######## design 1 ########
Fig. 1: design 1, routing congestion
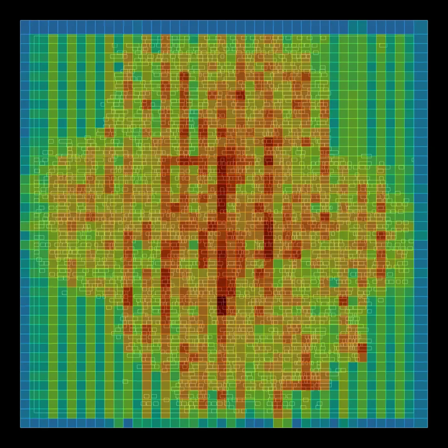

--- config.mk ---
export PLATFORM = sky130hd
export DESIGN_NAME = pad_cfg_serializer
export DESIGN_NICKNAME = d
export VERILOG_FILES = /design/src/rtl/pad_cfg_serializer.sv
export SDC_FILE = /design/constraint.sdc
export NUM_CORES = 1
export LEC_CHECK = 0
export CORE_MARGIN = 10
export CORE_UTILIZATION = 30
export DETAILED_ROUTE_END_ITERATION = 12
export GPL_ROUTABILITY_DRIVEN = 0
export PLACE_DENSITY = 0.52
export SYNTH_ARGS = -nofsm -noshare
export SYNTH_HDL_FRONTEND = slang
export SYNTH_SLANG_ARGS = --single-unit
export TNS_END_PERCENT = 5
--- constraint.sdc ---
create_clock -name HCLK -period 4 [get_ports HCLK]
set_input_delay 0.8 -clock HCLK [delete_from_list [all_inputs] [get_ports HCLK]]
set_output_delay 0.8 -clock HCLK [all_outputs]
set_load 0.1 [all_outputs]
--- src/rtl/pad_cfg_serializer.sv ---
// Serialises the 224-bit pad mux/config frame into the pad-ring shift chain whenever it changes.
// Define PAD_CFG_SERIALIZER_READBACK_EN to check the chain echo against the previously sent frame.
module pad_cfg_serializer #(
  parameter int HALF_PERIOD = 2
) (
  input  logic         HCLK,
  input  logic         HRESETn,
  input  logic [31:0]  pad_mux_i,
  input  logic [191:0] pad_cfg_i,
  input  logic         force_i,
  input  logic         sdi_i,
  output logic         sclk_o,
  output logic         sdo_o,
  output logic         latch_o,
  output logic         busy_o,
  output logic         done_o,
  output logic         err_o
);

  localparam int         FRAME_W  = 224;
  localparam logic [7:0] DIV_MAX  = 8'(HALF_PERIOD - 1);
  localparam logic [7:0] LAST_BIT = 8'(FRAME_W - 1);

  typedef enum logic [1:0] {IDLE, SHIFT, LATCH} state_e;

  state_e             r_state;
  logic [7:0]         r_div;
  logic [7:0]         r_bit;
  logic [FRAME_W-1:0] r_shift;
  logic [FRAME_W-1:0] r_shadow;
  logic               r_init_pending;
  logic               r_sclk;
  logic               r_sdo;
  logic               r_latch;
  logic               r_busy;
  logic               r_done;

  logic [FRAME_W-1:0] w_frame;
  logic               w_start;
  logic               w_tick;
  logic               w_load;
  logic               w_sclk_rise;
  logic               w_last;

  assign w_frame     = {pad_mux_i, pad_cfg_i};
  assign w_start     = (w_frame != r_shadow) || force_i || r_init_pending;
  assign w_tick      = (r_div == DIV_MAX);
  assign w_load      = (r_state == IDLE) && w_start;
  assign w_sclk_rise = (r_state == SHIFT) && w_tick && !r_sclk;
  assign w_last      = (r_state == SHIFT) && w_tick && r_sclk && (r_bit == LAST_BIT);

  // NOTE: all state here updates with <= so every flop sees the pre-edge values of the others.
  always_ff @(posedge HCLK or negedge HRESETn) begin
    if (!HRESETn) begin
      r_state        <= IDLE;
      r_div          <= '0;
      r_bit          <= '0;
      r_shift        <= '0;
      r_shadow       <= '0;
      r_init_pending <= 1'b1;
      r_sclk         <= 1'b0;
      r_sdo          <= 1'b0;
      r_latch        <= 1'b0;
      r_busy         <= 1'b0;
      r_done         <= 1'b0;
    end else begin
      r_done <= 1'b0;
      case (r_state)
        IDLE: begin
          if (w_load) begin
            r_state        <= SHIFT;
            r_busy         <= 1'b1;
            r_shadow       <= w_frame;
            r_shift        <= {w_frame[FRAME_W-2:0], 1'b0};
            r_sdo          <= w_frame[FRAME_W-1];
            r_init_pending <= 1'b0;
            r_div          <= '0;
            r_bit          <= '0;
          end
        end
        SHIFT: begin
          r_div <= w_tick ? '0 : r_div + 8'd1;
          if (w_sclk_rise) begin
            r_sclk <= 1'b1;
          end else if (w_last) begin
            r_sclk  <= 1'b0;
            r_sdo   <= 1'b0;
            r_latch <= 1'b1;
            r_bit   <= '0;
            r_state <= LATCH;
          end else if (w_tick) begin
            // Falling edge of sclk_o: present the next bit while the chain holds the last one.
            r_sclk  <= 1'b0;
            r_bit   <= r_bit + 8'd1;
            r_sdo   <= r_shift[FRAME_W-1];
            r_shift <= {r_shift[FRAME_W-2:0], 1'b0};
          end
        end
        LATCH: begin
          r_div <= w_tick ? '0 : r_div + 8'd1;
          if (w_tick) begin
            r_latch <= 1'b0;
            r_busy  <= 1'b0;
            r_done  <= 1'b1;
            r_state <= IDLE;
          end
        end
        default: r_state <= IDLE;
      endcase
    end
  end

  assign sclk_o  = r_sclk;
  assign sdo_o   = r_sdo;
  assign latch_o = r_latch;
  assign busy_o  = r_busy;
  assign done_o  = r_done;

`ifdef PAD_CFG_SERIALIZER_READBACK_EN
  logic [FRAME_W-1:0] r_rx;
  logic [FRAME_W-1:0] r_prev;
  logic               r_cmp_en;
  logic               r_err;

  // The chain echoes what it held before this frame, so compare against the shadow being replaced.
  always_ff @(posedge HCLK or negedge HRESETn) begin
    if (!HRESETn) begin
      r_rx     <= '0;
      r_prev   <= '0;
      r_cmp_en <= 1'b0;
      r_err    <= 1'b0;
    end else begin
      if (w_load) begin
        r_prev   <= r_shadow;
        r_cmp_en <= !r_init_pending;
      end
      if (w_sclk_rise) r_rx <= {r_rx[FRAME_W-2:0], sdi_i};
      if (w_last && r_cmp_en) r_err <= (r_rx != r_prev);
    end
  end

  assign err_o = r_err;
`else
  logic w_unused_sdi;
  assign w_unused_sdi = sdi_i;
  assign err_o        = 1'b0;
`endif

endmodule

######## design 2 ########
===== config.mk =====
export PLATFORM = sky130hd
export DESIGN_NAME = lsu_mem_responder
export DESIGN_NICKNAME = d
export VERILOG_FILES = /design/src/rtl/lsu_pkg.sv /design/src/rtl/lsu_write_buffer.sv /design/src/rtl/lsu_mem_responder.sv
export SDC_FILE = /design/constraint.sdc
export NUM_CORES = 1
export LEC_CHECK = 0
export ABC_AREA = 1
export CAP_MARGIN = 10
export CORE_MARGIN = 1.5
export CORE_UTILIZATION = 50
export CTS_CLUSTER_SIZE = 28
export DETAILED_ROUTE_END_ITERATION = 7
export PLACE_DENSITY = 0.75
export RECOVER_POWER = 50
export SLEW_MARGIN = 20
export SYNTH_ARGS = -nofsm -noshare
export SYNTH_HDL_FRONTEND = slang
export SYNTH_SLANG_ARGS = --single-unit

===== constraint.sdc =====
create_clock -name clk -period 11.9 [get_ports clk]
set_input_delay 2.38 -clock clk [delete_from_list [all_inputs] [get_ports clk]]
set_output_delay 2.38 -clock clk [all_outputs]
set_load 0.05 [all_outputs]

===== src/rtl/lsu_pkg.sv =====
// Shared load/store codes, responder FSM states and byte-lane helpers for the
// LSU memory responder and its write buffer.
package lsu_pkg;

    localparam logic [2:0] LD_LW  = 3'b000;
    localparam logic [2:0] LD_LH  = 3'b001;
    localparam logic [2:0] LD_LB  = 3'b010;
    localparam logic [2:0] LD_LHU = 3'b011;
    localparam logic [2:0] LD_LBU = 3'b100;

    localparam logic [1:0] ST_SW = 2'b00;
    localparam logic [1:0] ST_SH = 2'b01;
    localparam logic [1:0] ST_SB = 2'b10;

    // Buffer entry is {word address, byte enables, data}; the address part is
    // sized by the instantiating module.
    localparam int unsigned WB_BE_W      = 4;
    localparam int unsigned WB_DATA_W    = 32;
    localparam int unsigned WB_PAYLOAD_W = WB_BE_W + WB_DATA_W;

    typedef enum logic [2:0] {
        S_IDLE,
        S_DRAIN,
        S_LREQ,
        S_LWAIT,
        S_LDONE
    } lsu_state_e;

    function automatic logic [3:0] store_be(input logic [1:0] st, input logic [1:0] a);
        case (st)
            ST_SH:   return a[1] ? 4'b1100 : 4'b0011;
            ST_SB:   return 4'b0001 << a;
            default: return 4'b1111;
        endcase
    endfunction

    function automatic logic [31:0] store_data(input logic [1:0] st, input logic [31:0] d);
        case (st)
            ST_SH:   return {2{d[15:0]}};
            ST_SB:   return {4{d[7:0]}};
            default: return d;
        endcase
    endfunction

    function automatic logic load_misaligned(input logic [2:0] ld, input logic [1:0] a);
        case (ld)
            LD_LH, LD_LHU: return a[0];
            LD_LB, LD_LBU: return 1'b0;
            default:       return a != 2'b00;
        endcase
    endfunction

    function automatic logic store_misaligned(input logic [1:0] st, input logic [1:0] a);
        case (st)
            ST_SH:   return a[0];
            ST_SB:   return 1'b0;
            default: return a != 2'b00;
        endcase
    endfunction

    function automatic logic [31:0] load_extract(input logic [2:0] ld, input logic [1:0] a,
                                                 input logic [31:0] w);
        logic [7:0]  b;
        logic [15:0] h;
        case (a)
            2'd0:    b = w[7:0];
            2'd1:    b = w[15:8];
            2'd2:    b = w[23:16];
            default: b = w[31:24];
        endcase
        h = a[1] ? w[31:16] : w[15:0];
        case (ld)
            LD_LH:   return {{16{h[15]}}, h};
            LD_LHU:  return {16'h0000, h};
            LD_LB:   return {{24{b[7]}}, b};
            LD_LBU:  return {24'h000000, b};
            default: return w;
        endcase
    endfunction

endpackage


===== src/rtl/lsu_write_buffer.sv =====
// Store write buffer: synchronous FIFO of DEPTH entries with full/empty flags
// and a combinational head output.
module lsu_write_buffer
    import lsu_pkg::*;
#(
    parameter int unsigned DEPTH = 4,
    parameter int unsigned WIDTH = 66
) (
    input  logic             clk,
    input  logic             rst_n,
    input  logic             push,
    input  logic [WIDTH-1:0] push_data,
    input  logic             pop,
    output logic [WIDTH-1:0] head,
    output logic             full,
    output logic             empty
);

    localparam int unsigned PW = $clog2(DEPTH);
    localparam logic [PW:0] FULL_CNT = (PW+1)'(DEPTH);

    logic [WIDTH-1:0] mem [DEPTH];
    logic [PW-1:0]    wr_ptr;
    logic [PW-1:0]    rd_ptr;
    logic [PW:0]      count;
    logic             do_push;
    logic             do_pop;

    assign full    = count == FULL_CNT;
    assign empty   = count == '0;
    assign do_push = push & ~full;
    assign do_pop  = pop & ~empty;
    assign head    = mem[rd_ptr];

    always_ff @(posedge clk) begin
        if (do_push) begin
            mem[wr_ptr] <= push_data;
        end
    end

    always_ff @(posedge clk or negedge rst_n) begin
        if (!rst_n) begin
            wr_ptr <= '0;
            rd_ptr <= '0;
            count  <= '0;
        end else begin
            if (do_push) begin
                wr_ptr <= wr_ptr + 1'b1;
            end
            if (do_pop) begin
                rd_ptr <= rd_ptr + 1'b1;
            end
            case ({do_push, do_pop})
                2'b10:   count <= count + 1'b1;
                2'b01:   count <= count - 1'b1;
                default: count <= count;
            endcase
        end
    end

endmodule


===== src/rtl/lsu_mem_responder.sv =====
// Memory-side load/store responder: buffered stores, stalling loads behind a
// drain. Define LSU_PERF_CNT_EN to add the stall performance counters.
module lsu_mem_responder
    import lsu_pkg::*;
#(
    parameter int unsigned WB_DEPTH = 4,
    parameter int unsigned ADDR_W   = 32
) (
    input  logic              clk,
    input  logic              rst_n,
    input  logic              memRead,
    input  logic              memWrite,
    input  logic [2:0]        load,
    input  logic [1:0]        store,
    input  logic [ADDR_W-1:0] addr,
    input  logic [31:0]       wdata,
    output logic [31:0]       rdata,
    output logic              stall,
    output logic              lsu_err,
    output logic              mem_req,
    output logic              mem_we,
    output logic [ADDR_W-1:0] mem_addr,
    output logic [31:0]       mem_wdata,
    output logic [3:0]        mem_be,
    input  logic              mem_ack,
    input  logic [31:0]       mem_rdata
`ifdef LSU_PERF_CNT_EN
    ,
    output logic [31:0]       perf_load_stall,
    output logic [31:0]       perf_wb_full_stall
`endif
);

    localparam int unsigned WA_W    = ADDR_W - 2;
    localparam int unsigned ENTRY_W = WA_W + WB_PAYLOAD_W;

    lsu_state_e       state;
    lsu_state_e       state_nxt;
    logic             ld_mis;
    logic             st_mis;
    logic             err_now;
    logic             load_valid;
    logic             store_valid;
    logic             wb_push;
    logic             wb_pop;
    logic             wb_full;
    logic             wb_empty;
    logic [ENTRY_W-1:0] wb_head;
    logic             rd_issue;
    logic             wr_issue;
    logic             stall_load;
    logic             stall_full;

    assign ld_mis      = load_misaligned(load, addr[1:0]);
    assign st_mis      = store_misaligned(store, addr[1:0]);
    assign err_now     = (memRead & memWrite) | (memRead & ld_mis) | (memWrite & st_mis);
    assign load_valid  = memRead & ~memWrite & ~ld_mis;
    assign store_valid = memWrite & ~memRead & ~st_mis;
    assign wb_push     = store_valid & ~wb_full;
    assign wb_pop      = wr_issue & mem_ack;
    assign stall_full  = store_valid & wb_full;
    // Gated so a request held through reset cannot raise stall.
    assign stall       = rst_n & (stall_load | stall_full);

    lsu_write_buffer #(
        .DEPTH (WB_DEPTH),
        .WIDTH (ENTRY_W)
    ) u_wb (
        .clk       (clk),
        .rst_n     (rst_n),
        .push      (wb_push),
        .push_data ({addr[ADDR_W-1:2], store_be(store, addr[1:0]), store_data(store, wdata)}),
        .pop       (wb_pop),
        .head      (wb_head),
        .full      (wb_full),
        .empty     (wb_empty)
    );

    always_ff @(posedge clk or negedge rst_n) begin
        if (!rst_n) begin
            state <= S_IDLE;
        end else begin
            state <= state_nxt;
        end
    end

    always_comb begin
        state_nxt  = state;
        rd_issue   = 1'b0;
        wr_issue   = 1'b0;
        stall_load = 1'b0;
        mem_req    = 1'b0;
        mem_we     = 1'b0;
        mem_addr   = '0;
        mem_wdata  = '0;
        mem_be     = '0;
        case (state)
            S_IDLE: begin
                wr_issue = ~wb_empty;
                if (load_valid) begin
                    stall_load = 1'b1;
                    state_nxt  = wb_empty ? S_LREQ : S_DRAIN;
                end
            end
            S_DRAIN: begin
                wr_issue   = ~wb_empty;
                stall_load = 1'b1;
                if (wb_empty) begin
                    state_nxt = S_LREQ;
                end
            end
            S_LREQ, S_LWAIT: begin
                rd_issue   = 1'b1;
                stall_load = 1'b1;
                state_nxt  = mem_ack ? S_LDONE : S_LWAIT;
            end
            default: state_nxt = S_IDLE;
        endcase
        // The held load address drives the port directly; the core keeps it stable while stalled.
        if (rd_issue) begin
            mem_req  = 1'b1;
            mem_addr = {addr[ADDR_W-1:2], 2'b00};
            mem_be   = '1;
        end else if (wr_issue) begin
            mem_req   = 1'b1;
            mem_we    = 1'b1;
            mem_addr  = {wb_head[ENTRY_W-1 -: WA_W], 2'b00};
            mem_be    = wb_head[WB_DATA_W +: WB_BE_W];
            mem_wdata = wb_head[WB_DATA_W-1:0];
        end
    end

    always_ff @(posedge clk or negedge rst_n) begin
        if (!rst_n) begin
            rdata   <= '0;
            lsu_err <= 1'b0;
        end else begin
            lsu_err <= err_now;
            if (rd_issue & mem_ack) begin
                rdata <= load_extract(load, addr[1:0], mem_rdata);
            end
        end
    end

`ifdef LSU_PERF_CNT_EN
    always_ff @(posedge clk or negedge rst_n) begin
        if (!rst_n) begin
            perf_load_stall    <= '0;
            perf_wb_full_stall <= '0;
        end else begin
            if (stall_load) begin
                perf_load_stall <= perf_load_stall + 32'd1;
            end
            if (stall_full) begin
                perf_wb_full_stall <= perf_wb_full_stall + 32'd1;
            end
        end
    end
`endif

endmodule


######## design 3 ########
File: src/rtl/aclint_ctrl.sv
// ---------------------------------------------------------------------------
// aclint_ctrl
//
// Single-hart ACLINT controller. Owns the machine timer (mtime / mtimecmp)
// and the machine software-interrupt bit (msip), serves them as
// memory-mapped registers on a simple request/response bus, and drives the
// interrupt-pending lines plus the live mtime value to the CSR unit.
//
// Register map (offset = bus_addr - BASE_ADDR, bus_addr[2:0] ignored):
//   0x0000  MSIP      bit 0 only, other bits read 0
//   0x4000  MTIMECMP  64-bit
//   0xBFF8  MTIME     64-bit
//   other   reads 0, writes dropped, no error
//
// Handshake: a request transfers in the cycle where bus_valid and bus_ready
// are both high. bus_ready is high only in IDLE, so at most one request is
// outstanding. The response is a single-cycle bus_rvalid pulse in the cycle
// after acceptance; bus_rdata is meaningful only while bus_rvalid is high and
// is 0 for writes. The requester holds bus_valid and its payload stable until
// it sees bus_ready high at a clock edge. There is no response back-pressure.
//
// Ports:
//   clk, rst                 core clock, asynchronous active-low reset
//   bus_valid / bus_ready    request handshake
//   bus_addr, bus_wen,       request payload (byte address, write flag,
//   bus_wdata, bus_wmask     write data, byte enables)
//   bus_rvalid, bus_rdata    one-cycle response
//   mtip, msip, mtime        outputs to the CSR unit
//
// Debug visibility: the FSM state is held in state_q (type state_t) and the
// prescaler in presc_q, both plain signals a checker can bind to.
// ---------------------------------------------------------------------------
module aclint_ctrl #(
    parameter logic [63:0] BASE_ADDR = 64'h0000_0000_0200_0000,
    parameter int unsigned TICK_DIV  = 1
) (
    input  logic        clk,
    input  logic        rst,
    input  logic        bus_valid,
    output logic        bus_ready,
    input  logic [63:0] bus_addr,
    input  logic        bus_wen,
    input  logic [63:0] bus_wdata,
    input  logic [7:0]  bus_wmask,
    output logic        bus_rvalid,
    output logic [63:0] bus_rdata,
    output logic        mtip,
    output logic        msip,
    output logic [63:0] mtime
);

    // -----------------------------------------------------------------------
    // Constants
    // -----------------------------------------------------------------------
    localparam int PW = (TICK_DIV > 1) ? $clog2(TICK_DIV) : 1;
    localparam logic [PW-1:0] PRESC_LAST = PW'(TICK_DIV - 1);
    localparam logic [PW-1:0] PRESC_ONE  = PW'(1);

    // Offsets compared on 8-byte granularity (address bits [2:0] dropped).
    localparam logic [60:0] OFF_MSIP     = 61'h0000;
    localparam logic [60:0] OFF_MTIMECMP = 61'h0800;  // 0x4000 >> 3
    localparam logic [60:0] OFF_MTIME    = 61'h17FF;  // 0xBFF8 >> 3

    typedef enum logic [0:0] {
        ST_IDLE = 1'b0,
        ST_RESP = 1'b1
    } state_t;

    // -----------------------------------------------------------------------
    // State
    // -----------------------------------------------------------------------
    state_t        state_q,    state_d;
    logic          run_q,      run_d;       // low only in the cycle reset ends
    logic [PW-1:0] presc_q,    presc_d;
    logic [63:0]   mtime_q,    mtime_d;
    logic [63:0]   mtimecmp_q, mtimecmp_d;
    logic          msip_q,     msip_d;
    logic          mtip_q,     mtip_d;
    logic [63:0]   rdata_q,    rdata_d;

    // -----------------------------------------------------------------------
    // Address decode
    // -----------------------------------------------------------------------
    logic [63:0] addr_off;
    logic        hit_msip;
    logic        hit_mtimecmp;
    logic        hit_mtime;
    logic        unused_off_bits;

    assign addr_off        = bus_addr - BASE_ADDR;
    assign hit_msip        = (addr_off[63:3] == OFF_MSIP);
    assign hit_mtimecmp    = (addr_off[63:3] == OFF_MTIMECMP);
    assign hit_mtime       = (addr_off[63:3] == OFF_MTIME);
    assign unused_off_bits = ^addr_off[2:0];

    // -----------------------------------------------------------------------
    // Helpers
    // -----------------------------------------------------------------------
    function automatic logic [63:0] merge_bytes(
        input logic [63:0] old_v,
        input logic [63:0] new_v,
        input logic [7:0]  mask
    );
        logic [63:0] res;
        for (int i = 0; i < 8; i++) begin
            res[8*i +: 8] = mask[i] ? new_v[8*i +: 8] : old_v[8*i +: 8];
        end
        return res;
    endfunction

    // -----------------------------------------------------------------------
    // Combinational next state
    // -----------------------------------------------------------------------
    logic        tick;
    logic        accept;
    logic [63:0] mtime_inc;
    logic [63:0] read_val;

    assign tick   = (presc_q == PRESC_LAST);
    assign accept = bus_valid & bus_ready;

    always_comb begin
        read_val = 64'h0;
        if (hit_msip) begin
            read_val = {63'h0, msip_q};
        end else if (hit_mtimecmp) begin
            read_val = mtimecmp_q;
        end else if (hit_mtime) begin
            read_val = mtime_q;
        end
    end

    always_comb begin
        state_d    = state_q;
        run_d      = 1'b1;
        presc_d    = tick ? '0 : (presc_q + PRESC_ONE);
        mtime_inc  = tick ? (mtime_q + 64'd1) : mtime_q;
        mtime_d    = mtime_inc;
        mtimecmp_d = mtimecmp_q;
        msip_d     = msip_q;
        // Compare uses current register values, so a change to either
        // operand shows on mtip one cycle after it lands in the register.
        mtip_d     = (mtime_q >= mtimecmp_q);
        rdata_d    = 64'h0;

        case (state_q)
            ST_IDLE: begin
                if (accept) begin
                    state_d = ST_RESP;
                    if (bus_wen) begin
                        if (hit_msip && bus_wmask[0]) begin
                            msip_d = bus_wdata[0];
                        end
                        if (hit_mtimecmp) begin
                            mtimecmp_d = merge_bytes(mtimecmp_q, bus_wdata, bus_wmask);
                        end
                        // Merging over the incremented value means written
                        // bytes win and unwritten bytes still advance; a tick
                        // in this cycle is not carried forward separately.
                        if (hit_mtime) begin
                            mtime_d = merge_bytes(mtime_inc, bus_wdata, bus_wmask);
                        end
                    end else begin
                        // Read data comes from pre-write, pre-tick values.
                        rdata_d = read_val;
                    end
                end
            end
            ST_RESP: begin
                // rdata_d defaults to 0 so bus_rdata idles at 0 again after
                // the response cycle.
                state_d = ST_IDLE;
            end
            default: begin
                state_d = ST_IDLE;
            end
        endcase
    end

    // -----------------------------------------------------------------------
    // Registers
    // -----------------------------------------------------------------------
    always_ff @(posedge clk or negedge rst) begin
        if (!rst) begin
            state_q    <= ST_IDLE;
            run_q      <= 1'b0;
            presc_q    <= '0;
            mtime_q    <= 64'h0;
            mtimecmp_q <= {64{1'b1}};
            msip_q     <= 1'b0;
            mtip_q     <= 1'b0;
            rdata_q    <= 64'h0;
        end else begin
            state_q    <= state_d;
            run_q      <= run_d;
            presc_q    <= presc_d;
            mtime_q    <= mtime_d;
            mtimecmp_q <= mtimecmp_d;
            msip_q     <= msip_d;
            mtip_q     <= mtip_d;
            rdata_q    <= rdata_d;
        end
    end

    // -----------------------------------------------------------------------
    // Outputs
    // -----------------------------------------------------------------------
    // run_q keeps bus_ready low in reset and in the cycle reset is released.
    assign bus_ready  = run_q && (state_q == ST_IDLE);
    assign bus_rvalid = (state_q == ST_RESP);
    assign bus_rdata  = rdata_q;
    assign mtip       = mtip_q;
    assign msip       = msip_q;
    assign mtime      = mtime_q;

endmodule

File: config.mk
export PLATFORM = sky130hd
export DESIGN_NAME = aclint_ctrl
export DESIGN_NICKNAME = d
export VERILOG_FILES = /design/src/rtl/aclint_ctrl.sv
export SDC_FILE = /design/constraint.sdc
export NUM_CORES = 1
export LEC_CHECK = 0
export CELL_PAD_IN_SITES_DETAIL_PLACEMENT = 0
export CELL_PAD_IN_SITES_GLOBAL_PLACEMENT = 2
export CORE_ASPECT_RATIO = 0.75
export CORE_MARGIN = 10
export CORE_UTILIZATION = 28
export DETAILED_ROUTE_END_ITERATION = 12
export GPL_ROUTABILITY_DRIVEN = 0
export GPL_TIMING_DRIVEN = 0
export HOLD_SLACK_MARGIN = 0.05
export PLACE_DENSITY_LB_ADDON = 0.1
export SLEW_MARGIN = 20
export SYNTH_ARGS = -nofsm -noshare
export SYNTH_HDL_FRONTEND = slang
export SYNTH_SLANG_ARGS = --single-unit
File: constraint.sdc
create_clock -name clk -period 2.35 [get_ports clk]
set_clock_uncertainty 0.1 [all_clocks]
set_input_delay 0.47 -clock clk [delete_from_list [all_inputs] [get_ports clk]]
set_output_delay 0.47 -clock clk [all_outputs]
set_load 0.03 [all_outputs]
Fig. 2: design 2, M2 wires
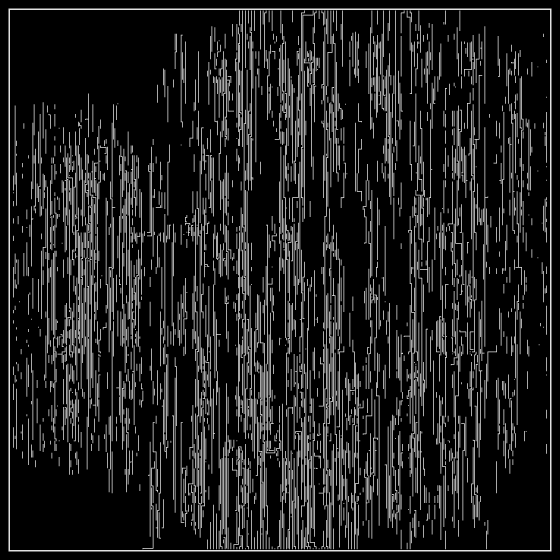
main direction: vertical
nets with wire on the layer: 1258
share of all routed wire: 49%
wire length on this layer: 16800 µm
via count: 10300
final wirelength: 34400 µm
met2 usage: 0.408

Fig. 3: design 2, signal wires on met4
The bar under the picture is 50 µm long.
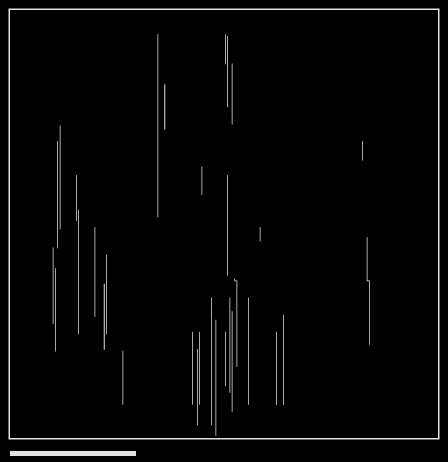
share of all routed wire: 2.9%
nets with wire on the layer: 23
longest straight run: 72.1 µm
main direction: vertical
wire length on this layer: 1010 µm

==> ci_impl_report.md, design 2 <==
### Flow metrics

| Metric | Value |
|---|---|
| Yosys top cell by area | edfxtp_1 |
| Mapped cell area | 13800 µm² |
| Final tally of hold violations | 0 |
| Avg Cell Area, Syn | 10.2 µm² |
| Critical path arrival | 5.90 ns |
| Cell Count, Final, Fillers Out | 1902 |
| Top reg by flops | u_wb.mem |
| DRC viols | 0 |
| # Post-CTS Setup Buffers | 0 |
| CP max stage cell | clkbuf_1 |
| WHS Path Cells | 2 |
| CP peak stage delay | 1.15 ns |
| Place WS | 4.15 ns |
| Worst r2r dst | rdata[30]$_DFFE_PN0P_ |
| Max-area cell share | 0.574 |
| DR WL met2 | 16800 µm |
| Min cycle time layout | 8.28 ns |
| Final count of pins violating max slew | 82 |
| Largest net degree at the start of global routing | 121 |
| Sequential cell area | 9010 µm² |
| Yosys xor share | 0.00317 |
| Logic inverters | 103 |
| Top cells by count, synth | nand2_1, edfxtp_1, nor2_1 |
| Met3 WL | 2610 µm |
| Violated checks | capacitance limit, slew limit |
| Max Cap Violations | 2 |
| Final Wtd Congestion | 0.937 |
| Critical Path Fanout Max | 36 |
| Hold path start | rdata[10]$_DFFE_PN0P_ |
| Routed wire length per instance | 18.1 µm |
| Top sig layer | met4 |
| CTS Hold Buffers Added | 0 |
| HPWL after DPL | 21100 µm |
| TritonCTS clock tree | done |
| Outcome | finished with violations |
| Main logic family | simple AND/OR/NAND/NOR gates |
| Chip Area, Yosys | 13800 µm² |
| CTS Buffer Depth | 3 |
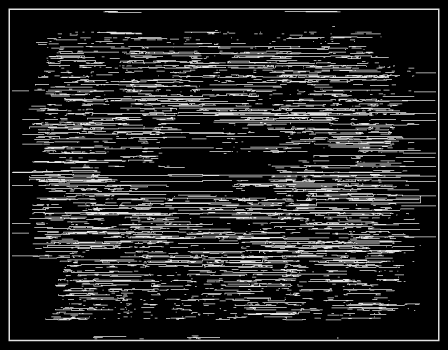
Fig. 4. M1 wires (design 3).
wire length on this layer: 20.1 mm
nets with wire on the layer: 1422
main direction: horizontal
via count: 8903
GR Util met1: 0.245
final wirelength: 40700 µm

Fig. 5: design 3, the metal 3 layer
The bar under the picture is 50 µm long.
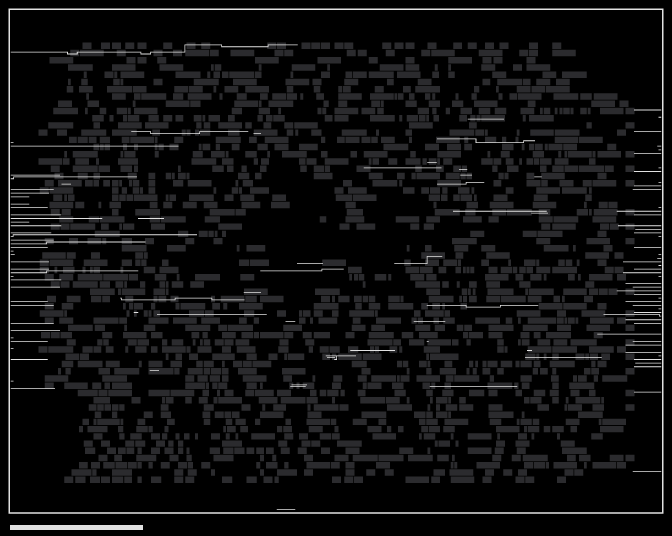
share of all routed wire: 4.3%
nets with wire on the layer: 106
wire length on this layer: 1740 µm
main direction: horizontal
met3 GRT Util: 0.0381

==> ci_impl_report.md, design 3 <==
### Flow metrics

| Metric | Value |
|---|---|
| Max-area cell share | 0.310 |
| EDFF count, synth | 0 |
| Commonest flop | dfrtp_1 |
| Met3 WL | 1740 µm |
| Final setup fails | 194 |
| Worst setup margin | -0.222 ns |
| CP top delay family | AND-OR/OR-AND gates |
| Switch share | 0.249 |
| Combinational share of cell area | 0.385 |
| Yosys xor share | 0.0526 |
| Top Usage Layer GRT | met2 |
| Chip Area, Yosys | 10700 µm² |
| I/O Buffers | 268 |
| Syn Inst Count | 992 |
| Violated checks | setup timing |
| Outcome | finished with violations |
| Vias in the first global route | 9255 |
| Pleak | 6.84 nW |
| Syn-to-layout area delta | 59.1% |
Fig. 6: design 1, signal wires on met4
The bar under the picture is 100 µm long.
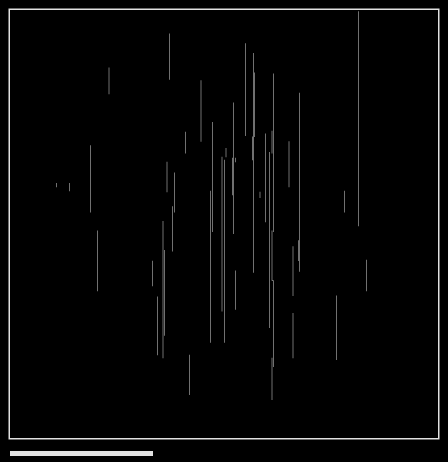
nets with wire on the layer: 27
main direction: vertical
via count: 16400
final wirelength: 82200 µm

About Fig. 1:
Top Usage Layer GRT: met2
met2 usage: 0.297
routed wire length per instance: 24.2 µm

==> ci_impl_report.md, design 1 <==
### Flow metrics

| Metric | Value |
|---|---|
| Outcome | finished, final reports clean |
| Final setup fails | 0 |
| Clock sinks | 471 |
| Final tally of hold violations | 0 |
| Avg Vias per Cell | 4.83 |
| Max Freq | 0.255 GHz |
| Avg Cell Area, Syn | 13.0 µm² |
| I/O Buffers | 231 |
| Synthesis Warnings | 0 |
| Post-synth ARST share | 1.00 |
| Top power group | the clock network |
| CP top delay family | buffers and inverters |
| CTS Hold Buffers Added | 0 |
| First-pass GRT wire length | 119000 µm |
| Initial antenna violation count | 4 |
| Core Util, Final | 0.400 |
| Sequential cell area | 11800 µm² |
| Top sig layer | met5 |
| GR Util met1 | 0.237 |
| Comb pwr | 1.05 mW |
| WHS | 0.242 ns |
| Syn-to-layout area delta | 31.9% |
| Commonest flop | dfrtp_1 |
| Die H | 300 µm |
| Period utilization | 0.982 |
| Clock network area share | 0.0583 |
| Yosys top cell by area | dfrtp_1 |
| Total Routing Usage GR | 0.179 |
| Power Clock | 5.08 mW |
| Clock-pin slew on the worst setup and hold paths | 0.06 ns |
| AND-OR/OR-AND share of the synthesized area | 0.0413 |
| Non-clock buffer count | 522 |
| Levels on crit path | 13 |
| HPWL after DPL | 65400 µm |
| Seq. pwr | 4.91 mW |
| Internal power | 8.38 mW |
| CP max stage cell | a2111oi_1 |

######## design 4 ########
Fig. 7: design 4, M1 wires
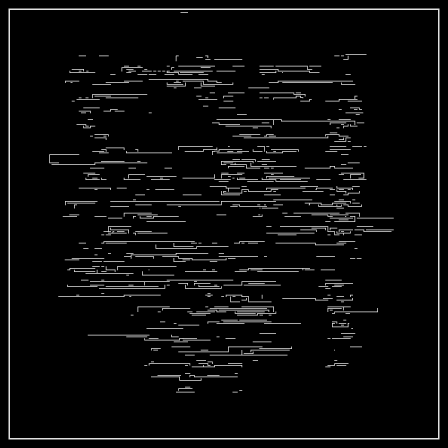

**src/rtl/hdmi_mode_sequencer_pkg.sv**
```systemverilog
// Shared types and constants for the HDMI NTSC/PAL mode sequencer.
package hdmi_mode_pkg;

  typedef enum logic [1:0] {
    RST_HOLD   = 2'd0,
    POST_BLANK = 2'd1,
    IDLE       = 2'd2,
    PRE_BLANK  = 2'd3
  } hdmi_mode_state_t;

  localparam logic HDMI_MODE_NTSC = 1'b0;
  localparam logic HDMI_MODE_PAL  = 1'b1;

  // CEA-861 VIC codes that hdmi_selection programs for each standard.
  localparam logic [6:0] HDMI_VIC_NTSC = 7'd2;
  localparam logic [6:0] HDMI_VIC_PAL  = 7'd17;

  function automatic logic [6:0] vic_for_mode(input logic pal);
    return pal ? HDMI_VIC_PAL : HDMI_VIC_NTSC;
  endfunction

endpackage

```
**src/rtl/hdmi_mode_sequencer_if.sv**
```systemverilog
// Control/status bundle between VDP control logic, the mode sequencer and hdmi_selection.
interface hdmi_mode_sequencer_if;

  logic        pal_mode_req;
  logic        include_audio_req;
  logic [10:0] cx;
  logic [9:0]  cy;
  logic        pal_mode;
  logic        hdmi_reset;
  logic        blank;
  logic        include_audio;
  logic        busy;

  modport master (
    input  pal_mode_req, include_audio_req, cx, cy,
    output pal_mode, hdmi_reset, blank, include_audio, busy
  );

  modport slave (
    output pal_mode_req, include_audio_req, cx, cy,
    input  pal_mode, hdmi_reset, blank, include_audio, busy
  );

endinterface

```
**src/rtl/hdmi_mode_sequencer_frame_event_timer.sv**
```systemverilog
// Frame-boundary edge detector merged with a saturating watchdog; emits one
// frame_evt pulse per boundary or per timeout expiry.
module frame_event_timer
  import hdmi_mode_pkg::*;
#(
  parameter int TIMEOUT_CYCLES = 1048576
) (
  input  logic        clk_pixel,
  input  logic        reset,
  input  logic        clear,
  input  logic [10:0] cx,
  input  logic [9:0]  cy,
  output logic        frame_evt
);

  localparam int              TW     = $clog2(TIMEOUT_CYCLES + 1);
  localparam logic [TW-1:0]   TO_MAX = TW'(TIMEOUT_CYCLES);

  logic          origin;
  logic          origin_q;
  logic          fb;
  logic          expired;
  logic [TW-1:0] to_cnt_q;

  assign origin    = (cx == 11'd0) && (cy == 10'd0);
  assign fb        = origin & ~origin_q;
  assign expired   = (to_cnt_q == TO_MAX);
  // A boundary landing on the expiry cycle yields a single event.
  assign frame_evt = fb | expired;

  // NOTE: sequential state uses non-blocking assignments so every register
  // samples pre-edge values, independent of statement order.
  always_ff @(posedge clk_pixel) begin
    if (reset) begin
      origin_q <= 1'b0;
      to_cnt_q <= '0;
    end else begin
      origin_q <= origin;
      if (clear || frame_evt) begin
        to_cnt_q <= '0;
      end else if (!expired) begin
        to_cnt_q <= to_cnt_q + 1'b1;
      end
    end
  end

endmodule

```
**src/rtl/hdmi_mode_sequencer.sv**
```systemverilog
// Applies NTSC/PAL changes at frame boundaries with blanking and an encoder reset window.
// Optional feature: define HDMI_MODE_AUDIO_MUTE_EN to mute audio while busy.
module hdmi_mode_sequencer
  import hdmi_mode_pkg::*;
#(
  parameter int RESET_CYCLES   = 16,
  parameter int BLANK_FRAMES   = 2,
  parameter int TIMEOUT_CYCLES = 1048576
) (
  input  logic                  clk_pixel,
  input  logic                  reset,
  hdmi_mode_sequencer_if.master bus
);

  localparam int            RW       = $clog2(RESET_CYCLES + 1);
  localparam int            FW       = $clog2(BLANK_FRAMES + 1);
  localparam logic [RW-1:0] RST_LAST = RW'(RESET_CYCLES - 1);
  localparam logic [FW-1:0] FRM_LAST = FW'(BLANK_FRAMES - 1);

  hdmi_mode_state_t state_q, state_d;
  logic [RW-1:0]    rst_cnt_q, rst_cnt_d;
  logic [FW-1:0]    frm_cnt_q, frm_cnt_d;
  logic             pal_q, pal_d;
  logic             timer_clear;
  logic             frame_evt;
  logic             busy_d;
  logic             audio_d;
  logic             hdmi_reset_q, blank_q, busy_q, audio_q;

  frame_event_timer #(
    .TIMEOUT_CYCLES (TIMEOUT_CYCLES)
  ) u_timer (
    .clk_pixel (clk_pixel),
    .reset     (reset),
    .clear     (timer_clear),
    .cx        (bus.cx),
    .cy        (bus.cy),
    .frame_evt (frame_evt)
  );

  // NOTE: every always_comb output gets a default first, so no path can
  // leave a value unassigned and infer a latch.
  always_comb begin
    state_d     = state_q;
    rst_cnt_d   = rst_cnt_q;
    frm_cnt_d   = frm_cnt_q;
    pal_d       = pal_q;
    timer_clear = 1'b0;
    unique case (state_q)
      IDLE: begin
        if (bus.pal_mode_req != pal_q) begin
          state_d     = PRE_BLANK;
          timer_clear = 1'b1;
        end
      end
      PRE_BLANK: begin
        // The request is re-sampled here; a reverted request still runs the window.
        if (frame_evt) begin
          state_d   = RST_HOLD;
          pal_d     = bus.pal_mode_req;
          rst_cnt_d = '0;
        end
      end
      RST_HOLD: begin
        if (rst_cnt_q == RST_LAST) begin
          state_d     = POST_BLANK;
          frm_cnt_d   = '0;
          timer_clear = 1'b1;
        end else begin
          rst_cnt_d = rst_cnt_q + 1'b1;
        end
      end
      POST_BLANK: begin
        if (frame_evt) begin
          if (frm_cnt_q == FRM_LAST) begin
            state_d = IDLE;
          end else begin
            frm_cnt_d = frm_cnt_q + 1'b1;
          end
        end
      end
      default: state_d = RST_HOLD;
    endcase
  end

  // Outputs are decoded from the next state so they are valid in the first cycle of it.
  assign busy_d = (state_d != IDLE);

`ifdef HDMI_MODE_AUDIO_MUTE_EN
  assign audio_d = bus.include_audio_req & ~busy_d;
`else
  assign audio_d = bus.include_audio_req;
`endif

  always_ff @(posedge clk_pixel) begin
    if (reset) begin
      state_q      <= RST_HOLD;
      rst_cnt_q    <= '0;
      frm_cnt_q    <= '0;
      pal_q        <= HDMI_MODE_NTSC;
      hdmi_reset_q <= 1'b1;
      blank_q      <= 1'b1;
      busy_q       <= 1'b1;
      audio_q      <= 1'b0;
    end else begin
      state_q      <= state_d;
      rst_cnt_q    <= rst_cnt_d;
      frm_cnt_q    <= frm_cnt_d;
      pal_q        <= pal_d;
      hdmi_reset_q <= (state_d == RST_HOLD);
      blank_q      <= busy_d;
      busy_q       <= busy_d;
      audio_q      <= audio_d;
    end
  end

  assign bus.pal_mode      = pal_q;
  assign bus.hdmi_reset    = hdmi_reset_q;
  assign bus.blank         = blank_q;
  assign bus.busy          = busy_q;
  assign bus.include_audio = audio_q;

endmodule

```
**src/flat_wrapper.sv**
```systemverilog
// flat-port wrapper written by rule: the top's interface ports become plain ports
module hdmi_mode_sequencer_flat import hdmi_mode_pkg::*;
#(
  parameter int RESET_CYCLES   = 16,
  parameter int BLANK_FRAMES   = 2,
  parameter int TIMEOUT_CYCLES = 1048576
)
  (clk_pixel, reset, bus_pal_mode_req, bus_include_audio_req, bus_cx, bus_cy, bus_pal_mode, bus_hdmi_reset, bus_blank, bus_include_audio, bus_busy);
  hdmi_mode_sequencer_if bus_i ();
  input  logic clk_pixel;
  input  logic reset;
  input wire logic [$bits(bus_i.pal_mode_req)-1:0] bus_pal_mode_req;
  input wire logic [$bits(bus_i.include_audio_req)-1:0] bus_include_audio_req;
  input wire logic [$bits(bus_i.cx)-1:0] bus_cx;
  input wire logic [$bits(bus_i.cy)-1:0] bus_cy;
  output wire logic [$bits(bus_i.pal_mode)-1:0] bus_pal_mode;
  output wire logic [$bits(bus_i.hdmi_reset)-1:0] bus_hdmi_reset;
  output wire logic [$bits(bus_i.blank)-1:0] bus_blank;
  output wire logic [$bits(bus_i.include_audio)-1:0] bus_include_audio;
  output wire logic [$bits(bus_i.busy)-1:0] bus_busy;
  assign bus_i.pal_mode_req = bus_pal_mode_req;
  assign bus_i.include_audio_req = bus_include_audio_req;
  assign bus_i.cx = bus_cx;
  assign bus_i.cy = bus_cy;
  assign bus_pal_mode = bus_i.pal_mode;
  assign bus_hdmi_reset = bus_i.hdmi_reset;
  assign bus_blank = bus_i.blank;
  assign bus_include_audio = bus_i.include_audio;
  assign bus_busy = bus_i.busy;
  hdmi_mode_sequencer #(.RESET_CYCLES(RESET_CYCLES), .BLANK_FRAMES(BLANK_FRAMES), .TIMEOUT_CYCLES(TIMEOUT_CYCLES)) u_core (.clk_pixel(clk_pixel), .reset(reset), .bus(bus_i));
endmodule
```
**config.mk**
```make
export PLATFORM = sky130hd
export DESIGN_NAME = hdmi_mode_sequencer_flat
export DESIGN_NICKNAME = d
export VERILOG_FILES = /design/src/rtl/hdmi_mode_sequencer_pkg.sv /design/src/rtl/hdmi_mode_sequencer_if.sv /design/src/rtl/hdmi_mode_sequencer_frame_event_timer.sv /design/src/rtl/hdmi_mode_sequencer.sv /design/src/flat_wrapper.sv
export SDC_FILE = /design/constraint.sdc
export NUM_CORES = 1
export LEC_CHECK = 0
export CAP_MARGIN = 20
export CELL_PAD_IN_SITES_DETAIL_PLACEMENT = 0
export CELL_PAD_IN_SITES_GLOBAL_PLACEMENT = 1
export CORE_MARGIN = 8
export CORE_UTILIZATION = 35
export CTS_BUF_LIST = sky130_fd_sc_hd__clkbuf_4 sky130_fd_sc_hd__clkbuf_8
export CTS_CLUSTER_DIAMETER = 200
export DETAILED_ROUTE_END_ITERATION = 10
export DONT_BUFFER_PORTS = 1
export PLACE_DENSITY_LB_ADDON = 0.1
export SLEW_MARGIN = 20
export SYNTH_ARGS = -nofsm -noshare
export SYNTH_HDL_FRONTEND = slang
export SYNTH_SLANG_ARGS = --single-unit
```
**constraint.sdc**
```tcl
create_clock -name clk_pixel -period 2.1 [get_ports clk_pixel]
set_clock_uncertainty 0.2 [all_clocks]
set_input_delay 0.21 -clock clk_pixel [delete_from_list [all_inputs] [get_ports clk_pixel]]
set_output_delay 0.21 -clock clk_pixel [all_outputs]
set_load 0.01 [all_outputs]
```
######## design 5 ########
$ cat src/rtl/stage_monitor.sv
// Stage monitor: checks stage/epoch sequencing and per-stage cycle counts
// against a programmable limit table, and queues one event per stage.
module stage_monitor #(
  parameter int Na    = 8,
  parameter int Nc    = 4,
  parameter int Nd    = 16,
  parameter int DEPTH = 4
) (
  input  logic          clk,
  input  logic          rst,
  input  logic [Na-1:0] count_step,
  input  logic [Nc-1:0] count_stage,
  input  logic [Nd-1:0] count_epoch,
  input  logic          last_step,
  input  logic [Nc-1:0] limit_stage,
  input  logic [Nd-1:0] stop_epoch,
  input  logic          cfg_we,
  input  logic [Nc-1:0] cfg_addr,
  input  logic [Na-1:0] cfg_data,
  input  logic          evt_ready,
  output logic          evt_valid,
  output logic [Nc-1:0] evt_stage,
  output logic [Nd-1:0] evt_epoch,
  output logic [Na:0]   evt_steps,
  output logic          err_seq,
  output logic          err_len,
  output logic          run_done,
  output logic [7:0]    drop_cnt
);

  localparam int NT = 1 << Nc;
  localparam int AW = $clog2(DEPTH);
  localparam int EW = Nc + Nd + Na + 1;

  logic [Na-1:0] tbl [NT];
  logic [EW-1:0] mem [DEPTH];

  logic          armed;
  logic [Nc-1:0] prev_stage;
  logic [Nd-1:0] prev_epoch;
  logic          prev_last;
  logic [Na:0]   cyc;
  logic [Na:0]   exp_len;

  logic          boundary;
  logic          seq_ok;
  logic          seq_bad;
  logic          len_bad;
  logic          done_hit;

  logic [AW:0]   wr_ptr;
  logic [AW:0]   rd_ptr;
  logic          empty;
  logic          full;
  logic          pop;
  logic          do_push;
  logic          drop;
  logic [EW-1:0] head;

  // Step count is carried on the interface but not needed for checking.
  logic unused_step;
  assign unused_step = ^count_step;

  always_ff @(posedge clk or negedge rst) begin
    if (!rst) begin
      for (int i = 0; i < NT; i++) tbl[i] <= '1;
    end else if (cfg_we) begin
      tbl[cfg_addr] <= cfg_data;
    end
  end

  assign exp_len  = {1'b0, tbl[prev_stage]} + (Na+1)'(1);
  assign boundary = armed && (count_stage != prev_stage);

  always_comb begin
    seq_ok = 1'b0;
    if (prev_stage < limit_stage)
      seq_ok = (count_stage == prev_stage + Nc'(1))
            && (count_epoch == prev_epoch);
    else if (prev_stage == limit_stage)
      seq_ok = (count_stage == '0)
            && (count_epoch == prev_epoch + Nd'(1));
  end

  assign seq_bad = boundary ? (!seq_ok || !prev_last)
                 : (armed && (count_epoch != prev_epoch));
  assign len_bad  = boundary && (cyc != exp_len);
  assign done_hit = boundary && (prev_stage == limit_stage)
                 && (prev_epoch == stop_epoch);

  always_ff @(posedge clk or negedge rst) begin
    if (!rst) begin
      armed      <= 1'b0;
      prev_stage <= '0;
      prev_epoch <= '0;
      prev_last  <= 1'b0;
      cyc        <= '0;
      err_seq    <= 1'b0;
      err_len    <= 1'b0;
      run_done   <= 1'b0;
    end else begin
      armed      <= 1'b1;
      prev_stage <= count_stage;
      prev_epoch <= count_epoch;
      prev_last  <= last_step;
      if (!armed || boundary)
        cyc <= (Na+1)'(1);
      else if (!(&cyc))
        cyc <= cyc + (Na+1)'(1);
      err_seq  <= err_seq  | seq_bad;
      err_len  <= err_len  | len_bad;
      run_done <= run_done | done_hit;
    end
  end

  // Event FIFO, first-word fall-through; a pop frees room for a push.
  assign empty   = (wr_ptr == rd_ptr);
  assign full    = (wr_ptr[AW] != rd_ptr[AW])
                && (wr_ptr[AW-1:0] == rd_ptr[AW-1:0]);
  assign pop     = !empty && evt_ready;
  assign do_push = boundary && (!full || pop);
  assign drop    = boundary && full && !pop;

  always_ff @(posedge clk) begin
    if (do_push)
      mem[wr_ptr[AW-1:0]] <= {prev_stage, prev_epoch, cyc};
  end

  always_ff @(posedge clk or negedge rst) begin
    if (!rst) begin
      wr_ptr   <= '0;
      rd_ptr   <= '0;
      drop_cnt <= '0;
    end else begin
      if (do_push) wr_ptr <= wr_ptr + (AW+1)'(1);
      if (pop)     rd_ptr <= rd_ptr + (AW+1)'(1);
      if (drop && drop_cnt != 8'hFF)
        drop_cnt <= drop_cnt + 8'd1;
    end
  end

  assign head      = mem[rd_ptr[AW-1:0]];
  assign evt_valid = !empty;
  assign {evt_stage, evt_epoch, evt_steps} = evt_valid ? head : '0;

endmodule

$ cat config.mk
export PLATFORM = sky130hd
export DESIGN_NAME = stage_monitor
export DESIGN_NICKNAME = d
export VERILOG_FILES = /design/src/rtl/stage_monitor.sv
export SDC_FILE = /design/constraint.sdc
export NUM_CORES = 1
export LEC_CHECK = 0
export CORE_UTILIZATION = 59
export DETAILED_ROUTE_END_ITERATION = 10
export HOLD_SLACK_MARGIN = 0.1
export MAX_ROUTING_LAYER = met4
export PLACE_DENSITY = 0.81
export SLEW_MARGIN = 15
export SYNTH_ARGS = -nofsm -noshare
export SYNTH_HDL_FRONTEND = slang
export SYNTH_SLANG_ARGS = --single-unit
$ cat constraint.sdc
create_clock -name clk -period 3.8 [get_ports clk]
set_input_delay 0.76 -clock clk [delete_from_list [all_inputs] [get_ports clk]]
set_output_delay 0.76 -clock clk [all_outputs]
set_load 0.005 [all_outputs]
######## design 6 ########
===== config.mk =====
export PLATFORM = sky130hd
export DESIGN_NAME = delay_line_controller_flat
export DESIGN_NICKNAME = d
export VERILOG_FILES = /design/src/rtl/cdr_pkg.sv /design/src/rtl/delay_line_controller_if.sv /design/src/rtl/delay_line_controller_rw_filter.sv /design/src/rtl/delay_line_controller.sv /design/src/flat_wrapper.sv
export SDC_FILE = /design/constraint.sdc
export NUM_CORES = 1
export LEC_CHECK = 0
export CAP_MARGIN = 40
export CORE_UTILIZATION = 59
export DETAILED_ROUTE_END_ITERATION = 10
export GPL_TIMING_DRIVEN = 1
export PLACE_DENSITY_LB_ADDON = 0.05
export SETUP_SLACK_MARGIN = 0.2
export SLEW_MARGIN = 10
export SYNTH_ARGS = -nofsm -noshare
export SYNTH_HDL_FRONTEND = slang
export SYNTH_HIERARCHICAL = 1
export SYNTH_SLANG_ARGS = --single-unit

===== constraint.sdc =====
create_clock -name clk -period 4.21 [get_ports clk]
set_input_delay 0.842 -clock clk [delete_from_list [all_inputs] [get_ports clk]]
set_output_delay 0.842 -clock clk [all_outputs]
set_load 0.05 [all_outputs]

===== src/rtl/cdr_pkg.sv =====
// Shared CDR constants and lock-FSM encoding used by the delay-line
// controller and the phase-detector top.
package cdr_pkg;

  localparam int N_TAPS      = 32;
  localparam int TAP_W       = $clog2(N_TAPS);
  localparam int FILT_TH     = 8;
  localparam int LOCK_CYCLES = 64;
  localparam int TAP_RESET   = N_TAPS / 2;

  typedef enum logic {
    ACQ  = 1'b0,
    LOCK = 1'b1
  } lock_state_e;

  // Signed accumulator width able to hold -th..+th.
  function automatic int acc_width(input int th);
    return $clog2(th + 1) + 1;
  endfunction

endpackage


===== src/rtl/delay_line_controller_if.sv =====
// Phase-detector <-> delay-line controller bundle: votes and freeze in,
// tap select, step pulses, range flags and lock indication out.
interface delay_line_controller_if #(
  parameter int TAP_W = cdr_pkg::TAP_W
);

  logic             shift_left;
  logic             shift_right;
  logic             freeze;
  logic [TAP_W-1:0] tap_sel;
  logic             step_left;
  logic             step_right;
  logic             at_min;
  logic             at_max;
  logic             locked;

  modport master (
    output shift_left, shift_right, freeze,
    input  tap_sel, step_left, step_right, at_min, at_max, locked
  );

  modport slave (
    input  shift_left, shift_right, freeze,
    output tap_sel, step_left, step_right, at_min, at_max, locked
  );

endinterface


===== src/rtl/delay_line_controller_rw_filter.sv =====
// Random-walk filter: integrates early/late votes and emits a one-cycle
// threshold pulse (combinational, same cycle as the deciding vote).
module rw_filter #(
  parameter int FILT_TH = cdr_pkg::FILT_TH
) (
  input  logic                                          clk,
  input  logic                                          rst,
  input  logic                                          en,
  input  logic                                          vote_up,
  input  logic                                          vote_dn,
  output logic signed [cdr_pkg::acc_width(FILT_TH)-1:0] acc,
  output logic                                          thr_up,
  output logic                                          thr_dn
);

  localparam int ACC_W = cdr_pkg::acc_width(FILT_TH);
  localparam logic signed [ACC_W-1:0] ONE    = ACC_W'(1);
  localparam logic signed [ACC_W-1:0] TH_POS = ACC_W'(FILT_TH);
  localparam logic signed [ACC_W-1:0] TH_NEG = -TH_POS;

  logic signed [ACC_W-1:0] acc_sum;
  logic signed [ACC_W-1:0] acc_d;

  // NOTE: every signal written here gets a default first, so no path can
  // leave it unassigned and infer a latch.
  always_comb begin
    acc_sum = acc;
    thr_up  = 1'b0;
    thr_dn  = 1'b0;
    if (en) begin
      if (vote_up && !vote_dn)
        acc_sum = acc + ONE;
      else if (vote_dn && !vote_up)
        acc_sum = acc - ONE;
      thr_up = (acc_sum == TH_POS);
      thr_dn = (acc_sum == TH_NEG);
    end
    acc_d = (thr_up || thr_dn) ? '0 : acc_sum;
  end

  // NOTE: state registers use non-blocking assignments so every flop samples
  // the pre-edge values regardless of process evaluation order.
  always_ff @(posedge clk) begin
    if (rst)
      acc <= '0;
    else
      acc <= acc_d;
  end

endmodule


===== src/rtl/delay_line_controller.sv =====
// Delay-line controller: filtered votes move a saturating tap pointer; a
// step-free run of LOCK_CYCLES unfrozen cycles declares lock.
module delay_line_controller #(
  parameter int N_TAPS      = cdr_pkg::N_TAPS,
  parameter int FILT_TH     = cdr_pkg::FILT_TH,
  parameter int LOCK_CYCLES = cdr_pkg::LOCK_CYCLES,
  parameter int TAP_RESET   = cdr_pkg::TAP_RESET
) (
  input logic                    clk,
  input logic                    rst,
  delay_line_controller_if.slave dl
);

  import cdr_pkg::*;

  localparam int TAP_W = $clog2(N_TAPS);
  localparam int CNT_W = $clog2(LOCK_CYCLES + 1);
  localparam int ACC_W = acc_width(FILT_TH);

  localparam logic [TAP_W-1:0] TAP_MAX  = TAP_W'(N_TAPS - 1);
  localparam logic [TAP_W-1:0] TAP_INIT = TAP_W'(TAP_RESET);
  localparam logic [CNT_W-1:0] CNT_LOCK = CNT_W'(LOCK_CYCLES);

  logic signed [ACC_W-1:0] acc;
  logic                    thr_up;
  logic                    thr_dn;

  logic [TAP_W-1:0] tap_q, tap_d;
  logic [CNT_W-1:0] cnt_q, cnt_d;
  lock_state_e      state_q, state_d;
  logic             inc, dec, step_evt;
  logic             step_left_q, step_right_q, at_min_q, at_max_q;

  rw_filter #(
    .FILT_TH (FILT_TH)
  ) u_filt (
    .clk     (clk),
    .rst     (rst),
    .en      (!dl.freeze),
    .vote_up (dl.shift_right),
    .vote_dn (dl.shift_left),
    .acc     (acc),
    .thr_up  (thr_up),
    .thr_dn  (thr_dn)
  );

  // A threshold hit at a range end is still a step for lock purposes, even
  // though the pointer cannot move.
  always_comb begin
    inc      = thr_up && (tap_q != TAP_MAX);
    dec      = thr_dn && (tap_q != '0);
    step_evt = thr_up || thr_dn;
    tap_d    = tap_q;
    if (inc)
      tap_d = tap_q + TAP_W'(1);
    else if (dec)
      tap_d = tap_q - TAP_W'(1);

    cnt_d = cnt_q;
    if (!dl.freeze) begin
      if (step_evt)
        cnt_d = '0;
      else if (cnt_q < CNT_LOCK)
        cnt_d = cnt_q + CNT_W'(1);
    end
  end

  always_comb begin
    state_d = state_q;
    unique case (state_q)
      ACQ:  if (!dl.freeze && !step_evt && cnt_d == CNT_LOCK) state_d = LOCK;
      LOCK: if (step_evt) state_d = ACQ;
      default: state_d = ACQ;
    endcase
  end

  always_ff @(posedge clk) begin
    if (rst) begin
      state_q      <= ACQ;
      tap_q        <= TAP_INIT;
      cnt_q        <= '0;
      step_left_q  <= 1'b0;
      step_right_q <= 1'b0;
      at_min_q     <= (TAP_INIT == '0);
      at_max_q     <= (TAP_INIT == TAP_MAX);
    end else begin
      state_q      <= state_d;
      tap_q        <= tap_d;
      cnt_q        <= cnt_d;
      step_left_q  <= dec;
      step_right_q <= inc;
      at_min_q     <= (tap_d == '0);
      at_max_q     <= (tap_d == TAP_MAX);
    end
  end

  assign dl.tap_sel    = tap_q;
  assign dl.step_left  = step_left_q;
  assign dl.step_right = step_right_q;
  assign dl.at_min     = at_min_q;
  assign dl.at_max     = at_max_q;
  assign dl.locked     = (state_q == LOCK);

endmodule


===== src/flat_wrapper.sv =====
// flat-port wrapper written by rule: the top's interface ports become plain ports
module delay_line_controller_flat import cdr_pkg::*;
#(
  parameter int N_TAPS      = cdr_pkg::N_TAPS,
  parameter int FILT_TH     = cdr_pkg::FILT_TH,
  parameter int LOCK_CYCLES = cdr_pkg::LOCK_CYCLES,
  parameter int TAP_RESET   = cdr_pkg::TAP_RESET
)
  (clk, rst, dl_shift_left, dl_shift_right, dl_freeze, dl_tap_sel, dl_step_left, dl_step_right, dl_at_min, dl_at_max, dl_locked);
  delay_line_controller_if dl_i ();
  input logic clk;
  input logic rst;
  input wire logic [$bits(dl_i.shift_left)-1:0] dl_shift_left;
  input wire logic [$bits(dl_i.shift_right)-1:0] dl_shift_right;
  input wire logic [$bits(dl_i.freeze)-1:0] dl_freeze;
  output wire logic [$bits(dl_i.tap_sel)-1:0] dl_tap_sel;
  output wire logic [$bits(dl_i.step_left)-1:0] dl_step_left;
  output wire logic [$bits(dl_i.step_right)-1:0] dl_step_right;
  output wire logic [$bits(dl_i.at_min)-1:0] dl_at_min;
  output wire logic [$bits(dl_i.at_max)-1:0] dl_at_max;
  output wire logic [$bits(dl_i.locked)-1:0] dl_locked;
  assign dl_i.shift_left = dl_shift_left;
  assign dl_i.shift_right = dl_shift_right;
  assign dl_i.freeze = dl_freeze;
  assign dl_tap_sel = dl_i.tap_sel;
  assign dl_step_left = dl_i.step_left;
  assign dl_step_right = dl_i.step_right;
  assign dl_at_min = dl_i.at_min;
  assign dl_at_max = dl_i.at_max;
  assign dl_locked = dl_i.locked;
  delay_line_controller #(.N_TAPS(N_TAPS), .FILT_TH(FILT_TH), .LOCK_CYCLES(LOCK_CYCLES), .TAP_RESET(TAP_RESET)) u_core (.clk(clk), .rst(rst), .dl(dl_i));
endmodule

######## design 7 ########
`src/rtl/serial_add_ctrl_pkg.sv`:
```
// Shared definitions for the bit-serial adder controller: FSM state encodings and default width.
package serial_add_ctrl_pkg;

   localparam int unsigned DEF_W = 8;

   typedef enum logic [1:0] {
      ST_IDLE = 2'd0,
      ST_RUN  = 2'd1,
      ST_DONE = 2'd2
   } state_t;

endpackage : serial_add_ctrl_pkg

```
`src/rtl/serial_add_ctrl_fa.sv`:
```
// Single-bit full-adder cell shared by the serial adder controller.
module fa (
   input  logic ai,
   input  logic bi,
   input  logic ci,
   output logic so,
   output logic co
);

   always_comb begin
      so = ai ^ bi ^ ci;
      co = (ai & bi) | (ai & ci) | (bi & ci);
   end

endmodule : fa

```
`src/rtl/serial_add_ctrl.sv`:
```
// Bit-serial W-bit adder sequencing one full-adder cell, LSB first, one bit per cycle.
// Optional subtract mode (sub port, inverted B, carry seeded with 1) is enabled by SERIAL_ADD_SUB_EN.
module serial_add_ctrl
   import serial_add_ctrl_pkg::*;
#(
   parameter int unsigned W = DEF_W
) (
   input  logic         clk,
   input  logic         rst,
   input  logic         start,
   input  logic [W-1:0] a,
   input  logic [W-1:0] b,
`ifdef SERIAL_ADD_SUB_EN
   input  logic         sub,
`endif
   output logic         busy,
   output logic         done,
   output logic [W-1:0] sum,
   output logic         cout
);

   localparam int unsigned CNT_W = $clog2(W + 1);

   if (W < 2 || W > 32) begin : g_bad_width
      $error("serial_add_ctrl: W must be in 2..32");
   end

   state_t             state_q;
   state_t             state_d;
   logic [W-1:0]       a_sr;
   logic [W-1:0]       b_sr;
   logic [W-1:0]       sum_q;
   logic [CNT_W-1:0]   cnt_q;
   logic               carry_q;
   logic               cout_q;
   logic               sub_q;
   logic               sub_in;
   logic               accept;
   logic               step;
   logic               last;
   logic               fa_bi;
   logic               fa_so;
   logic               fa_co;

`ifdef SERIAL_ADD_SUB_EN
   always_comb sub_in = sub;
`else
   always_comb sub_in = 1'b0;
`endif

   always_comb last = (cnt_q == CNT_W'(W - 1));

   always_ff @(posedge clk or posedge rst) begin
      if (rst) state_q <= ST_IDLE;
      else     state_q <= state_d;
   end

   // accept: load operands this edge; step: consume one bit slice this edge
   always_comb begin
      state_d = state_q;
      accept  = 1'b0;
      step    = 1'b0;
      case (state_q)
         ST_IDLE: begin
            if (start) begin
               accept  = 1'b1;
               state_d = ST_RUN;
            end
         end
         ST_RUN: begin
            step = 1'b1;
            if (last) state_d = ST_DONE;
         end
         ST_DONE: begin
            if (start) begin
               accept  = 1'b1;
               state_d = ST_RUN;
            end else begin
               state_d = ST_IDLE;
            end
         end
         default: state_d = ST_IDLE;
      endcase
   end

   always_comb fa_bi = b_sr[0] ^ sub_q;

   fa u_fa (
      .ai (a_sr[0]),
      .bi (fa_bi),
      .ci (carry_q),
      .so (fa_so),
      .co (fa_co)
   );

   always_ff @(posedge clk or posedge rst) begin
      if (rst) begin
         a_sr    <= '0;
         b_sr    <= '0;
         sum_q   <= '0;
         cnt_q   <= '0;
         carry_q <= 1'b0;
         cout_q  <= 1'b0;
         sub_q   <= 1'b0;
      end else if (accept) begin
         a_sr    <= a;
         b_sr    <= b;
         sum_q   <= '0;
         cnt_q   <= '0;
         carry_q <= sub_in;
         cout_q  <= 1'b0;
         sub_q   <= sub_in;
      end else if (step) begin
         a_sr    <= a_sr >> 1;
         b_sr    <= b_sr >> 1;
         sum_q   <= {fa_so, sum_q[W-1:1]};
         carry_q <= fa_co;
         cnt_q   <= cnt_q + 1'b1;
         if (last) cout_q <= fa_co;
      end
   end

   always_comb begin
      busy = (state_q == ST_RUN);
      done = (state_q == ST_DONE);
      sum  = sum_q;
      cout = cout_q;
   end

endmodule : serial_add_ctrl

```
`config.mk`:
```
export PLATFORM = sky130hd
export DESIGN_NAME = serial_add_ctrl
export DESIGN_NICKNAME = d
export VERILOG_FILES = /design/src/rtl/serial_add_ctrl_pkg.sv /design/src/rtl/serial_add_ctrl_fa.sv /design/src/rtl/serial_add_ctrl.sv
export SDC_FILE = /design/constraint.sdc
export NUM_CORES = 1
export LEC_CHECK = 0
export CAP_MARGIN = 20
export CORE_MARGIN = 2
export CORE_UTILIZATION = 30
export CTS_CLUSTER_DIAMETER = 200
export CTS_CLUSTER_SIZE = 20
export DETAILED_ROUTE_END_ITERATION = 8
export GPL_ROUTABILITY_DRIVEN = 0
export SETUP_SLACK_MARGIN = 0.4
export SYNTH_ARGS = -nofsm -noshare
export SYNTH_HDL_FRONTEND = slang
export SYNTH_SLANG_ARGS = --single-unit
```
`constraint.sdc`:
```
create_clock -name clk -period 1.75 [get_ports clk]
set_clock_uncertainty 0.2 [all_clocks]
set_input_delay 0.175 -clock clk [delete_from_list [all_inputs] [get_ports clk]]
set_output_delay 0.175 -clock clk [all_outputs]
set_load 0.01 [all_outputs]
```
Fig. 8: design 4, M2 wires
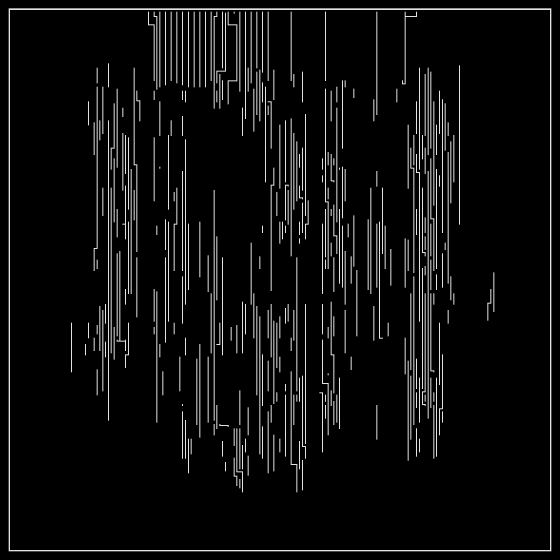
longest straight run: 48.3 µm
share of all routed wire: 56%
wire length on this layer: 2570 µm
nets with wire on the layer: 227
final wirelength: 4600 µm
via count: 1557
met2 usage: 0.210

## Picture notes: Fig. 7
wire length on this layer: 1860 µm
nets with wire on the layer: 252
longest straight run: 22.1 µm
main direction: horizontal
GR Util met1: 0.130

==> ci_impl_report.md, design 4 <==
### Flow metrics

| Metric | Value |
|---|---|
| WHS | -0.214 ns |
| Placed Cells incl. Taps | 291 |
| DRC viols | 0 |
| Final Wtd Congestion | 0.749 |
| Internal power | 0.982 mW |
| CTS Hold Buffers Added | 3 |
| EDFF count, synth | 0 |
| Top Usage Layer GRT | met2 |
| Pleak | 0.860 nW |
| Cell Type Count | 38 |
| Most used cell, CP | nor2_4 |
| Avg Vias per Cell | 5.06 |
| Switch share | 0.228 |
| Met3 GRT Util | 0.0340 |
| Core Footprint | 4980 µm² |
| Placed cell area | 1970 µm² |
| Hold path start | reset |
| Cell area leaders | dfxtp_1, xor2_1, ha_1 |
| WS Path Type | reg -> reg |
| WHS Endpoint | u_core.rst_cnt_q[3]$_SDFFE_PP0P_ |
| Comb pwr | 0.0979 mW |
| Mi-comb count | 158 |
| Violated checks | hold timing |
| Outcome | finished with violations |
| Power Dens Cells | 532 nW/µm² |
| Initial antenna violation count | 0 |
| Final tally of hold violations | 10 |
| Final Cell Area | 2390 µm² |
| Layout cells sized above 1 | 0.298 |
| Leading cell kind | multi-input combinational cells |
| Row cnt | 26 |
| Top reg by flops | u_core.u_timer.to_cnt_q |
| Slew headroom | 0.746 |
| Synth flops | 35 |
| Post-synth ARST share | 0 |
| Final count of pins violating max slew | 0 |
| Critical path endpoint | u_core.frm_cnt_q[0]$_SDFFE_PP0P_ |
| Final setup fails | 0 |
| Period utilization | 0.984 |
| Min cycle time layout | 2.07 ns |
Fig. 9: design 6, routing congestion
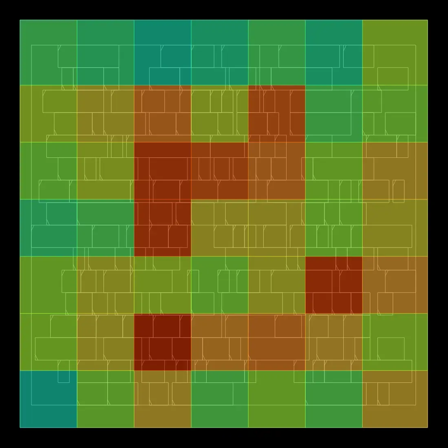
routed wire length per instance: 14.0 µm
met3 GRT Util: 0.0280
Total Routing Usage GR: 0.245

==> ci_impl_report.md, design 6 <==
### Flow metrics

| Metric | Value |
|---|---|
| WHS Endpoint | u_core/u_filt/acc[4]$_SDFFE_PP0P_ |
| HPWL after DPL | 1940 µm |
| Synth Seq Share | 0.334 |
| GR Util met1 | 0.298 |
| Outcome | finished, final reports clean |
| CTS Buf Count | 3 |
| Yosys top cell by area | dfxtp_1 |
| Diodes inserted | 0 |
| Count leader, synth | nor2_1 |
| Avg Vias per Cell | 5.90 |
| Final tally of hold violations | 0 |
| Placed cell area | 1480 µm² |
| NetSw | 0.111 mW |
| First-pass GRT wire length | 4640 µm |
| Final Cell Area | 1510 µm² |
| I/O pins | 15 |
| Syn Inst Count | 147 |
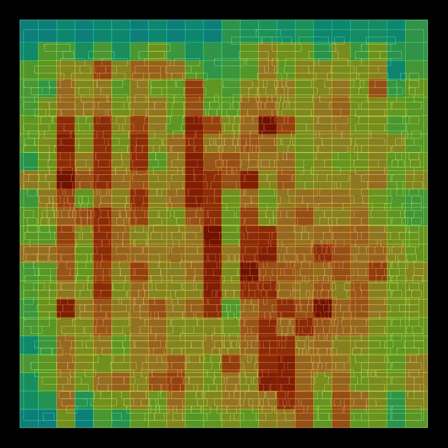
Fig. 10. Routing congestion (design 5).
met3 GRT Util: 0.0329
Core Util, Final: 0.717

==> ci_impl_report.md, design 5 <==
### Flow metrics

| Metric | Value |
|---|---|
| CTS Hold Buffers Added | 0 |
| Final-layout clock buffer total | 44 |
| Slew headroom | 0.497 |
| Critical Path Fanout Max | 30 |
| Critical path cell sequence | buf_4 > xnor2_1 > and3_1 > buf_4 > inv_1 > clkdlybuf4s50_1 |
| WS Path Type | reg -> out |
| Dominant logic cell type in the layout | mux2_2 |
| Max Freq | 0.302 GHz |
| Post-Syn Nets | 934 |
| GRT Residual Overflow | 0 |
| Leading cell kind | sequential cells |
| Outcome | finished, final reports clean |
| Max reg flops | 128 |
| Worst reg2reg setup slack | 0.62 ns |
| Yosys top cell by area | edfxtp_1 |
| Syn Inst Count | 854 |
| CP max stage cell | clkdlybuf4s50_1 |
| WHS | 0.244 ns |
| Synthesis Warnings | 0 |
| GR Util met1 | 0.338 |
| Clk_skew | 0.0156 ns |
| Hold WC Path Type | in -> async |
| Startpoint Class | flop |
| Via count | 7703 |
| Clock sinks | 292 |
| Avg Vias per Cell | 6.02 |
| Nets@finish | 1056 |
| Placed cell area | 14900 µm² |
| Logic area | 5190 µm² |
| CTS Buf Count | 29 |
| # Cells Yosys | 854 |
| Top reg by flops | tbl |
| Met3 WL | 1330 µm |
| Sequential cell area | 8050 µm² |
| Worst setup EP type | output pin |
| CP top delay family | buffers and inverters |
Fig. 11: design 7, M2 wires
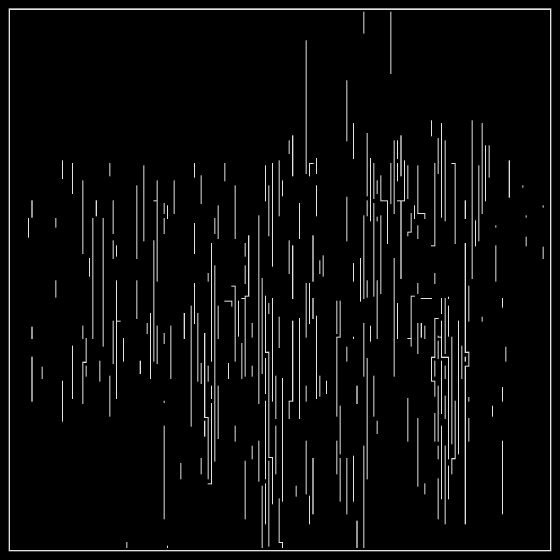
wire length on this layer: 1500 µm
nets with wire on the layer: 159
main direction: vertical
share of all routed wire: 46%
met2 usage: 0.192
final wirelength: 3270 µm
via count: 1114

==> ci_impl_report.md, design 7 <==
### Flow metrics

| Metric | Value |
|---|---|
| Outcome | finished, final reports clean |
| Largest net degree at the start of global routing | 33 |
| Placed Cells incl. Taps | 201 |
| Final count of pins violating max slew | 0 |
| Gate power share | 0.482 |
| NetSw | 1.35 mW |
| Avg Vias per Cell | 4.95 |
| # Post-CTS Setup Buffers | 8 |
| Top cells excl fill/tap | dfrtp_1, nand2_1, clkdlybuf4s50_1 |
| EDFF count, synth | 0 |
| DR WL met2 | 1500 µm |
| CTS Hold Buffers Added | 0 |
| WP data required | 1.37 ns |
| Adder-Cell Fraction of Synth Area | 0.0225 |
| Final tally of hold violations | 0 |
| Filler cell count | 436 |
| Reg-to-reg startpoint | carry_q$_DFFE_PP0P_ |
| Top sig layer | met4 |
| Worst Setup SP | state_q[1]$_DFFE_PP0P_ |
| Worst-margin pin slew | 0.410 ns |
| Power Clock | 0.708 mW |
| Width of the die | 73.4 µm |
| AND-OR/OR-AND share of the synthesized area | 0.207 |
| WHS | 0.0783 ns |
| Leading cell kind | sequential cells |
| Routed wire length per instance | 14.5 µm |
| First-pass GRT wire length | 5170 µm |
| Combinational share of cell area | 0.284 |
| Comb pwr | 1.86 mW |
| Total Routing Usage GR | 0.128 |
| Hold WC Path Type | in -> async |
| Critical Path Fanout Max | 7 |
| Root buffer cell | clkbuf_8 |
| CP top delay family | flip-flops |
| Cell Type Count | 19 |
| Max-area cell share | 0.555 |
| Met1 Routed Length | 1500 µm |
| Core Util, Final | 0.451 |
| Power Dens Cells | 1820 nW/µm² |
| Mapped cell area | 1440 µm² |
| Final-layout clock buffer total | 5 |
| # Cells Yosys | 120 |
| WS Path Type | reg -> out |
| Yosys top cell by area | dfrtp_1 |
| Main logic family | AND-OR/OR-AND gates |
| Min cycle time layout | 1.41 ns |
| Sequential cell area | 802 µm² |
| Met3 GRT Util | 0.0357 |
| Final ANT Viol Nets | 0 |
| HPWL after DPL | 2100 µm |
| Dominant logic cell type in the layout | dfrtp_1 |
| Worst setup EP type | output pin |

==> layout pictures side by side <==
Sequential cells grouped by signal name.
(a)
The bar under the picture is 20 µm long.
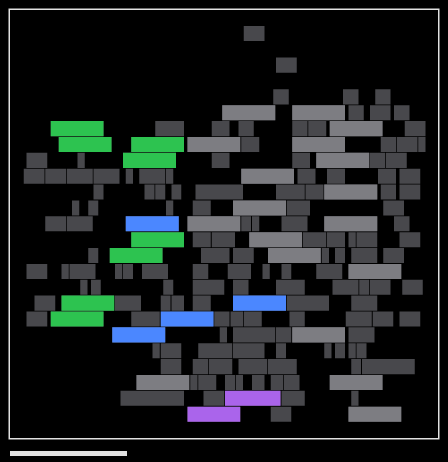
(b)
The bar under the picture is 20 µm long.
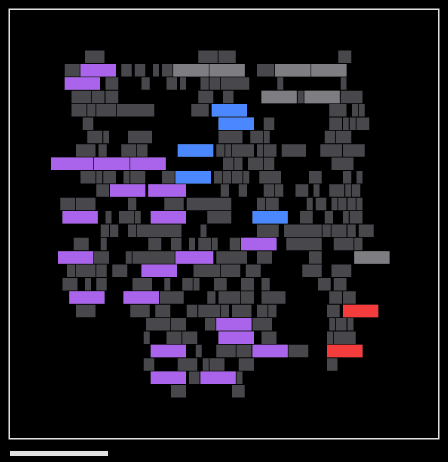
(c)
The bar under the picture is 10 µm long.
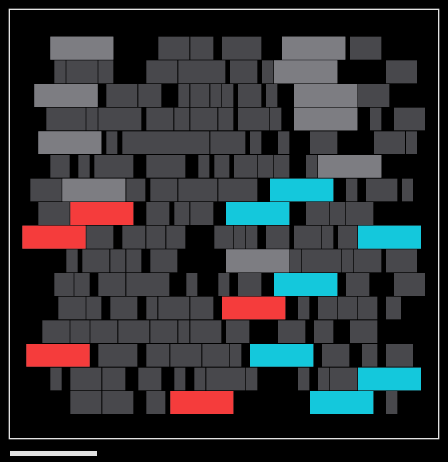
(a) comes from design 7.
(c) comes from design 6.
(b) comes from design 4.


######## design 8 ########
Fig. 12: design 8, sequential cells grouped by signal name
The bar under the picture is 20 µm long.
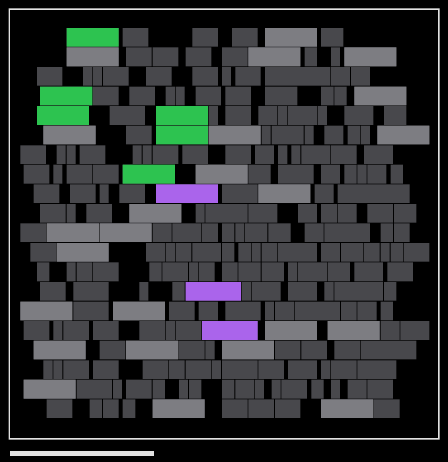

===== src/rtl/ld_pkg.sv =====
// Shared types and defaults for the LD operand sequencer.
package ld_pkg;

  localparam int unsigned LD_ADR_W   = 6;
  localparam int unsigned LD_DATA_W  = 6;
  localparam int unsigned LD_TIMEOUT = 15;
  // Wide enough for any TIMEOUT in 1..63.
  localparam int unsigned LD_CNT_W   = 6;

  typedef enum logic [2:0] {
    ST_IDLE,
    ST_REQ1,
    ST_WAIT1,
    ST_REQ2,
    ST_WAIT2,
    ST_DONE,
    ST_HALT
  } ld_state_e;

endpackage


===== src/rtl/ld_rd_timer.sv =====
// Read-response wait counter; expire_c flags the last wait cycle before a re-issue.
module ld_rd_timer
  import ld_pkg::*;
#(
  parameter int unsigned TIMEOUT = LD_TIMEOUT
) (
  input  logic clk,
  input  logic rst,
  input  logic clr,
  input  logic en,
  output logic expire_c
);

  logic [LD_CNT_W-1:0] cnt_q;

  always_ff @(posedge clk) begin
    if (rst) begin
      cnt_q <= '0;
    end else if (clr) begin
      cnt_q <= '0;
    end else if (en) begin
      cnt_q <= cnt_q + LD_CNT_W'(1);
    end
  end

  assign expire_c = (cnt_q == LD_CNT_W'(TIMEOUT - 1));

endmodule


===== src/rtl/ld_operand_sequencer.sv =====
// Fetches both operands of an instruction with two sequential memory reads,
// then releases the LD register for a single commit cycle; owns sticky halt.
module ld_operand_sequencer
  import ld_pkg::*;
#(
  parameter int unsigned ADR_W   = LD_ADR_W,
  parameter int unsigned DATA_W  = LD_DATA_W,
  parameter int unsigned TIMEOUT = LD_TIMEOUT
) (
  input  logic              clk,
  input  logic              rst,
  input  logic              freeze,
  input  logic              in_valid,
  output logic              in_ready,
  input  logic              in_halt,
  input  logic [ADR_W-1:0]  in_adr_1,
  input  logic [ADR_W-1:0]  in_adr_2,
  output logic              mem_req,
  output logic [ADR_W-1:0]  mem_adr,
  input  logic [DATA_W-1:0] mem_rdata,
  input  logic              mem_rvalid,
  output logic [DATA_W-1:0] data_1,
  output logic [DATA_W-1:0] data_2,
  output logic              out_valid,
  input  logic              out_ready,
  output logic              ld_freeze,
  output logic              ld_inst_halt,
  output logic              halted_out
);

  ld_state_e        state_q, state_d;
  logic [ADR_W-1:0] adr_1_q, adr_2_q;
  logic             lat_adr, cap_1, cap_2;
  logic             tmr_clr, tmr_en, tmr_expire;

  ld_rd_timer #(.TIMEOUT(TIMEOUT)) u_timer (
    .clk      (clk),
    .rst      (rst),
    .clr      (tmr_clr),
    .en       (tmr_en),
    .expire_c (tmr_expire)
  );

  always_ff @(posedge clk) begin
    if (rst) begin
      state_q <= ST_IDLE;
      adr_1_q <= '0;
      adr_2_q <= '0;
      data_1  <= '0;
      data_2  <= '0;
    end else begin
      state_q <= state_d;
      if (lat_adr) begin
        adr_1_q <= in_adr_1;
        adr_2_q <= in_adr_2;
      end
      if (cap_1) data_1 <= mem_rdata;
      if (cap_2) data_2 <= mem_rdata;
    end
  end

  // Next state and state-decoded controls; freeze only gates accept, request and commit.
  always_comb begin
    state_d      = state_q;
    in_ready     = 1'b0;
    mem_req      = 1'b0;
    mem_adr      = '0;
    out_valid    = 1'b0;
    ld_freeze    = 1'b1;
    ld_inst_halt = 1'b0;
    halted_out   = 1'b0;
    tmr_clr      = 1'b0;
    tmr_en       = 1'b0;
    lat_adr      = 1'b0;
    cap_1        = 1'b0;
    cap_2        = 1'b0;
    unique case (state_q)
      ST_IDLE: begin
        in_ready = !freeze;
        if (in_valid && !freeze) begin
          if (in_halt) begin
            state_d = ST_HALT;
          end else begin
            lat_adr = 1'b1;
            state_d = ST_REQ1;
          end
        end
      end
      ST_REQ1: begin
        tmr_clr = 1'b1;
        if (!freeze) begin
          mem_req = 1'b1;
          mem_adr = adr_1_q;
          state_d = ST_WAIT1;
        end
      end
      ST_WAIT1: begin
        if (mem_rvalid) begin
          cap_1   = 1'b1;
          state_d = ST_REQ2;
        end else if (tmr_expire) begin
          state_d = ST_REQ1;
        end else begin
          tmr_en = 1'b1;
        end
      end
      ST_REQ2: begin
        tmr_clr = 1'b1;
        if (!freeze) begin
          mem_req = 1'b1;
          mem_adr = adr_2_q;
          state_d = ST_WAIT2;
        end
      end
      ST_WAIT2: begin
        if (mem_rvalid) begin
          cap_2   = 1'b1;
          state_d = ST_DONE;
        end else if (tmr_expire) begin
          state_d = ST_REQ2;
        end else begin
          tmr_en = 1'b1;
        end
      end
      ST_DONE: begin
        out_valid = 1'b1;
        if (out_ready && !freeze) begin
          ld_freeze = 1'b0;
          state_d   = ST_IDLE;
        end
      end
      ST_HALT: begin
        halted_out   = 1'b1;
        ld_inst_halt = 1'b1;
      end
      default: state_d = ST_IDLE;
    endcase
  end

endmodule


===== config.mk =====
export PLATFORM = sky130hd
export DESIGN_NAME = ld_operand_sequencer
export DESIGN_NICKNAME = d
export VERILOG_FILES = /design/src/rtl/ld_pkg.sv /design/src/rtl/ld_rd_timer.sv /design/src/rtl/ld_operand_sequencer.sv
export SDC_FILE = /design/constraint.sdc
export NUM_CORES = 1
export LEC_CHECK = 0
export ABC_CLOCK_PERIOD_IN_PS = 1900
export CORE_UTILIZATION = 48
export CTS_BUF_LIST = sky130_fd_sc_hd__clkbuf_8
export CTS_CLUSTER_DIAMETER = 60
export DETAILED_ROUTE_END_ITERATION = 7
export GPL_ROUTABILITY_DRIVEN = 0
export GPL_TIMING_DRIVEN = 0
export PLACE_DENSITY = 0.83
export SETUP_SLACK_MARGIN = 0.15
export SYNTH_ARGS = -nofsm -noshare
export SYNTH_HDL_FRONTEND = slang
export SYNTH_SLANG_ARGS = --single-unit

===== constraint.sdc =====
create_clock -name clk -period 1.9 [get_ports clk]
set_clock_uncertainty 0.1 [all_clocks]
set_input_delay 0.38 -clock clk [delete_from_list [all_inputs] [get_ports clk]]
set_output_delay 0.38 -clock clk [all_outputs]
set_load 0.01 [all_outputs]

######## design 9 ########
File: src/rtl/clk_div_ctrl_pkg.sv
// clk_div_pkg: shared types and constants for the programmable clock divider.
//   state_t / IDLE..DRAIN : controller state encoding
//   MIN_DIV               : smallest legal divisor
package clk_div_pkg;
  typedef logic [1:0] state_t;
  localparam state_t IDLE  = 2'd0;
  localparam state_t RUN   = 2'd1;
  localparam state_t PEND  = 2'd2;
  localparam state_t DRAIN = 2'd3;

  localparam int MIN_DIV = 2;
endpackage

File: src/rtl/clk_div_ctrl_if.sv
// clk_div_ctrl_if: valid/ready configuration port of the clock divider.
//   cfg_valid / cfg_ready : handshake, transfer on both high at rising clk
//   cfg_en                : 1 = run with cfg_div, 0 = stop
//   cfg_div               : requested divisor N
//   cfg_err               : one-cycle pulse after an accepted illegal N
interface clk_div_ctrl_if #(parameter int CNT_W = 8);
  logic             cfg_valid;
  logic             cfg_ready;
  logic             cfg_en;
  logic [CNT_W-1:0] cfg_div;
  logic             cfg_err;

  modport master (output cfg_valid, cfg_en, cfg_div, input cfg_ready, cfg_err);
  modport slave  (input cfg_valid, cfg_en, cfg_div, output cfg_ready, cfg_err);
endinterface

File: src/rtl/clk_div_ctrl_core.sv
// clk_div_core: phase counter and 50%-duty output stage.
//   clk, reset : clock, synchronous active-high reset
//   run        : counter active after this edge (0 parks cnt at 0, output low)
//   load       : start a fresh period with divisor div at this edge
//   div        : divisor to load
//   last       : cnt == cur_div-1 (raw, for the controller)
//   div_out    : divided clock
//   div_tick   : last cycle of each running period
module clk_div_core
  import clk_div_pkg::*;
#(
  parameter int CNT_W     = 8,
  parameter int DIV_RESET = 3
) (
  input  logic             clk,
  input  logic             reset,
  input  logic             run,
  input  logic             load,
  input  logic [CNT_W-1:0] div,
  output logic             last,
  output logic             div_out,
  output logic             div_tick
);
  localparam logic [CNT_W-1:0] ONE = {{(CNT_W-1){1'b0}}, 1'b1};

  logic [CNT_W-1:0] cnt, cnt_nxt, cur_div, div_nxt;
  logic             running, q_pos, q_neg;

  assign last    = (cnt == cur_div - ONE);
  assign div_nxt = load ? div : cur_div;
  // cnt never exceeds N-1, so N = 2**CNT_W-1 cannot overflow.
  assign cnt_nxt = (!run || load || last) ? '0 : cnt + ONE;

  // q_pos is registered from the next count so it is aligned with cnt:
  // high for cnt in [0, H).
  always_ff @(posedge clk) begin
    if (reset) begin
      cnt     <= '0;
      cur_div <= DIV_RESET[CNT_W-1:0];
      q_pos   <= 1'b0;
      running <= 1'b0;
    end else begin
      cnt     <= cnt_nxt;
      cur_div <= div_nxt;
      q_pos   <= run & (cnt_nxt < (div_nxt >> 1));
      running <= run;
    end
  end

  // Half-cycle extension for odd N. q_pos is always 0 on the last cycle of a
  // period (N-1 >= H), so q_neg is 0 whenever cur_div changes: no runt pulse.
  always_ff @(negedge clk) begin
    if (reset) q_neg <= 1'b0;
    else       q_neg <= q_pos;
  end

  assign div_out  = q_pos | (cur_div[0] & q_neg);
  assign div_tick = running & last;
endmodule

File: src/rtl/clk_div_ctrl.sv
// clk_div_ctrl: run-time programmable divide-by-N clock generator.
//   clk, reset : clock, synchronous active-high reset
//   cfg        : config port (start / stop / ratio change), slave side
//   div_out    : divided clock, 50% duty
//   div_tick   : one-cycle pulse on last cycle of each period
//   busy       : controller not idle
// All changes land on period boundaries; a ratio change mid-period is parked
// in pend_div (PEND), a stop mid-period lets the period finish (DRAIN).
module clk_div_ctrl
  import clk_div_pkg::*;
#(
  parameter int CNT_W     = 8,
  parameter int DIV_RESET = 3
) (
  input  logic                 clk,
  input  logic                 reset,
  clk_div_ctrl_if.slave        cfg,
  output logic                 div_out,
  output logic                 div_tick,
  output logic                 busy
);
  state_t           state, state_nxt;
  logic [CNT_W-1:0] pend_div, ld_div;
  logic             acc, legal, last, run, load, pend_ld, err;

  assign cfg.cfg_ready = ~reset & (state == IDLE || state == RUN);
  assign acc           = cfg.cfg_valid & cfg.cfg_ready;
  assign legal         = cfg.cfg_div >= CNT_W'(MIN_DIV);

  always_comb begin
    state_nxt = state;
    run       = 1'b1;
    load      = 1'b0;
    pend_ld   = 1'b0;
    ld_div    = cfg.cfg_div;
    case (state)
      IDLE: begin
        run = 1'b0;
        if (acc && cfg.cfg_en && legal) begin
          run       = 1'b1;
          load      = 1'b1;
          state_nxt = RUN;
        end
      end
      RUN: begin
        if (acc) begin
          if (cfg.cfg_en) begin
            if (legal) begin
              if (last) load = 1'b1;
              else begin
                pend_ld   = 1'b1;
                state_nxt = PEND;
              end
            end
          end else if (last) begin
            run       = 1'b0;
            state_nxt = IDLE;
          end else begin
            state_nxt = DRAIN;
          end
        end
      end
      PEND: begin
        if (last) begin
          load      = 1'b1;
          ld_div    = pend_div;
          state_nxt = RUN;
        end
      end
      DRAIN: begin
        if (last) begin
          run       = 1'b0;
          state_nxt = IDLE;
        end
      end
      default: begin
        run       = 1'b0;
        state_nxt = IDLE;
      end
    endcase
  end

  always_ff @(posedge clk) begin
    if (reset) begin
      state    <= IDLE;
      pend_div <= '0;
      err      <= 1'b0;
    end else begin
      state <= state_nxt;
      if (pend_ld) pend_div <= cfg.cfg_div;
      err   <= acc & cfg.cfg_en & ~legal;
    end
  end

  assign cfg.cfg_err = err;
  assign busy        = (state != IDLE);

  clk_div_core #(.CNT_W(CNT_W), .DIV_RESET(DIV_RESET)) u_core (
    .clk      (clk),
    .reset    (reset),
    .run      (run),
    .load     (load),
    .div      (ld_div),
    .last     (last),
    .div_out  (div_out),
    .div_tick (div_tick)
  );
endmodule

File: src/flat_wrapper.sv
// flat-port wrapper written by rule: the top's interface ports become plain ports
module clk_div_ctrl_flat import clk_div_pkg::*;
#(
  parameter int CNT_W     = 8,
  parameter int DIV_RESET = 3
)
  (clk, reset, div_out, div_tick, busy, cfg_cfg_valid, cfg_cfg_en, cfg_cfg_div, cfg_cfg_ready, cfg_cfg_err);
  clk_div_ctrl_if #(.CNT_W(CNT_W)) cfg_i ();
  input  logic clk;
  input  logic reset;
  output logic div_out;
  output logic div_tick;
  output logic busy;
  input wire logic [$bits(cfg_i.cfg_valid)-1:0] cfg_cfg_valid;
  input wire logic [$bits(cfg_i.cfg_en)-1:0] cfg_cfg_en;
  input wire logic [$bits(cfg_i.cfg_div)-1:0] cfg_cfg_div;
  output wire logic [$bits(cfg_i.cfg_ready)-1:0] cfg_cfg_ready;
  output wire logic [$bits(cfg_i.cfg_err)-1:0] cfg_cfg_err;
  assign cfg_i.cfg_valid = cfg_cfg_valid;
  assign cfg_i.cfg_en = cfg_cfg_en;
  assign cfg_i.cfg_div = cfg_cfg_div;
  assign cfg_cfg_ready = cfg_i.cfg_ready;
  assign cfg_cfg_err = cfg_i.cfg_err;
  clk_div_ctrl #(.CNT_W(CNT_W), .DIV_RESET(DIV_RESET)) u_core (.clk(clk), .reset(reset), .cfg(cfg_i), .div_out(div_out), .div_tick(div_tick), .busy(busy));
endmodule
File: config.mk
export PLATFORM = sky130hd
export DESIGN_NAME = clk_div_ctrl_flat
export DESIGN_NICKNAME = d
export VERILOG_FILES = /design/src/rtl/clk_div_ctrl_pkg.sv /design/src/rtl/clk_div_ctrl_if.sv /design/src/rtl/clk_div_ctrl_core.sv /design/src/rtl/clk_div_ctrl.sv /design/src/flat_wrapper.sv
export SDC_FILE = /design/constraint.sdc
export NUM_CORES = 1
export LEC_CHECK = 0
export CORE_MARGIN = 2
export CORE_UTILIZATION = 36
export DETAILED_ROUTE_END_ITERATION = 10
export GPL_TIMING_DRIVEN = 0
export PLACE_DENSITY = 0.62
export SLEW_MARGIN = 40
export SYNTH_ARGS = -nofsm -noshare
export SYNTH_HDL_FRONTEND = slang
export SYNTH_SLANG_ARGS = --single-unit
export TNS_END_PERCENT = 50
File: constraint.sdc
create_clock -name clk -period 10.1 [get_ports clk]
set_input_delay 2.02 -clock clk [delete_from_list [all_inputs] [get_ports clk]]
set_output_delay 2.02 -clock clk [all_outputs]
set_load 0.05 [all_outputs]
######## design 10 ########
===== src/rtl/mem_req_arbiter_pkg.sv =====
// Shared types for the memory request arbiter: requester IDs and the
// request bundle carried on the sram-like address channel.
package mem_req_arbiter_pkg;

  localparam int ADDR_W = 32;
  localparam int DATA_W = 32;

  // Which requester owns a transaction. DATA is the reset/idle grant.
  typedef enum logic {
    REQ_INST = 1'b0,
    REQ_DATA = 1'b1
  } req_src_e;

  // Address-phase fields that travel together through the mux.
  typedef struct packed {
    logic              wr;
    logic [1:0]        size;
    logic [3:0]        wstrb;
    logic [ADDR_W-1:0] addr;
    logic [DATA_W-1:0] wdata;
  } mem_req_t;

endpackage


===== src/rtl/mem_req_arbiter_req_id_fifo.sv =====
// In-order queue of requester IDs for accepted-but-unanswered transactions.
// Push and pop in the same cycle advance both pointers and leave the count alone.
module req_id_fifo
  import mem_req_arbiter_pkg::*;
#(
  parameter int DEPTH = 4,
  parameter int CNT_W = $clog2(DEPTH) + 1
) (
  input  logic     clk,
  input  logic     resetn,
  input  logic     push_i,
  input  req_src_e push_id_i,
  input  logic     pop_i,
  output req_src_e head_o,
  output logic     full_o,
  output logic     empty_o
);

  localparam int PTR_W = $clog2(DEPTH);

  req_src_e   id_q [DEPTH];
  logic [PTR_W-1:0] wr_ptr_q, wr_ptr_d;
  logic [PTR_W-1:0] rd_ptr_q, rd_ptr_d;
  logic [CNT_W-1:0] count_q, count_d;
  logic             push_ok;
  logic             pop_ok;

  assign full_o  = (count_q == CNT_W'(DEPTH));
  assign empty_o = (count_q == '0);
  assign head_o  = id_q[rd_ptr_q];

  // Never overrun or underrun, whatever the caller does.
  assign push_ok = push_i && !full_o;
  assign pop_ok  = pop_i && !empty_o;

  // Next pointers and count; DEPTH is a power of 2 so pointers wrap naturally.
  always_comb begin
    wr_ptr_d = wr_ptr_q;
    rd_ptr_d = rd_ptr_q;
    count_d  = count_q;
    if (push_ok) wr_ptr_d = wr_ptr_q + PTR_W'(1);
    if (pop_ok)  rd_ptr_d = rd_ptr_q + PTR_W'(1);
    case ({push_ok, pop_ok})
      2'b10:   count_d = count_q + CNT_W'(1);
      2'b01:   count_d = count_q - CNT_W'(1);
      default: count_d = count_q;
    endcase
  end

  // Pointer and count registers.
  always_ff @(posedge clk) begin
    if (!resetn) begin
      wr_ptr_q <= '0;
      rd_ptr_q <= '0;
      count_q  <= '0;
    end else begin
      wr_ptr_q <= wr_ptr_d;
      rd_ptr_q <= rd_ptr_d;
      count_q  <= count_d;
    end
  end

  // Storage; contents need no reset because count gates every read.
  always_ff @(posedge clk) begin
    if (push_ok) id_q[wr_ptr_q] <= push_id_i;
  end

endmodule


===== src/rtl/mem_req_arbiter.sv =====
// Shares one sram-like memory port between instruction fetch and the data
// port. Address phase is arbitrated combinationally (data wins, grant frozen
// while a request waits for addr_ok); responses are routed back in order via
// an ID queue.
//
// Handshake: a request transfers in the cycle where mem_req && mem_addr_ok
// are both high; a response transfers in the cycle mem_data_ok is high, in
// issue order, no earlier than the cycle after its address transfer.
module mem_req_arbiter
  import mem_req_arbiter_pkg::*;
#(
  parameter int MAX_OUTSTANDING = 4,
  parameter int CNT_W = $clog2(MAX_OUTSTANDING) + 1
) (
  input  logic        clk,
  input  logic        resetn,
  input  logic        inst_req,
  input  logic        inst_wr,
  input  logic [1:0]  inst_size,
  input  logic [3:0]  inst_wstrb,
  input  logic [31:0] inst_addr,
  input  logic [31:0] inst_wdata,
  output logic        inst_addr_ok,
  output logic        inst_data_ok,
  output logic [31:0] inst_rdata,
  input  logic        data_req,
  input  logic        data_wr,
  input  logic [1:0]  data_size,
  input  logic [3:0]  data_wstrb,
  input  logic [31:0] data_addr,
  input  logic [31:0] data_wdata,
  output logic        data_addr_ok,
  output logic        data_data_ok,
  output logic [31:0] data_rdata,
  output logic        mem_req,
  output logic        mem_wr,
  output logic [1:0]  mem_size,
  output logic [3:0]  mem_wstrb,
  output logic [31:0] mem_addr,
  output logic [31:0] mem_wdata,
  input  logic        mem_addr_ok,
  input  logic        mem_data_ok,
  input  logic [31:0] mem_rdata,
  output logic        busy
);

  mem_req_t inst_bus, data_bus, mem_bus;
  req_src_e grant, grant_q, grant_d;
  req_src_e head_id;
  logic     lock_q, lock_d;
  logic     sel_req;
  logic     full, empty;
  logic     push, pop;

  assign inst_bus = {inst_wr, inst_size, inst_wstrb, inst_addr, inst_wdata};
  assign data_bus = {data_wr, data_size, data_wstrb, data_addr, data_wdata};

  // Grant: frozen while locked, otherwise data has priority over fetch.
  always_comb begin
    grant = REQ_DATA;
    if (lock_q)        grant = grant_q;
    else if (data_req) grant = REQ_DATA;
    else if (inst_req) grant = REQ_INST;
  end

  // Request mux; fields read as zero when nobody is requesting.
  always_comb begin
    sel_req = (grant == REQ_DATA) ? data_req : inst_req;
    mem_bus = '0;
    if (inst_req || data_req) mem_bus = (grant == REQ_DATA) ? data_bus : inst_bus;
  end

  // Full blocks new requests; a same-cycle pop deliberately does not help,
  // keeping mem_data_ok off the mem_req path.
  assign mem_req   = sel_req && !full;
  assign mem_wr    = mem_bus.wr;
  assign mem_size  = mem_bus.size;
  assign mem_wstrb = mem_bus.wstrb;
  assign mem_addr  = mem_bus.addr;
  assign mem_wdata = mem_bus.wdata;

  assign push         = mem_req && mem_addr_ok;
  assign inst_addr_ok = push && (grant == REQ_INST);
  assign data_addr_ok = push && (grant == REQ_DATA);

  // A stray mem_data_ok with nothing outstanding is dropped here.
  assign pop          = mem_data_ok && !empty;
  assign inst_data_ok = pop && (head_id == REQ_INST);
  assign data_data_ok = pop && (head_id == REQ_DATA);
  assign inst_rdata   = mem_rdata;
  assign data_rdata   = mem_rdata;
  assign busy         = !empty;

  // Lock holds the grant across a stalled address phase until it is accepted.
  always_comb begin
    lock_d  = lock_q;
    grant_d = grant;
    if (mem_addr_ok)  lock_d = 1'b0;
    else if (mem_req) lock_d = 1'b1;
  end

  // Lock/grant state register.
  always_ff @(posedge clk) begin
    if (!resetn) begin
      lock_q  <= 1'b0;
      grant_q <= REQ_DATA;
    end else begin
      lock_q  <= lock_d;
      grant_q <= grant_d;
    end
  end

  req_id_fifo #(
    .DEPTH (MAX_OUTSTANDING),
    .CNT_W (CNT_W)
  ) u_id_fifo (
    .clk       (clk),
    .resetn    (resetn),
    .push_i    (push),
    .push_id_i (grant),
    .pop_i     (pop),
    .head_o    (head_id),
    .full_o    (full),
    .empty_o   (empty)
  );

endmodule


===== config.mk =====
export PLATFORM = sky130hd
export DESIGN_NAME = mem_req_arbiter
export DESIGN_NICKNAME = d
export VERILOG_FILES = /design/src/rtl/mem_req_arbiter_pkg.sv /design/src/rtl/mem_req_arbiter_req_id_fifo.sv /design/src/rtl/mem_req_arbiter.sv
export SDC_FILE = /design/constraint.sdc
export NUM_CORES = 1
export LEC_CHECK = 0
export CORE_AREA = 2 2 123 125
export DETAILED_ROUTE_END_ITERATION = 6
export DIE_AREA = 0 0 125 127
export PLACE_DENSITY_LB_ADDON = 0.15
export SLEW_MARGIN = 15
export SYNTH_ARGS = -nofsm -noshare
export SYNTH_HDL_FRONTEND = slang
export SYNTH_SLANG_ARGS = --single-unit

===== constraint.sdc =====
create_clock -name clk -period 4.3 [get_ports clk]
set_input_delay 0.86 -clock clk [delete_from_list [all_inputs] [get_ports clk]]
set_output_delay 0.86 -clock clk [all_outputs]
set_load 0.05 [all_outputs]

Fig. 13: design 8, M1 wires
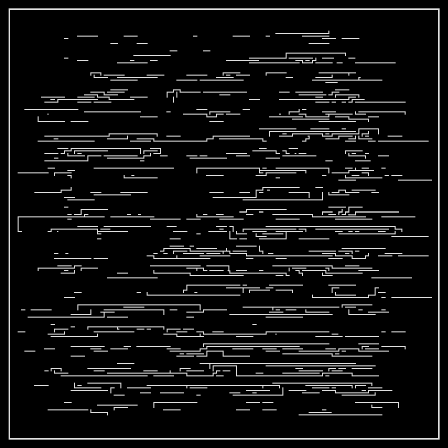
nets with wire on the layer: 239
share of all routed wire: 40%
main direction: horizontal
longest straight run: 21.6 µm
final wirelength: 4410 µm
GR Util met1: 0.269

About Fig. 12:
legend:
  `state_q`:
    colour: purple
    placed_flops: 3
  `data_2`:
    colour: green
    placed_flops: 6
    where: top left
not coloured: 24
Sequential cell area: 667 µm²
Core Util, Final: 0.781
Seq area share: 0.275

==> ci_impl_report.md, design 8 <==
### Flow metrics

| Metric | Value |
|---|---|
| Outcome | finished, final reports clean |
| Die H | 59.6 µm |
| NetSw | 0.942 mW |
| Top cells excl fill/tap | clkdlybuf4s50_1, nor2_1, dfxtp_1 |
| Switch share | 0.349 |
| Main logic family | simple AND/OR/NAND/NOR gates |
| VDD IR max | 608 µV |
| Skew-Pair Late Insertion Delay | 0.29 ns |
| Levels on crit path | 5 |
| AND-OR/OR-AND share of the synthesized area | 0.0795 |
| Slew headroom | 0.698 |
| Syn Inst Count | 173 |
| Via count | 1514 |
| Non-clock buffer count | 71 |
| HPWL after DPL | 2740 µm |
| Avg Cell Area, Syn | 9.19 µm² |
| # Cells Yosys | 173 |
| Worst setup margin | 0.0978 ns |
| Top Usage Layer GRT | met2 |
| Routed wire length per instance | 15.5 µm |
| Max-area cell share | 0.415 |
| Placed Cells incl. Taps | 265 |
| Row cnt | 20 |
| Met2 usage | 0.457 |
| DRC viols | 0 |
| DR WL met2 | 2320 µm |
| Die area | 3550 µm² |
| Met3 GRT Util | 0.0742 |
| Nets@finish | 267 |
| Reg power frac | 0.317 |
| Max Cap Violations | 0 |
| Vias in the first global route | 1455 |
| CTS resizes | 68 |
| Layout cells sized above 1 | 0.275 |
| H-tree Lvls | 2 |
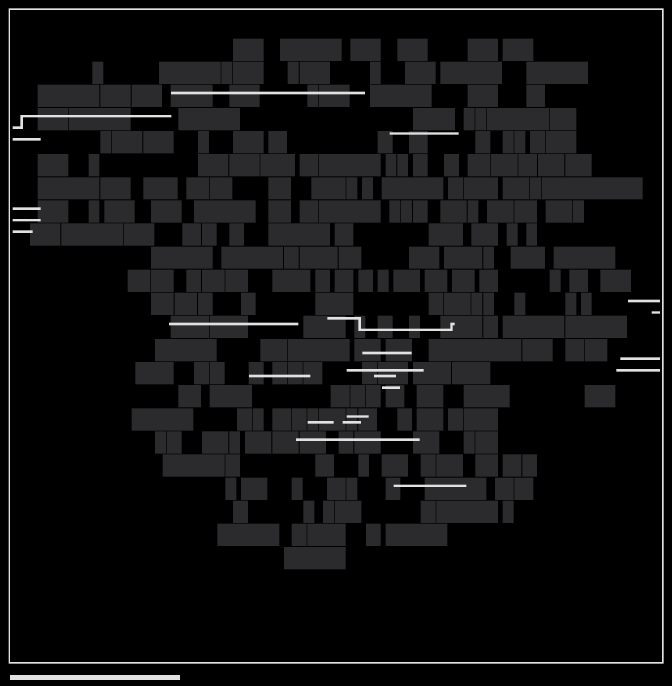
Fig. 14. The metal 3 layer (design 9).
The bar under the picture is 20 µm long.
wire length on this layer: 161 µm
nets with wire on the layer: 20
share of all routed wire: 3.6%
final wirelength: 4530 µm
met3 GRT Util: 0.0459

==> ci_impl_report.md, design 9 <==
### Flow metrics

| Metric | Value |
|---|---|
| Final tally of hold violations | 0 |
| Post-synth ARST share | 0 |
| Core Footprint | 5110 µm² |
| Switch share | 0.285 |
| Logic area | 1210 µm² |
| Row cnt | 26 |
| Critical path endpoint | div_out |
| Power Dens Cells | 137 nW/µm² |
| Largest net degree at the start of global routing | 11 |
| Tap cells | 70 |
| WS Path Type | reg -> out |
| Comb pwr | 0.0608 mW |
| Sequential cell area | 601 µm² |
| Yosys xor share | 0.0689 |
| First DRT Iteration DRCs | 109 |
| Clock network area share | 0.0500 |
| Worst reg2reg setup slack | 4.55 ns |
| CP top delay family | buffers and inverters |
| DR WL met2 | 1980 µm |
| Worst r2r dst | u_core.u_core.q_neg$_SDFF_NP0_ |
| Logic inverters | 7 |
| AND-OR/OR-AND share of the synthesized area | 0.184 |
| CTS resizes | 0 |
| Worst-margin pin slew | 0.632 ns |
| GR Util met1 | 0.227 |
| Width of the die | 76.8 µm |
| Layout cells sized above 1 | 0.116 |
| RSZ-0062 raised after global routing | false |
| Synthesis Warnings | 0 |
| Clock sinks | 30 |
| Clock-pin slew on the worst setup and hold paths | 0.07 ns |
| Top cells excl fill/tap | dfxtp_1, nor2_1, nor3_1 |
| Count of tool warnings | 27 |
| Top cells by count, synth | dfxtp_1, nor2_1, nor3_1 |
| Seq. pwr | 0.127 mW |
| Main logic family | simple AND/OR/NAND/NOR gates |
| Worst Setup SP | u_core.u_core.q_neg$_SDFF_NP0_ |
| Met3 WL | 160 µm |
| Cell area leaders | dfxtp_1, mux2i_1, ha_1 |
| Final setup fails | 0 |
| Critical Path Fanout Max | 1 |
| Largest registers | u_core.pend_div (8), u_core.u_core.cnt (8), u_core.u_core.cur_div (8) |
| Post-Syn Nets | 239 |
| Outcome | finished, final reports clean |
| Seq area share | 0.267 |
| Vias in the first global route | 1554 |
| Mapped cell area | 1910 µm² |
| Cell Type Count | 53 |
| Adder-Cell Fraction of Synth Area | 0.0525 |
| Root buffer cell | clkbuf_8 |
| Non-clock buffer count | 24 |
| Place WS | 1.84 ns |
| Top Usage Layer GRT | met2 |
| Seq cells | 30 |
| Syn-to-layout area delta | 18.2% |
| WHS Path Cells | 2 |
| Avg Vias per Cell | 5.25 |
| VDD IR max | 95.5 µV |
| First-pass GRT wire length | 7680 µm |
| Final ANT Viol Nets | 0 |
| H-tree Lvls | 2 |
| Mi-comb count | 172 |
| GRT Residual Overflow | 0 |
| EDFF count, synth | 0 |
| Filler cell count | 520 |
| Levels on crit path | 2 |
| Power Clock | 0.122 mW |
Fig. 15: design 10, M2 wires
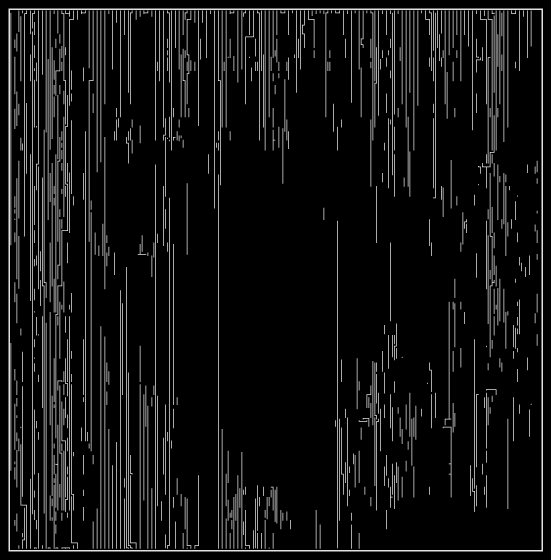
longest straight run: 113 µm
nets with wire on the layer: 568
main direction: vertical
share of all routed wire: 58%
final wirelength: 11700 µm
met2 usage: 0.287
via count: 2856

Fig. 16: design 10, M1 wires
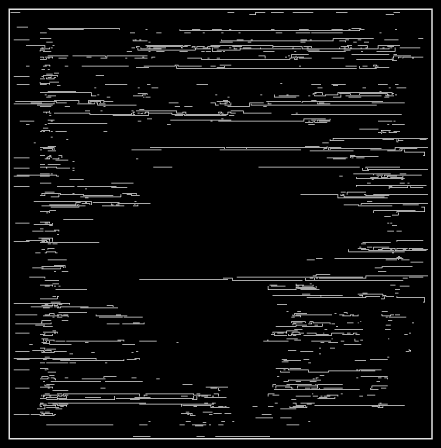
main direction: horizontal
nets with wire on the layer: 557
GR Util met1: 0.133

==> ci_impl_report.md, design 10 <==
### Flow metrics

| Metric | Value |
|---|---|
| Final count of pins violating max slew | 0 |
| Clock sinks | 15 |
| CTS Hold Buffers Added | 0 |
| First-pass GRT wire length | 16900 µm |
| RSZ-0062 raised after global routing | false |
| Outcome | finished, final reports clean |
| Placed Cells incl. Taps | 703 |
| Tap cells | 184 |
| Sequential cell area | 340 µm² |
| Mapped cell area | 2280 µm² |
| Seq cells | 15 |
| First DRT Iteration DRCs | 72 |
| Met3 WL | 894 µm |
| Vias in the first global route | 2902 |
| Power Dens Cells | 293 nW/µm² |
| Gate power share | 0.737 |
| Top power group | combinational cells |
| Width of the die | 125 µm |
| Met3 GRT Util | 0.0360 |
| Initial antenna violation count | 0 |
| Core Footprint | 14400 µm² |
| Avg Vias per Cell | 4.04 |
| Cell Count, Final, Fillers Out | 707 |
| Adder-Cell Fraction of Synth Area | 0.0363 |
| DRC viols | 0 |
| Seq. pwr | 0.204 mW |
| Combinational share of cell area | 0.256 |
| Worst Setup SP | inst_req |
| Leading cell kind | buffers |
| Clock network area share | 0.0163 |

######## design 11 ########
## config.mk

```make
export PLATFORM = sky130hd
export DESIGN_NAME = tracker_clkgen_flat
export DESIGN_NICKNAME = d
export VERILOG_FILES = /design/src/rtl/tracker_clk_pkg.sv /design/src/rtl/tracker_clkgen_if.sv /design/src/rtl/tracker_clkgen_ch.sv /design/src/rtl/tracker_clkgen.sv /design/src/flat_wrapper.sv
export SDC_FILE = /design/constraint.sdc
export NUM_CORES = 1
export LEC_CHECK = 0
export ABC_CLOCK_PERIOD_IN_PS = 4300
export CAP_MARGIN = 20
export CORE_UTILIZATION = 30
export CTS_BUF_LIST = sky130_fd_sc_hd__clkbuf_8
export DETAILED_ROUTE_END_ITERATION = 12
export PLACE_DENSITY = 0.52
export SYNTH_ARGS = -nofsm -noshare
export SYNTH_HDL_FRONTEND = slang
export SYNTH_SLANG_ARGS = --single-unit
```

## constraint.sdc

```tcl
create_clock -name REFERENCECLK -period 4.3 [get_ports REFERENCECLK]
set_input_delay 0.86 -clock REFERENCECLK [delete_from_list [all_inputs] [get_ports REFERENCECLK]]
set_output_delay 0.86 -clock REFERENCECLK [all_outputs]
set_load 0.005 [all_outputs]
```

## src/rtl/tracker_clk_pkg.sv

```systemverilog
// Shared definitions for the tracker clock-enable generator.
//   lock_state_e    : lock-qualification FSM states
//   DIV_W_DEF       : default divide-ratio width
//   LOCK_CYCLES_DEF : default number of lock-high cycles before READY
//   ch_w()          : channel-index width for a given channel count (min 1)
package tracker_clk_pkg;

  localparam int unsigned DIV_W_DEF       = 16;
  localparam int unsigned LOCK_CYCLES_DEF = 256;

  typedef enum logic [1:0] {
    WAIT_LOCK,
    QUALIFY,
    RUN
  } lock_state_e;

  function automatic int unsigned ch_w(input int unsigned n);
    return (n > 1) ? $clog2(n) : 1;
  endfunction

endpackage

```

## src/rtl/tracker_clkgen_if.sv

```systemverilog
// Divide-ratio configuration bus.
//   CFG_VALID : write request (master -> slave)
//   CFG_READY : slave can take the write for CFG_CH
//   CFG_CH    : target channel index
//   CFG_DIV   : new divide ratio, 0 disables the channel
interface tracker_clkgen_if
  import tracker_clk_pkg::*;
#(
  parameter int unsigned NUM_CH = 4,
  parameter int unsigned DIV_W  = DIV_W_DEF
);
  localparam int unsigned CH_W = ch_w(NUM_CH);

  logic             CFG_VALID;
  logic             CFG_READY;
  logic [CH_W-1:0]  CFG_CH;
  logic [DIV_W-1:0] CFG_DIV;

  modport master (output CFG_VALID, CFG_CH, CFG_DIV, input CFG_READY);
  modport slave  (input CFG_VALID, CFG_CH, CFG_DIV, output CFG_READY);
endinterface

```

## src/rtl/tracker_clkgen_ch.sv

```systemverilog
// One clock-enable channel: down-counter, active ratio, one pending slot.
//   i_clk, i_rst : clock, synchronous active-high reset
//   i_run        : lock FSM is in RUN
//   i_sync       : phase realign strobe
//   i_wr, i_div  : accepted write of a new ratio to this channel
//   o_pend       : pending slot occupied
//   o_clken      : one-cycle pulse at terminal count
//   o_toggle     : square wave, period 2*DIV
module tracker_clkgen_ch
  import tracker_clk_pkg::*;
#(
  parameter int unsigned DIV_W = DIV_W_DEF
) (
  input  logic             i_clk,
  input  logic             i_rst,
  input  logic             i_run,
  input  logic             i_sync,
  input  logic             i_wr,
  input  logic [DIV_W-1:0] i_div,
  output logic             o_pend,
  output logic             o_clken,
  output logic             o_toggle
);

  logic [DIV_W-1:0] r_cnt, r_act, r_pend;
  logic             r_pend_v, r_clken, r_toggle;
  logic             w_idle, w_term, w_apply;
  logic [DIV_W-1:0] w_act_nxt, w_reload;

  always_comb begin
    // idle: not counting this cycle (outside RUN, realign, or disabled)
    w_idle    = !i_run || i_sync || (r_act == '0);
    w_term    = !w_idle && (r_cnt == '0);
    // pending ratio only takes effect at a period boundary
    w_apply   = r_pend_v && (w_idle || w_term);
    w_act_nxt = w_apply ? r_pend : r_act;
    w_reload  = (w_act_nxt == '0) ? '0 : w_act_nxt - DIV_W'(1);
  end

  always_ff @(posedge i_clk) begin
    if (i_rst) begin
      r_cnt    <= '0;
      r_act    <= '0;
      r_pend   <= '0;
      r_pend_v <= 1'b0;
      r_clken  <= 1'b0;
      r_toggle <= 1'b0;
    end else begin
      // write is only accepted with an empty slot, so it never races an apply
      if (w_apply) begin
        r_act    <= r_pend;
        r_pend_v <= 1'b0;
      end else if (i_wr) begin
        r_pend   <= i_div;
        r_pend_v <= 1'b1;
      end

      if (w_idle) begin
        r_cnt    <= w_reload;
        r_clken  <= 1'b0;
        r_toggle <= 1'b0;
      end else if (w_term) begin
        r_cnt    <= w_reload;
        r_clken  <= 1'b1;
        r_toggle <= ~r_toggle;
      end else begin
        r_cnt    <= r_cnt - DIV_W'(1);
        r_clken  <= 1'b0;
      end
    end
  end

  // masked so nothing leaks out on the cycle READY falls
  assign o_pend   = r_pend_v;
  assign o_clken  = r_clken & i_run;
  assign o_toggle = r_toggle & i_run;

endmodule

```

## src/rtl/tracker_clkgen.sv

```systemverilog
// Lock-qualified multi-channel clock-enable generator.
//   REFERENCECLK : sole clock (PLL output), rising edge
//   RESET        : synchronous active-high reset
//   PLL_LOCK     : raw lock indication
//   SYNC         : phase realign strobe for all channels
//   cfg          : divide-ratio configuration bus (slave)
//   READY        : lock qualified, channels running
//   CLKEN        : per-channel terminal-count pulse
//   TOGGLE       : per-channel square wave
//   LOL          : sticky loss-of-lock, only with TRACKER_CLKGEN_LOCKMON_EN
//                  (cleared by a write with CFG_CH all-ones and CFG_DIV 0)
module tracker_clkgen
  import tracker_clk_pkg::*;
#(
  parameter int unsigned NUM_CH      = 4,
  parameter int unsigned DIV_W       = DIV_W_DEF,
  parameter int unsigned LOCK_CYCLES = LOCK_CYCLES_DEF
) (
  input  logic              REFERENCECLK,
  input  logic              RESET,
  input  logic              PLL_LOCK,
  input  logic              SYNC,
  tracker_clkgen_if.slave   cfg,
  output logic              READY,
  output logic [NUM_CH-1:0] CLKEN,
  output logic [NUM_CH-1:0] TOGGLE
`ifdef TRACKER_CLKGEN_LOCKMON_EN
  ,
  output logic              LOL
`endif
);

  localparam int unsigned CH_W = ch_w(NUM_CH);
  localparam int unsigned QW   = $clog2(LOCK_CYCLES + 1);

  lock_state_e          r_state, w_state_nxt;
  logic [QW-1:0]        r_qcnt, w_qcnt_nxt, w_qinc;
  logic                 r_ready;
  logic [NUM_CH-1:0]    w_pend, w_wr;
  logic [(2**CH_W)-1:0] w_busy;
  logic                 w_cfg_ready, w_acc;

  // WAIT_LOCK holds the counter at 0, so both pre-RUN states share one increment
  always_comb begin
    w_state_nxt = r_state;
    w_qcnt_nxt  = r_qcnt;
    w_qinc      = r_qcnt + QW'(1);
    case (r_state)
      WAIT_LOCK, QUALIFY: begin
        if (!PLL_LOCK) begin
          w_state_nxt = WAIT_LOCK;
          w_qcnt_nxt  = '0;
        end else begin
          w_qcnt_nxt  = w_qinc;
          w_state_nxt = (w_qinc == QW'(LOCK_CYCLES)) ? RUN : QUALIFY;
        end
      end
      RUN: begin
        if (!PLL_LOCK) begin
          w_state_nxt = WAIT_LOCK;
          w_qcnt_nxt  = '0;
        end
      end
      default: begin
        w_state_nxt = WAIT_LOCK;
        w_qcnt_nxt  = '0;
      end
    endcase
  end

  always_ff @(posedge REFERENCECLK) begin
    if (RESET) begin
      r_state <= WAIT_LOCK;
      r_qcnt  <= '0;
      r_ready <= 1'b0;
    end else begin
      r_state <= w_state_nxt;
      r_qcnt  <= w_qcnt_nxt;
      r_ready <= (w_state_nxt == RUN);
    end
  end

  assign READY = r_ready;

  // out-of-range channels read as never busy, so their writes are taken and dropped
  always_comb begin
    w_busy              = '0;
    w_busy[NUM_CH-1:0]  = w_pend;
    w_cfg_ready         = !w_busy[cfg.CFG_CH];
    w_acc               = cfg.CFG_VALID && w_cfg_ready;
    for (int unsigned i = 0; i < NUM_CH; i++) begin
      w_wr[i] = w_acc && (cfg.CFG_CH == CH_W'(i));
    end
  end

  assign cfg.CFG_READY = w_cfg_ready;

  for (genvar g = 0; g < NUM_CH; g++) begin : g_ch
    tracker_clkgen_ch #(
      .DIV_W (DIV_W)
    ) u_ch (
      .i_clk    (REFERENCECLK),
      .i_rst    (RESET),
      .i_run    (r_ready),
      .i_sync   (SYNC),
      .i_wr     (w_wr[g]),
      .i_div    (cfg.CFG_DIV),
      .o_pend   (w_pend[g]),
      .o_clken  (CLKEN[g]),
      .o_toggle (TOGGLE[g])
    );
  end

`ifdef TRACKER_CLKGEN_LOCKMON_EN
  logic r_lol;

  always_ff @(posedge REFERENCECLK) begin
    if (RESET) begin
      r_lol <= 1'b0;
    end else if (r_ready && (w_state_nxt != RUN)) begin
      r_lol <= 1'b1;
    end else if (w_acc && (&cfg.CFG_CH) && (cfg.CFG_DIV == '0)) begin
      r_lol <= 1'b0;
    end
  end

  assign LOL = r_lol;
`endif

endmodule

```

## src/flat_wrapper.sv

```systemverilog
// flat-port wrapper written by rule: the top's interface ports become plain ports
module tracker_clkgen_flat import tracker_clk_pkg::*;
#(
  parameter int unsigned NUM_CH      = 4,
  parameter int unsigned DIV_W       = DIV_W_DEF,
  parameter int unsigned LOCK_CYCLES = LOCK_CYCLES_DEF
)
  (REFERENCECLK, RESET, PLL_LOCK, SYNC, READY, CLKEN, TOGGLE, cfg_CFG_VALID, cfg_CFG_CH, cfg_CFG_DIV, cfg_CFG_READY);
  tracker_clkgen_if #(.NUM_CH(NUM_CH), .DIV_W(DIV_W)) cfg_i ();
  input  logic REFERENCECLK;
  input  logic RESET;
  input  logic PLL_LOCK;
  input  logic SYNC;
  output logic READY;
  output logic [NUM_CH-1:0] CLKEN;
  output logic [NUM_CH-1:0] TOGGLE;
  input wire logic [$bits(cfg_i.CFG_VALID)-1:0] cfg_CFG_VALID;
  input wire logic [$bits(cfg_i.CFG_CH)-1:0] cfg_CFG_CH;
  input wire logic [$bits(cfg_i.CFG_DIV)-1:0] cfg_CFG_DIV;
  output wire logic [$bits(cfg_i.CFG_READY)-1:0] cfg_CFG_READY;
  assign cfg_i.CFG_VALID = cfg_CFG_VALID;
  assign cfg_i.CFG_CH = cfg_CFG_CH;
  assign cfg_i.CFG_DIV = cfg_CFG_DIV;
  assign cfg_CFG_READY = cfg_i.CFG_READY;
  tracker_clkgen #(.NUM_CH(NUM_CH), .DIV_W(DIV_W), .LOCK_CYCLES(LOCK_CYCLES)) u_core (.REFERENCECLK(REFERENCECLK), .RESET(RESET), .PLL_LOCK(PLL_LOCK), .SYNC(SYNC), .cfg(cfg_i), .READY(READY), .CLKEN(CLKEN), .TOGGLE(TOGGLE));
endmodule
```

######## design 12 ########
## src/rtl/frame_pkg.sv

```systemverilog
// frame_pkg: geometry and state encoding shared by the capture controller,
// the frame buffer and the LCD controller, so all of them agree on frame size
// and address width.
//   clog2()       : ceiling log2. Returns 0 for v <= 1.
//   frame_bytes() : IMG_W * IMG_H * BPP.
//   addr_bits()   : the byte address width inside one buffer (at least 1).
//   ST_*/state_t  : the capture FSM encoding, which is also shown on the LEDs.
package frame_pkg;

  localparam logic [2:0] ST_IDLE   = 3'd0;
  localparam logic [2:0] ST_RECV   = 3'd1;
  localparam logic [2:0] ST_COMMIT = 3'd2;
  localparam logic [2:0] ST_DRAIN  = 3'd3;
  localparam logic [2:0] ST_DROP   = 3'd4;

  typedef enum logic [2:0] {
    S_IDLE   = ST_IDLE,
    S_RECV   = ST_RECV,
    S_COMMIT = ST_COMMIT,
    S_DRAIN  = ST_DRAIN,
    S_DROP   = ST_DROP
  } state_t;

  function automatic int clog2(input longint unsigned v);
    int r;
    longint unsigned x;
    r = 0;
    x = 1;
    while (x < v) begin
      x = x << 1;
      r++;
    end
    return r;
  endfunction

  function automatic int frame_bytes(input int w, input int h, input int bpp);
    return w * h * bpp;
  endfunction

  function automatic int addr_bits(input int w, input int h, input int bpp);
    int n;
    n = clog2(longint'(frame_bytes(w, h, bpp)));
    return (n < 1) ? 1 : n;
  endfunction

endpackage

```

## src/rtl/frame_capture_ctrl_if.sv

```systemverilog
// frame_capture_ctrl_if: the byte stream coming from the SPI slave.
//   cs_n     : chip select, already synchronised to sys_clk. A low window frames one frame.
//   rx_data  : the received byte.
//   rx_valid : a one-cycle pulse for each byte.
//   rx_ready : the consumer accepts the byte. A byte transfers when rx_valid && rx_ready.
// master = the SPI byte source; slave = the capture controller.
interface frame_capture_ctrl_if;
  logic       cs_n;
  logic [7:0] rx_data;
  logic       rx_valid;
  logic       rx_ready;

  modport master (output cs_n, output rx_data, output rx_valid, input rx_ready);
  modport slave  (input cs_n, input rx_data, input rx_valid, output rx_ready);
endinterface

```

## src/rtl/frame_buf_tracker.sv

```systemverilog
// frame_buf_tracker: keeps track of which frame buffers are in use and the
// order in which they were published.
//   commit/commit_buf : a capture completed into commit_buf (push to the queue, mark busy).
//   ack               : the consumer releases the queue head. It is ignored when the queue is empty.
//   frame_valid       : the queue is not empty.
//   frame_buf         : the queue head.
//   free_any/free_idx : whether some buffer is free, and the lowest-index free buffer.
// A commit and an ack in the same cycle both take effect.
module frame_buf_tracker
  import frame_pkg::*;
#(
  parameter int NUM_BUFS = 2
) (
  input  logic sys_clk,
  input  logic sys_rst_n,
  input  logic commit,
  input  logic commit_buf,
  input  logic ack,
  output logic frame_valid,
  output logic frame_buf,
  output logic free_any,
  output logic free_idx
);

  localparam int CNT_W = clog2(longint'(NUM_BUFS + 1));

  logic [NUM_BUFS-1:0] busy;
  // The publish queue. q[0] is the head. Each entry is one buffer-index bit.
  logic [NUM_BUFS-1:0] q, q_n;
  logic [CNT_W-1:0]    cnt, cnt_n;
  logic                pop;

  assign pop = ack && (cnt != '0);

  // The pop shifts the queue first. The push then lands behind the entries that remain.
  // A push always has room, because the committed buffer was free and so it is not in the queue.
  always_comb begin
    q_n   = q;
    cnt_n = cnt;
    if (pop) begin
      for (int i = 0; i < NUM_BUFS - 1; i++) q_n[i] = q[i+1];
      q_n[NUM_BUFS-1] = 1'b0;
      cnt_n = cnt - CNT_W'(1);
    end
    if (commit) begin
      for (int i = 0; i < NUM_BUFS; i++)
        if (cnt_n == CNT_W'(i)) q_n[i] = commit_buf;
      cnt_n = cnt_n + CNT_W'(1);
    end
  end

  always_ff @(posedge sys_clk or negedge sys_rst_n) begin
    if (!sys_rst_n) begin
      busy <= '0;
      q    <= '0;
      cnt  <= '0;
    end else begin
      for (int i = 0; i < NUM_BUFS; i++) begin
        if (pop && q[0] == 1'(i))         busy[i] <= 1'b0;
        if (commit && commit_buf == 1'(i)) busy[i] <= 1'b1;
      end
      q   <= q_n;
      cnt <= cnt_n;
    end
  end

  // Scan from the top down, so that the lowest free index is the last one written.
  always_comb begin
    free_any = 1'b0;
    free_idx = 1'b0;
    for (int i = NUM_BUFS - 1; i >= 0; i--) begin
      if (!busy[i]) begin
        free_any = 1'b1;
        free_idx = 1'(i);
      end
    end
  end

  assign frame_valid = (cnt != '0);
  assign frame_buf   = (NUM_BUFS == 1) ? 1'b0 : q[0];

endmodule

```

## src/rtl/frame_capture_ctrl.sv

```systemverilog
// frame_capture_ctrl: turns a byte stream framed by chip select into complete
// frames in one of NUM_BUFS frame buffers, and publishes each finished frame
// to a downstream consumer through frame_valid/frame_ack.
//   rx          : the byte stream (slave modport).
//   wr_*        : the frame buffer write port. It is registered, so it is valid the cycle after a byte is accepted.
//   frame_valid : a published frame is waiting in buffer frame_buf. frame_ack releases it.
//   frame_count : the number of published frames. It wraps at 2^16.
//   err_*       : one-cycle pulses for a short frame, an overlong frame, or a frame with no free buffer.
//   state_dbg   : the FSM state encoding.
module frame_capture_ctrl
  import frame_pkg::*;
#(
  parameter  int IMG_W       = 320,
  parameter  int IMG_H       = 240,
  parameter  int BPP         = 1,
  parameter  int NUM_BUFS    = 2,
  localparam int FRAME_BYTES = frame_bytes(IMG_W, IMG_H, BPP),
  localparam int ADDR_W      = addr_bits(IMG_W, IMG_H, BPP)
) (
  input  logic                 sys_clk,
  input  logic                 sys_rst_n,
  frame_capture_ctrl_if.slave  rx,
  output logic                 wr_en,
  output logic                 wr_buf,
  output logic [ADDR_W-1:0]    wr_addr,
  output logic [7:0]           wr_data,
  output logic                 frame_valid,
  output logic                 frame_buf,
  input  logic                 frame_ack,
  output logic [15:0]          frame_count,
  output logic                 err_short,
  output logic                 err_overrun,
  output logic                 err_drop,
  output logic [2:0]           state_dbg
);

  state_t            state, state_n;
  logic [ADDR_W-1:0] addr;
  logic              cap_buf;
  logic              ovr_seen;
  logic              rx_ready_q;
  logic              fire, last, commit;
  logic              wr_c, short_c, ovr_c, drop_c;
  logic              free_any, free_idx;

  assign fire   = rx.rx_valid && rx_ready_q;
  assign last   = (addr == ADDR_W'(FRAME_BYTES - 1));
  assign commit = (state == S_COMMIT);

  always_comb begin
    state_n = state;
    wr_c    = 1'b0;
    short_c = 1'b0;
    ovr_c   = 1'b0;
    drop_c  = 1'b0;
    unique case (state)
      S_IDLE: begin
        if (!rx.cs_n) begin
          state_n = free_any ? S_RECV : S_DROP;
          drop_c  = !free_any;
        end
      end
      S_RECV: begin
        wr_c = fire;
        // If the final byte and the rise of chip select land in the same cycle, the frame still completes.
        if (fire && last) state_n = S_COMMIT;
        else if (rx.cs_n) begin
          state_n = S_IDLE;
          short_c = 1'b1;
        end
      end
      S_COMMIT: state_n = rx.cs_n ? S_IDLE : S_DRAIN;
      S_DRAIN: begin
        ovr_c = fire && !ovr_seen;
        if (rx.cs_n) state_n = S_IDLE;
      end
      S_DROP:  if (rx.cs_n) state_n = S_IDLE;
      default: state_n = S_IDLE;
    endcase
  end

  always_ff @(posedge sys_clk or negedge sys_rst_n) begin
    if (!sys_rst_n) begin
      state       <= S_IDLE;
      addr        <= '0;
      cap_buf     <= 1'b0;
      ovr_seen    <= 1'b0;
      rx_ready_q  <= 1'b0;
      wr_en       <= 1'b0;
      wr_addr     <= '0;
      wr_data     <= '0;
      frame_count <= '0;
      err_short   <= 1'b0;
      err_overrun <= 1'b0;
      err_drop    <= 1'b0;
    end else begin
      state       <= state_n;
      // Registered from the next state, so that rx_ready follows the current state and still resets low.
      rx_ready_q  <= (state_n != S_COMMIT);
      wr_en       <= wr_c;
      err_short   <= short_c;
      err_overrun <= ovr_c;
      err_drop    <= drop_c;
      if (wr_c) begin
        wr_addr <= addr;
        wr_data <= rx.rx_data;
      end
      if (state == S_IDLE && state_n == S_RECV) begin
        addr    <= '0;
        cap_buf <= free_idx;
      end else if (wr_c && !last) begin
        addr <= addr + ADDR_W'(1);
      end
      if (commit)     ovr_seen <= 1'b0;
      else if (ovr_c) ovr_seen <= 1'b1;
      if (commit) frame_count <= frame_count + 16'd1;
    end
  end

  assign rx.rx_ready = rx_ready_q;
  assign wr_buf      = (NUM_BUFS == 1) ? 1'b0 : cap_buf;
  assign state_dbg   = state;

  frame_buf_tracker #(.NUM_BUFS(NUM_BUFS)) u_tracker (
    .sys_clk     (sys_clk),
    .sys_rst_n   (sys_rst_n),
    .commit      (commit),
    .commit_buf  (cap_buf),
    .ack         (frame_ack),
    .frame_valid (frame_valid),
    .frame_buf   (frame_buf),
    .free_any    (free_any),
    .free_idx    (free_idx)
  );

endmodule

```

## src/flat_wrapper.sv

```systemverilog
// flat-port wrapper written by rule: the top's interface ports become plain ports
module frame_capture_ctrl_flat import frame_pkg::*;
#(
  parameter  int IMG_W       = 320,
  parameter  int IMG_H       = 240,
  parameter  int BPP         = 1,
  parameter  int NUM_BUFS    = 2,
  localparam int FRAME_BYTES = frame_bytes(IMG_W, IMG_H, BPP),
  localparam int ADDR_W      = addr_bits(IMG_W, IMG_H, BPP)
)
  (sys_clk, sys_rst_n, wr_en, wr_buf, wr_addr, wr_data, frame_valid, frame_buf, frame_ack, frame_count, err_short, err_overrun, err_drop, state_dbg, rx_cs_n, rx_rx_data, rx_rx_valid, rx_rx_ready);
  frame_capture_ctrl_if rx_i ();
  input  logic sys_clk;
  input  logic sys_rst_n;
  output logic wr_en;
  output logic wr_buf;
  output logic [ADDR_W-1:0] wr_addr;
  output logic [7:0] wr_data;
  output logic frame_valid;
  output logic frame_buf;
  input  logic frame_ack;
  output logic [15:0] frame_count;
  output logic err_short;
  output logic err_overrun;
  output logic err_drop;
  output logic [2:0] state_dbg;
  input wire logic [$bits(rx_i.cs_n)-1:0] rx_cs_n;
  input wire logic [$bits(rx_i.rx_data)-1:0] rx_rx_data;
  input wire logic [$bits(rx_i.rx_valid)-1:0] rx_rx_valid;
  output wire logic [$bits(rx_i.rx_ready)-1:0] rx_rx_ready;
  assign rx_i.cs_n = rx_cs_n;
  assign rx_i.rx_data = rx_rx_data;
  assign rx_i.rx_valid = rx_rx_valid;
  assign rx_rx_ready = rx_i.rx_ready;
  frame_capture_ctrl #(.IMG_W(IMG_W), .IMG_H(IMG_H), .BPP(BPP), .NUM_BUFS(NUM_BUFS)) u_core (.sys_clk(sys_clk), .sys_rst_n(sys_rst_n), .rx(rx_i), .wr_en(wr_en), .wr_buf(wr_buf), .wr_addr(wr_addr), .wr_data(wr_data), .frame_valid(frame_valid), .frame_buf(frame_buf), .frame_ack(frame_ack), .frame_count(frame_count), .err_short(err_short), .err_overrun(err_overrun), .err_drop(err_drop), .state_dbg(state_dbg));
endmodule
```

## config.mk

```make
export PLATFORM = sky130hd
export DESIGN_NAME = frame_capture_ctrl_flat
export DESIGN_NICKNAME = d
export VERILOG_FILES = /design/src/rtl/frame_pkg.sv /design/src/rtl/frame_capture_ctrl_if.sv /design/src/rtl/frame_buf_tracker.sv /design/src/rtl/frame_capture_ctrl.sv /design/src/flat_wrapper.sv
export SDC_FILE = /design/constraint.sdc
export NUM_CORES = 1
export LEC_CHECK = 0
export CORE_ASPECT_RATIO = 0.75
export CORE_MARGIN = 2
export CORE_UTILIZATION = 30
export DETAILED_ROUTE_END_ITERATION = 8
export PLACE_DENSITY_LB_ADDON = 0.05
export RECOVER_POWER = 100
export SYNTH_ARGS = -nofsm -noshare
export SYNTH_HDL_FRONTEND = slang
export SYNTH_SLANG_ARGS = --single-unit
```

## constraint.sdc

```tcl
create_clock -name sys_clk -period 2.1 [get_ports sys_clk]
set_input_delay 0.315 -clock sys_clk [delete_from_list [all_inputs] [get_ports sys_clk]]
set_output_delay 0.315 -clock sys_clk [all_outputs]
set_load 0.02 [all_outputs]
```

######## design 13 ########
`src/rtl/time_domain_register.sv`:
```
// -----------------------------------------------------------------------------
// time_domain_register
//
// Stores a time duration V (in clk_i cycles) that is built up by single-unit
// add/subtract strobes, then replays it as a single pulse of exactly V cycles
// on out_o when RE_i rises. Replay does not change V.
//
// Ports
//   clk_i    in   rising-edge clock for all state
//   rstb_i   in   asynchronous active-low reset
//   WE0_i    in   add one time unit per cycle (ignored while replaying)
//   WE1_i    in   remove one time unit per cycle (ignored while replaying)
//   RE_i     in   replay request; a rising edge starts the pulse, holding it
//                 high lets the pulse run, dropping it aborts the pulse
//   carry_o  out  sticky flag: V has wrapped (overflow or borrow) since reset
//   out_o    out  replayed pulse, registered
//
// All inputs other than rstb_i are assumed synchronous to clk_i.
// -----------------------------------------------------------------------------
module time_domain_register #(
    parameter int WIDTH = 8
) (
    input  logic clk_i,
    input  logic rstb_i,
    input  logic WE0_i,
    input  logic WE1_i,
    input  logic RE_i,
    output logic carry_o,
    output logic out_o
);

    typedef enum logic {
        IDLE = 1'b0,
        READ = 1'b1
    } state_t;

    localparam logic [WIDTH-1:0] V_MAX  = {WIDTH{1'b1}};
    localparam logic [WIDTH-1:0] V_ZERO = '0;
    localparam logic [WIDTH-1:0] V_ONE  = WIDTH'(1);

    // -------------------------------------------------------------------------
    // State
    // -------------------------------------------------------------------------
    state_t           state_q,   state_d;
    logic [WIDTH-1:0] v_q,       v_d;        // stored duration
    logic [WIDTH-1:0] c_q,       c_d;        // replay countdown
    logic             re_prev_q, re_prev_d;  // RE_i history for edge detect
    logic             out_q,     out_d;
    logic             carry_q,   carry_d;

    logic             re_rise;
    logic             do_add;
    logic             do_sub;

    // -------------------------------------------------------------------------
    // Input decode
    // -------------------------------------------------------------------------
    // Edge history resets to 0, so RE_i held high through reset release is
    // seen as a fresh rising edge on the first sampled cycle.
    assign re_rise = RE_i & ~re_prev_q;

    // Simultaneous add and subtract cancel out.
    assign do_add  = WE0_i & ~WE1_i;
    assign do_sub  = WE1_i & ~WE0_i;

    // -------------------------------------------------------------------------
    // Next-state logic
    // -------------------------------------------------------------------------
    always_comb begin
        state_d   = state_q;
        v_d       = v_q;
        c_d       = c_q;
        re_prev_d = RE_i;
        out_d     = 1'b0;
        carry_d   = carry_q;   // sticky: only reset clears it

        unique case (state_q)
            IDLE: begin
                if (do_add) begin
                    v_d = v_q + V_ONE;
                    if (v_q == V_MAX) begin
                        carry_d = 1'b1;
                    end
                end else if (do_sub) begin
                    v_d = v_q - V_ONE;
                    if (v_q == V_ZERO) begin
                        carry_d = 1'b1;
                    end
                end

                // Snapshot the pre-write value; the pulse length is whatever
                // V held when the edge was sampled.
                if (re_rise) begin
                    c_d     = v_q;
                    state_d = READ;
                end
            end

            READ: begin
                // Writes are ignored here so the replayed value is stable.
                if (!RE_i) begin
                    // Abort (or normal exit after the pulse has finished).
                    c_d     = V_ZERO;
                    state_d = IDLE;
                end else if (c_q != V_ZERO) begin
                    out_d = 1'b1;
                    c_d   = c_q - V_ONE;
                end
                // c_q == 0 with RE_i still high: park here with out low until
                // RE_i falls, so a held request cannot retrigger.
            end

            default: begin
                state_d = IDLE;
            end
        endcase
    end

    // -------------------------------------------------------------------------
    // Registers
    // -------------------------------------------------------------------------
    always_ff @(posedge clk_i or negedge rstb_i) begin
        if (!rstb_i) begin
            state_q   <= IDLE;
            v_q       <= V_ZERO;
            c_q       <= V_ZERO;
            re_prev_q <= 1'b0;
            out_q     <= 1'b0;
            carry_q   <= 1'b0;
        end else begin
            state_q   <= state_d;
            v_q       <= v_d;
            c_q       <= c_d;
            re_prev_q <= re_prev_d;
            out_q     <= out_d;
            carry_q   <= carry_d;
        end
    end

    assign out_o   = out_q;
    assign carry_o = carry_q;

endmodule

```
`config.mk`:
```
export PLATFORM = sky130hd
export DESIGN_NAME = time_domain_register
export DESIGN_NICKNAME = d
export VERILOG_FILES = /design/src/rtl/time_domain_register.sv
export SDC_FILE = /design/constraint.sdc
export NUM_CORES = 1
export LEC_CHECK = 0
export CAP_MARGIN = 20
export CORE_UTILIZATION = 52
export CTS_BUF_LIST = sky130_fd_sc_hd__clkbuf_16
export DETAILED_ROUTE_END_ITERATION = 7
export GPL_TIMING_DRIVEN = 0
export HOLD_SLACK_MARGIN = 0.03
export PLACE_DENSITY = 0.79
export SLEW_MARGIN = 30
export SYNTH_ARGS = -nofsm -noshare
export SYNTH_HDL_FRONTEND = slang
export SYNTH_SLANG_ARGS = --single-unit
```
`constraint.sdc`:
```
create_clock -name clk_i -period 2 [get_ports clk_i]
set_input_delay 0.5 -clock clk_i [delete_from_list [all_inputs] [get_ports clk_i]]
set_output_delay 0.5 -clock clk_i [all_outputs]
set_load 0.01 [all_outputs]
```
Fig. 17: design 12, routing congestion
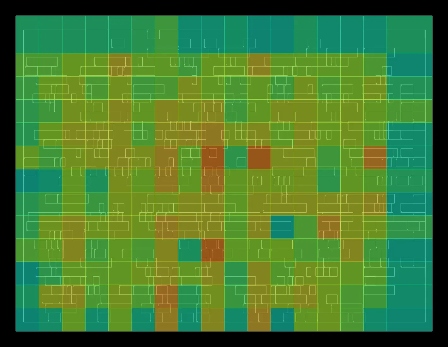
routed wire length per instance: 13.7 µm
Total Routing Usage GR: 0.146
met3 GRT Util: 0.0461
Core Util, Final: 0.423

==> ci_impl_report.md, design 12 <==
### Flow metrics

| Metric | Value |
|---|---|
| Layout non-clock buf frac | 0.177 |
| Non-clock buffer count | 86 |
| First-pass GRT wire length | 12700 µm |
| Worst r2r dst | u_core.addr[7]$_DFFE_PN0P_ |
| WHS | 0.454 ns |
| Critical path arrival | 1.65 ns |
| HPWL after DPL | 5330 µm |
| Dominant logic cell type in the layout | nand2_1 |
| WP data required | 1.78 ns |
| Cell Type Count | 39 |
| Place WS | 0.0459 ns |
| Fp_density | 0.311 |
| Seq cells | 74 |
| Filler cell count | 1015 |
| Sequential cell area | 1850 µm² |
| Skew-Pair Late Insertion Delay | 0.32 ns |
| CP top delay family | buffers and inverters |
| Top sig layer | met4 |
| Met2 usage | 0.202 |
| Critical path endpoint | state_dbg[0] |
| Chip Area, Yosys | 3240 µm² |
| Placed Cells incl. Taps | 536 |
| Clk_skew | 0.00444 ns |
| Synth Seq Share | 0.572 |
| Seq area share | 0.421 |
| # Post-CTS Setup Buffers | 0 |
| GRT Residual Overflow | 0 |
| Width of the die | 124 µm |
| Yosys xor share | 0.0568 |
| Die H | 93.9 µm |
| Comb pwr | 0.636 mW |
| H-tree Lvls | 3 |
| Reg-to-reg startpoint | u_core.state_dbg[1]$_DFF_PN0_ |
| Cell area leaders | dfrtp_1, nand2_1, xnor2_1 |
| Tot Pwr | 3.62 mW |
| Combinational share of cell area | 0.294 |
| Outcome | finished, final reports clean |
| Layout cells sized above 1 | 0.0841 |
| Met3 WL | 354 µm |
| RSZ-0062 raised after global routing | false |
| First-pass DRT Iterations | 4 |
| Clock network area share | 0.0620 |
| CTS Hold Buffers Added | 1 |
| Total Neg Setup Slack | 0 ns |
| Worst-margin pin slew | 1.05 ns |
| Pleak | 2.20 nW |
| Hold WC Path Type | reg -> reg |
| Mi-comb count | 233 |
| Die area | 11600 µm² |
| Switch share | 0.270 |
| Simple share | 0.245 |
| Yosys top cell by area | dfrtp_1 |
| Max Cap Violations | 0 |
| Largest net degree at the start of global routing | 43 |
| Critical Path Fanout Max | 5 |
| DR WL met2 | 3150 µm |
| VDD IR max | 381 µV |
| Clock-pin slew on the worst setup and hold paths | 0.05 ns |
| # Cells Yosys | 324 |
| Max Freq | 0.509 GHz |
| Placed cell area | 4170 µm² |
| Final-layout clock buffer total | 13 |
| Top cells excl fill/tap | nand2_1, dfrtp_1, dlygate4sd3_1 |
| Period utilization | 0.936 |
| Seq. pwr | 1.58 mW |
| Tap cells | 136 |
| Main logic family | simple AND/OR/NAND/NOR gates |
| Worst setup EP type | output pin |
| Avg Vias per Cell | 4.58 |
Fig. 18: design 11, M1 wires
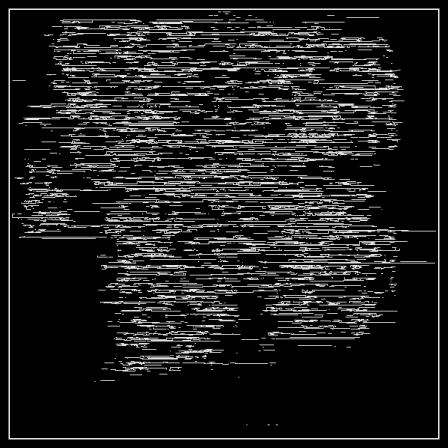
share of all routed wire: 48%
longest straight run: 48.3 µm
via count: 9679
GR Util met1: 0.221
final wirelength: 30700 µm

==> ci_impl_report.md, design 11 <==
### Flow metrics

| Metric | Value |
|---|---|
| Non-clock buffer count | 66 |
| Routed wire length per instance | 15.9 µm |
| Avg Vias per Cell | 5.02 |
| DR WL met2 | 14100 µm |
| Final-layout clock buffer total | 47 |
| First-pass DRT Iterations | 4 |
| Final Wtd Congestion | 0.845 |
| NetSw | 1.36 mW |
| Period utilization | 0.891 |
| Diodes inserted | 0 |
| EDFF count, synth | 0 |
| Worst setup margin | 0.469 ns |
| Max Cap Violations | 0 |
| # Cells Yosys | 1403 |
| Met2 usage | 0.262 |
| Layout cells sized above 1 | 0.0781 |
| Worst r2r dst | u_core.g_ch[0].u_ch.r_cnt[11]$_SDFF_PP0_ |
| Critical path endpoint | u_core.g_ch[0].u_ch.r_cnt[11]$_SDFF_PP0_ |
| Vias in the first global route | 9430 |
| First DRT Iteration DRCs | 521 |
| Syn Inst Count | 1403 |
| Levels on crit path | 11 |
| Die H | 194 µm |
| Count leader, synth | nand2_1 |
| Adder-Cell Fraction of Synth Area | 0.0146 |
| Reg-to-reg startpoint | u_core.g_ch[0].u_ch.r_act[6]$_SDFF_PP0_ |
| Final count of pins violating max slew | 0 |
| Startpoint Class | flop |
| Logic area | 6430 µm² |
| Synth flops | 216 |
| WHS Path Cells | 2 |
| Outcome | finished, final reports clean |
| WS Path Type | reg -> reg |
| Max-area cell share | 0.389 |
| Final ANT Viol Nets | 0 |
| Switch share | 0.287 |
| Fp_density | 0.304 |
| Leading cell kind | multi-input combinational cells |
| Seq cells | 216 |
| H-tree Lvls | 2 |
| Mapped cell area | 11100 µm² |
Fig. 19: design 13, M1 wires
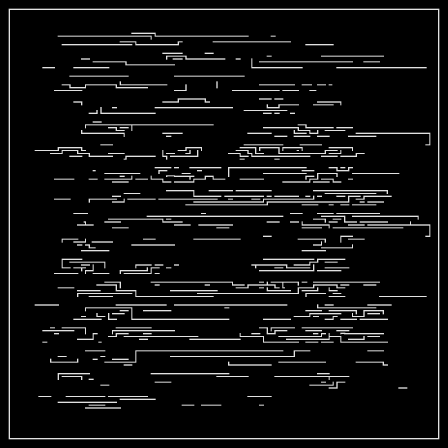
longest straight run: 17.5 µm
share of all routed wire: 42%
via count: 1076
GR Util met1: 0.293

Fig. 20: design 13, routing congestion
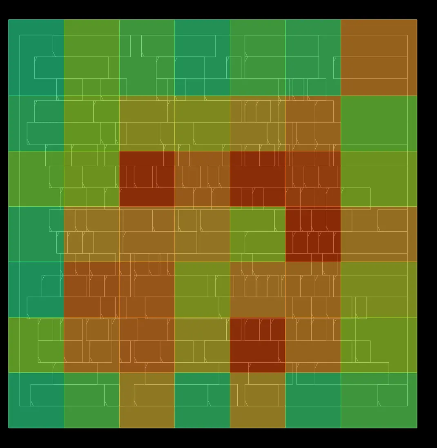
Core Util, Final: 0.709
met2 usage: 0.496
Top Usage Layer GRT: met2

==> ci_impl_report.md, design 13 <==
### Flow metrics

| Metric | Value |
|---|---|
| Top sig layer | met4 |
| # Post-CTS Setup Buffers | 3 |
| Nets@finish | 166 |
| Avg Vias per Cell | 6.04 |
| Final setup fails | 1 |
| Violated checks | setup timing |
| Worst reg2reg setup slack | -0.01 ns |
| Clock share of power | 0.171 |
| Hold WC Path Type | in -> async |
| Combinational share of cell area | 0.517 |
| Mux area share | 0.0161 |
| Reg power frac | 0.352 |
| Worst setup margin | -0.0820 ns |
| Outcome | finished with violations |
| Met1 Routed Length | 1200 µm |
| Final Cell Area | 1580 µm² |
| CTS Buffer Depth | 2 |
| WHS | 0.187 ns |
| Layout cells sized above 1 | 0.207 |
| TritonCTS clock tree | done |
| Filler cell count | 166 |

==> gallery <==
M2 wires.
shot_01.png
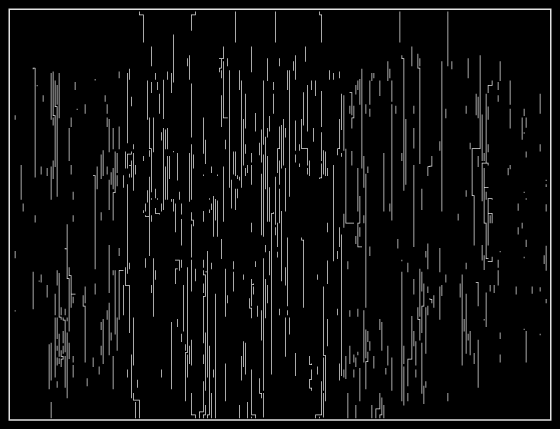
shot_02.png
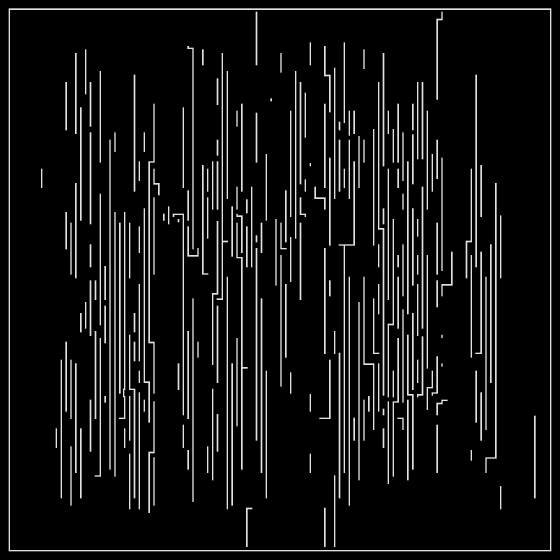
shot_03.png
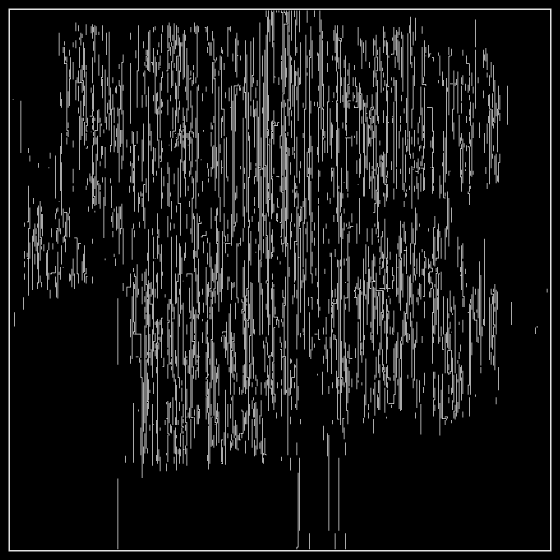
shot_02.png: design 13
shot_01.png: design 12
shot_03.png: design 11

Key to shot_02.png:
share of all routed wire: 53%
main direction: vertical
longest straight run: 30.9 µm


######## design 14 ########
Fig. 21: design 14, M2 wires
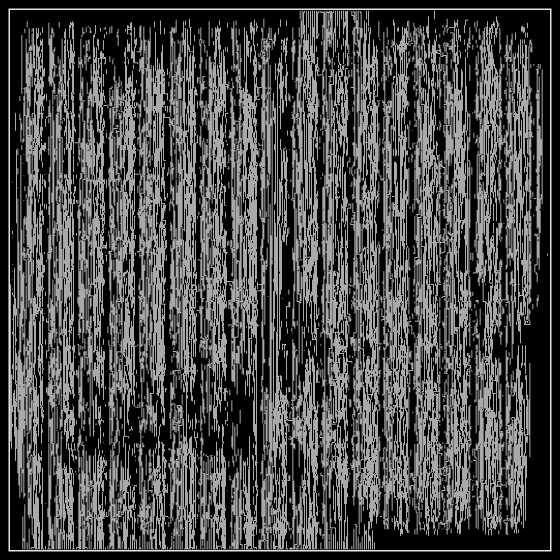

`src/rtl/execute_mc_if.sv`:
```
// ----------------------------------------------------------------------------
// execute_mc_if
// Bundles the execute-stage operand, control and result signals that pass
// between the pipeline (master) and the execute unit (slave).
//   master : drives validE, ALUSrcE, ALUControlE, ForwardAE/BE, SrcAE,
//            WriteDataE, ExtImmE, ResultW, ALUResultM; samples the results.
//   slave  : samples the operands/controls; drives ALUResultE, SrcBE,
//            WriteDataFwdE, ALUFlags {N,Z,C,V}, BusyE, DoneE.
// ----------------------------------------------------------------------------
interface execute_mc_if #(
  parameter int WIDTH = 32
);
  logic             validE;
  logic             ALUSrcE;
  logic [3:0]       ALUControlE;
  logic [1:0]       ForwardAE;
  logic [1:0]       ForwardBE;
  logic [WIDTH-1:0] SrcAE;
  logic [WIDTH-1:0] WriteDataE;
  logic [WIDTH-1:0] ExtImmE;
  logic [WIDTH-1:0] ResultW;
  logic [WIDTH-1:0] ALUResultM;
  logic [WIDTH-1:0] ALUResultE;
  logic [WIDTH-1:0] SrcBE;
  logic [WIDTH-1:0] WriteDataFwdE;
  logic [3:0]       ALUFlags;
  logic             BusyE;
  logic             DoneE;

  modport master (
    output validE, ALUSrcE, ALUControlE, ForwardAE, ForwardBE,
           SrcAE, WriteDataE, ExtImmE, ResultW, ALUResultM,
    input  ALUResultE, SrcBE, WriteDataFwdE, ALUFlags, BusyE, DoneE
  );

  modport slave (
    input  validE, ALUSrcE, ALUControlE, ForwardAE, ForwardBE,
           SrcAE, WriteDataE, ExtImmE, ResultW, ALUResultM,
    output ALUResultE, SrcBE, WriteDataFwdE, ALUFlags, BusyE, DoneE
  );
endinterface

```
`src/rtl/execute_mc.sv`:
```
// ----------------------------------------------------------------------------
// execute_mc
// Execute stage with operand forwarding, a combinational single-cycle ALU
// and an iterative unit for MUL (shift-add), DIVU and REMU (restoring
// division).  Iterative ops take WIDTH+1 cycles from accept to DoneE and
// hold BusyE high for the whole time except the DONE cycle.
// Ports:
//   clk   : rising-edge clock
//   reset : synchronous, active-high
//   ex    : execute_mc_if.slave (operands, controls, results, BusyE/DoneE)
// ----------------------------------------------------------------------------
module execute_mc #(
  parameter int WIDTH = 32,
  parameter int CNTW  = $clog2(WIDTH) + 1
) (
  input  logic          clk,
  input  logic          reset,
  execute_mc_if.slave   ex
);

  localparam int SHW = $clog2(WIDTH);

  localparam logic [3:0] OP_ADD  = 4'b0000;
  localparam logic [3:0] OP_SUB  = 4'b0001;
  localparam logic [3:0] OP_AND  = 4'b0010;
  localparam logic [3:0] OP_ORR  = 4'b0011;
  localparam logic [3:0] OP_EOR  = 4'b0100;
  localparam logic [3:0] OP_LSL  = 4'b0101;
  localparam logic [3:0] OP_LSR  = 4'b0110;
  localparam logic [3:0] OP_MOV  = 4'b0111;
  localparam logic [3:0] OP_MUL  = 4'b1000;
  localparam logic [3:0] OP_DIVU = 4'b1001;
  localparam logic [3:0] OP_REMU = 4'b1010;

  typedef enum logic [1:0] {
    ST_IDLE = 2'b00,
    ST_RUN  = 2'b01,
    ST_DONE = 2'b10
  } state_t;

  // Forwarding source select: 01 writeback, 10 memory stage, else register.
  function automatic logic [WIDTH-1:0] fwd_mux(
    input logic [1:0]       sel,
    input logic [WIDTH-1:0] reg_v,
    input logic [WIDTH-1:0] res_w,
    input logic [WIDTH-1:0] alu_m
  );
    logic [WIDTH-1:0] v;
    case (sel)
      2'b01:   v = res_w;
      2'b10:   v = alu_m;
      default: v = reg_v;
    endcase
    return v;
  endfunction

  // Operand path
  logic [WIDTH-1:0] src_a_s;
  logic [WIDTH-1:0] wd_fwd_s;
  logic [WIDTH-1:0] src_b_s;
  logic [SHW-1:0]   shamt_s;

  // Single-cycle ALU
  logic [WIDTH:0]   sum_s;
  logic [WIDTH-1:0] sc_res_s;
  logic             sc_c_s;
  logic             sc_v_s;
  logic [3:0]       sc_flags_s;

  // Control
  logic             is_mc_s;
  logic             accept_s;
  logic             busy_s;

  // Iterative unit state
  state_t           state_r;
  logic [CNTW-1:0]  cnt_r;
  logic [3:0]       op_r;
  logic [WIDTH-1:0] x_r;    // MUL: shifting multiplicand; DIV: dividend -> quotient
  logic [WIDTH-1:0] y_r;    // MUL: shifting multiplier;   DIV: divisor
  logic [WIDTH-1:0] acc_r;  // MUL: partial product;       DIV: partial remainder
  logic [WIDTH-1:0] res_r;
  logic             done_r;

  // Iteration next-state
  logic [WIDTH:0]   rem_sh_s;
  logic             ge_s;
  logic [WIDTH-1:0] x_nxt_s;
  logic [WIDTH-1:0] y_nxt_s;
  logic [WIDTH-1:0] acc_nxt_s;
  logic [WIDTH-1:0] res_nxt_s;

  // Outputs
  logic [WIDTH-1:0] alu_res_s;
  logic [3:0]       alu_flags_s;

  // Forwarding muxes and B-operand select.
  always_comb begin
    src_a_s  = fwd_mux(ex.ForwardAE, ex.SrcAE, ex.ResultW, ex.ALUResultM);
    wd_fwd_s = fwd_mux(ex.ForwardBE, ex.WriteDataE, ex.ResultW, ex.ALUResultM);
    if (ex.ALUSrcE) begin
      src_b_s = ex.ExtImmE;
    end else begin
      src_b_s = wd_fwd_s;
    end
    shamt_s = src_b_s[SHW-1:0];
  end

  // Accept / stall decode.
  always_comb begin
    is_mc_s  = (ex.ALUControlE == OP_MUL) || (ex.ALUControlE == OP_DIVU) ||
               (ex.ALUControlE == OP_REMU);
    accept_s = (state_r == ST_IDLE) && ex.validE && is_mc_s;
    busy_s   = accept_s || (state_r == ST_RUN);
  end

  // Single-cycle ALU and its flags.
  always_comb begin
    sum_s    = {(WIDTH+1){1'b0}};
    sc_res_s = {WIDTH{1'b0}};
    sc_c_s   = 1'b0;
    sc_v_s   = 1'b0;
    case (ex.ALUControlE)
      OP_ADD: begin
        sum_s    = {1'b0, src_a_s} + {1'b0, src_b_s};
        sc_res_s = sum_s[WIDTH-1:0];
        sc_c_s   = sum_s[WIDTH];
        sc_v_s   = (src_a_s[WIDTH-1] == src_b_s[WIDTH-1]) &&
                   (sum_s[WIDTH-1] != src_a_s[WIDTH-1]);
      end
      OP_SUB: begin
        // a + ~b + 1: carry out is the ARM-style "no borrow" flag.
        sum_s    = {1'b0, src_a_s} + {1'b0, ~src_b_s} + {{WIDTH{1'b0}}, 1'b1};
        sc_res_s = sum_s[WIDTH-1:0];
        sc_c_s   = sum_s[WIDTH];
        sc_v_s   = (src_a_s[WIDTH-1] != src_b_s[WIDTH-1]) &&
                   (sum_s[WIDTH-1] != src_a_s[WIDTH-1]);
      end
      OP_AND:  sc_res_s = src_a_s & src_b_s;
      OP_ORR:  sc_res_s = src_a_s | src_b_s;
      OP_EOR:  sc_res_s = src_a_s ^ src_b_s;
      OP_LSL:  sc_res_s = src_a_s << shamt_s;
      OP_LSR:  sc_res_s = src_a_s >> shamt_s;
      OP_MOV:  sc_res_s = src_b_s;
      OP_MUL, OP_DIVU, OP_REMU: sc_res_s = {WIDTH{1'b0}};
      default: sc_res_s = src_b_s;
    endcase
    sc_flags_s = {sc_res_s[WIDTH-1], (sc_res_s == {WIDTH{1'b0}}), sc_c_s, sc_v_s};
  end

  // One shift-add or restoring-division step from the captured registers.
  always_comb begin
    rem_sh_s  = {acc_r, x_r[WIDTH-1]};
    ge_s      = (rem_sh_s >= {1'b0, y_r});
    x_nxt_s   = x_r;
    y_nxt_s   = y_r;
    acc_nxt_s = acc_r;
    if (op_r == OP_MUL) begin
      acc_nxt_s = acc_r + (y_r[0] ? x_r : {WIDTH{1'b0}});
      x_nxt_s   = {x_r[WIDTH-2:0], 1'b0};
      y_nxt_s   = {1'b0, y_r[WIDTH-1:1]};
    end else if (ge_s) begin
      // True difference is below the divisor, so the low WIDTH bits are exact.
      // A zero divisor always takes this branch: quotient all ones and the
      // remainder ends up holding the dividend.
      acc_nxt_s = rem_sh_s[WIDTH-1:0] - y_r;
      x_nxt_s   = {x_r[WIDTH-2:0], 1'b1};
    end else begin
      acc_nxt_s = rem_sh_s[WIDTH-1:0];
      x_nxt_s   = {x_r[WIDTH-2:0], 1'b0};
    end
    if (op_r == OP_DIVU) begin
      res_nxt_s = x_nxt_s;
    end else begin
      res_nxt_s = acc_nxt_s;
    end
  end

  // Iterative-unit FSM: IDLE -> RUN (WIDTH steps) -> DONE (one cycle) -> IDLE.
  always_ff @(posedge clk) begin
    if (reset) begin
      state_r <= ST_IDLE;
      cnt_r   <= {CNTW{1'b0}};
      op_r    <= 4'b0000;
      x_r     <= {WIDTH{1'b0}};
      y_r     <= {WIDTH{1'b0}};
      acc_r   <= {WIDTH{1'b0}};
      res_r   <= {WIDTH{1'b0}};
      done_r  <= 1'b0;
    end else begin
      done_r <= 1'b0;
      case (state_r)
        ST_IDLE: begin
          if (accept_s) begin
            op_r    <= ex.ALUControlE;
            x_r     <= src_a_s;
            y_r     <= src_b_s;
            acc_r   <= {WIDTH{1'b0}};
            cnt_r   <= {CNTW{1'b0}};
            state_r <= ST_RUN;
          end else begin
            state_r <= ST_IDLE;
          end
        end
        ST_RUN: begin
          x_r   <= x_nxt_s;
          y_r   <= y_nxt_s;
          acc_r <= acc_nxt_s;
          cnt_r <= cnt_r + CNTW'(1);
          if (cnt_r == CNTW'(WIDTH - 1)) begin
            res_r   <= res_nxt_s;
            done_r  <= 1'b1;
            state_r <= ST_DONE;
          end else begin
            state_r <= ST_RUN;
          end
        end
        ST_DONE: begin
          // validE is deliberately ignored here; the next op is taken in IDLE.
          state_r <= ST_IDLE;
        end
        default: begin
          state_r <= ST_IDLE;
        end
      endcase
    end
  end

  // Result/flag select: zero while stalled, held result in DONE, else ALU.
  always_comb begin
    if (busy_s) begin
      alu_res_s   = {WIDTH{1'b0}};
      alu_flags_s = 4'b0100;
    end else if (state_r == ST_DONE) begin
      alu_res_s   = res_r;
      alu_flags_s = {res_r[WIDTH-1], (res_r == {WIDTH{1'b0}}), 2'b00};
    end else begin
      alu_res_s   = sc_res_s;
      alu_flags_s = sc_flags_s;
    end
  end

  assign ex.ALUResultE    = alu_res_s;
  assign ex.ALUFlags      = alu_flags_s;
  assign ex.SrcBE         = src_b_s;
  assign ex.WriteDataFwdE = wd_fwd_s;
  assign ex.BusyE         = busy_s;
  assign ex.DoneE         = done_r;

endmodule
```
`src/flat_wrapper.sv`:
```
// flat-port wrapper written by rule: the top's interface ports become plain ports
module execute_mc_flat 
#(
  parameter int WIDTH = 32,
  parameter int CNTW  = $clog2(WIDTH) + 1
)
  (clk, reset, ex_validE, ex_ALUSrcE, ex_ALUControlE, ex_ForwardAE, ex_ForwardBE, ex_SrcAE, ex_WriteDataE, ex_ExtImmE, ex_ResultW, ex_ALUResultM, ex_ALUResultE, ex_SrcBE, ex_WriteDataFwdE, ex_ALUFlags, ex_BusyE, ex_DoneE);
  execute_mc_if #(.WIDTH(WIDTH)) ex_i ();
  input  logic clk;
  input  logic reset;
  input wire logic [$bits(ex_i.validE)-1:0] ex_validE;
  input wire logic [$bits(ex_i.ALUSrcE)-1:0] ex_ALUSrcE;
  input wire logic [$bits(ex_i.ALUControlE)-1:0] ex_ALUControlE;
  input wire logic [$bits(ex_i.ForwardAE)-1:0] ex_ForwardAE;
  input wire logic [$bits(ex_i.ForwardBE)-1:0] ex_ForwardBE;
  input wire logic [$bits(ex_i.SrcAE)-1:0] ex_SrcAE;
  input wire logic [$bits(ex_i.WriteDataE)-1:0] ex_WriteDataE;
  input wire logic [$bits(ex_i.ExtImmE)-1:0] ex_ExtImmE;
  input wire logic [$bits(ex_i.ResultW)-1:0] ex_ResultW;
  input wire logic [$bits(ex_i.ALUResultM)-1:0] ex_ALUResultM;
  output wire logic [$bits(ex_i.ALUResultE)-1:0] ex_ALUResultE;
  output wire logic [$bits(ex_i.SrcBE)-1:0] ex_SrcBE;
  output wire logic [$bits(ex_i.WriteDataFwdE)-1:0] ex_WriteDataFwdE;
  output wire logic [$bits(ex_i.ALUFlags)-1:0] ex_ALUFlags;
  output wire logic [$bits(ex_i.BusyE)-1:0] ex_BusyE;
  output wire logic [$bits(ex_i.DoneE)-1:0] ex_DoneE;
  assign ex_i.validE = ex_validE;
  assign ex_i.ALUSrcE = ex_ALUSrcE;
  assign ex_i.ALUControlE = ex_ALUControlE;
  assign ex_i.ForwardAE = ex_ForwardAE;
  assign ex_i.ForwardBE = ex_ForwardBE;
  assign ex_i.SrcAE = ex_SrcAE;
  assign ex_i.WriteDataE = ex_WriteDataE;
  assign ex_i.ExtImmE = ex_ExtImmE;
  assign ex_i.ResultW = ex_ResultW;
  assign ex_i.ALUResultM = ex_ALUResultM;
  assign ex_ALUResultE = ex_i.ALUResultE;
  assign ex_SrcBE = ex_i.SrcBE;
  assign ex_WriteDataFwdE = ex_i.WriteDataFwdE;
  assign ex_ALUFlags = ex_i.ALUFlags;
  assign ex_BusyE = ex_i.BusyE;
  assign ex_DoneE = ex_i.DoneE;
  execute_mc #(.WIDTH(WIDTH), .CNTW(CNTW)) u_core (.clk(clk), .reset(reset), .ex(ex_i));
endmodule
```
`config.mk`:
```
export PLATFORM = sky130hd
export DESIGN_NAME = execute_mc_flat
export DESIGN_NICKNAME = d
export VERILOG_FILES = /design/src/rtl/execute_mc_if.sv /design/src/rtl/execute_mc.sv /design/src/flat_wrapper.sv
export SDC_FILE = /design/constraint.sdc
export NUM_CORES = 1
export LEC_CHECK = 0
export ABC_AREA = 1
export CORE_MARGIN = 2
export CORE_UTILIZATION = 40
export CTS_CLUSTER_SIZE = 20
export DETAILED_ROUTE_END_ITERATION = 16
export GPL_TIMING_DRIVEN = 0
export PLACE_DENSITY = 0.63
export SETUP_SLACK_MARGIN = 0.1
export SLEW_MARGIN = 20
export SYNTH_ARGS = -nofsm -noshare
export SYNTH_HDL_FRONTEND = slang
export SYNTH_SLANG_ARGS = --single-unit
```
`constraint.sdc`:
```
create_clock -name clk -period 7 [get_ports clk]
set_input_delay 0.7 -clock clk [delete_from_list [all_inputs] [get_ports clk]]
set_output_delay 0.7 -clock clk [all_outputs]
set_load 0.05 [all_outputs]
```
######## design 15 ########
<file path="src/rtl/mul16_seq_if.sv">
// Handshake and result bundle between control/writeback logic and the
// iterative multiplier.
interface mul16_seq_if #(
    parameter int WIDTH = 16
);
    logic             start;
    logic [WIDTH-1:0] a;
    logic [WIDTH-1:0] b;
    logic             busy;
    logic             done;
    logic             valid;
    logic [WIDTH-1:0] p_lo;
    logic [WIDTH-1:0] p_hi;

    modport master (
        output start, a, b,
        input  busy, done, valid, p_lo, p_hi
    );

    modport slave (
        input  start, a, b,
        output busy, done, valid, p_lo, p_hi
    );
endinterface

</file>
<file path="src/rtl/mul16_seq.sv">
// Iterative unsigned shift-add multiplier with a fixed WIDTH-cycle latency.
// valid steers p_lo through the downstream writeback mux.
module mul16_seq #(
    parameter int WIDTH = 16
) (
    input  logic         clk,
    input  logic         rst,
    mul16_seq_if.slave   bus
);
    localparam int CNT_W = (WIDTH > 1) ? $clog2(WIDTH) : 1;
    localparam int PW    = 2 * WIDTH;

    typedef enum logic [0:0] {
        ST_IDLE = 1'b0,
        ST_RUN  = 1'b1
    } state_t;

    state_t             state_r, state_s;
    logic [PW-1:0]      mcand_r, mcand_s;
    logic [WIDTH-1:0]   mplier_r, mplier_s;
    logic [PW-1:0]      acc_r, acc_s;
    logic [CNT_W-1:0]   cnt_r, cnt_s;
    logic               busy_r, busy_s;
    logic               done_r, done_s;
    logic               valid_r, valid_s;
    logic [WIDTH-1:0]   p_lo_r, p_lo_s;
    logic [WIDTH-1:0]   p_hi_r, p_hi_s;
    logic [PW-1:0]      sum_s;

    // Accumulator value after this cycle's conditional partial-product add.
    always_comb begin
        if (mplier_r[0]) begin
            sum_s = acc_r + mcand_r;
        end else begin
            sum_s = acc_r;
        end
    end

    // Next-state and next-output logic for the IDLE/RUN sequencer.
    always_comb begin
        state_s  = state_r;
        mcand_s  = mcand_r;
        mplier_s = mplier_r;
        acc_s    = acc_r;
        cnt_s    = cnt_r;
        busy_s   = busy_r;
        done_s   = 1'b0;
        valid_s  = valid_r;
        p_lo_s   = p_lo_r;
        p_hi_s   = p_hi_r;
        case (state_r)
            ST_IDLE: begin
                if (bus.start) begin
                    mcand_s  = {{WIDTH{1'b0}}, bus.a};
                    mplier_s = bus.b;
                    acc_s    = {PW{1'b0}};
                    cnt_s    = {CNT_W{1'b0}};
                    busy_s   = 1'b1;
                    valid_s  = 1'b0;
                    state_s  = ST_RUN;
                end else begin
                    state_s  = ST_IDLE;
                end
            end
            ST_RUN: begin
                acc_s    = sum_s;
                mcand_s  = {mcand_r[PW-2:0], 1'b0};
                mplier_s = {1'b0, mplier_r[WIDTH-1:1]};
                cnt_s    = cnt_r + CNT_W'(1);
                // The last iteration publishes the sum including its own add.
                if (cnt_r == CNT_W'(WIDTH - 1)) begin
                    p_hi_s  = sum_s[PW-1:WIDTH];
                    p_lo_s  = sum_s[WIDTH-1:0];
                    done_s  = 1'b1;
                    valid_s = 1'b1;
                    busy_s  = 1'b0;
                    state_s = ST_IDLE;
                end else begin
                    state_s = ST_RUN;
                end
            end
            default: begin
                state_s = ST_IDLE;
                busy_s  = 1'b0;
                valid_s = 1'b0;
            end
        endcase
    end

    // State and datapath registers; reset discards any operation in flight.
    always_ff @(posedge clk or posedge rst) begin
        if (rst) begin
            state_r  <= ST_IDLE;
            mcand_r  <= {PW{1'b0}};
            mplier_r <= {WIDTH{1'b0}};
            acc_r    <= {PW{1'b0}};
            cnt_r    <= {CNT_W{1'b0}};
            busy_r   <= 1'b0;
            done_r   <= 1'b0;
            valid_r  <= 1'b0;
            p_lo_r   <= {WIDTH{1'b0}};
            p_hi_r   <= {WIDTH{1'b0}};
        end else begin
            state_r  <= state_s;
            mcand_r  <= mcand_s;
            mplier_r <= mplier_s;
            acc_r    <= acc_s;
            cnt_r    <= cnt_s;
            busy_r   <= busy_s;
            done_r   <= done_s;
            valid_r  <= valid_s;
            p_lo_r   <= p_lo_s;
            p_hi_r   <= p_hi_s;
        end
    end

    assign bus.busy  = busy_r;
    assign bus.done  = done_r;
    assign bus.valid = valid_r;
    assign bus.p_lo  = p_lo_r;
    assign bus.p_hi  = p_hi_r;
endmodule

</file>
<file path="src/flat_wrapper.sv">
// flat-port wrapper written by rule: the top's interface ports become plain ports
module mul16_seq_flat 
#(
    parameter int WIDTH = 16
)
  (clk, rst, bus_start, bus_a, bus_b, bus_busy, bus_done, bus_valid, bus_p_lo, bus_p_hi);
  mul16_seq_if #(.WIDTH(WIDTH)) bus_i ();
  input  logic clk;
  input  logic rst;
  input wire logic [$bits(bus_i.start)-1:0] bus_start;
  input wire logic [$bits(bus_i.a)-1:0] bus_a;
  input wire logic [$bits(bus_i.b)-1:0] bus_b;
  output wire logic [$bits(bus_i.busy)-1:0] bus_busy;
  output wire logic [$bits(bus_i.done)-1:0] bus_done;
  output wire logic [$bits(bus_i.valid)-1:0] bus_valid;
  output wire logic [$bits(bus_i.p_lo)-1:0] bus_p_lo;
  output wire logic [$bits(bus_i.p_hi)-1:0] bus_p_hi;
  assign bus_i.start = bus_start;
  assign bus_i.a = bus_a;
  assign bus_i.b = bus_b;
  assign bus_busy = bus_i.busy;
  assign bus_done = bus_i.done;
  assign bus_valid = bus_i.valid;
  assign bus_p_lo = bus_i.p_lo;
  assign bus_p_hi = bus_i.p_hi;
  mul16_seq #(.WIDTH(WIDTH)) u_core (.clk(clk), .rst(rst), .bus(bus_i));
endmodule
</file>
<file path="config.mk">
export PLATFORM = sky130hd
export DESIGN_NAME = mul16_seq_flat
export DESIGN_NICKNAME = d
export VERILOG_FILES = /design/src/rtl/mul16_seq_if.sv /design/src/rtl/mul16_seq.sv /design/src/flat_wrapper.sv
export SDC_FILE = /design/constraint.sdc
export NUM_CORES = 1
export LEC_CHECK = 0
export CORE_ASPECT_RATIO = 0.7
export CORE_MARGIN = 5
export CORE_UTILIZATION = 35
export DETAILED_ROUTE_END_ITERATION = 6
export SYNTH_ARGS = -nofsm -noshare
export SYNTH_HDL_FRONTEND = slang
export SYNTH_SLANG_ARGS = --single-unit
</file>
<file path="constraint.sdc">
create_clock -name clk -period 4.8 [get_ports clk]
set_input_delay 0.72 -clock clk [delete_from_list [all_inputs] [get_ports clk]]
set_output_delay 0.72 -clock clk [all_outputs]
set_load 0.005 [all_outputs]
</file>
######## design 16 ########
$ cat src/rtl/fetch_unit.sv
// Instruction fetch stage: credit-limited imem requests, in-order
// response buffering with PC tags, and redirect flush with response discard.
module fetch_unit #(
  parameter int unsigned DEPTH    = 4,
  parameter logic [31:0] RESET_PC = 32'h0000_0000
) (
  input  logic        clk,
  input  logic        rst,
  output logic        imem_req_o,
  output logic [31:0] imem_addr_o,
  input  logic        imem_gnt_i,
  input  logic        imem_rvalid_i,
  input  logic [31:0] imem_rdata_i,
  input  logic        redirect_i,
  input  logic [31:0] redirect_pc_i,
  output logic        inst_valid_o,
  output logic [31:0] inst_o,
  output logic [31:0] inst_pc_o,
  input  logic        inst_ready_i,
  output logic        misalign_o
);

  localparam int unsigned AW = $clog2(DEPTH);
  localparam int unsigned CW = AW + 1;

  typedef enum logic [1:0] {
    BOOT,
    RUN,
    DRAIN
  } state_t;

  state_t        state;
  logic [31:0]   fpc;
  logic [31:0]   rpc;
  logic [CW-1:0] outstanding;
  logic [CW-1:0] discard;
  logic [CW-1:0] wptr;
  logic [CW-1:0] rptr;
  logic [CW-1:0] cnt;
  logic [CW-1:0] out_next;
  logic [CW:0]   credit;
  logic [31:0]   mem_inst [DEPTH];
  logic [31:0]   mem_pc   [DEPTH];
  logic          misalign_q;
  logic          grant;
  logic          drop;
  logic          push;
  logic          pop;
  logic [31:0]   tgt;

  assign cnt    = wptr - rptr;
  assign credit = {1'b0, outstanding} + {1'b0, cnt};
  assign tgt    = {redirect_pc_i[31:2], 2'b00};

  // Credit covers in-flight plus buffered words, so the FIFO cannot overflow
  assign imem_req_o  = (state != BOOT) && !redirect_i
                     && (credit < (CW+1)'(DEPTH));
  assign imem_addr_o = fpc;

  assign grant = imem_req_o && imem_gnt_i;
  assign drop  = imem_rvalid_i && (discard != '0);
  assign push  = imem_rvalid_i && (discard == '0) && !redirect_i;
  assign pop   = inst_valid_o && inst_ready_i && !redirect_i;

  assign out_next = outstanding + CW'(grant) - CW'(imem_rvalid_i);

  assign inst_valid_o = (wptr != rptr);
  assign inst_o       = mem_inst[rptr[AW-1:0]];
  assign inst_pc_o    = mem_pc[rptr[AW-1:0]];
  assign misalign_o   = misalign_q;

  always_ff @(posedge clk or posedge rst) begin
    if (rst) begin
      state       <= BOOT;
      fpc         <= RESET_PC;
      rpc         <= RESET_PC;
      outstanding <= '0;
      discard     <= '0;
      wptr        <= '0;
      rptr        <= '0;
      misalign_q  <= 1'b0;
      for (int i = 0; i < int'(DEPTH); i++) begin
        mem_inst[i] <= '0;
        mem_pc[i]   <= '0;
      end
    end else begin
      outstanding <= out_next;
      misalign_q  <= redirect_i && (redirect_pc_i[1:0] != 2'b00);
      if (redirect_i) begin
        fpc     <= tgt;
        rpc     <= tgt;
        wptr    <= '0;
        rptr    <= '0;
        discard <= out_next;
        state   <= (out_next != '0) ? DRAIN : RUN;
      end else begin
        if (grant) fpc <= fpc + 32'd4;
        if (drop) discard <= discard - CW'(1);
        if (push) begin
          mem_inst[wptr[AW-1:0]] <= imem_rdata_i;
          mem_pc[wptr[AW-1:0]]   <= rpc;
          wptr <= wptr + CW'(1);
          rpc  <= rpc + 32'd4;
        end
        if (pop) rptr <= rptr + CW'(1);
        unique case (state)
          BOOT:  state <= RUN;
          RUN:   state <= RUN;
          DRAIN: begin
            if (discard == '0 || (drop && discard == CW'(1)))
              state <= RUN;
          end
          default: state <= BOOT;
        endcase
      end
    end
  end

  rvalid_needs_outstanding: assert property (
    @(posedge clk) disable iff (rst)
    imem_rvalid_i |-> (outstanding != '0)
  );

endmodule

$ cat config.mk
export PLATFORM = sky130hd
export DESIGN_NAME = fetch_unit
export DESIGN_NICKNAME = d
export VERILOG_FILES = /design/src/rtl/fetch_unit.sv
export SDC_FILE = /design/constraint.sdc
export NUM_CORES = 1
export LEC_CHECK = 0
export CAP_MARGIN = 20
export CORE_ASPECT_RATIO = 0.8
export CORE_UTILIZATION = 37
export DETAILED_ROUTE_END_ITERATION = 6
export HOLD_SLACK_MARGIN = 0.02
export SLEW_MARGIN = 30
export SYNTH_ARGS = -nofsm -noshare
export SYNTH_HDL_FRONTEND = slang
export SYNTH_SLANG_ARGS = --single-unit
$ cat constraint.sdc
create_clock -name clk -period 21.1 [get_ports clk]
set_input_delay 4.22 -clock clk [delete_from_list [all_inputs] [get_ports clk]]
set_output_delay 4.22 -clock clk [all_outputs]
set_load 0.05 [all_outputs]
Fig. 22: design 16, M2 wires
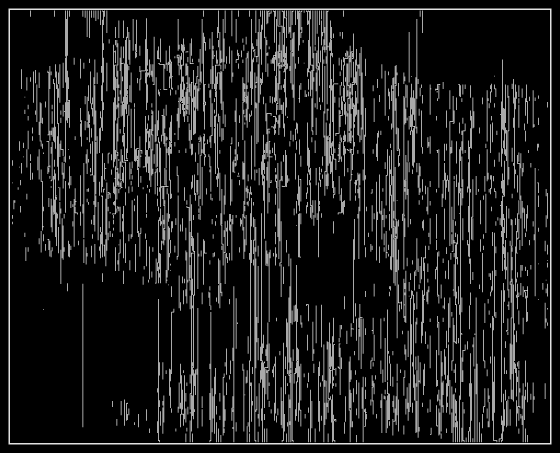
longest straight run: 86.9 µm
main direction: vertical
share of all routed wire: 47%
final wirelength: 36100 µm
met2 usage: 0.282
via count: 9454

Fig. 23: design 16, routing congestion
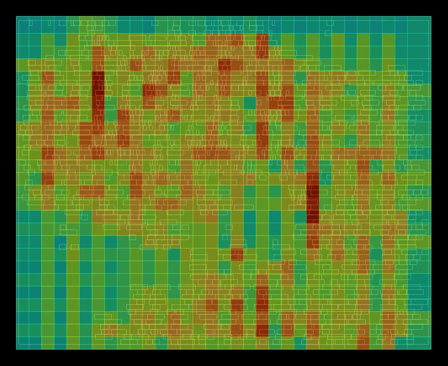
GR Util met1: 0.258
met3 GRT Util: 0.0359

==> ci_impl_report.md, design 16 <==
### Flow metrics

| Metric | Value |
|---|---|
| I/O pins | 169 |
| Main logic family | multiplexers |
| Post-synth ARST share | 1.00 |
| Logic inverters | 21 |
| Gate power share | 0.395 |
| GRT Residual Overflow | 0 |
| Hold path start | mem_pc[90]$_DFFE_PP0P_ |
| Mapped cell area | 15000 µm² |
| CP max stage cell | clkdlybuf4s50_1 |
| Top sig layer | met4 |
| Layout cells sized above 1 | 0.315 |
| Worst-margin pin slew | 0.956 ns |
| Critical Path Fanout Max | 73 |
| Core Footprint | 39600 µm² |
| First-pass GRT wire length | 57800 µm |
| Initial antenna violation count | 0 |
| Met3 WL | 1570 µm |
| Startpoint Class | primary input |
| WHS | 0.484 ns |
| Clock sinks | 323 |
| Width of the die | 227 µm |
| Final-layout clock buffer total | 52 |
| Yosys top cell by area | dfrtp_1 |
| I/O Buffers | 164 |
| CP peak stage delay | 0.81 ns |
| Layout non-clock buf frac | 0.0977 |
| Placed cell area | 17100 µm² |
| Skew-Pair Late Insertion Delay | 0.53 ns |
| Seq. pwr | 0.869 mW |
| Slew headroom | 0.359 |
| Largest net degree at the start of global routing | 119 |
| Met1 Routed Length | 17000 µm |
| TritonCTS clock tree | done |
| WP data required | 16.88 ns |
| Critical path cell sequence | buf_2 > buf_4 > nor4_2 > o211a_1 > clkdlybuf4s50_1 |
| Clock-pin slew on the worst setup and hold paths | 0.06 ns |
| Outcome | finished, final reports clean |
| Top reg by flops | mem_inst |
| Hold WC Path Type | reg -> reg |
| H-tree Lvls | 2 |
| Final Cell Area | 18300 µm² |
| DR WL met2 | 16800 µm |
| Final tally of hold violations | 0 |
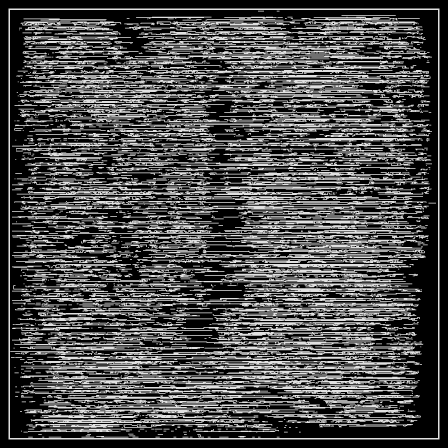
Fig. 24. M1 wires (design 14).
wire length on this layer: 52.4 mm
share of all routed wire: 38%
nets with wire on the layer: 4517
via count: 31200
GR Util met1: 0.572

Fig. 25: design 14, signal wires on met4
The bar under the picture is 50 µm long.
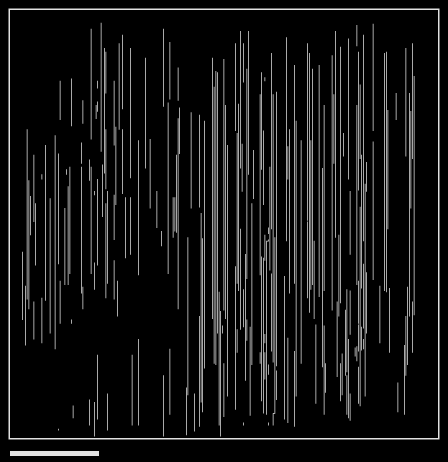
main direction: vertical
nets with wire on the layer: 179
longest straight run: 165 µm
final wirelength: 138000 µm

Notes on Fig. 21 above:
main direction: vertical
share of all routed wire: 42%
longest straight run: 132 µm
wire length on this layer: 57.9 mm
nets with wire on the layer: 3763
met2 usage: 0.711

==> ci_impl_report.md, design 14 <==
### Flow metrics

| Metric | Value |
|---|---|
| CTS Buf Count | 17 |
| Violated checks | setup timing |
| Top cells by count, synth | nand2_1, nand3_1, inv_1 |
| Combinational share of cell area | 0.640 |
| Power Dens Cells | 238 nW/µm² |
| Core Util, Final | 0.486 |
| Diodes inserted | 9 |
| Dominant logic cell type in the layout | nand2_1 |
| # Cells Yosys | 4136 |
| DR WL met2 | 57900 µm |
| Worst setup margin | -0.0918 ns |
| Layout cells sized above 1 | 0.0601 |
| Post-synth ARST share | 0 |
| Synth Seq Share | 0.127 |
| NetSw | 3.76 mW |
| Final Cell Area | 26800 µm² |
| Filler cell count | 6238 |
| Met3 GRT Util | 0.113 |
| Simple share | 0.453 |
| Final setup fails | 1 |
| Count leader, synth | nand2_1 |
| Outcome | finished with violations |
| Cell Count, Final, Fillers Out | 5198 |
| Largest net degree at the start of global routing | 20 |
| Internal power | 2.60 mW |
| AND-OR/OR-AND share of the synthesized area | 0.192 |
| Mapped cell area | 22300 µm² |
| Routed wire length per instance | 26.5 µm |
| Final tally of hold violations | 0 |
| Critical Path Fanout Max | 10 |
| Die H | 240 µm |
| Worst setup EP type | output pin |
| Hold WC Path Type | reg -> reg |
| Switch share | 0.591 |
| Core Footprint | 55100 µm² |
| Place WS | -1.45 ns |
| Met3 WL | 15700 µm |
| WHS Endpoint | u_core.op_r[3]$_SDFFE_PP0P_ |
| Cell area leaders | nand2_1, nand3_1, dfxtp_1 |
| Critical path arrival | 6.39 ns |
| Max-area cell share | 0.218 |
| Count of tool warnings | 96 |
| Top sig layer | met5 |
| Gate power share | 0.712 |
| Adder-Cell Fraction of Synth Area | 0.0967 |
| Slew headroom | 0.140 |
| Width of the die | 240 µm |
| Skew-Pair Late Insertion Delay | 0.46 ns |
| Cell Type Count | 55 |
Fig. 26: design 15, M2 wires
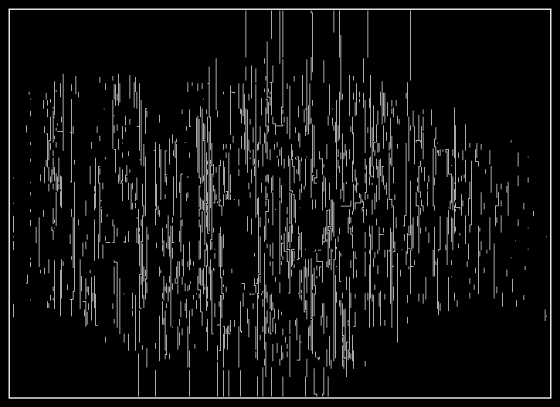
main direction: vertical
wire length on this layer: 5950 µm
share of all routed wire: 38%
met2 usage: 0.197
final wirelength: 15700 µm
via count: 5047

==> ci_impl_report.md, design 15 <==
### Flow metrics

| Metric | Value |
|---|---|
| Chip Area, Yosys | 6690 µm² |
| Clock-pin slew on the worst setup and hold paths | 0.06 ns |
| Layout non-clock buf frac | 0.0916 |
| Nets@finish | 807 |
| Outcome | finished, final reports clean |
| Root buffer cell | clkbuf_16 |
| Syn Inst Count | 682 |
| Max Freq | 0.340 GHz |
| Met1 Routed Length | 8640 µm |
| Reg-to-reg startpoint | u_core.acc_r[0]$_DFFE_PP0P_ |
| Syn-to-layout area delta | 22.5% |
| Width of the die | 175 µm |
| WS Path Type | reg -> reg |
| Cell Type Count | 57 |
| Vias in the first global route | 4970 |
| Buf/Inv on CP | 0 |
| Startpoint Class | flop |
| Simple share | 0.132 |
| Switch share | 0.383 |
| Internal power | 3.38 mW |
| Final-layout clock buffer total | 24 |
| # Cells Yosys | 682 |
| Seq area share | 0.367 |
| Seq cells | 120 |
| HPWL after DPL | 11000 µm |
| Total Neg Setup Slack | 0 ns |
| Place WS | 1.88 ns |
| Seq. pwr | 1.78 mW |
| Power Dens Cells | 668 nW/µm² |
| Adder-Cell Fraction of Synth Area | 0.0628 |

==> notes/layouts.md <==
Pictures saved along the way, in no particular order.

The metal 3 layer.
The bar under the picture is 50 µm long.
image #1
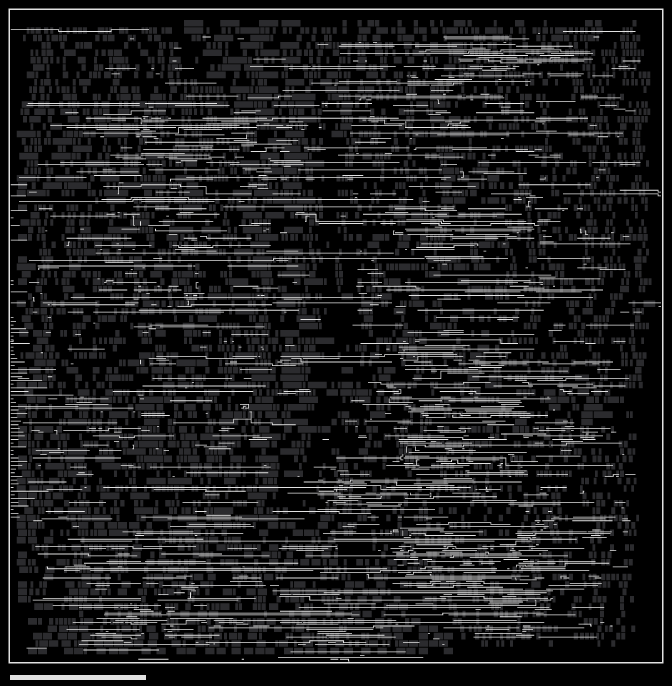
image #2
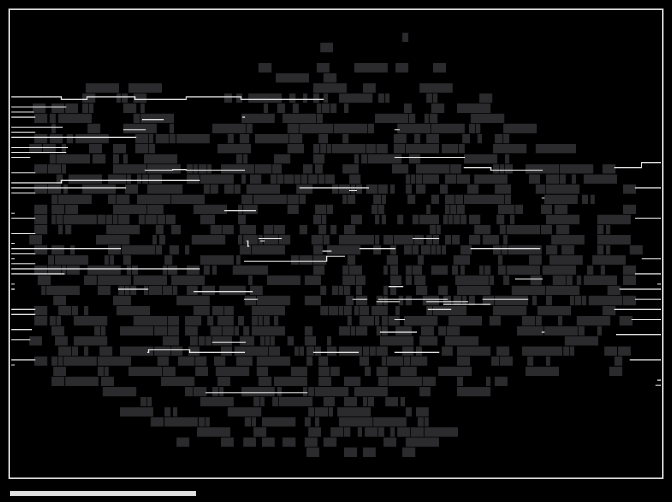
image #3
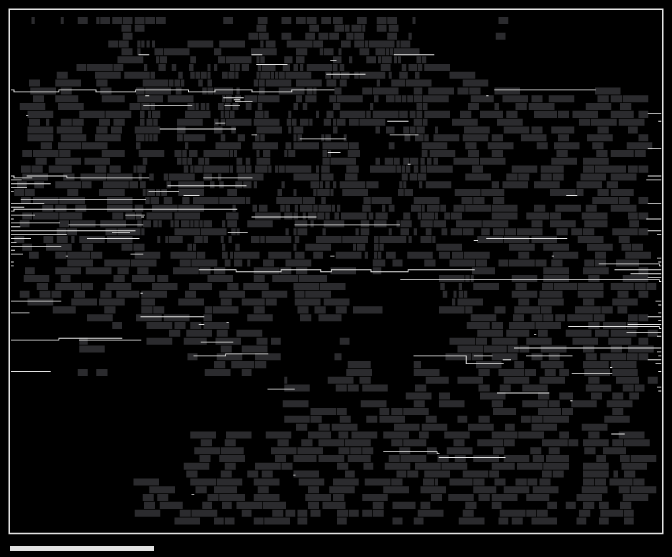
The one with the largest die is image #1.
| from | picture |
|---|---|
| design 14 | image #1 |
| design 16 | image #3 |
| design 15 | image #2 |


######## design 17 ########
Fig. 27: design 17, M2 wires
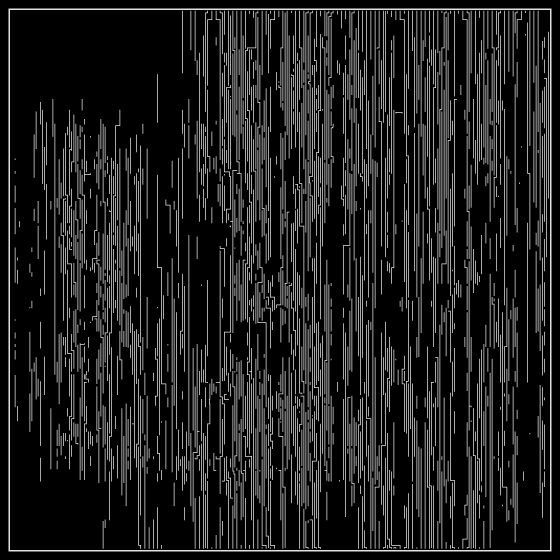

`src/rtl/mem_arbiter.sv`:
```
// mem_arbiter: shares one single-port RAM between the fetch port (i_*) and
// the load/store port (d_*). One access is granted per IDLE cycle; writes
// finish in the grant cycle, reads occupy the RAM one more cycle (RD_WAIT)
// while the data is returned to the owning port.
//
// Ports:
//   clk, reset_n                   clock, asynchronous active-low reset
//   i_req_i/i_addr_i               fetch request (always a read)
//   i_gnt_o/i_rvalid_o/i_rdata_o   fetch grant and read-data return
//   d_req_i/d_addr_i/d_wdata_i/d_wmask_i  load/store request (mask 0 = load)
//   d_gnt_o/d_rvalid_o/d_rdata_o   load/store grant and load-data return
//   ram_en_o/ram_addr_o/ram_wdata_o/ram_wmask_o/ram_rdata_i  RAM side
//
// Parameters:
//   API_ADDR_WIDTH, API_DATA_WIDTH  bus widths
//   STARVE_LIMIT (1..15)            consecutive D wins before a waiting I wins
//
// Compile option:
//   MEM_ARB_RR_EN  defined   -> round-robin on a 1-bit last-winner pointer
//                  undefined -> fixed D priority with starvation limit
module mem_arbiter #(
  parameter int unsigned API_ADDR_WIDTH = 32,
  parameter int unsigned API_DATA_WIDTH = 32,
  parameter int unsigned STARVE_LIMIT   = 4
) (
  input  logic                      clk,
  input  logic                      reset_n,
  input  logic                      i_req_i,
  input  logic [API_ADDR_WIDTH-1:0] i_addr_i,
  output logic                      i_gnt_o,
  output logic                      i_rvalid_o,
  output logic [API_DATA_WIDTH-1:0] i_rdata_o,
  input  logic                      d_req_i,
  input  logic [API_ADDR_WIDTH-1:0] d_addr_i,
  input  logic [API_DATA_WIDTH-1:0] d_wdata_i,
  input  logic [3:0]                d_wmask_i,
  output logic                      d_gnt_o,
  output logic                      d_rvalid_o,
  output logic [API_DATA_WIDTH-1:0] d_rdata_o,
  output logic                      ram_en_o,
  output logic [API_ADDR_WIDTH-1:0] ram_addr_o,
  output logic [API_DATA_WIDTH-1:0] ram_wdata_o,
  output logic [3:0]                ram_wmask_o,
  input  logic [API_DATA_WIDTH-1:0] ram_rdata_i
);

  typedef enum logic {
    ST_IDLE    = 1'b0,
    ST_RD_WAIT = 1'b1
  } state_t;

  state_t                    r_state;
  state_t                    w_state_nxt;
  logic                      r_owner_d;   // pending read belongs to D
  logic [API_ADDR_WIDTH-1:0] r_addr;      // pending read address
  logic                      w_d_wins;
  logic                      w_gnt_i;
  logic                      w_gnt_d;
  logic                      w_rd_grant;

`ifdef MEM_ARB_RR_EN
  logic r_last_i;  // 1: I won the most recent grant

  // When both request, the port that did not win last goes first.
  always_comb begin
    w_d_wins = d_req_i && (!i_req_i || r_last_i);
  end

  always_ff @(posedge clk or negedge reset_n) begin
    if (!reset_n) begin
      r_last_i <= 1'b1;
    end else if (w_gnt_i || w_gnt_d) begin
      r_last_i <= w_gnt_i;
    end
  end
`else
  localparam logic [3:0] LP_LIMIT = 4'(STARVE_LIMIT);

  logic [3:0] r_starve_cnt;

  // D has priority until it has won LP_LIMIT times in a row over a waiting I.
  always_comb begin
    w_d_wins = d_req_i && (!i_req_i || (r_starve_cnt != LP_LIMIT));
  end

  always_ff @(posedge clk or negedge reset_n) begin
    if (!reset_n) begin
      r_starve_cnt <= '0;
    end else if (!i_req_i || w_gnt_i) begin
      r_starve_cnt <= '0;
    end else if (w_gnt_d && (r_starve_cnt != LP_LIMIT)) begin
      r_starve_cnt <= r_starve_cnt + 4'd1;
    end
  end
`endif

  // Grants are only possible in IDLE; a lone I request wins because
  // w_d_wins is low whenever d_req_i is low.
  always_comb begin
    w_gnt_d    = (r_state == ST_IDLE) && w_d_wins;
    w_gnt_i    = (r_state == ST_IDLE) && i_req_i && !w_d_wins;
    w_rd_grant = w_gnt_i || (w_gnt_d && (d_wmask_i == 4'b0000));
  end

  // State register plus the read-owner/address capture.
  always_ff @(posedge clk or negedge reset_n) begin
    if (!reset_n) begin
      r_state   <= ST_IDLE;
      r_owner_d <= 1'b0;
      r_addr    <= '0;
    end else begin
      r_state <= w_state_nxt;
      if (w_rd_grant) begin
        r_owner_d <= w_gnt_d;
        r_addr    <= w_gnt_d ? d_addr_i : i_addr_i;
      end
    end
  end

  // Next-state logic.
  always_comb begin
    w_state_nxt = ST_IDLE;
    case (r_state)
      ST_IDLE:    w_state_nxt = w_rd_grant ? ST_RD_WAIT : ST_IDLE;
      ST_RD_WAIT: w_state_nxt = ST_IDLE;
      default:    w_state_nxt = ST_IDLE;
    endcase
  end

  // Outputs. Gated by reset_n so everything, including the combinational
  // grants, reads zero while reset is held, whatever the requests are.
  always_comb begin
    i_gnt_o     = 1'b0;
    d_gnt_o     = 1'b0;
    i_rvalid_o  = 1'b0;
    d_rvalid_o  = 1'b0;
    i_rdata_o   = '0;
    d_rdata_o   = '0;
    ram_en_o    = 1'b0;
    ram_addr_o  = '0;
    ram_wdata_o = '0;
    ram_wmask_o = 4'b0000;
    if (reset_n) begin
      case (r_state)
        ST_IDLE: begin
          i_gnt_o = w_gnt_i;
          d_gnt_o = w_gnt_d;
          if (w_gnt_d) begin
            ram_en_o    = 1'b1;
            ram_addr_o  = d_addr_i;
            ram_wdata_o = d_wdata_i;
            ram_wmask_o = d_wmask_i;
          end else if (w_gnt_i) begin
            ram_en_o   = 1'b1;
            ram_addr_o = i_addr_i;
          end
        end
        ST_RD_WAIT: begin
          ram_en_o   = 1'b1;
          ram_addr_o = r_addr;
          if (r_owner_d) begin
            d_rvalid_o = 1'b1;
            d_rdata_o  = ram_rdata_i;
          end else begin
            i_rvalid_o = 1'b1;
            i_rdata_o  = ram_rdata_i;
          end
        end
        default: begin
        end
      endcase
    end
  end

endmodule

```
`config.mk`:
```
export PLATFORM = sky130hd
export DESIGN_NAME = mem_arbiter
export DESIGN_NICKNAME = d
export VERILOG_FILES = /design/src/rtl/mem_arbiter.sv
export SDC_FILE = /design/constraint.sdc
export NUM_CORES = 1
export LEC_CHECK = 0
export CORE_MARGIN = 4
export CORE_UTILIZATION = 25
export DETAILED_ROUTE_END_ITERATION = 7
export PLACE_DENSITY = 0.68
export SETUP_SLACK_MARGIN = 0.1
export SYNTH_ARGS = -nofsm -noshare
export SYNTH_HDL_FRONTEND = slang
export SYNTH_SLANG_ARGS = --single-unit
```
`constraint.sdc`:
```
create_clock -name clk -period 2.23 [get_ports clk]
set_input_delay 0.669 -clock clk [delete_from_list [all_inputs] [get_ports clk]]
set_output_delay 0.669 -clock clk [all_outputs]
set_load 0.05 [all_outputs]
```
######## design 18 ########
$ cat src/rtl/branch_cmp_pht_if.sv
// Bundle between the F/D pipeline stages and the branch comparator / PHT.
// The master side is the pipeline; the slave side is branch_cmp_pht.
interface branch_cmp_pht_if #(
    parameter int WIDTH = 32
);
    logic [31:0]      f_pc;
    logic             f_pred_taken;
    logic             d_valid;
    logic             d_stall;
    logic [31:0]      d_pc;
    logic [2:0]       d_op;
    logic [WIDTH-1:0] src_a;
    logic [WIDTH-1:0] src_b;
    logic             d_pred_taken;
    logic             allow;
    logic             mispredict;

    modport master (
        output f_pc, d_valid, d_stall, d_pc, d_op, src_a, src_b, d_pred_taken,
        input  f_pred_taken, allow, mispredict
    );

    modport slave (
        input  f_pc, d_valid, d_stall, d_pc, d_op, src_a, src_b, d_pred_taken,
        output f_pred_taken, allow, mispredict
    );
endinterface

$ cat src/rtl/branch_cmp_pht.sv
// Decode-stage branch comparator with a 2-bit saturating-counter PHT for F-stage prediction.
// Optional statistics counters are built when BRANCH_CMP_STATS_EN is defined.
module branch_cmp_pht #(
    parameter int         WIDTH       = 32,
    parameter int         PHT_ENTRIES = 64,
    parameter logic [1:0] CNT_INIT    = 2'b01,
    localparam int        IDX_W       = $clog2(PHT_ENTRIES)
) (
    input  logic         clk,
    input  logic         reset,
`ifdef BRANCH_CMP_STATS_EN
    output logic [31:0]  stat_branches,
    output logic [31:0]  stat_misses,
`endif
    branch_cmp_pht_if.slave bus
);

    logic [1:0]       pht_q [PHT_ENTRIES];
    logic [1:0]       pht_d [PHT_ENTRIES];
    logic [IDX_W-1:0] f_idx;
    logic [IDX_W-1:0] d_idx;
    logic             cond_ok;
    logic             cond_true;
    logic             allow;
    logic             update_en;
    logic [1:0]       cnt_d;
    logic             a_neg;
    logic             a_zero;

    assign f_idx  = bus.f_pc[IDX_W+1:2];
    assign d_idx  = bus.d_pc[IDX_W+1:2];
    assign a_neg  = bus.src_a[WIDTH-1];
    assign a_zero = (bus.src_a == '0);

    always_comb begin
        cond_ok   = 1'b1;
        cond_true = 1'b0;
        case (bus.d_op)
            3'b001:  cond_true = (bus.src_a == bus.src_b);
            3'b010:  cond_true = (bus.src_a != bus.src_b);
            3'b011:  cond_true = a_neg;
            3'b100:  cond_true = ~a_neg;
            3'b101:  cond_true = a_neg | a_zero;
            3'b110:  cond_true = ~a_neg & ~a_zero;
            default: cond_ok   = 1'b0;
        endcase
        allow     = bus.d_valid & cond_ok & cond_true;
        update_en = bus.d_valid & ~bus.d_stall & cond_ok;
    end

    assign bus.allow        = allow;
    assign bus.mispredict   = ~reset & bus.d_valid & cond_ok & (allow ^ bus.d_pred_taken);
    // Reads see the registered table, so a same-cycle update is visible only next cycle.
    assign bus.f_pred_taken = pht_q[f_idx][1];

    always_comb begin
        pht_d = pht_q;
        cnt_d = pht_q[d_idx];
        if (update_en) begin
            if (allow) begin
                if (cnt_d != 2'b11) cnt_d = cnt_d + 2'b01;
            end else begin
                if (cnt_d != 2'b00) cnt_d = cnt_d - 2'b01;
            end
            pht_d[d_idx] = cnt_d;
        end
    end

    always_ff @(posedge clk) begin
        if (reset) begin
            for (int i = 0; i < PHT_ENTRIES; i++) pht_q[i] <= CNT_INIT;
        end else begin
            pht_q <= pht_d;
        end
    end

`ifdef BRANCH_CMP_STATS_EN
    logic [31:0] stat_branches_q;
    logic [31:0] stat_branches_d;
    logic [31:0] stat_misses_q;
    logic [31:0] stat_misses_d;

    always_comb begin
        stat_branches_d = stat_branches_q;
        stat_misses_d   = stat_misses_q;
        if (update_en && stat_branches_q != 32'hFFFF_FFFF)
            stat_branches_d = stat_branches_q + 32'd1;
        if (update_en && bus.mispredict && stat_misses_q != 32'hFFFF_FFFF)
            stat_misses_d = stat_misses_q + 32'd1;
    end

    always_ff @(posedge clk) begin
        if (reset) begin
            stat_branches_q <= '0;
            stat_misses_q   <= '0;
        end else begin
            stat_branches_q <= stat_branches_d;
            stat_misses_q   <= stat_misses_d;
        end
    end

    assign stat_branches = stat_branches_q;
    assign stat_misses   = stat_misses_q;
`else
    // Statistics counters are not built in this configuration.
`endif

    logic unused_pc_bits;
    assign unused_pc_bits = ^{bus.f_pc[31:IDX_W+2], bus.f_pc[1:0],
                              bus.d_pc[31:IDX_W+2], bus.d_pc[1:0]};

endmodule

$ cat src/flat_wrapper.sv
// flat-port wrapper written by rule: the top's interface ports become plain ports
module branch_cmp_pht_flat 
#(
    parameter int         WIDTH       = 32,
    parameter int         PHT_ENTRIES = 64,
    parameter logic [1:0] CNT_INIT    = 2'b01,
    localparam int        IDX_W       = $clog2(PHT_ENTRIES)
)
  (clk, reset, bus_f_pc, bus_d_valid, bus_d_stall, bus_d_pc, bus_d_op, bus_src_a, bus_src_b, bus_d_pred_taken, bus_f_pred_taken, bus_allow, bus_mispredict);
  branch_cmp_pht_if #(.WIDTH(WIDTH)) bus_i ();
  input  logic clk;
  input  logic reset;
  input wire logic [$bits(bus_i.f_pc)-1:0] bus_f_pc;
  input wire logic [$bits(bus_i.d_valid)-1:0] bus_d_valid;
  input wire logic [$bits(bus_i.d_stall)-1:0] bus_d_stall;
  input wire logic [$bits(bus_i.d_pc)-1:0] bus_d_pc;
  input wire logic [$bits(bus_i.d_op)-1:0] bus_d_op;
  input wire logic [$bits(bus_i.src_a)-1:0] bus_src_a;
  input wire logic [$bits(bus_i.src_b)-1:0] bus_src_b;
  input wire logic [$bits(bus_i.d_pred_taken)-1:0] bus_d_pred_taken;
  output wire logic [$bits(bus_i.f_pred_taken)-1:0] bus_f_pred_taken;
  output wire logic [$bits(bus_i.allow)-1:0] bus_allow;
  output wire logic [$bits(bus_i.mispredict)-1:0] bus_mispredict;
  assign bus_i.f_pc = bus_f_pc;
  assign bus_i.d_valid = bus_d_valid;
  assign bus_i.d_stall = bus_d_stall;
  assign bus_i.d_pc = bus_d_pc;
  assign bus_i.d_op = bus_d_op;
  assign bus_i.src_a = bus_src_a;
  assign bus_i.src_b = bus_src_b;
  assign bus_i.d_pred_taken = bus_d_pred_taken;
  assign bus_f_pred_taken = bus_i.f_pred_taken;
  assign bus_allow = bus_i.allow;
  assign bus_mispredict = bus_i.mispredict;
  branch_cmp_pht #(.WIDTH(WIDTH), .PHT_ENTRIES(PHT_ENTRIES), .CNT_INIT(CNT_INIT)) u_core (.clk(clk), .reset(reset), .bus(bus_i));
endmodule
$ cat config.mk
export PLATFORM = sky130hd
export DESIGN_NAME = branch_cmp_pht_flat
export DESIGN_NICKNAME = d
export VERILOG_FILES = /design/src/rtl/branch_cmp_pht_if.sv /design/src/rtl/branch_cmp_pht.sv /design/src/flat_wrapper.sv
export SDC_FILE = /design/constraint.sdc
export NUM_CORES = 1
export LEC_CHECK = 0
export CAP_MARGIN = 20
export CORE_MARGIN = 2
export CORE_UTILIZATION = 49
export CTS_BUF_LIST = sky130_fd_sc_hd__clkbuf_8
export DETAILED_ROUTE_END_ITERATION = 7
export GPL_TIMING_DRIVEN = 0
export PLACE_DENSITY = 0.88
export SLEW_MARGIN = 10
export SYNTH_ARGS = -nofsm -noshare
export SYNTH_HDL_FRONTEND = slang
export SYNTH_SLANG_ARGS = --single-unit
$ cat constraint.sdc
create_clock -name clk -period 3.57 [get_ports clk]
set_input_delay 0.714 -clock clk [delete_from_list [all_inputs] [get_ports clk]]
set_output_delay 0.714 -clock clk [all_outputs]
set_load 0.05 [all_outputs]
######## design 19 ########
==> config.mk <==
export PLATFORM = sky130hd
export DESIGN_NAME = msg_block_word_sched
export DESIGN_NICKNAME = d
export VERILOG_FILES = /design/src/rtl/msg_block_word_sched.sv
export SDC_FILE = /design/constraint.sdc
export NUM_CORES = 1
export LEC_CHECK = 0
export CAP_MARGIN = 20
export CORE_AREA = 2 2 216 218
export CTS_BUF_LIST = sky130_fd_sc_hd__clkbuf_16
export CTS_CLUSTER_SIZE = 40
export DETAILED_ROUTE_END_ITERATION = 16
export DIE_AREA = 0 0 218 220
export GPL_TIMING_DRIVEN = 0
export PLACE_DENSITY = 0.83
export SLEW_MARGIN = 30
export SYNTH_ARGS = -nofsm -noshare
export SYNTH_HDL_FRONTEND = slang
export SYNTH_SLANG_ARGS = --single-unit
==> constraint.sdc <==
create_clock -name clock -period 12.25 [get_ports clock]
set_input_delay 2.45 -clock clock [delete_from_list [all_inputs] [get_ports clock]]
set_output_delay 2.45 -clock clock [all_outputs]
set_load 0.02 [all_outputs]
==> src/rtl/msg_block_word_sched.sv <==
// Buffers one 512-bit padded block in a 16-word sliding window and streams it to the
// SHA-256 compression core one word per handshake. Define SCHEDULE_EXPAND_EN to also emit W16..W63.
module msg_block_word_sched #(
  parameter int WORD_WIDTH  = 32,
  parameter int BLOCK_WORDS = 16
) (
  input  logic                              clock,
  input  logic                              reset,
  input  logic                              block_valid,
  output logic                              block_ready,
  input  logic [BLOCK_WORDS*WORD_WIDTH-1:0] message_vector,
  input  logic                              block_last,
  output logic                              word_valid,
  input  logic                              word_ready,
  output logic [WORD_WIDTH-1:0]             word_data,
  output logic [5:0]                        word_index,
  output logic                              word_last,
  output logic                              word_msg_last,
  output logic                              busy
);

  typedef enum logic {IDLE, EMIT} state_t;

`ifdef SCHEDULE_EXPAND_EN
  localparam logic [5:0] LAST = 6'd63;
`else
  localparam logic [5:0] LAST = 6'd15;
`endif

  state_t                state;
  logic [WORD_WIDTH-1:0] window [BLOCK_WORDS];
  logic [5:0]            index;
  logic                  msg_last;
  logic [WORD_WIDTH-1:0] tail;

`ifdef SCHEDULE_EXPAND_EN
  function automatic logic [31:0] sigma0(input logic [31:0] x);
    return {x[6:0], x[31:7]} ^ {x[17:0], x[31:18]} ^ (x >> 3);
  endfunction

  function automatic logic [31:0] sigma1(input logic [31:0] x);
    return {x[16:0], x[31:17]} ^ {x[18:0], x[31:19]} ^ (x >> 10);
  endfunction

  // Window holds W[t..t+15], so the new tail is W[t+16].
  assign tail = sigma1(window[14]) + window[9] + sigma0(window[1]) + window[0];
`else
  assign tail = '0;
`endif

  // NOTE: block_ready is decoded from the state register and reset, not registered, so an
  // upstream source sees it the same cycle the block frees up.
  assign block_ready   = (state == IDLE) && !reset;
  assign word_valid    = (state == EMIT);
  assign word_data     = window[0];
  assign word_index    = index;
  assign word_last     = word_valid && (index == LAST);
  assign word_msg_last = word_last && msg_last;
  assign busy          = (state != IDLE);

  always_ff @(posedge clock) begin
    if (reset) begin
      state    <= IDLE;
      index    <= '0;
      msg_last <= 1'b0;
      // NOTE: the window is a register file cleared on reset so a discarded block can
      // never leak onto word_data; it is small enough that this costs nothing real.
      for (int i = 0; i < BLOCK_WORDS; i++) window[i] <= '0;
    end else begin
      case (state)
        IDLE: begin
          if (block_valid && block_ready) begin
            for (int i = 0; i < BLOCK_WORDS; i++)
              window[i] <= message_vector[(BLOCK_WORDS-1-i)*WORD_WIDTH +: WORD_WIDTH];
            msg_last <= block_last;
            index    <= '0;
            state    <= EMIT;
          end
        end
        EMIT: begin
          if (word_ready) begin
            if (index == LAST) begin
              state <= IDLE;
            end else begin
              for (int i = 0; i < BLOCK_WORDS-1; i++) window[i] <= window[i+1];
              window[BLOCK_WORDS-1] <= tail;
              index <= index + 6'd1;
            end
          end
        end
        default: state <= IDLE;
      endcase
    end
  end

endmodule
######## design 20 ########
==> src/rtl/capture_pkg.sv <==
// Shared capture-path definitions: controller states and default queue geometry
// used by the capture writer, command config and RAMqueue blocks.
package capture_pkg;

    localparam int DEF_ENTRIES = 384;
    localparam int DEF_LOG2    = 9;

    typedef enum logic [1:0] {
        IDLE,
        RUN,
        DONE
    } cap_state_t;

endpackage

==> src/rtl/wrap_cnt.sv <==
// Modulo-ENTRIES incrementing address counter with enable and synchronous clear.
// nxt exposes the post-increment value so callers can capture it on the same edge.
module wrap_cnt #(
    parameter int ENTRIES = 384,
    parameter int LOG2    = 9
) (
    input  logic            clk,
    input  logic            rst,
    input  logic            clr,
    input  logic            en,
    output logic [LOG2-1:0] q,
    output logic [LOG2-1:0] nxt
);

    always_comb begin
        nxt = q;
        if (en) nxt = (q == LOG2'(ENTRIES - 1)) ? '0 : q + 1'b1;
    end

    always_ff @(posedge clk or posedge rst) begin
        if (rst)      q <= '0;
        else if (clr) q <= '0;
        else          q <= nxt;
    end

endmodule

==> src/rtl/capture_wrt.sv <==
// Capture controller: circular sample writes into the RAMqueue, arming once enough
// pre-trigger history exists, then exactly trig_pos post-trigger samples before DONE.
module capture_wrt
    import capture_pkg::*;
#(
    parameter int ENTRIES = DEF_ENTRIES,
    parameter int LOG2    = DEF_LOG2
) (
    input  logic            clk,
    input  logic            rst,
    input  logic            start,
    input  logic            abort,
    input  logic            wrt_smpl,
    input  logic            triggered,
    input  logic [LOG2-1:0] trig_pos,
    output logic            we,
    output logic [LOG2-1:0] waddr,
    output logic            armed,
    output logic            capturing,
    output logic            set_capture_done,
    output logic [LOG2-1:0] ram_addr
);

    localparam logic [LOG2:0] FULL = (LOG2+1)'(ENTRIES);

    cap_state_t      state, state_nxt;
    logic [LOG2:0]   smpl_cnt, smpl_nxt;
    logic [LOG2-1:0] trig_cnt, trig_cnt_nxt;
    logic [LOG2-1:0] tp, waddr_nxt;
    logic            trig_seen, eff_trig, run, hit, go, done, arm_nxt;

    // A request past the end of the queue still leaves one pre-trigger sample.
    assign tp = ({1'b0, trig_pos} >= FULL) ? LOG2'(ENTRIES - 1) : trig_pos;

    assign run          = (state == RUN);
    assign eff_trig     = trig_seen | (triggered & armed);
    assign hit          = eff_trig && (trig_cnt == tp);
    assign we           = run & wrt_smpl & ~hit;
    assign trig_cnt_nxt = trig_cnt + LOG2'(we & eff_trig);
    assign smpl_nxt     = (we && smpl_cnt != FULL) ? smpl_cnt + 1'b1 : smpl_cnt;
    assign arm_nxt      = (smpl_nxt + {1'b0, tp}) >= FULL;
    assign capturing    = run;

    always_comb begin
        state_nxt = state;
        go        = 1'b0;
        done      = 1'b0;
        case (state)
            IDLE: if (!abort && start) go = 1'b1;
            RUN: begin
                if (abort) begin
                    state_nxt = IDLE;
                end else if (eff_trig && trig_cnt_nxt == tp) begin
                    state_nxt = DONE;
                    done      = 1'b1;
                end
            end
            DONE: begin
                if (abort)      state_nxt = IDLE;
                else if (start) go = 1'b1;
            end
            default: state_nxt = IDLE;
        endcase
        if (go) state_nxt = RUN;
    end

    wrap_cnt #(.ENTRIES(ENTRIES), .LOG2(LOG2)) u_waddr (
        .clk (clk),
        .rst (rst),
        .clr (go),
        .en  (we),
        .q   (waddr),
        .nxt (waddr_nxt)
    );

    always_ff @(posedge clk or posedge rst) begin
        if (rst) begin
            state            <= IDLE;
            smpl_cnt         <= '0;
            trig_cnt         <= '0;
            trig_seen        <= 1'b0;
            armed            <= 1'b0;
            set_capture_done <= 1'b0;
            ram_addr         <= '0;
        end else begin
            state            <= state_nxt;
            set_capture_done <= done;
            if (go) begin
                smpl_cnt  <= '0;
                trig_cnt  <= '0;
                trig_seen <= 1'b0;
                armed     <= 1'b0;
            end else if (state_nxt == RUN) begin
                smpl_cnt  <= smpl_nxt;
                trig_cnt  <= trig_cnt_nxt;
                trig_seen <= eff_trig;
                armed     <= arm_nxt;
            end else begin
                trig_seen <= 1'b0;
                armed     <= 1'b0;
            end
            // The next write slot is the oldest sample once the buffer is full.
            if (done) ram_addr <= waddr_nxt;
        end
    end

endmodule

==> config.mk <==
export PLATFORM = sky130hd
export DESIGN_NAME = capture_wrt
export DESIGN_NICKNAME = d
export VERILOG_FILES = /design/src/rtl/capture_pkg.sv /design/src/rtl/wrap_cnt.sv /design/src/rtl/capture_wrt.sv
export SDC_FILE = /design/constraint.sdc
export NUM_CORES = 1
export LEC_CHECK = 0
export ABC_AREA = 1
export ABC_CLOCK_PERIOD_IN_PS = 2700
export CAP_MARGIN = 20
export CORE_UTILIZATION = 25
export CTS_CLUSTER_DIAMETER = 50
export DETAILED_ROUTE_END_ITERATION = 8
export GPL_ROUTABILITY_DRIVEN = 0
export PLACE_DENSITY = 0.51
export SETUP_SLACK_MARGIN = 0.02
export SYNTH_ARGS = -nofsm -noshare
export SYNTH_HDL_FRONTEND = slang
export SYNTH_SLANG_ARGS = --single-unit
==> constraint.sdc <==
create_clock -name clk -period 2.7 [get_ports clk]
set_clock_uncertainty 0.1 [all_clocks]
set_input_delay 0.405 -clock clk [delete_from_list [all_inputs] [get_ports clk]]
set_output_delay 0.405 -clock clk [all_outputs]
set_load 0.05 [all_outputs]
######## design 21 ########
### config.mk
export PLATFORM = sky130hd
export DESIGN_NAME = jesd_link_ctrl
export DESIGN_NICKNAME = d
export VERILOG_FILES = /design/src/rtl/jesd_link_ctrl.sv
export SDC_FILE = /design/constraint.sdc
export NUM_CORES = 1
export LEC_CHECK = 0
export CAP_MARGIN = 20
export CORE_AREA = 2 2 63 65
export CTS_BUF_LIST = sky130_fd_sc_hd__clkbuf_2
export DETAILED_ROUTE_END_ITERATION = 10
export DIE_AREA = 0 0 65 67
export PLACE_DENSITY = 0.83
export SETUP_SLACK_MARGIN = 0.5
export SLEW_MARGIN = 15
export SYNTH_ARGS = -nofsm -noshare
export SYNTH_HDL_FRONTEND = slang
export SYNTH_SLANG_ARGS = --single-unit
### constraint.sdc
create_clock -name clk -period 4.6 [get_ports clk]
set_input_delay 0.92 -clock clk [delete_from_list [all_inputs] [get_ports clk]]
set_output_delay 0.92 -clock clk [all_outputs]
set_load 0.01 [all_outputs]
### src/rtl/jesd_link_ctrl.sv
// JESD204 transmit link-establishment sequencer: drives lane source select (CGS -> ILA -> DATA),
// tracks the LMFC boundary and reacts to the receiver's SYNC~ (error reports and re-sync).
module jesd_link_ctrl #(
    parameter int unsigned F          = 2,
    parameter int unsigned K          = 16,
    parameter int unsigned ILA_MF     = 4,
    parameter int unsigned RESYNC_LEN = 17
) (
    input  logic        clk,
    input  logic        rst_n,
    input  logic        enable,
    input  logic        sync_n,
    output logic [2:0]  Data_Ctrl,
    output logic [31:0] Byte_Count,
    output logic [3:0]  ILA_Cnt,
    output logic        lmfc,
    output logic        link_up,
    output logic        data_req,
    output logic [7:0]  err_cnt
);
    localparam int unsigned FK = F * K;
    localparam int unsigned BW = $clog2(FK + 1);
    localparam int unsigned LW = $clog2(RESYNC_LEN + 1);
    localparam logic [BW-1:0] BC_LAST  = BW'(FK - 1);
    localparam logic [3:0]    ILA_LAST = 4'(ILA_MF - 1);
    localparam logic [LW-1:0] LOW_TRIP = LW'(RESYNC_LEN - 1);
    localparam logic [LW-1:0] LOW_SAT  = LW'(RESYNC_LEN);

    typedef enum logic [1:0] {S_IDLE, S_CGS, S_ILA, S_DATA} state_e;

    state_e        state_q, state_d, state_dd;
    logic          sync_q;
    logic [BW-1:0] byte_count_q, byte_count_d;
    logic [3:0]    ila_cnt_q, ila_cnt_d;
    logic [LW-1:0] low_cnt_q, low_cnt_d;
    logic [2:0]    data_ctrl_q, data_ctrl_d;
    logic          lmfc_q, lmfc_d;
    logic          link_up_q, link_up_d;
    logic          data_req_q, data_req_d;
    logic [7:0]    err_cnt_q, err_cnt_d;

    // Transition rule, shared by the real next state and the one-cycle look-ahead for data_req.
    function automatic state_e f_next_state(state_e s, logic [BW-1:0] bc, logic [3:0] ila,
                                            logic [LW-1:0] low, logic sync, logic en);
        state_e n;
        n = s;
        if (!en) begin
            n = S_IDLE;
        end else begin
            case (s)
                S_IDLE: n = S_CGS;
                S_CGS: begin
                    if (sync && bc == BC_LAST) n = S_ILA;
                end
                S_ILA: begin
                    if (!sync) n = S_CGS;
                    else if (ila == ILA_LAST && bc == BC_LAST) n = S_DATA;
                end
                S_DATA: begin
                    if (!sync && low == LOW_TRIP) n = S_CGS;
                end
                default: n = S_IDLE;
            endcase
        end
        return n;
    endfunction

    function automatic logic [3:0] f_next_ila(state_e s, state_e n, logic [3:0] ila,
                                              logic [BW-1:0] bc);
        logic [3:0] r;
        r = '0;
        if (s == S_ILA && n == S_ILA) r = (bc == BC_LAST) ? ila + 4'd1 : ila;
        return r;
    endfunction

    // Consecutive-low counter only lives inside DATA; any exit or a high SYNC~ clears it.
    function automatic logic [LW-1:0] f_next_low(state_e s, state_e n, logic [LW-1:0] low,
                                                 logic sync);
        logic [LW-1:0] r;
        r = '0;
        if (s == S_DATA && n == S_DATA && !sync) r = (low == LOW_SAT) ? low : low + LW'(1);
        return r;
    endfunction

    always_ff @(posedge clk) begin
        if (!rst_n) state_q <= S_IDLE;
        else        state_q <= state_d;
    end

    always_comb begin
        state_d = f_next_state(state_q, byte_count_q, ila_cnt_q, low_cnt_q, sync_q, enable);
    end

    // sync_n is next cycle's sync_q, so the look-ahead is exact unless enable changes.
    always_comb begin
        byte_count_d = (byte_count_q == BC_LAST) ? '0 : byte_count_q + BW'(1);
        ila_cnt_d    = f_next_ila(state_q, state_d, ila_cnt_q, byte_count_q);
        low_cnt_d    = f_next_low(state_q, state_d, low_cnt_q, sync_q);
        state_dd     = f_next_state(state_d, byte_count_d, ila_cnt_d, low_cnt_d, sync_n, enable);
        data_ctrl_d  = 3'b001;
        case (state_d)
            S_ILA:   data_ctrl_d = 3'b010;
            S_DATA:  data_ctrl_d = 3'b100;
            default: data_ctrl_d = 3'b001;
        endcase
        lmfc_d     = (byte_count_d == '0);
        link_up_d  = (state_d == S_DATA);
        data_req_d = (state_dd == S_DATA);
        err_cnt_d  = err_cnt_q;
        if (state_q == S_DATA && sync_q && low_cnt_q != '0 && low_cnt_q != LOW_SAT
            && err_cnt_q != 8'hFF) begin
            err_cnt_d = err_cnt_q + 8'd1;
        end
    end

    always_ff @(posedge clk) begin
        if (!rst_n) begin
            sync_q       <= 1'b0;
            byte_count_q <= '0;
            ila_cnt_q    <= '0;
            low_cnt_q    <= '0;
            data_ctrl_q  <= 3'b001;
            lmfc_q       <= 1'b0;
            link_up_q    <= 1'b0;
            data_req_q   <= 1'b0;
            err_cnt_q    <= '0;
        end else begin
            sync_q       <= sync_n;
            byte_count_q <= byte_count_d;
            ila_cnt_q    <= ila_cnt_d;
            low_cnt_q    <= low_cnt_d;
            data_ctrl_q  <= data_ctrl_d;
            lmfc_q       <= lmfc_d;
            link_up_q    <= link_up_d;
            data_req_q   <= data_req_d;
            err_cnt_q    <= err_cnt_d;
        end
    end

    assign Data_Ctrl  = data_ctrl_q;
    assign Byte_Count = 32'(byte_count_q);
    assign ILA_Cnt    = ila_cnt_q;
    assign lmfc       = lmfc_q;
    assign link_up    = link_up_q;
    assign data_req   = data_req_q;
    assign err_cnt    = err_cnt_q;

endmodule

Fig. 28: design 18, the metal 3 layer
The bar under the picture is 50 µm long.
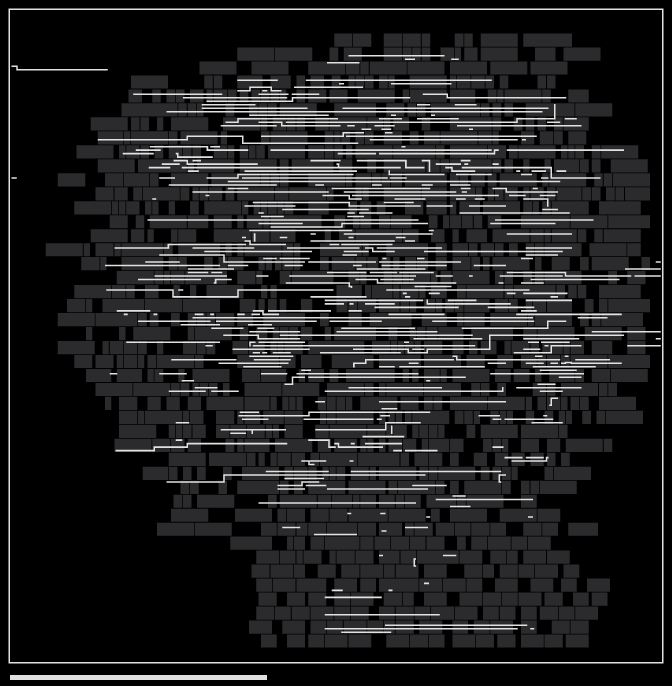
longest straight run: 72.9 µm
nets with wire on the layer: 199
wire length on this layer: 3820 µm
share of all routed wire: 14%
via count: 7712
final wirelength: 27100 µm

==> ci_impl_report.md, design 18 <==
### Flow metrics

| Metric | Value |
|---|---|
| Outcome | finished with violations |
| Violated checks | DRC, setup timing |
| Cell Type Count | 55 |
| VDD IR max | 261 µV |
| Main logic family | AND-OR/OR-AND gates |
| GR Util met1 | 0.403 |
| Tap cells | 184 |
| Most used cell, CP | buf_2 |
| Mapped cell area | 7400 µm² |
| WS Path Type | in -> reg |
| WP data required | 3.95 ns |
| Final count of pins violating max slew | 0 |
| Final Wtd Congestion | 0.993 |
| Post-synth ARST share | 0 |
| Worst setup margin | -0.0465 ns |
| First-pass GRT wire length | 40700 µm |
| GRT Residual Overflow | 0 |
| Hold path start | u_core.pht_q[27]$_SDFFE_PP0P_ |
| Nets@finish | 1066 |
| Seq. pwr | 1.43 mW |
| HPWL after DPL | 18200 µm |
| Final Cell Area | 9220 µm² |
| Clock-pin slew on the worst setup and hold paths | 0.07 ns |
| Combinational share of cell area | 0.491 |
| Final tally of hold violations | 0 |
| Layout non-clock buf frac | 0.160 |
| Worst Setup SP | bus_d_pc[4] |
| Worst r2r dst | u_core.pht_q[20]$_SDFFE_PP1P_ |
| Total Routing Usage GR | 0.330 |
| Clock network area share | 0.0445 |
| Max Freq | 0.277 GHz |
| Min cycle time layout | 3.62 ns |
| NetSw | 0.962 mW |
| Tot Pwr | 3.31 mW |
| Commonest flop | dfxtp_1 |
| Avg Vias per Cell | 6.85 |
| Yosys top cell by area | dfxtp_1 |
| Pleak | 3.49 nW |
| Final-layout clock buffer total | 22 |
| Logic area | 4530 µm² |
| Max-area cell share | 0.346 |
| CTS resizes | 57 |
| Worst-margin pin slew | 1.08 ns |
| Leading cell kind | multi-input combinational cells |
| H-tree Lvls | 4 |
| Largest net degree at the start of global routing | 17 |
| Core Util, Final | 0.630 |
| Die area | 16100 µm² |
| CTS Hold Buffers Added | 0 |
| DRC viols | 2 |
| RSZ-0062 raised after global routing | true |
| Mux area share | 0.180 |
| Diodes inserted | 0 |
| Logic inverters | 5 |
| CP top delay family | buffers and inverters |
| Met3 WL | 3820 µm |
| Final setup fails | 2 |
| Synth flops | 128 |
| First DRT Iteration DRCs | 1296 |
| Clk_skew | 0.0206 ns |
| Seq cells | 128 |
| Adder-Cell Fraction of Synth Area | 0 |
| Gate power share | 0.171 |
| TritonCTS clock tree | done |
| Max reg flops | 128 |
| Dominant logic cell type in the layout | dfxtp_1 |
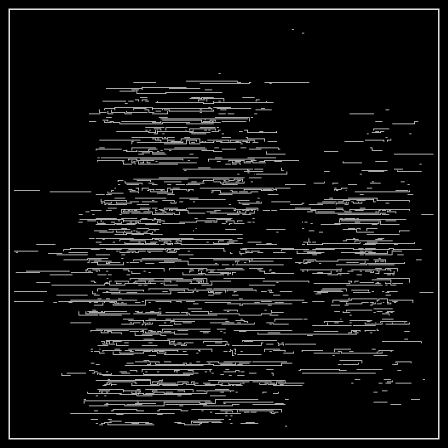
Fig. 29. M1 wires (design 20).
main direction: horizontal
nets with wire on the layer: 593
wire length on this layer: 4930 µm
via count: 3573
final wirelength: 11100 µm
GR Util met1: 0.218

==> ci_impl_report.md, design 20 <==
### Flow metrics

| Metric | Value |
|---|---|
| Place WS | -1.08 ns |
| Power Clock | 0.698 mW |
| Diodes inserted | 0 |
| Gate power share | 0.348 |
| Most used cell, CP | nand2_2 |
| # Post-CTS Setup Buffers | 36 |
| Syn Inst Count | 466 |
| Final count of pins violating max slew | 0 |
| Top Usage Layer GRT | met2 |
| Chip Area, Yosys | 3220 µm² |
| Reg power frac | 0.325 |
| Outcome | finished with violations |
| Hold path start | ram_addr[1]$_DFFE_PP0P_ |
| Violated checks | setup timing |
| Placed cell area | 4490 µm² |
| Max Freq | 0.333 GHz |
| Sequential cell area | 1050 µm² |
| Fp_density | 0.256 |
| Final setup fails | 33 |
| Skew-Pair Late Insertion Delay | 0.29 ns |
| Worst setup EP type | flop |
| Worst reg2reg setup slack | -0.30 ns |
| Met3 WL | 429 µm |
| Internal power | 1.43 mW |
| Logic inverters | 79 |
| Worst setup margin | -0.302 ns |
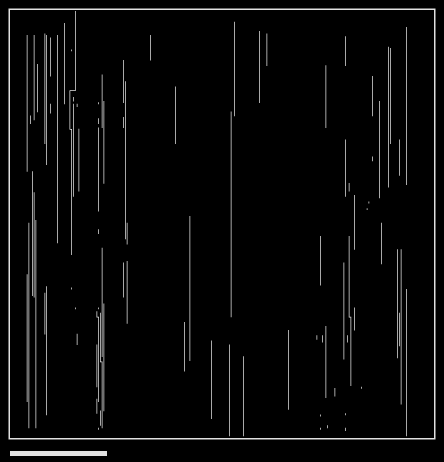
Fig. 30. Signal wires on met4 (design 19).
The bar under the picture is 50 µm long.
share of all routed wire: 4.5%
wire length on this layer: 3070 µm
nets with wire on the layer: 67
longest straight run: 107 µm
main direction: vertical
via count: 14400
final wirelength: 67700 µm

==> ci_impl_report.md, design 19 <==
### Flow metrics

| Metric | Value |
|---|---|
| GR Util met1 | 0.245 |
| GRT Residual Overflow | 0 |
| Final setup fails | 0 |
| Final-layout clock buffer total | 57 |
| DRC viols | 0 |
| Worst setup margin | 5.81 ns |
| Dominant logic cell type in the layout | clkdlybuf4s50_1 |
| Outcome | finished, final reports clean |
| Power Clock | 1.65 mW |
| Leading cell kind | sequential cells |
| # Cells Yosys | 1296 |
| Width of the die | 218 µm |
| Seq area share | 0.519 |
| Root buffer cell | clkbuf_16 |
| First-pass DRT Iterations | 5 |
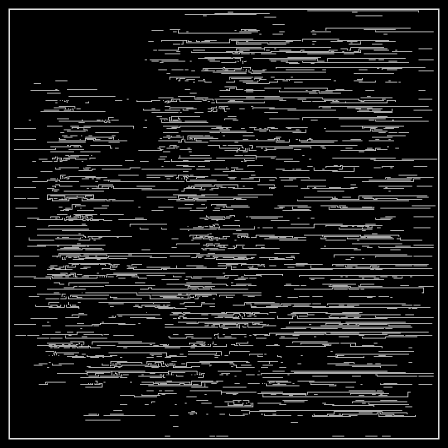
Fig. 31. M1 wires (design 17).
nets with wire on the layer: 761
share of all routed wire: 34%
wire length on this layer: 7630 µm
main direction: horizontal
longest straight run: 47.8 µm
final wirelength: 22100 µm
GR Util met1: 0.285
via count: 4819

Notes on Fig. 27 above:
main direction: vertical
wire length on this layer: 11900 µm
longest straight run: 55.1 µm
share of all routed wire: 54%
nets with wire on the layer: 829
met2 usage: 0.515

==> ci_impl_report.md, design 17 <==
### Flow metrics

| Metric | Value |
|---|---|
| WS Path Type | reg -> out |
| Top sig layer | met4 |
| CTS Buf Count | 5 |
| Synth Seq Share | 0.310 |
| Reg-to-reg startpoint | r_starve_cnt[1]$_DFFE_PN0P_ |
| Largest net degree at the start of global routing | 26 |
| Worst setup margin | -0.740 ns |
| Cell area leaders | dfrtp_1, and2_1, a222oi_1 |
| Yosys top cell by area | dfrtp_1 |
| RSZ-0062 raised after global routing | true |
| Post-Syn Nets | 512 |
| AND-OR/OR-AND share of the synthesized area | 0.253 |
| Dominant logic cell type in the layout | buf_12 |
| Critical Path Fanout Max | 6 |
| Power Clock | 0.668 mW |
| Critical path cell sequence | inv_2 > ha_4 > nand3b_4 > o21a_4 > buf_12 > a222oi_1 > buf_4 > nor2b_4 > buf_12 |
| Skew-Pair Late Insertion Delay | 0.28 ns |
| Cell Type Count | 32 |
| WP data required | 1.56 ns |
| Top power group | combinational cells |
| Startpoint Class | flop |
| Root buffer cell | clkbuf_16 |
| Seq cells | 38 |
| I/O Buffers | 272 |
| Diodes inserted | 0 |
| Routed wire length per instance | 24.9 µm |
| Violated checks | setup timing |
| Mi-comb count | 261 |
| Switch share | 0.359 |
| WHS | 0.461 ns |
| Leading cell kind | buffers |
| Final Cell Area | 9570 µm² |
| Outcome | finished with violations |
| Total Routing Usage GR | 0.272 |
| Worst r2r dst | r_addr[11]$_DFFE_PN0P_ |
| CP top delay family | AND-OR/OR-AND gates |
| R2r worst-path depth | 12 |
| Worst-margin pin slew | 0.515 ns |
| H-tree Lvls | 2 |
| Worst setup EP type | output pin |
| Placed cell area | 8430 µm² |
| Top cells excl fill/tap | buf_12, clkdlybuf4s50_1, buf_4 |
| Top cells by count, synth | and2_1, dfrtp_1, and3_1 |
| Non-clock buffer count | 400 |
| Worst reg2reg setup slack | 0.01 ns |
| Most used cell, CP | buf_12 |
| Syn Inst Count | 374 |
| Mapped cell area | 3070 µm² |
| Final setup fails | 136 |
| Top Usage Layer GRT | met2 |
| First DRT Iteration DRCs | 412 |
| Tot Pwr | 3.69 mW |
| Min cycle time layout | 2.97 ns |
| Row cnt | 40 |
| Top reg by flops | r_addr |
| Period utilization | 1.33 |
| Clock-pin slew on the worst setup and hold paths | 0.06 ns |
| Final-layout clock buffer total | 7 |
Fig. 32: design 21, M1 wires
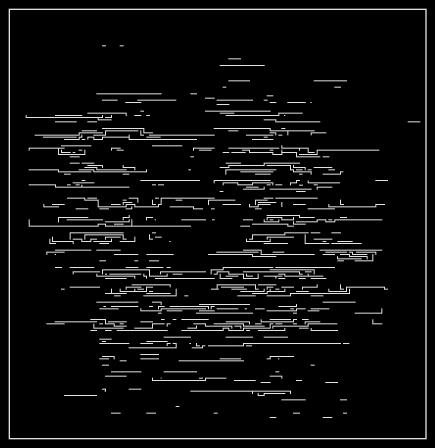
wire length on this layer: 1430 µm
longest straight run: 15.6 µm
nets with wire on the layer: 196
share of all routed wire: 46%
final wirelength: 3120 µm
GR Util met1: 0.192
via count: 1376

Fig. 33: design 21, the metal 3 layer
The bar under the picture is 20 µm long.
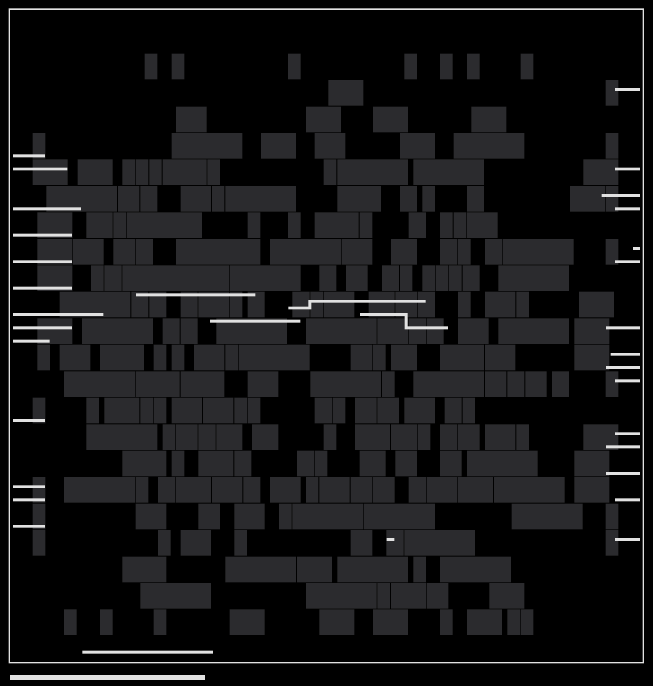
nets with wire on the layer: 31
share of all routed wire: 5.1%
met3 GRT Util: 0.0439

==> ci_impl_report.md, design 21 <==
### Flow metrics

| Metric | Value |
|---|---|
| Top Usage Layer GRT | met2 |
| CTS Hold Buffers Added | 0 |
| Fp_density | 0.502 |
| Critical Path Fanout Max | 11 |
| Hold path start | err_cnt[6]$_SDFFE_PN0P_ |
| Chip Area, Yosys | 1810 µm² |
| Worst Setup SP | byte_count_q[5]$_SDFF_PN0_ |
| Final setup fails | 0 |
| Outcome | finished, final reports clean |
| Filler cell count | 315 |
| Routed wire length per instance | 11.0 µm |
| Mi-comb count | 161 |
| TritonCTS clock tree | done |
| Internal power | 0.379 mW |
| Critical path endpoint | Byte_Count[5] |
| CP peak stage delay | 0.61 ns |
| Reg-to-reg startpoint | low_cnt_q[1]$_SDFF_PN0_ |
| First DRT Iteration DRCs | 46 |
| Pleak | 0.748 nW |
| H-tree Lvls | 2 |
| Skew-Pair Late Insertion Delay | 0.35 ns |
| Main logic family | simple AND/OR/NAND/NOR gates |
| Clock sinks | 32 |
| Hold WC Path Type | reg -> reg |
| AND-OR/OR-AND share of the synthesized area | 0.0822 |
| Met2 usage | 0.259 |
| Logic inverters | 7 |
| Count of tool warnings | 29 |
| GRT Residual Overflow | 0 |

==> screenshots <==
Routing congestion.
Plate I
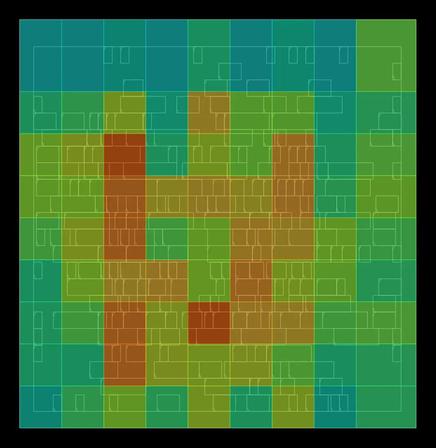
Plate II
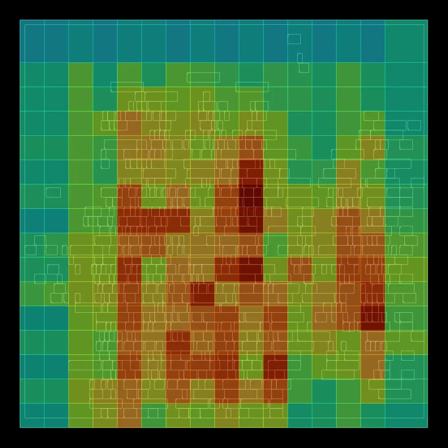
Plate III
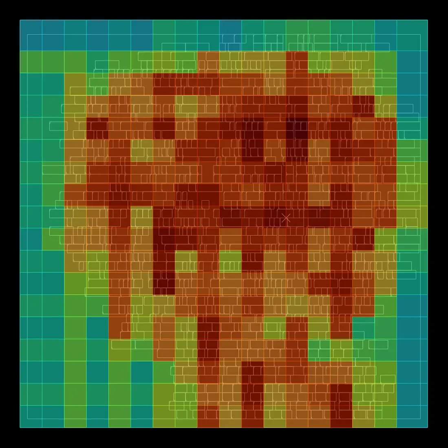
Plate IV
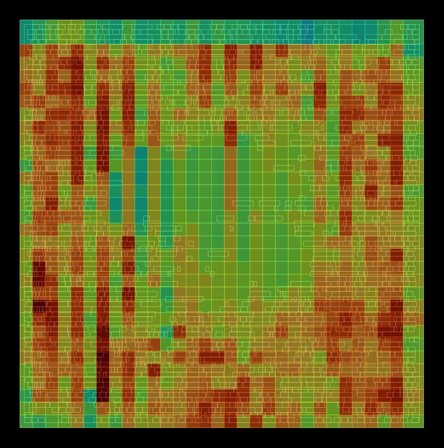
Plate V
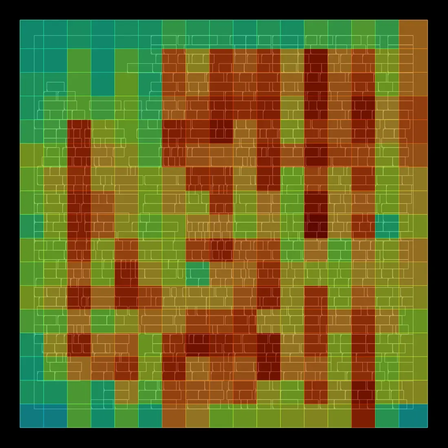
- highest track usage: Plate III
- lowest utilization: Plate II
Plate III: design 18
Plate I: design 21
Plate IV: design 19
Plate V: design 17
Plate II: design 20


######## design 22 ########
Fig. 34: design 22, M1 wires
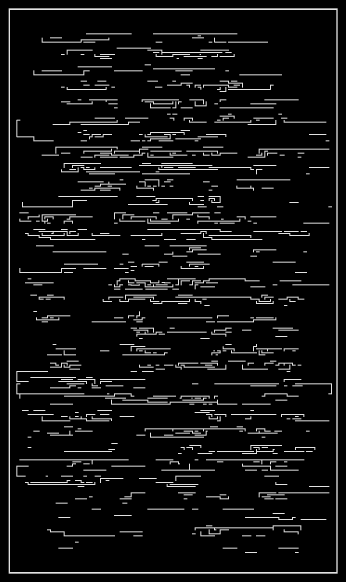

`src/rtl/uart_rx_core.sv`:
```
// uart_rx_core: 16x-oversampled UART receive engine.
// The frame is start bit, DATA_BITS data bits (MSB first), an optional even-parity bit and
// STOP_BITS stop bits. Each completed frame produces one Data_Rdy strobe.
// Break, parity and frame status are reported on Rx_Error.
module uart_rx_core #(
  parameter int unsigned SYSCLK_RATE = 100000000,
  parameter int unsigned BAUD_RATE   = 9600,
  parameter int unsigned DATA_BITS   = 8,
  parameter int unsigned PARITY_BIT  = 1,
  parameter int unsigned STOP_BITS   = 2
) (
  input  logic                 Clk,
  input  logic                 Rst,
  input  logic                 Rx,
  output logic [DATA_BITS-1:0] Data_Out,
  output logic                 Data_Rdy,
  output logic [2:0]           Rx_Error,
  output logic                 Rx_Busy
);

  localparam int unsigned DIV = SYSCLK_RATE / (BAUD_RATE * 16);
  localparam int unsigned TCW = (DIV > 1) ? $clog2(DIV) : 1;

  if (DIV < 1) begin : g_div_check
    $error("uart_rx_core: DIV = SYSCLK_RATE/(BAUD_RATE*16) must be at least 1");
  end
  if (DATA_BITS < 1 || DATA_BITS > 8) begin : g_data_check
    $error("uart_rx_core: DATA_BITS must be in 1..8");
  end
  if (STOP_BITS < 1 || STOP_BITS > 2) begin : g_stop_check
    $error("uart_rx_core: STOP_BITS must be in 1..2");
  end

  typedef enum logic [2:0] {
    StIdle,
    StStart,
    StData,
    StParity,
    StStop,
    StBreakWait
  } state_e;

  state_e               state_q, state_d;
  logic                 rx_m_q, rx_s_q, rx_prev_q;
  logic [TCW-1:0]       tick_cnt_q, tick_cnt_d;
  logic [3:0]           samp_cnt_q, samp_cnt_d;
  logic [3:0]           bit_cnt_q, bit_cnt_d;
  logic [DATA_BITS-1:0] shreg_q, shreg_d;
  logic [DATA_BITS:0]   shift_ext;
  logic                 all_zero_q, all_zero_d;
  logic                 par_err_q, par_err_d;
  logic                 frm_err_q, frm_err_d;
  logic [DATA_BITS-1:0] data_out_q, data_out_d;
  logic                 data_rdy_q, data_rdy_d;
  logic [2:0]           rx_err_q, rx_err_d;
  logic                 tick, mid_start, bit_end, fall;
  logic                 stop_frame, stop_zero;

  assign tick      = (tick_cnt_q == TCW'(DIV - 1));
  assign mid_start = tick && (samp_cnt_q == 4'd7);
  assign bit_end   = tick && (samp_cnt_q == 4'd15);
  assign fall      = rx_prev_q & ~rx_s_q;
  assign shift_ext = {shreg_q, rx_s_q};

  // Two-flop synchronizer plus edge register; idle level is high.
  always_ff @(posedge Clk or posedge Rst) begin
    if (Rst) begin
      rx_m_q    <= 1'b1;
      rx_s_q    <= 1'b1;
      rx_prev_q <= 1'b1;
    end else begin
      rx_m_q    <= Rx;
      rx_s_q    <= rx_m_q;
      rx_prev_q <= rx_s_q;
    end
  end

  // State, counter and output registers.
  always_ff @(posedge Clk or posedge Rst) begin
    if (Rst) begin
      state_q    <= StIdle;
      tick_cnt_q <= '0;
      samp_cnt_q <= '0;
      bit_cnt_q  <= '0;
      shreg_q    <= '0;
      all_zero_q <= 1'b0;
      par_err_q  <= 1'b0;
      frm_err_q  <= 1'b0;
      data_out_q <= '0;
      data_rdy_q <= 1'b0;
      rx_err_q   <= 3'b000;
    end else begin
      state_q    <= state_d;
      tick_cnt_q <= tick_cnt_d;
      samp_cnt_q <= samp_cnt_d;
      bit_cnt_q  <= bit_cnt_d;
      shreg_q    <= shreg_d;
      all_zero_q <= all_zero_d;
      par_err_q  <= par_err_d;
      frm_err_q  <= frm_err_d;
      data_out_q <= data_out_d;
      data_rdy_q <= data_rdy_d;
      rx_err_q   <= rx_err_d;
    end
  end

  // Next-state logic: bit sampling at mid-bit and frame completion.
  always_comb begin
    state_d    = state_q;
    tick_cnt_d = tick ? '0 : tick_cnt_q + 1'b1;
    samp_cnt_d = tick ? samp_cnt_q + 4'd1 : samp_cnt_q;
    bit_cnt_d  = bit_cnt_q;
    shreg_d    = shreg_q;
    all_zero_d = all_zero_q;
    par_err_d  = par_err_q;
    frm_err_d  = frm_err_q;
    data_out_d = data_out_q;
    data_rdy_d = 1'b0;
    rx_err_d   = rx_err_q;
    stop_frame = frm_err_q | ~rx_s_q;
    stop_zero  = all_zero_q & ~rx_s_q;
    case (state_q)
      StIdle: begin
        if (fall) begin
          state_d    = StStart;
          tick_cnt_d = '0;
          samp_cnt_d = '0;
        end
      end
      StStart: begin
        if (mid_start) begin
          if (rx_s_q) begin
            state_d = StIdle;
          end else begin
            state_d    = StData;
            samp_cnt_d = '0;
            bit_cnt_d  = '0;
            all_zero_d = 1'b1;
            par_err_d  = 1'b0;
            frm_err_d  = 1'b0;
          end
        end
      end
      StData: begin
        if (bit_end) begin
          shreg_d    = shift_ext[DATA_BITS-1:0];
          all_zero_d = all_zero_q & ~rx_s_q;
          if (bit_cnt_q == 4'(DATA_BITS - 1)) begin
            bit_cnt_d = '0;
            state_d   = (PARITY_BIT != 0) ? StParity : StStop;
          end else begin
            bit_cnt_d = bit_cnt_q + 4'd1;
          end
        end
      end
      StParity: begin
        if (bit_end) begin
          par_err_d  = rx_s_q ^ (^shreg_q);
          all_zero_d = all_zero_q & ~rx_s_q;
          state_d    = StStop;
        end
      end
      StStop: begin
        if (bit_end) begin
          if (bit_cnt_q == 4'(STOP_BITS - 1)) begin
            data_out_d = shreg_q;
            data_rdy_d = 1'b1;
            if (stop_zero) begin
              // Break overrides parity and frame status.
              rx_err_d = 3'b001;
              state_d  = StBreakWait;
            end else begin
              rx_err_d = {stop_frame, par_err_q, 1'b0};
              state_d  = StIdle;
            end
          end else begin
            frm_err_d  = stop_frame;
            all_zero_d = stop_zero;
            bit_cnt_d  = bit_cnt_q + 4'd1;
          end
        end
      end
      StBreakWait: begin
        if (rx_s_q) state_d = StIdle;
      end
      default: state_d = StIdle;
    endcase
  end

  assign Data_Out = data_out_q;
  assign Data_Rdy = data_rdy_q;
  assign Rx_Error = rx_err_q;
  assign Rx_Busy  = (state_q != StIdle);

endmodule

```
`config.mk`:
```
export PLATFORM = sky130hd
export DESIGN_NAME = uart_rx_core
export DESIGN_NICKNAME = d
export VERILOG_FILES = /design/src/rtl/uart_rx_core.sv
export SDC_FILE = /design/constraint.sdc
export NUM_CORES = 1
export LEC_CHECK = 0
export ABC_AREA = 1
export ABC_CLOCK_PERIOD_IN_PS = 3190
export CORE_ASPECT_RATIO = 1.75
export CORE_UTILIZATION = 55
export CTS_BUF_LIST = sky130_fd_sc_hd__clkbuf_16
export DETAILED_ROUTE_END_ITERATION = 8
export GPL_ROUTABILITY_DRIVEN = 0
export PLACE_DENSITY_LB_ADDON = 0.1
export SLEW_MARGIN = 30
export SYNTH_ARGS = -nofsm -noshare
export SYNTH_HDL_FRONTEND = slang
export SYNTH_SLANG_ARGS = --single-unit
```
`constraint.sdc`:
```
create_clock -name Clk -period 3.19 [get_ports Clk]
set_input_delay 0.638 -clock Clk [delete_from_list [all_inputs] [get_ports Clk]]
set_output_delay 0.638 -clock Clk [all_outputs]
set_load 0.05 [all_outputs]
```
######## design 23 ########
`config.mk`:
```
export PLATFORM = sky130hd
export DESIGN_NAME = fetch_sequencer
export DESIGN_NICKNAME = d
export VERILOG_FILES = /design/src/rtl/fetch_sequencer_pkg.sv /design/src/rtl/fetch_sequencer_pc_target_calc.sv /design/src/rtl/fetch_sequencer.sv
export SDC_FILE = /design/constraint.sdc
export NUM_CORES = 1
export LEC_CHECK = 0
export CORE_MARGIN = 2
export CORE_UTILIZATION = 30
export CTS_BUF_LIST = sky130_fd_sc_hd__clkbuf_8 sky130_fd_sc_hd__clkbuf_16
export CTS_CLUSTER_DIAMETER = 120
export CTS_CLUSTER_SIZE = 28
export DETAILED_ROUTE_END_ITERATION = 7
export HOLD_SLACK_MARGIN = 0.15
export PLACE_DENSITY_LB_ADDON = 0.12
export SLEW_MARGIN = 10
export SYNTH_ARGS = -nofsm -noshare
export SYNTH_HDL_FRONTEND = slang
export SYNTH_SLANG_ARGS = --single-unit
```
`constraint.sdc`:
```
create_clock -name clock -period 2.4 [get_ports clock]
set_input_delay 0.6 -clock clock [delete_from_list [all_inputs] [get_ports clock]]
set_output_delay 0.6 -clock clock [all_outputs]
set_load 0.005 [all_outputs]
```
`src/rtl/fetch_sequencer_pkg.sv`:
```
// Shared types for the instruction fetch sequencer: FSM states, Jump field
// encodings and the next-pc source selector used between FSM and target calc.
package fetch_sequencer_pkg;

  typedef enum logic [1:0] {
    ST_RUN      = 2'd0,
    ST_WAIT_IN  = 2'd1,
    ST_WAIT_REL = 2'd2,
    ST_HALT     = 2'd3
  } fs_state_t;

  localparam logic [1:0] JMP_SEQ = 2'b00;
  localparam logic [1:0] JMP_ABS = 2'b01;
  localparam logic [1:0] JMP_REG = 2'b10;

  typedef enum logic [2:0] {
    PC_HOLD   = 3'd0,
    PC_SEQ    = 3'd1,
    PC_BRANCH = 3'd2,
    PC_ABS    = 3'd3,
    PC_REG    = 3'd4,
    PC_RET    = 3'd5
  } pc_sel_t;

  function automatic logic [31:0] sext16(input logic [15:0] v);
    return {{16{v[15]}}, v};
  endfunction

endpackage

```
`src/rtl/fetch_sequencer_pc_target_calc.sv`:
```
// Combinational next-address selection for the fetch sequencer; all targets
// are truncated to ADDR_W so every path wraps modulo 2^ADDR_W.
module pc_target_calc
  import fetch_sequencer_pkg::*;
#(
  parameter int unsigned ADDR_W = 10
) (
  input  logic [ADDR_W-1:0] i_pc,
  input  logic [2:0]        i_sel,
  input  logic [15:0]       i_imm_offset,
  input  logic [25:0]       i_jump_target,
  input  logic [31:0]       i_reg_target,
  input  logic [ADDR_W-1:0] i_ret_addr,
  output logic [ADDR_W-1:0] o_next_pc,
  output logic [ADDR_W-1:0] o_pc_plus1
);

  logic [31:0] w_branch_sum;
  logic        w_unused;

  assign o_pc_plus1 = i_pc + ADDR_W'(1);

  // Offset is added at 32 bits and truncated, giving wrap in both directions.
  assign w_branch_sum = 32'(i_pc) + 32'd1 + sext16(i_imm_offset);

  always_comb begin
    o_next_pc = i_pc;
    case (i_sel)
      PC_HOLD:   o_next_pc = i_pc;
      PC_SEQ:    o_next_pc = o_pc_plus1;
      PC_BRANCH: o_next_pc = w_branch_sum[ADDR_W-1:0];
      PC_ABS:    o_next_pc = i_jump_target[ADDR_W-1:0];
      PC_REG:    o_next_pc = i_reg_target[ADDR_W-1:0];
      PC_RET:    o_next_pc = i_ret_addr;
      default:   o_next_pc = i_pc;
    endcase
  end

  assign w_unused = ^{w_branch_sum[31:ADDR_W], i_jump_target[25:ADDR_W],
                      i_reg_target[31:ADDR_W]};

endmodule

```
`src/rtl/fetch_sequencer.sv`:
```
// Instruction fetch sequencer: owns pc, the user-process return register and
// the RUN / WAIT_IN / WAIT_REL / HALT control FSM.
module fetch_sequencer
  import fetch_sequencer_pkg::*;
#(
  parameter int unsigned ADDR_W   = 10,
  parameter int unsigned OS_ENTRY = 0
) (
  input  logic              clock,
  input  logic              reset,
  input  logic [1:0]        Jump,
  input  logic              Branch,
  input  logic              alu_zero,
  input  logic              halt,
  input  logic              input_flag,
  input  logic              changeROM,
  input  logic              EndOfProcess,
  input  logic              input_ready,
  input  logic [15:0]       imm_offset,
  input  logic [25:0]       jump_target,
  input  logic [31:0]       reg_target,
  output logic [ADDR_W-1:0] pc,
  output logic [ADDR_W-1:0] pc_plus1,
  output logic              stall,
  output logic              in_commit,
  output logic              halted,
  output logic              inProgram
);

  fs_state_t         r_state;
  fs_state_t         w_state_nxt;
  logic [ADDR_W-1:0] r_pc;
  logic [ADDR_W-1:0] r_ret;
  logic [ADDR_W-1:0] w_ret_nxt;
  logic [ADDR_W-1:0] w_next_pc;
  logic [ADDR_W-1:0] w_pc_plus1;
  logic              r_inprog;
  logic              w_inprog_nxt;
  logic              w_stall;
  logic              w_commit;
  pc_sel_t           w_sel;

  pc_target_calc #(
    .ADDR_W (ADDR_W)
  ) u_pc_target_calc (
    .i_pc          (r_pc),
    .i_sel         (w_sel),
    .i_imm_offset  (imm_offset),
    .i_jump_target (jump_target),
    .i_reg_target  (reg_target),
    .i_ret_addr    (r_ret),
    .o_next_pc     (w_next_pc),
    .o_pc_plus1    (w_pc_plus1)
  );

  always_ff @(posedge clock or negedge reset) begin
    if (!reset) begin
      r_state  <= ST_RUN;
      r_pc     <= ADDR_W'(OS_ENTRY);
      r_ret    <= '0;
      r_inprog <= 1'b0;
    end else begin
      r_state  <= w_state_nxt;
      r_pc     <= w_next_pc;
      r_ret    <= w_ret_nxt;
      r_inprog <= w_inprog_nxt;
    end
  end

  always_comb begin
    w_state_nxt  = r_state;
    w_sel        = PC_HOLD;
    w_ret_nxt    = r_ret;
    w_inprog_nxt = r_inprog;
    w_stall      = 1'b0;
    w_commit     = 1'b0;
    case (r_state)
      ST_RUN: begin
        if (halt) begin
          w_state_nxt = ST_HALT;
        end else if (EndOfProcess) begin
          if (r_inprog) begin
            w_sel        = PC_RET;
            w_inprog_nxt = 1'b0;
          end else begin
            w_sel = PC_SEQ;
          end
        end else if (changeROM) begin
          // No nesting: a second changeROM inside a user process is a no-op.
          if (!r_inprog) begin
            w_sel        = PC_REG;
            w_ret_nxt    = w_pc_plus1;
            w_inprog_nxt = 1'b1;
          end else begin
            w_sel = PC_SEQ;
          end
        end else if (input_flag) begin
          w_stall     = 1'b1;
          w_state_nxt = ST_WAIT_IN;
        end else if (Branch && alu_zero) begin
          w_sel = PC_BRANCH;
        end else begin
          case (Jump)
            JMP_ABS: w_sel = PC_ABS;
            JMP_REG: w_sel = PC_REG;
            default: w_sel = PC_SEQ;
          endcase
        end
      end
      ST_WAIT_IN: begin
        if (input_ready) begin
          w_commit    = 1'b1;
          w_sel       = PC_SEQ;
          w_state_nxt = ST_WAIT_REL;
        end else begin
          w_stall = 1'b1;
        end
      end
      ST_WAIT_REL: begin
        // Held until the confirm level drops so one press commits one input.
        w_stall = 1'b1;
        if (!input_ready) begin
          w_state_nxt = ST_RUN;
        end
      end
      ST_HALT: begin
        w_state_nxt = ST_HALT;
      end
      default: begin
        w_state_nxt = ST_RUN;
      end
    endcase
  end

  // Strobes are gated by reset so they drop the instant reset asserts.
  assign stall     = w_stall && reset;
  assign in_commit = w_commit && reset;
  assign pc        = r_pc;
  assign pc_plus1  = w_pc_plus1;
  assign halted    = (r_state == ST_HALT);
  assign inProgram = r_inprog;

endmodule
```

## Gallery

The metal 3 layer.
The bar under the picture is 20 µm long.
panel A
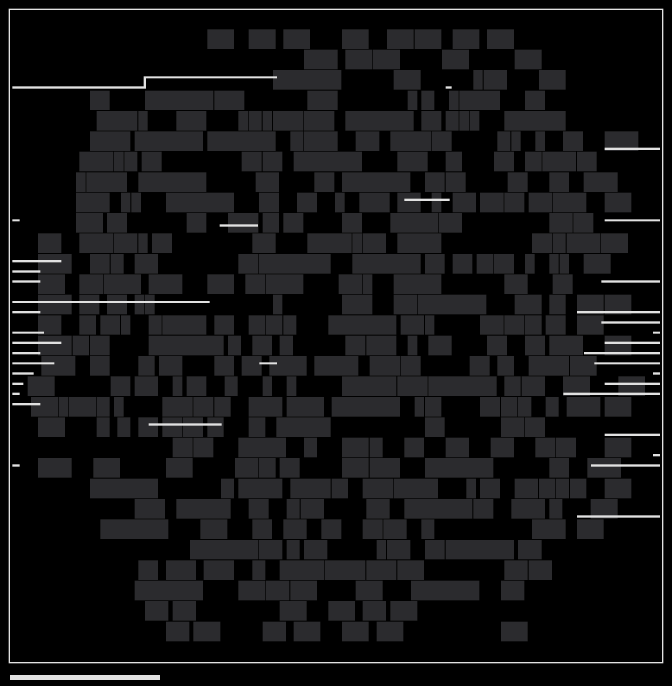
panel B
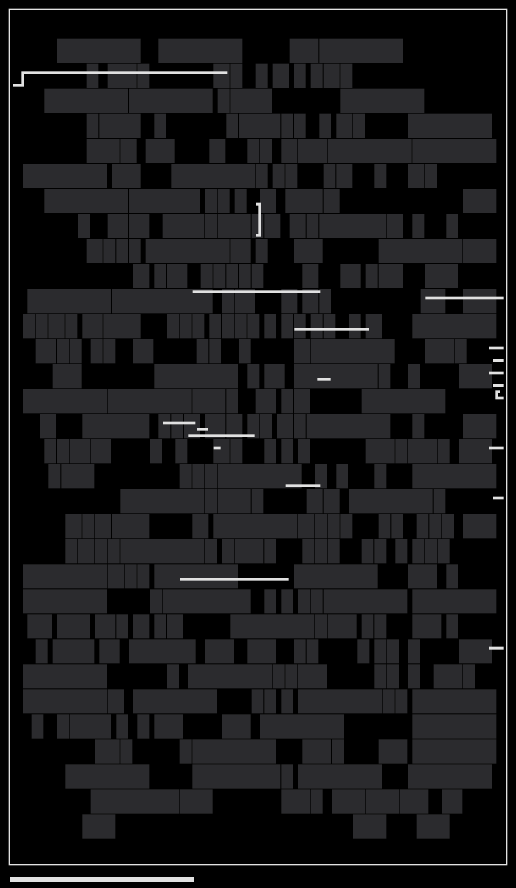
The one with the largest die is panel A.
| picture | from |
|---|---|
| panel B | design 22 |
| panel A | design 23 |

Fig. 35: design 22, M2 wires
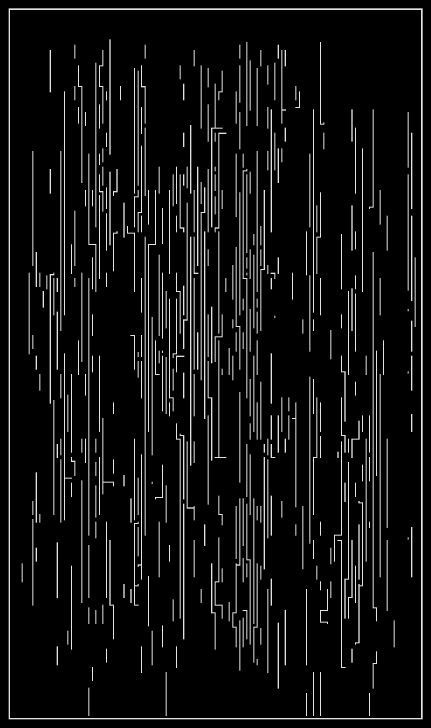
nets with wire on the layer: 276
share of all routed wire: 56%
longest straight run: 46.6 µm
main direction: vertical
wire length on this layer: 2640 µm
final wirelength: 4730 µm
met2 usage: 0.409
via count: 2011

## Picture notes: Fig. 34
wire length on this layer: 1930 µm
main direction: horizontal
nets with wire on the layer: 316
GR Util met1: 0.234

==> ci_impl_report.md, design 22 <==
### Flow metrics

| Metric | Value |
|---|---|
| Outcome | finished, final reports clean |
| H-tree Lvls | 2 |
| Final tally of hold violations | 0 |
| Critical Path Fanout Max | 5 |
| CP top delay family | buffers and inverters |
| Root buffer cell | clkbuf_16 |
| Met3 GRT Util | 0.0361 |
| Row cnt | 32 |
| Nets@finish | 344 |
| WP data required | 2.55 ns |
| Die area | 5010 µm² |
| RSZ-0062 raised after global routing | false |
| Seq cells | 47 |
| Startpoint Class | flop |
| Pleak | 1.50 nW |
| Commonest flop | dfrtp_1 |
| Top cells by count, synth | nand2_1, dfrtp_1, inv_1, nor2_1, nand3_1 |
| Final count of pins violating max slew | 0 |
| Min cycle time layout | 2.48 ns |
| CTS Buffer Depth | 2 |
| Die H | 92.8 µm |
| Hold path start | rx_m_q$_DFF_PP1_ |
| Cell area leaders | dfrtp_1, nand2_1, o21ai_2 |
| Final-layout clock buffer total | 5 |
| Top Usage Layer GRT | met2 |
| I/O Buffers | 15 |
| Final Cell Area | 2960 µm² |
| Synth Seq Share | 0.455 |
| WS Path Type | reg -> out |
| Power Clock | 0.593 mW |
| Seq area share | 0.398 |
| Worst r2r dst | shreg_q[2]$_DFFE_PP0P_ |
| Total Neg Setup Slack | 0 ns |
| Gate power share | 0.330 |
| Total Routing Usage GR | 0.224 |
| Sequential cell area | 1180 µm² |
| Worst Setup SP | state_q[0]$_DFFE_PP0P_ |
| Layout cells sized above 1 | 0.208 |
| I/O pins | 16 |
| WHS Path Cells | 0 |
| Clock network area share | 0.0570 |
| Worst-margin pin slew | 0.505 ns |
| Dominant logic cell type in the layout | nand2_1 |
| Top cells excl fill/tap | nand2_1, dfrtp_1, nor2_1 |
| Place WS | 1.01 ns |
| Critical path endpoint | Rx_Busy |
Fig. 36: design 23, M2 wires
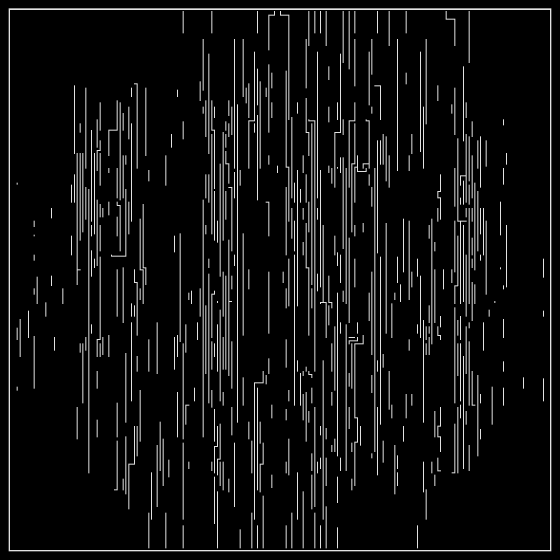
longest straight run: 51.0 µm
main direction: vertical
met2 usage: 0.289
via count: 2143
final wirelength: 6460 µm

==> ci_impl_report.md, design 23 <==
### Flow metrics

| Metric | Value |
|---|---|
| NetSw | 1.46 mW |
| Syn Inst Count | 223 |
| Top sig layer | met4 |
| WHS | 0.482 ns |
| Slew headroom | 0.690 |
| Worst r2r dst | pc[8]$_DFFE_PN0P_ |
| Core Util, Final | 0.524 |
| Hold WC Path Type | reg -> reg |
| WS Path Type | reg -> out |
| Buf/Inv on CP | 1 |
| Count leader, synth | dfrtp_1 |
| Avg Cell Area, Syn | 9.23 µm² |
| I/O Buffers | 64 |
| GR Util met1 | 0.232 |
| Met1 Routed Length | 3020 µm |
| I/O pins | 109 |
| Sequential cell area | 577 µm² |
| Layout cells sized above 1 | 0.350 |
| Nets@finish | 450 |
| Top cells by count, synth | dfrtp_1, nand2_1, ha_1 |
| Width of the die | 86.8 µm |
| CTS Buf Count | 3 |
| Final Cell Area | 3520 µm² |
| CTS Hold Buffers Added | 0 |
| Logic inverters | 6 |
| Min cycle time layout | 2.36 ns |
| Dominant logic cell type in the layout | buf_4 |
| Synth flops | 23 |
| Outcome | finished, final reports clean |
| Filler cell count | 634 |
| First DRT Iteration DRCs | 79 |
| Power Dens Cells | 1040 nW/µm² |
| Levels on crit path | 4 |
| Chip Area, Yosys | 2060 µm² |
| Largest net degree at the start of global routing | 15 |
| Power Clock | 0.241 mW |
| Worst setup margin | 0.0372 ns |
| Hold path start | r_ret[0]$_DFFE_PN0P_ |
| Reg power frac | 0.199 |
| Gate power share | 0.735 |
| Final ANT Viol Nets | 0 |
| CP peak stage delay | 0.55 ns |
| Commonest flop | dfrtp_1 |
| HPWL after DPL | 5120 µm |
| DRC viols | 0 |
| Clk_skew | 0.00690 ns |
| Top Usage Layer GRT | met2 |
| Reg-to-reg startpoint | pc[0]$_DFFE_PN0P_ |
| Non-clock buffer count | 128 |
| Simple share | 0.191 |
| Post-Syn Nets | 323 |
| Routed wire length per instance | 15.1 µm |
| Final Wtd Congestion | 0.787 |
| Period utilization | 0.985 |
| Cell Count, Final, Fillers Out | 429 |


==> gallery <==
M1 wires.
picture 1
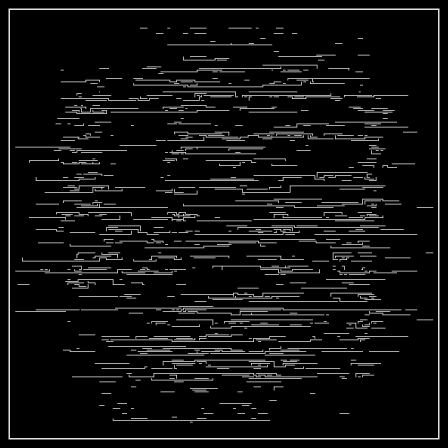
picture 2
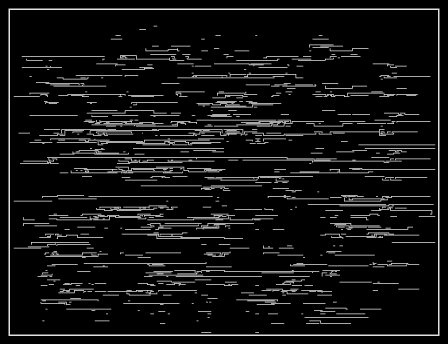
picture 3
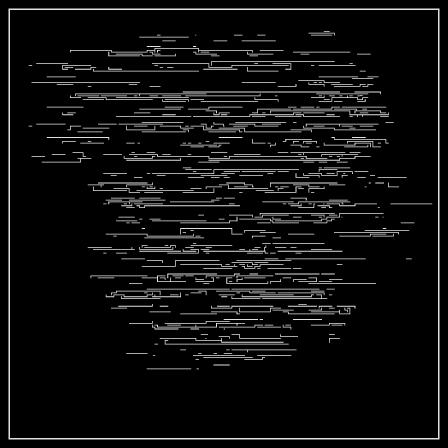
picture 4
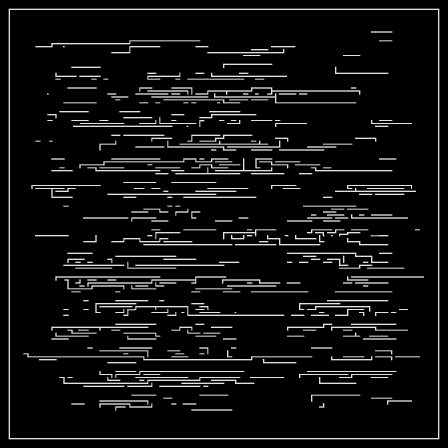
picture 5
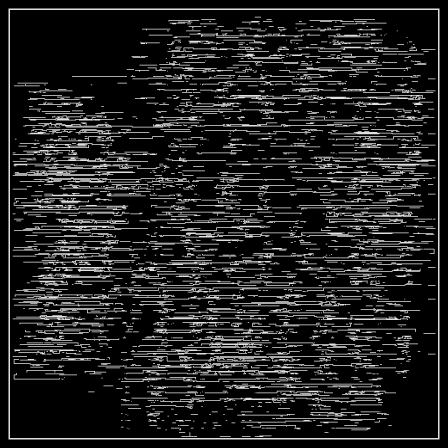
picture 6
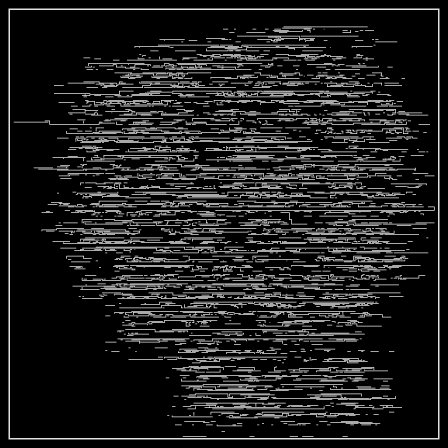
Picture 4 is design 6.
Picture 3 is design 9.
Picture 1 is design 23.
Picture 5 is design 2.
Picture 6 is design 18.
Picture 2 is design 12.

Key to picture 5:
wire length on this layer: 14000 µm
nets with wire on the layer: 1487


## Gallery

M2 wires.
panel A
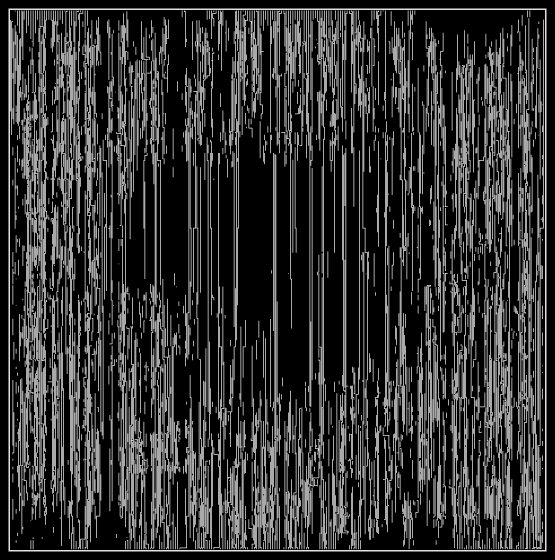
panel B
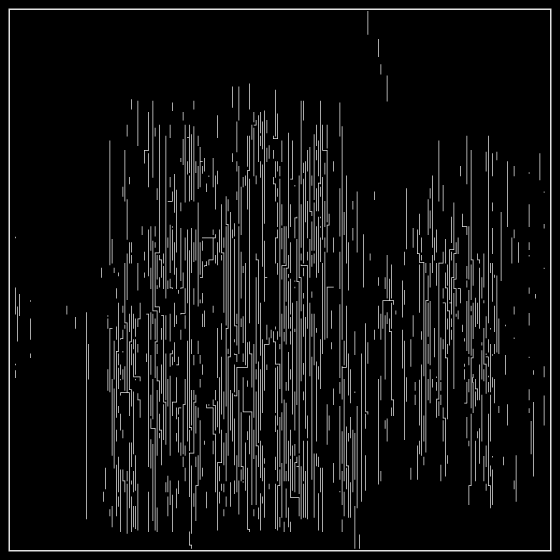
panel C
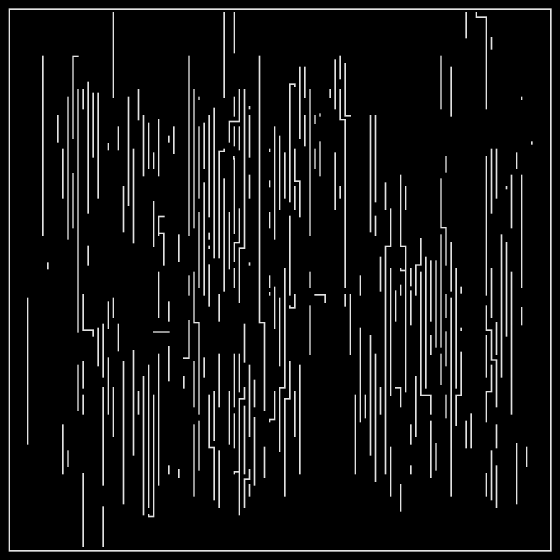
panel D
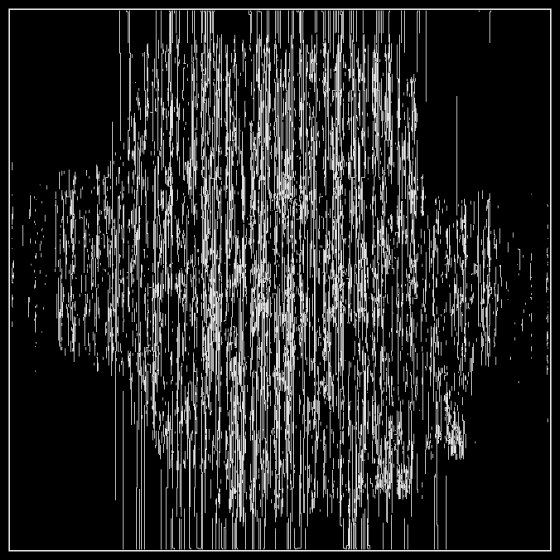
panel E
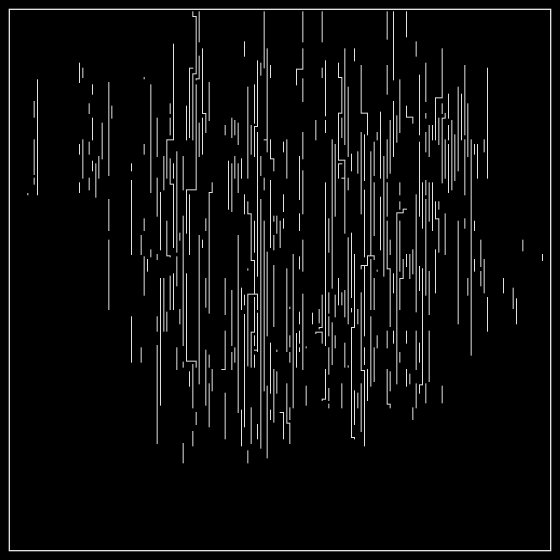
panel F
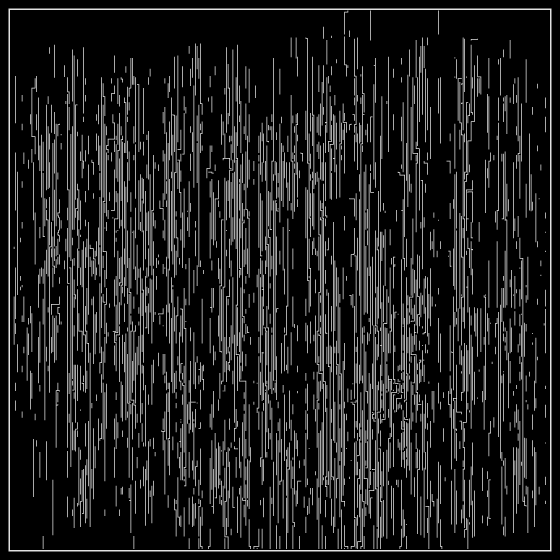
Panel F comes from design 5.
Panel B comes from design 20.
Panel D comes from design 1.
Panel E comes from design 9.
Panel A comes from design 19.
Panel C comes from design 6.

Key to panel B:
main direction: vertical
share of all routed wire: 49%

No activity file was given, so power comes from the tool's default toggle rates.
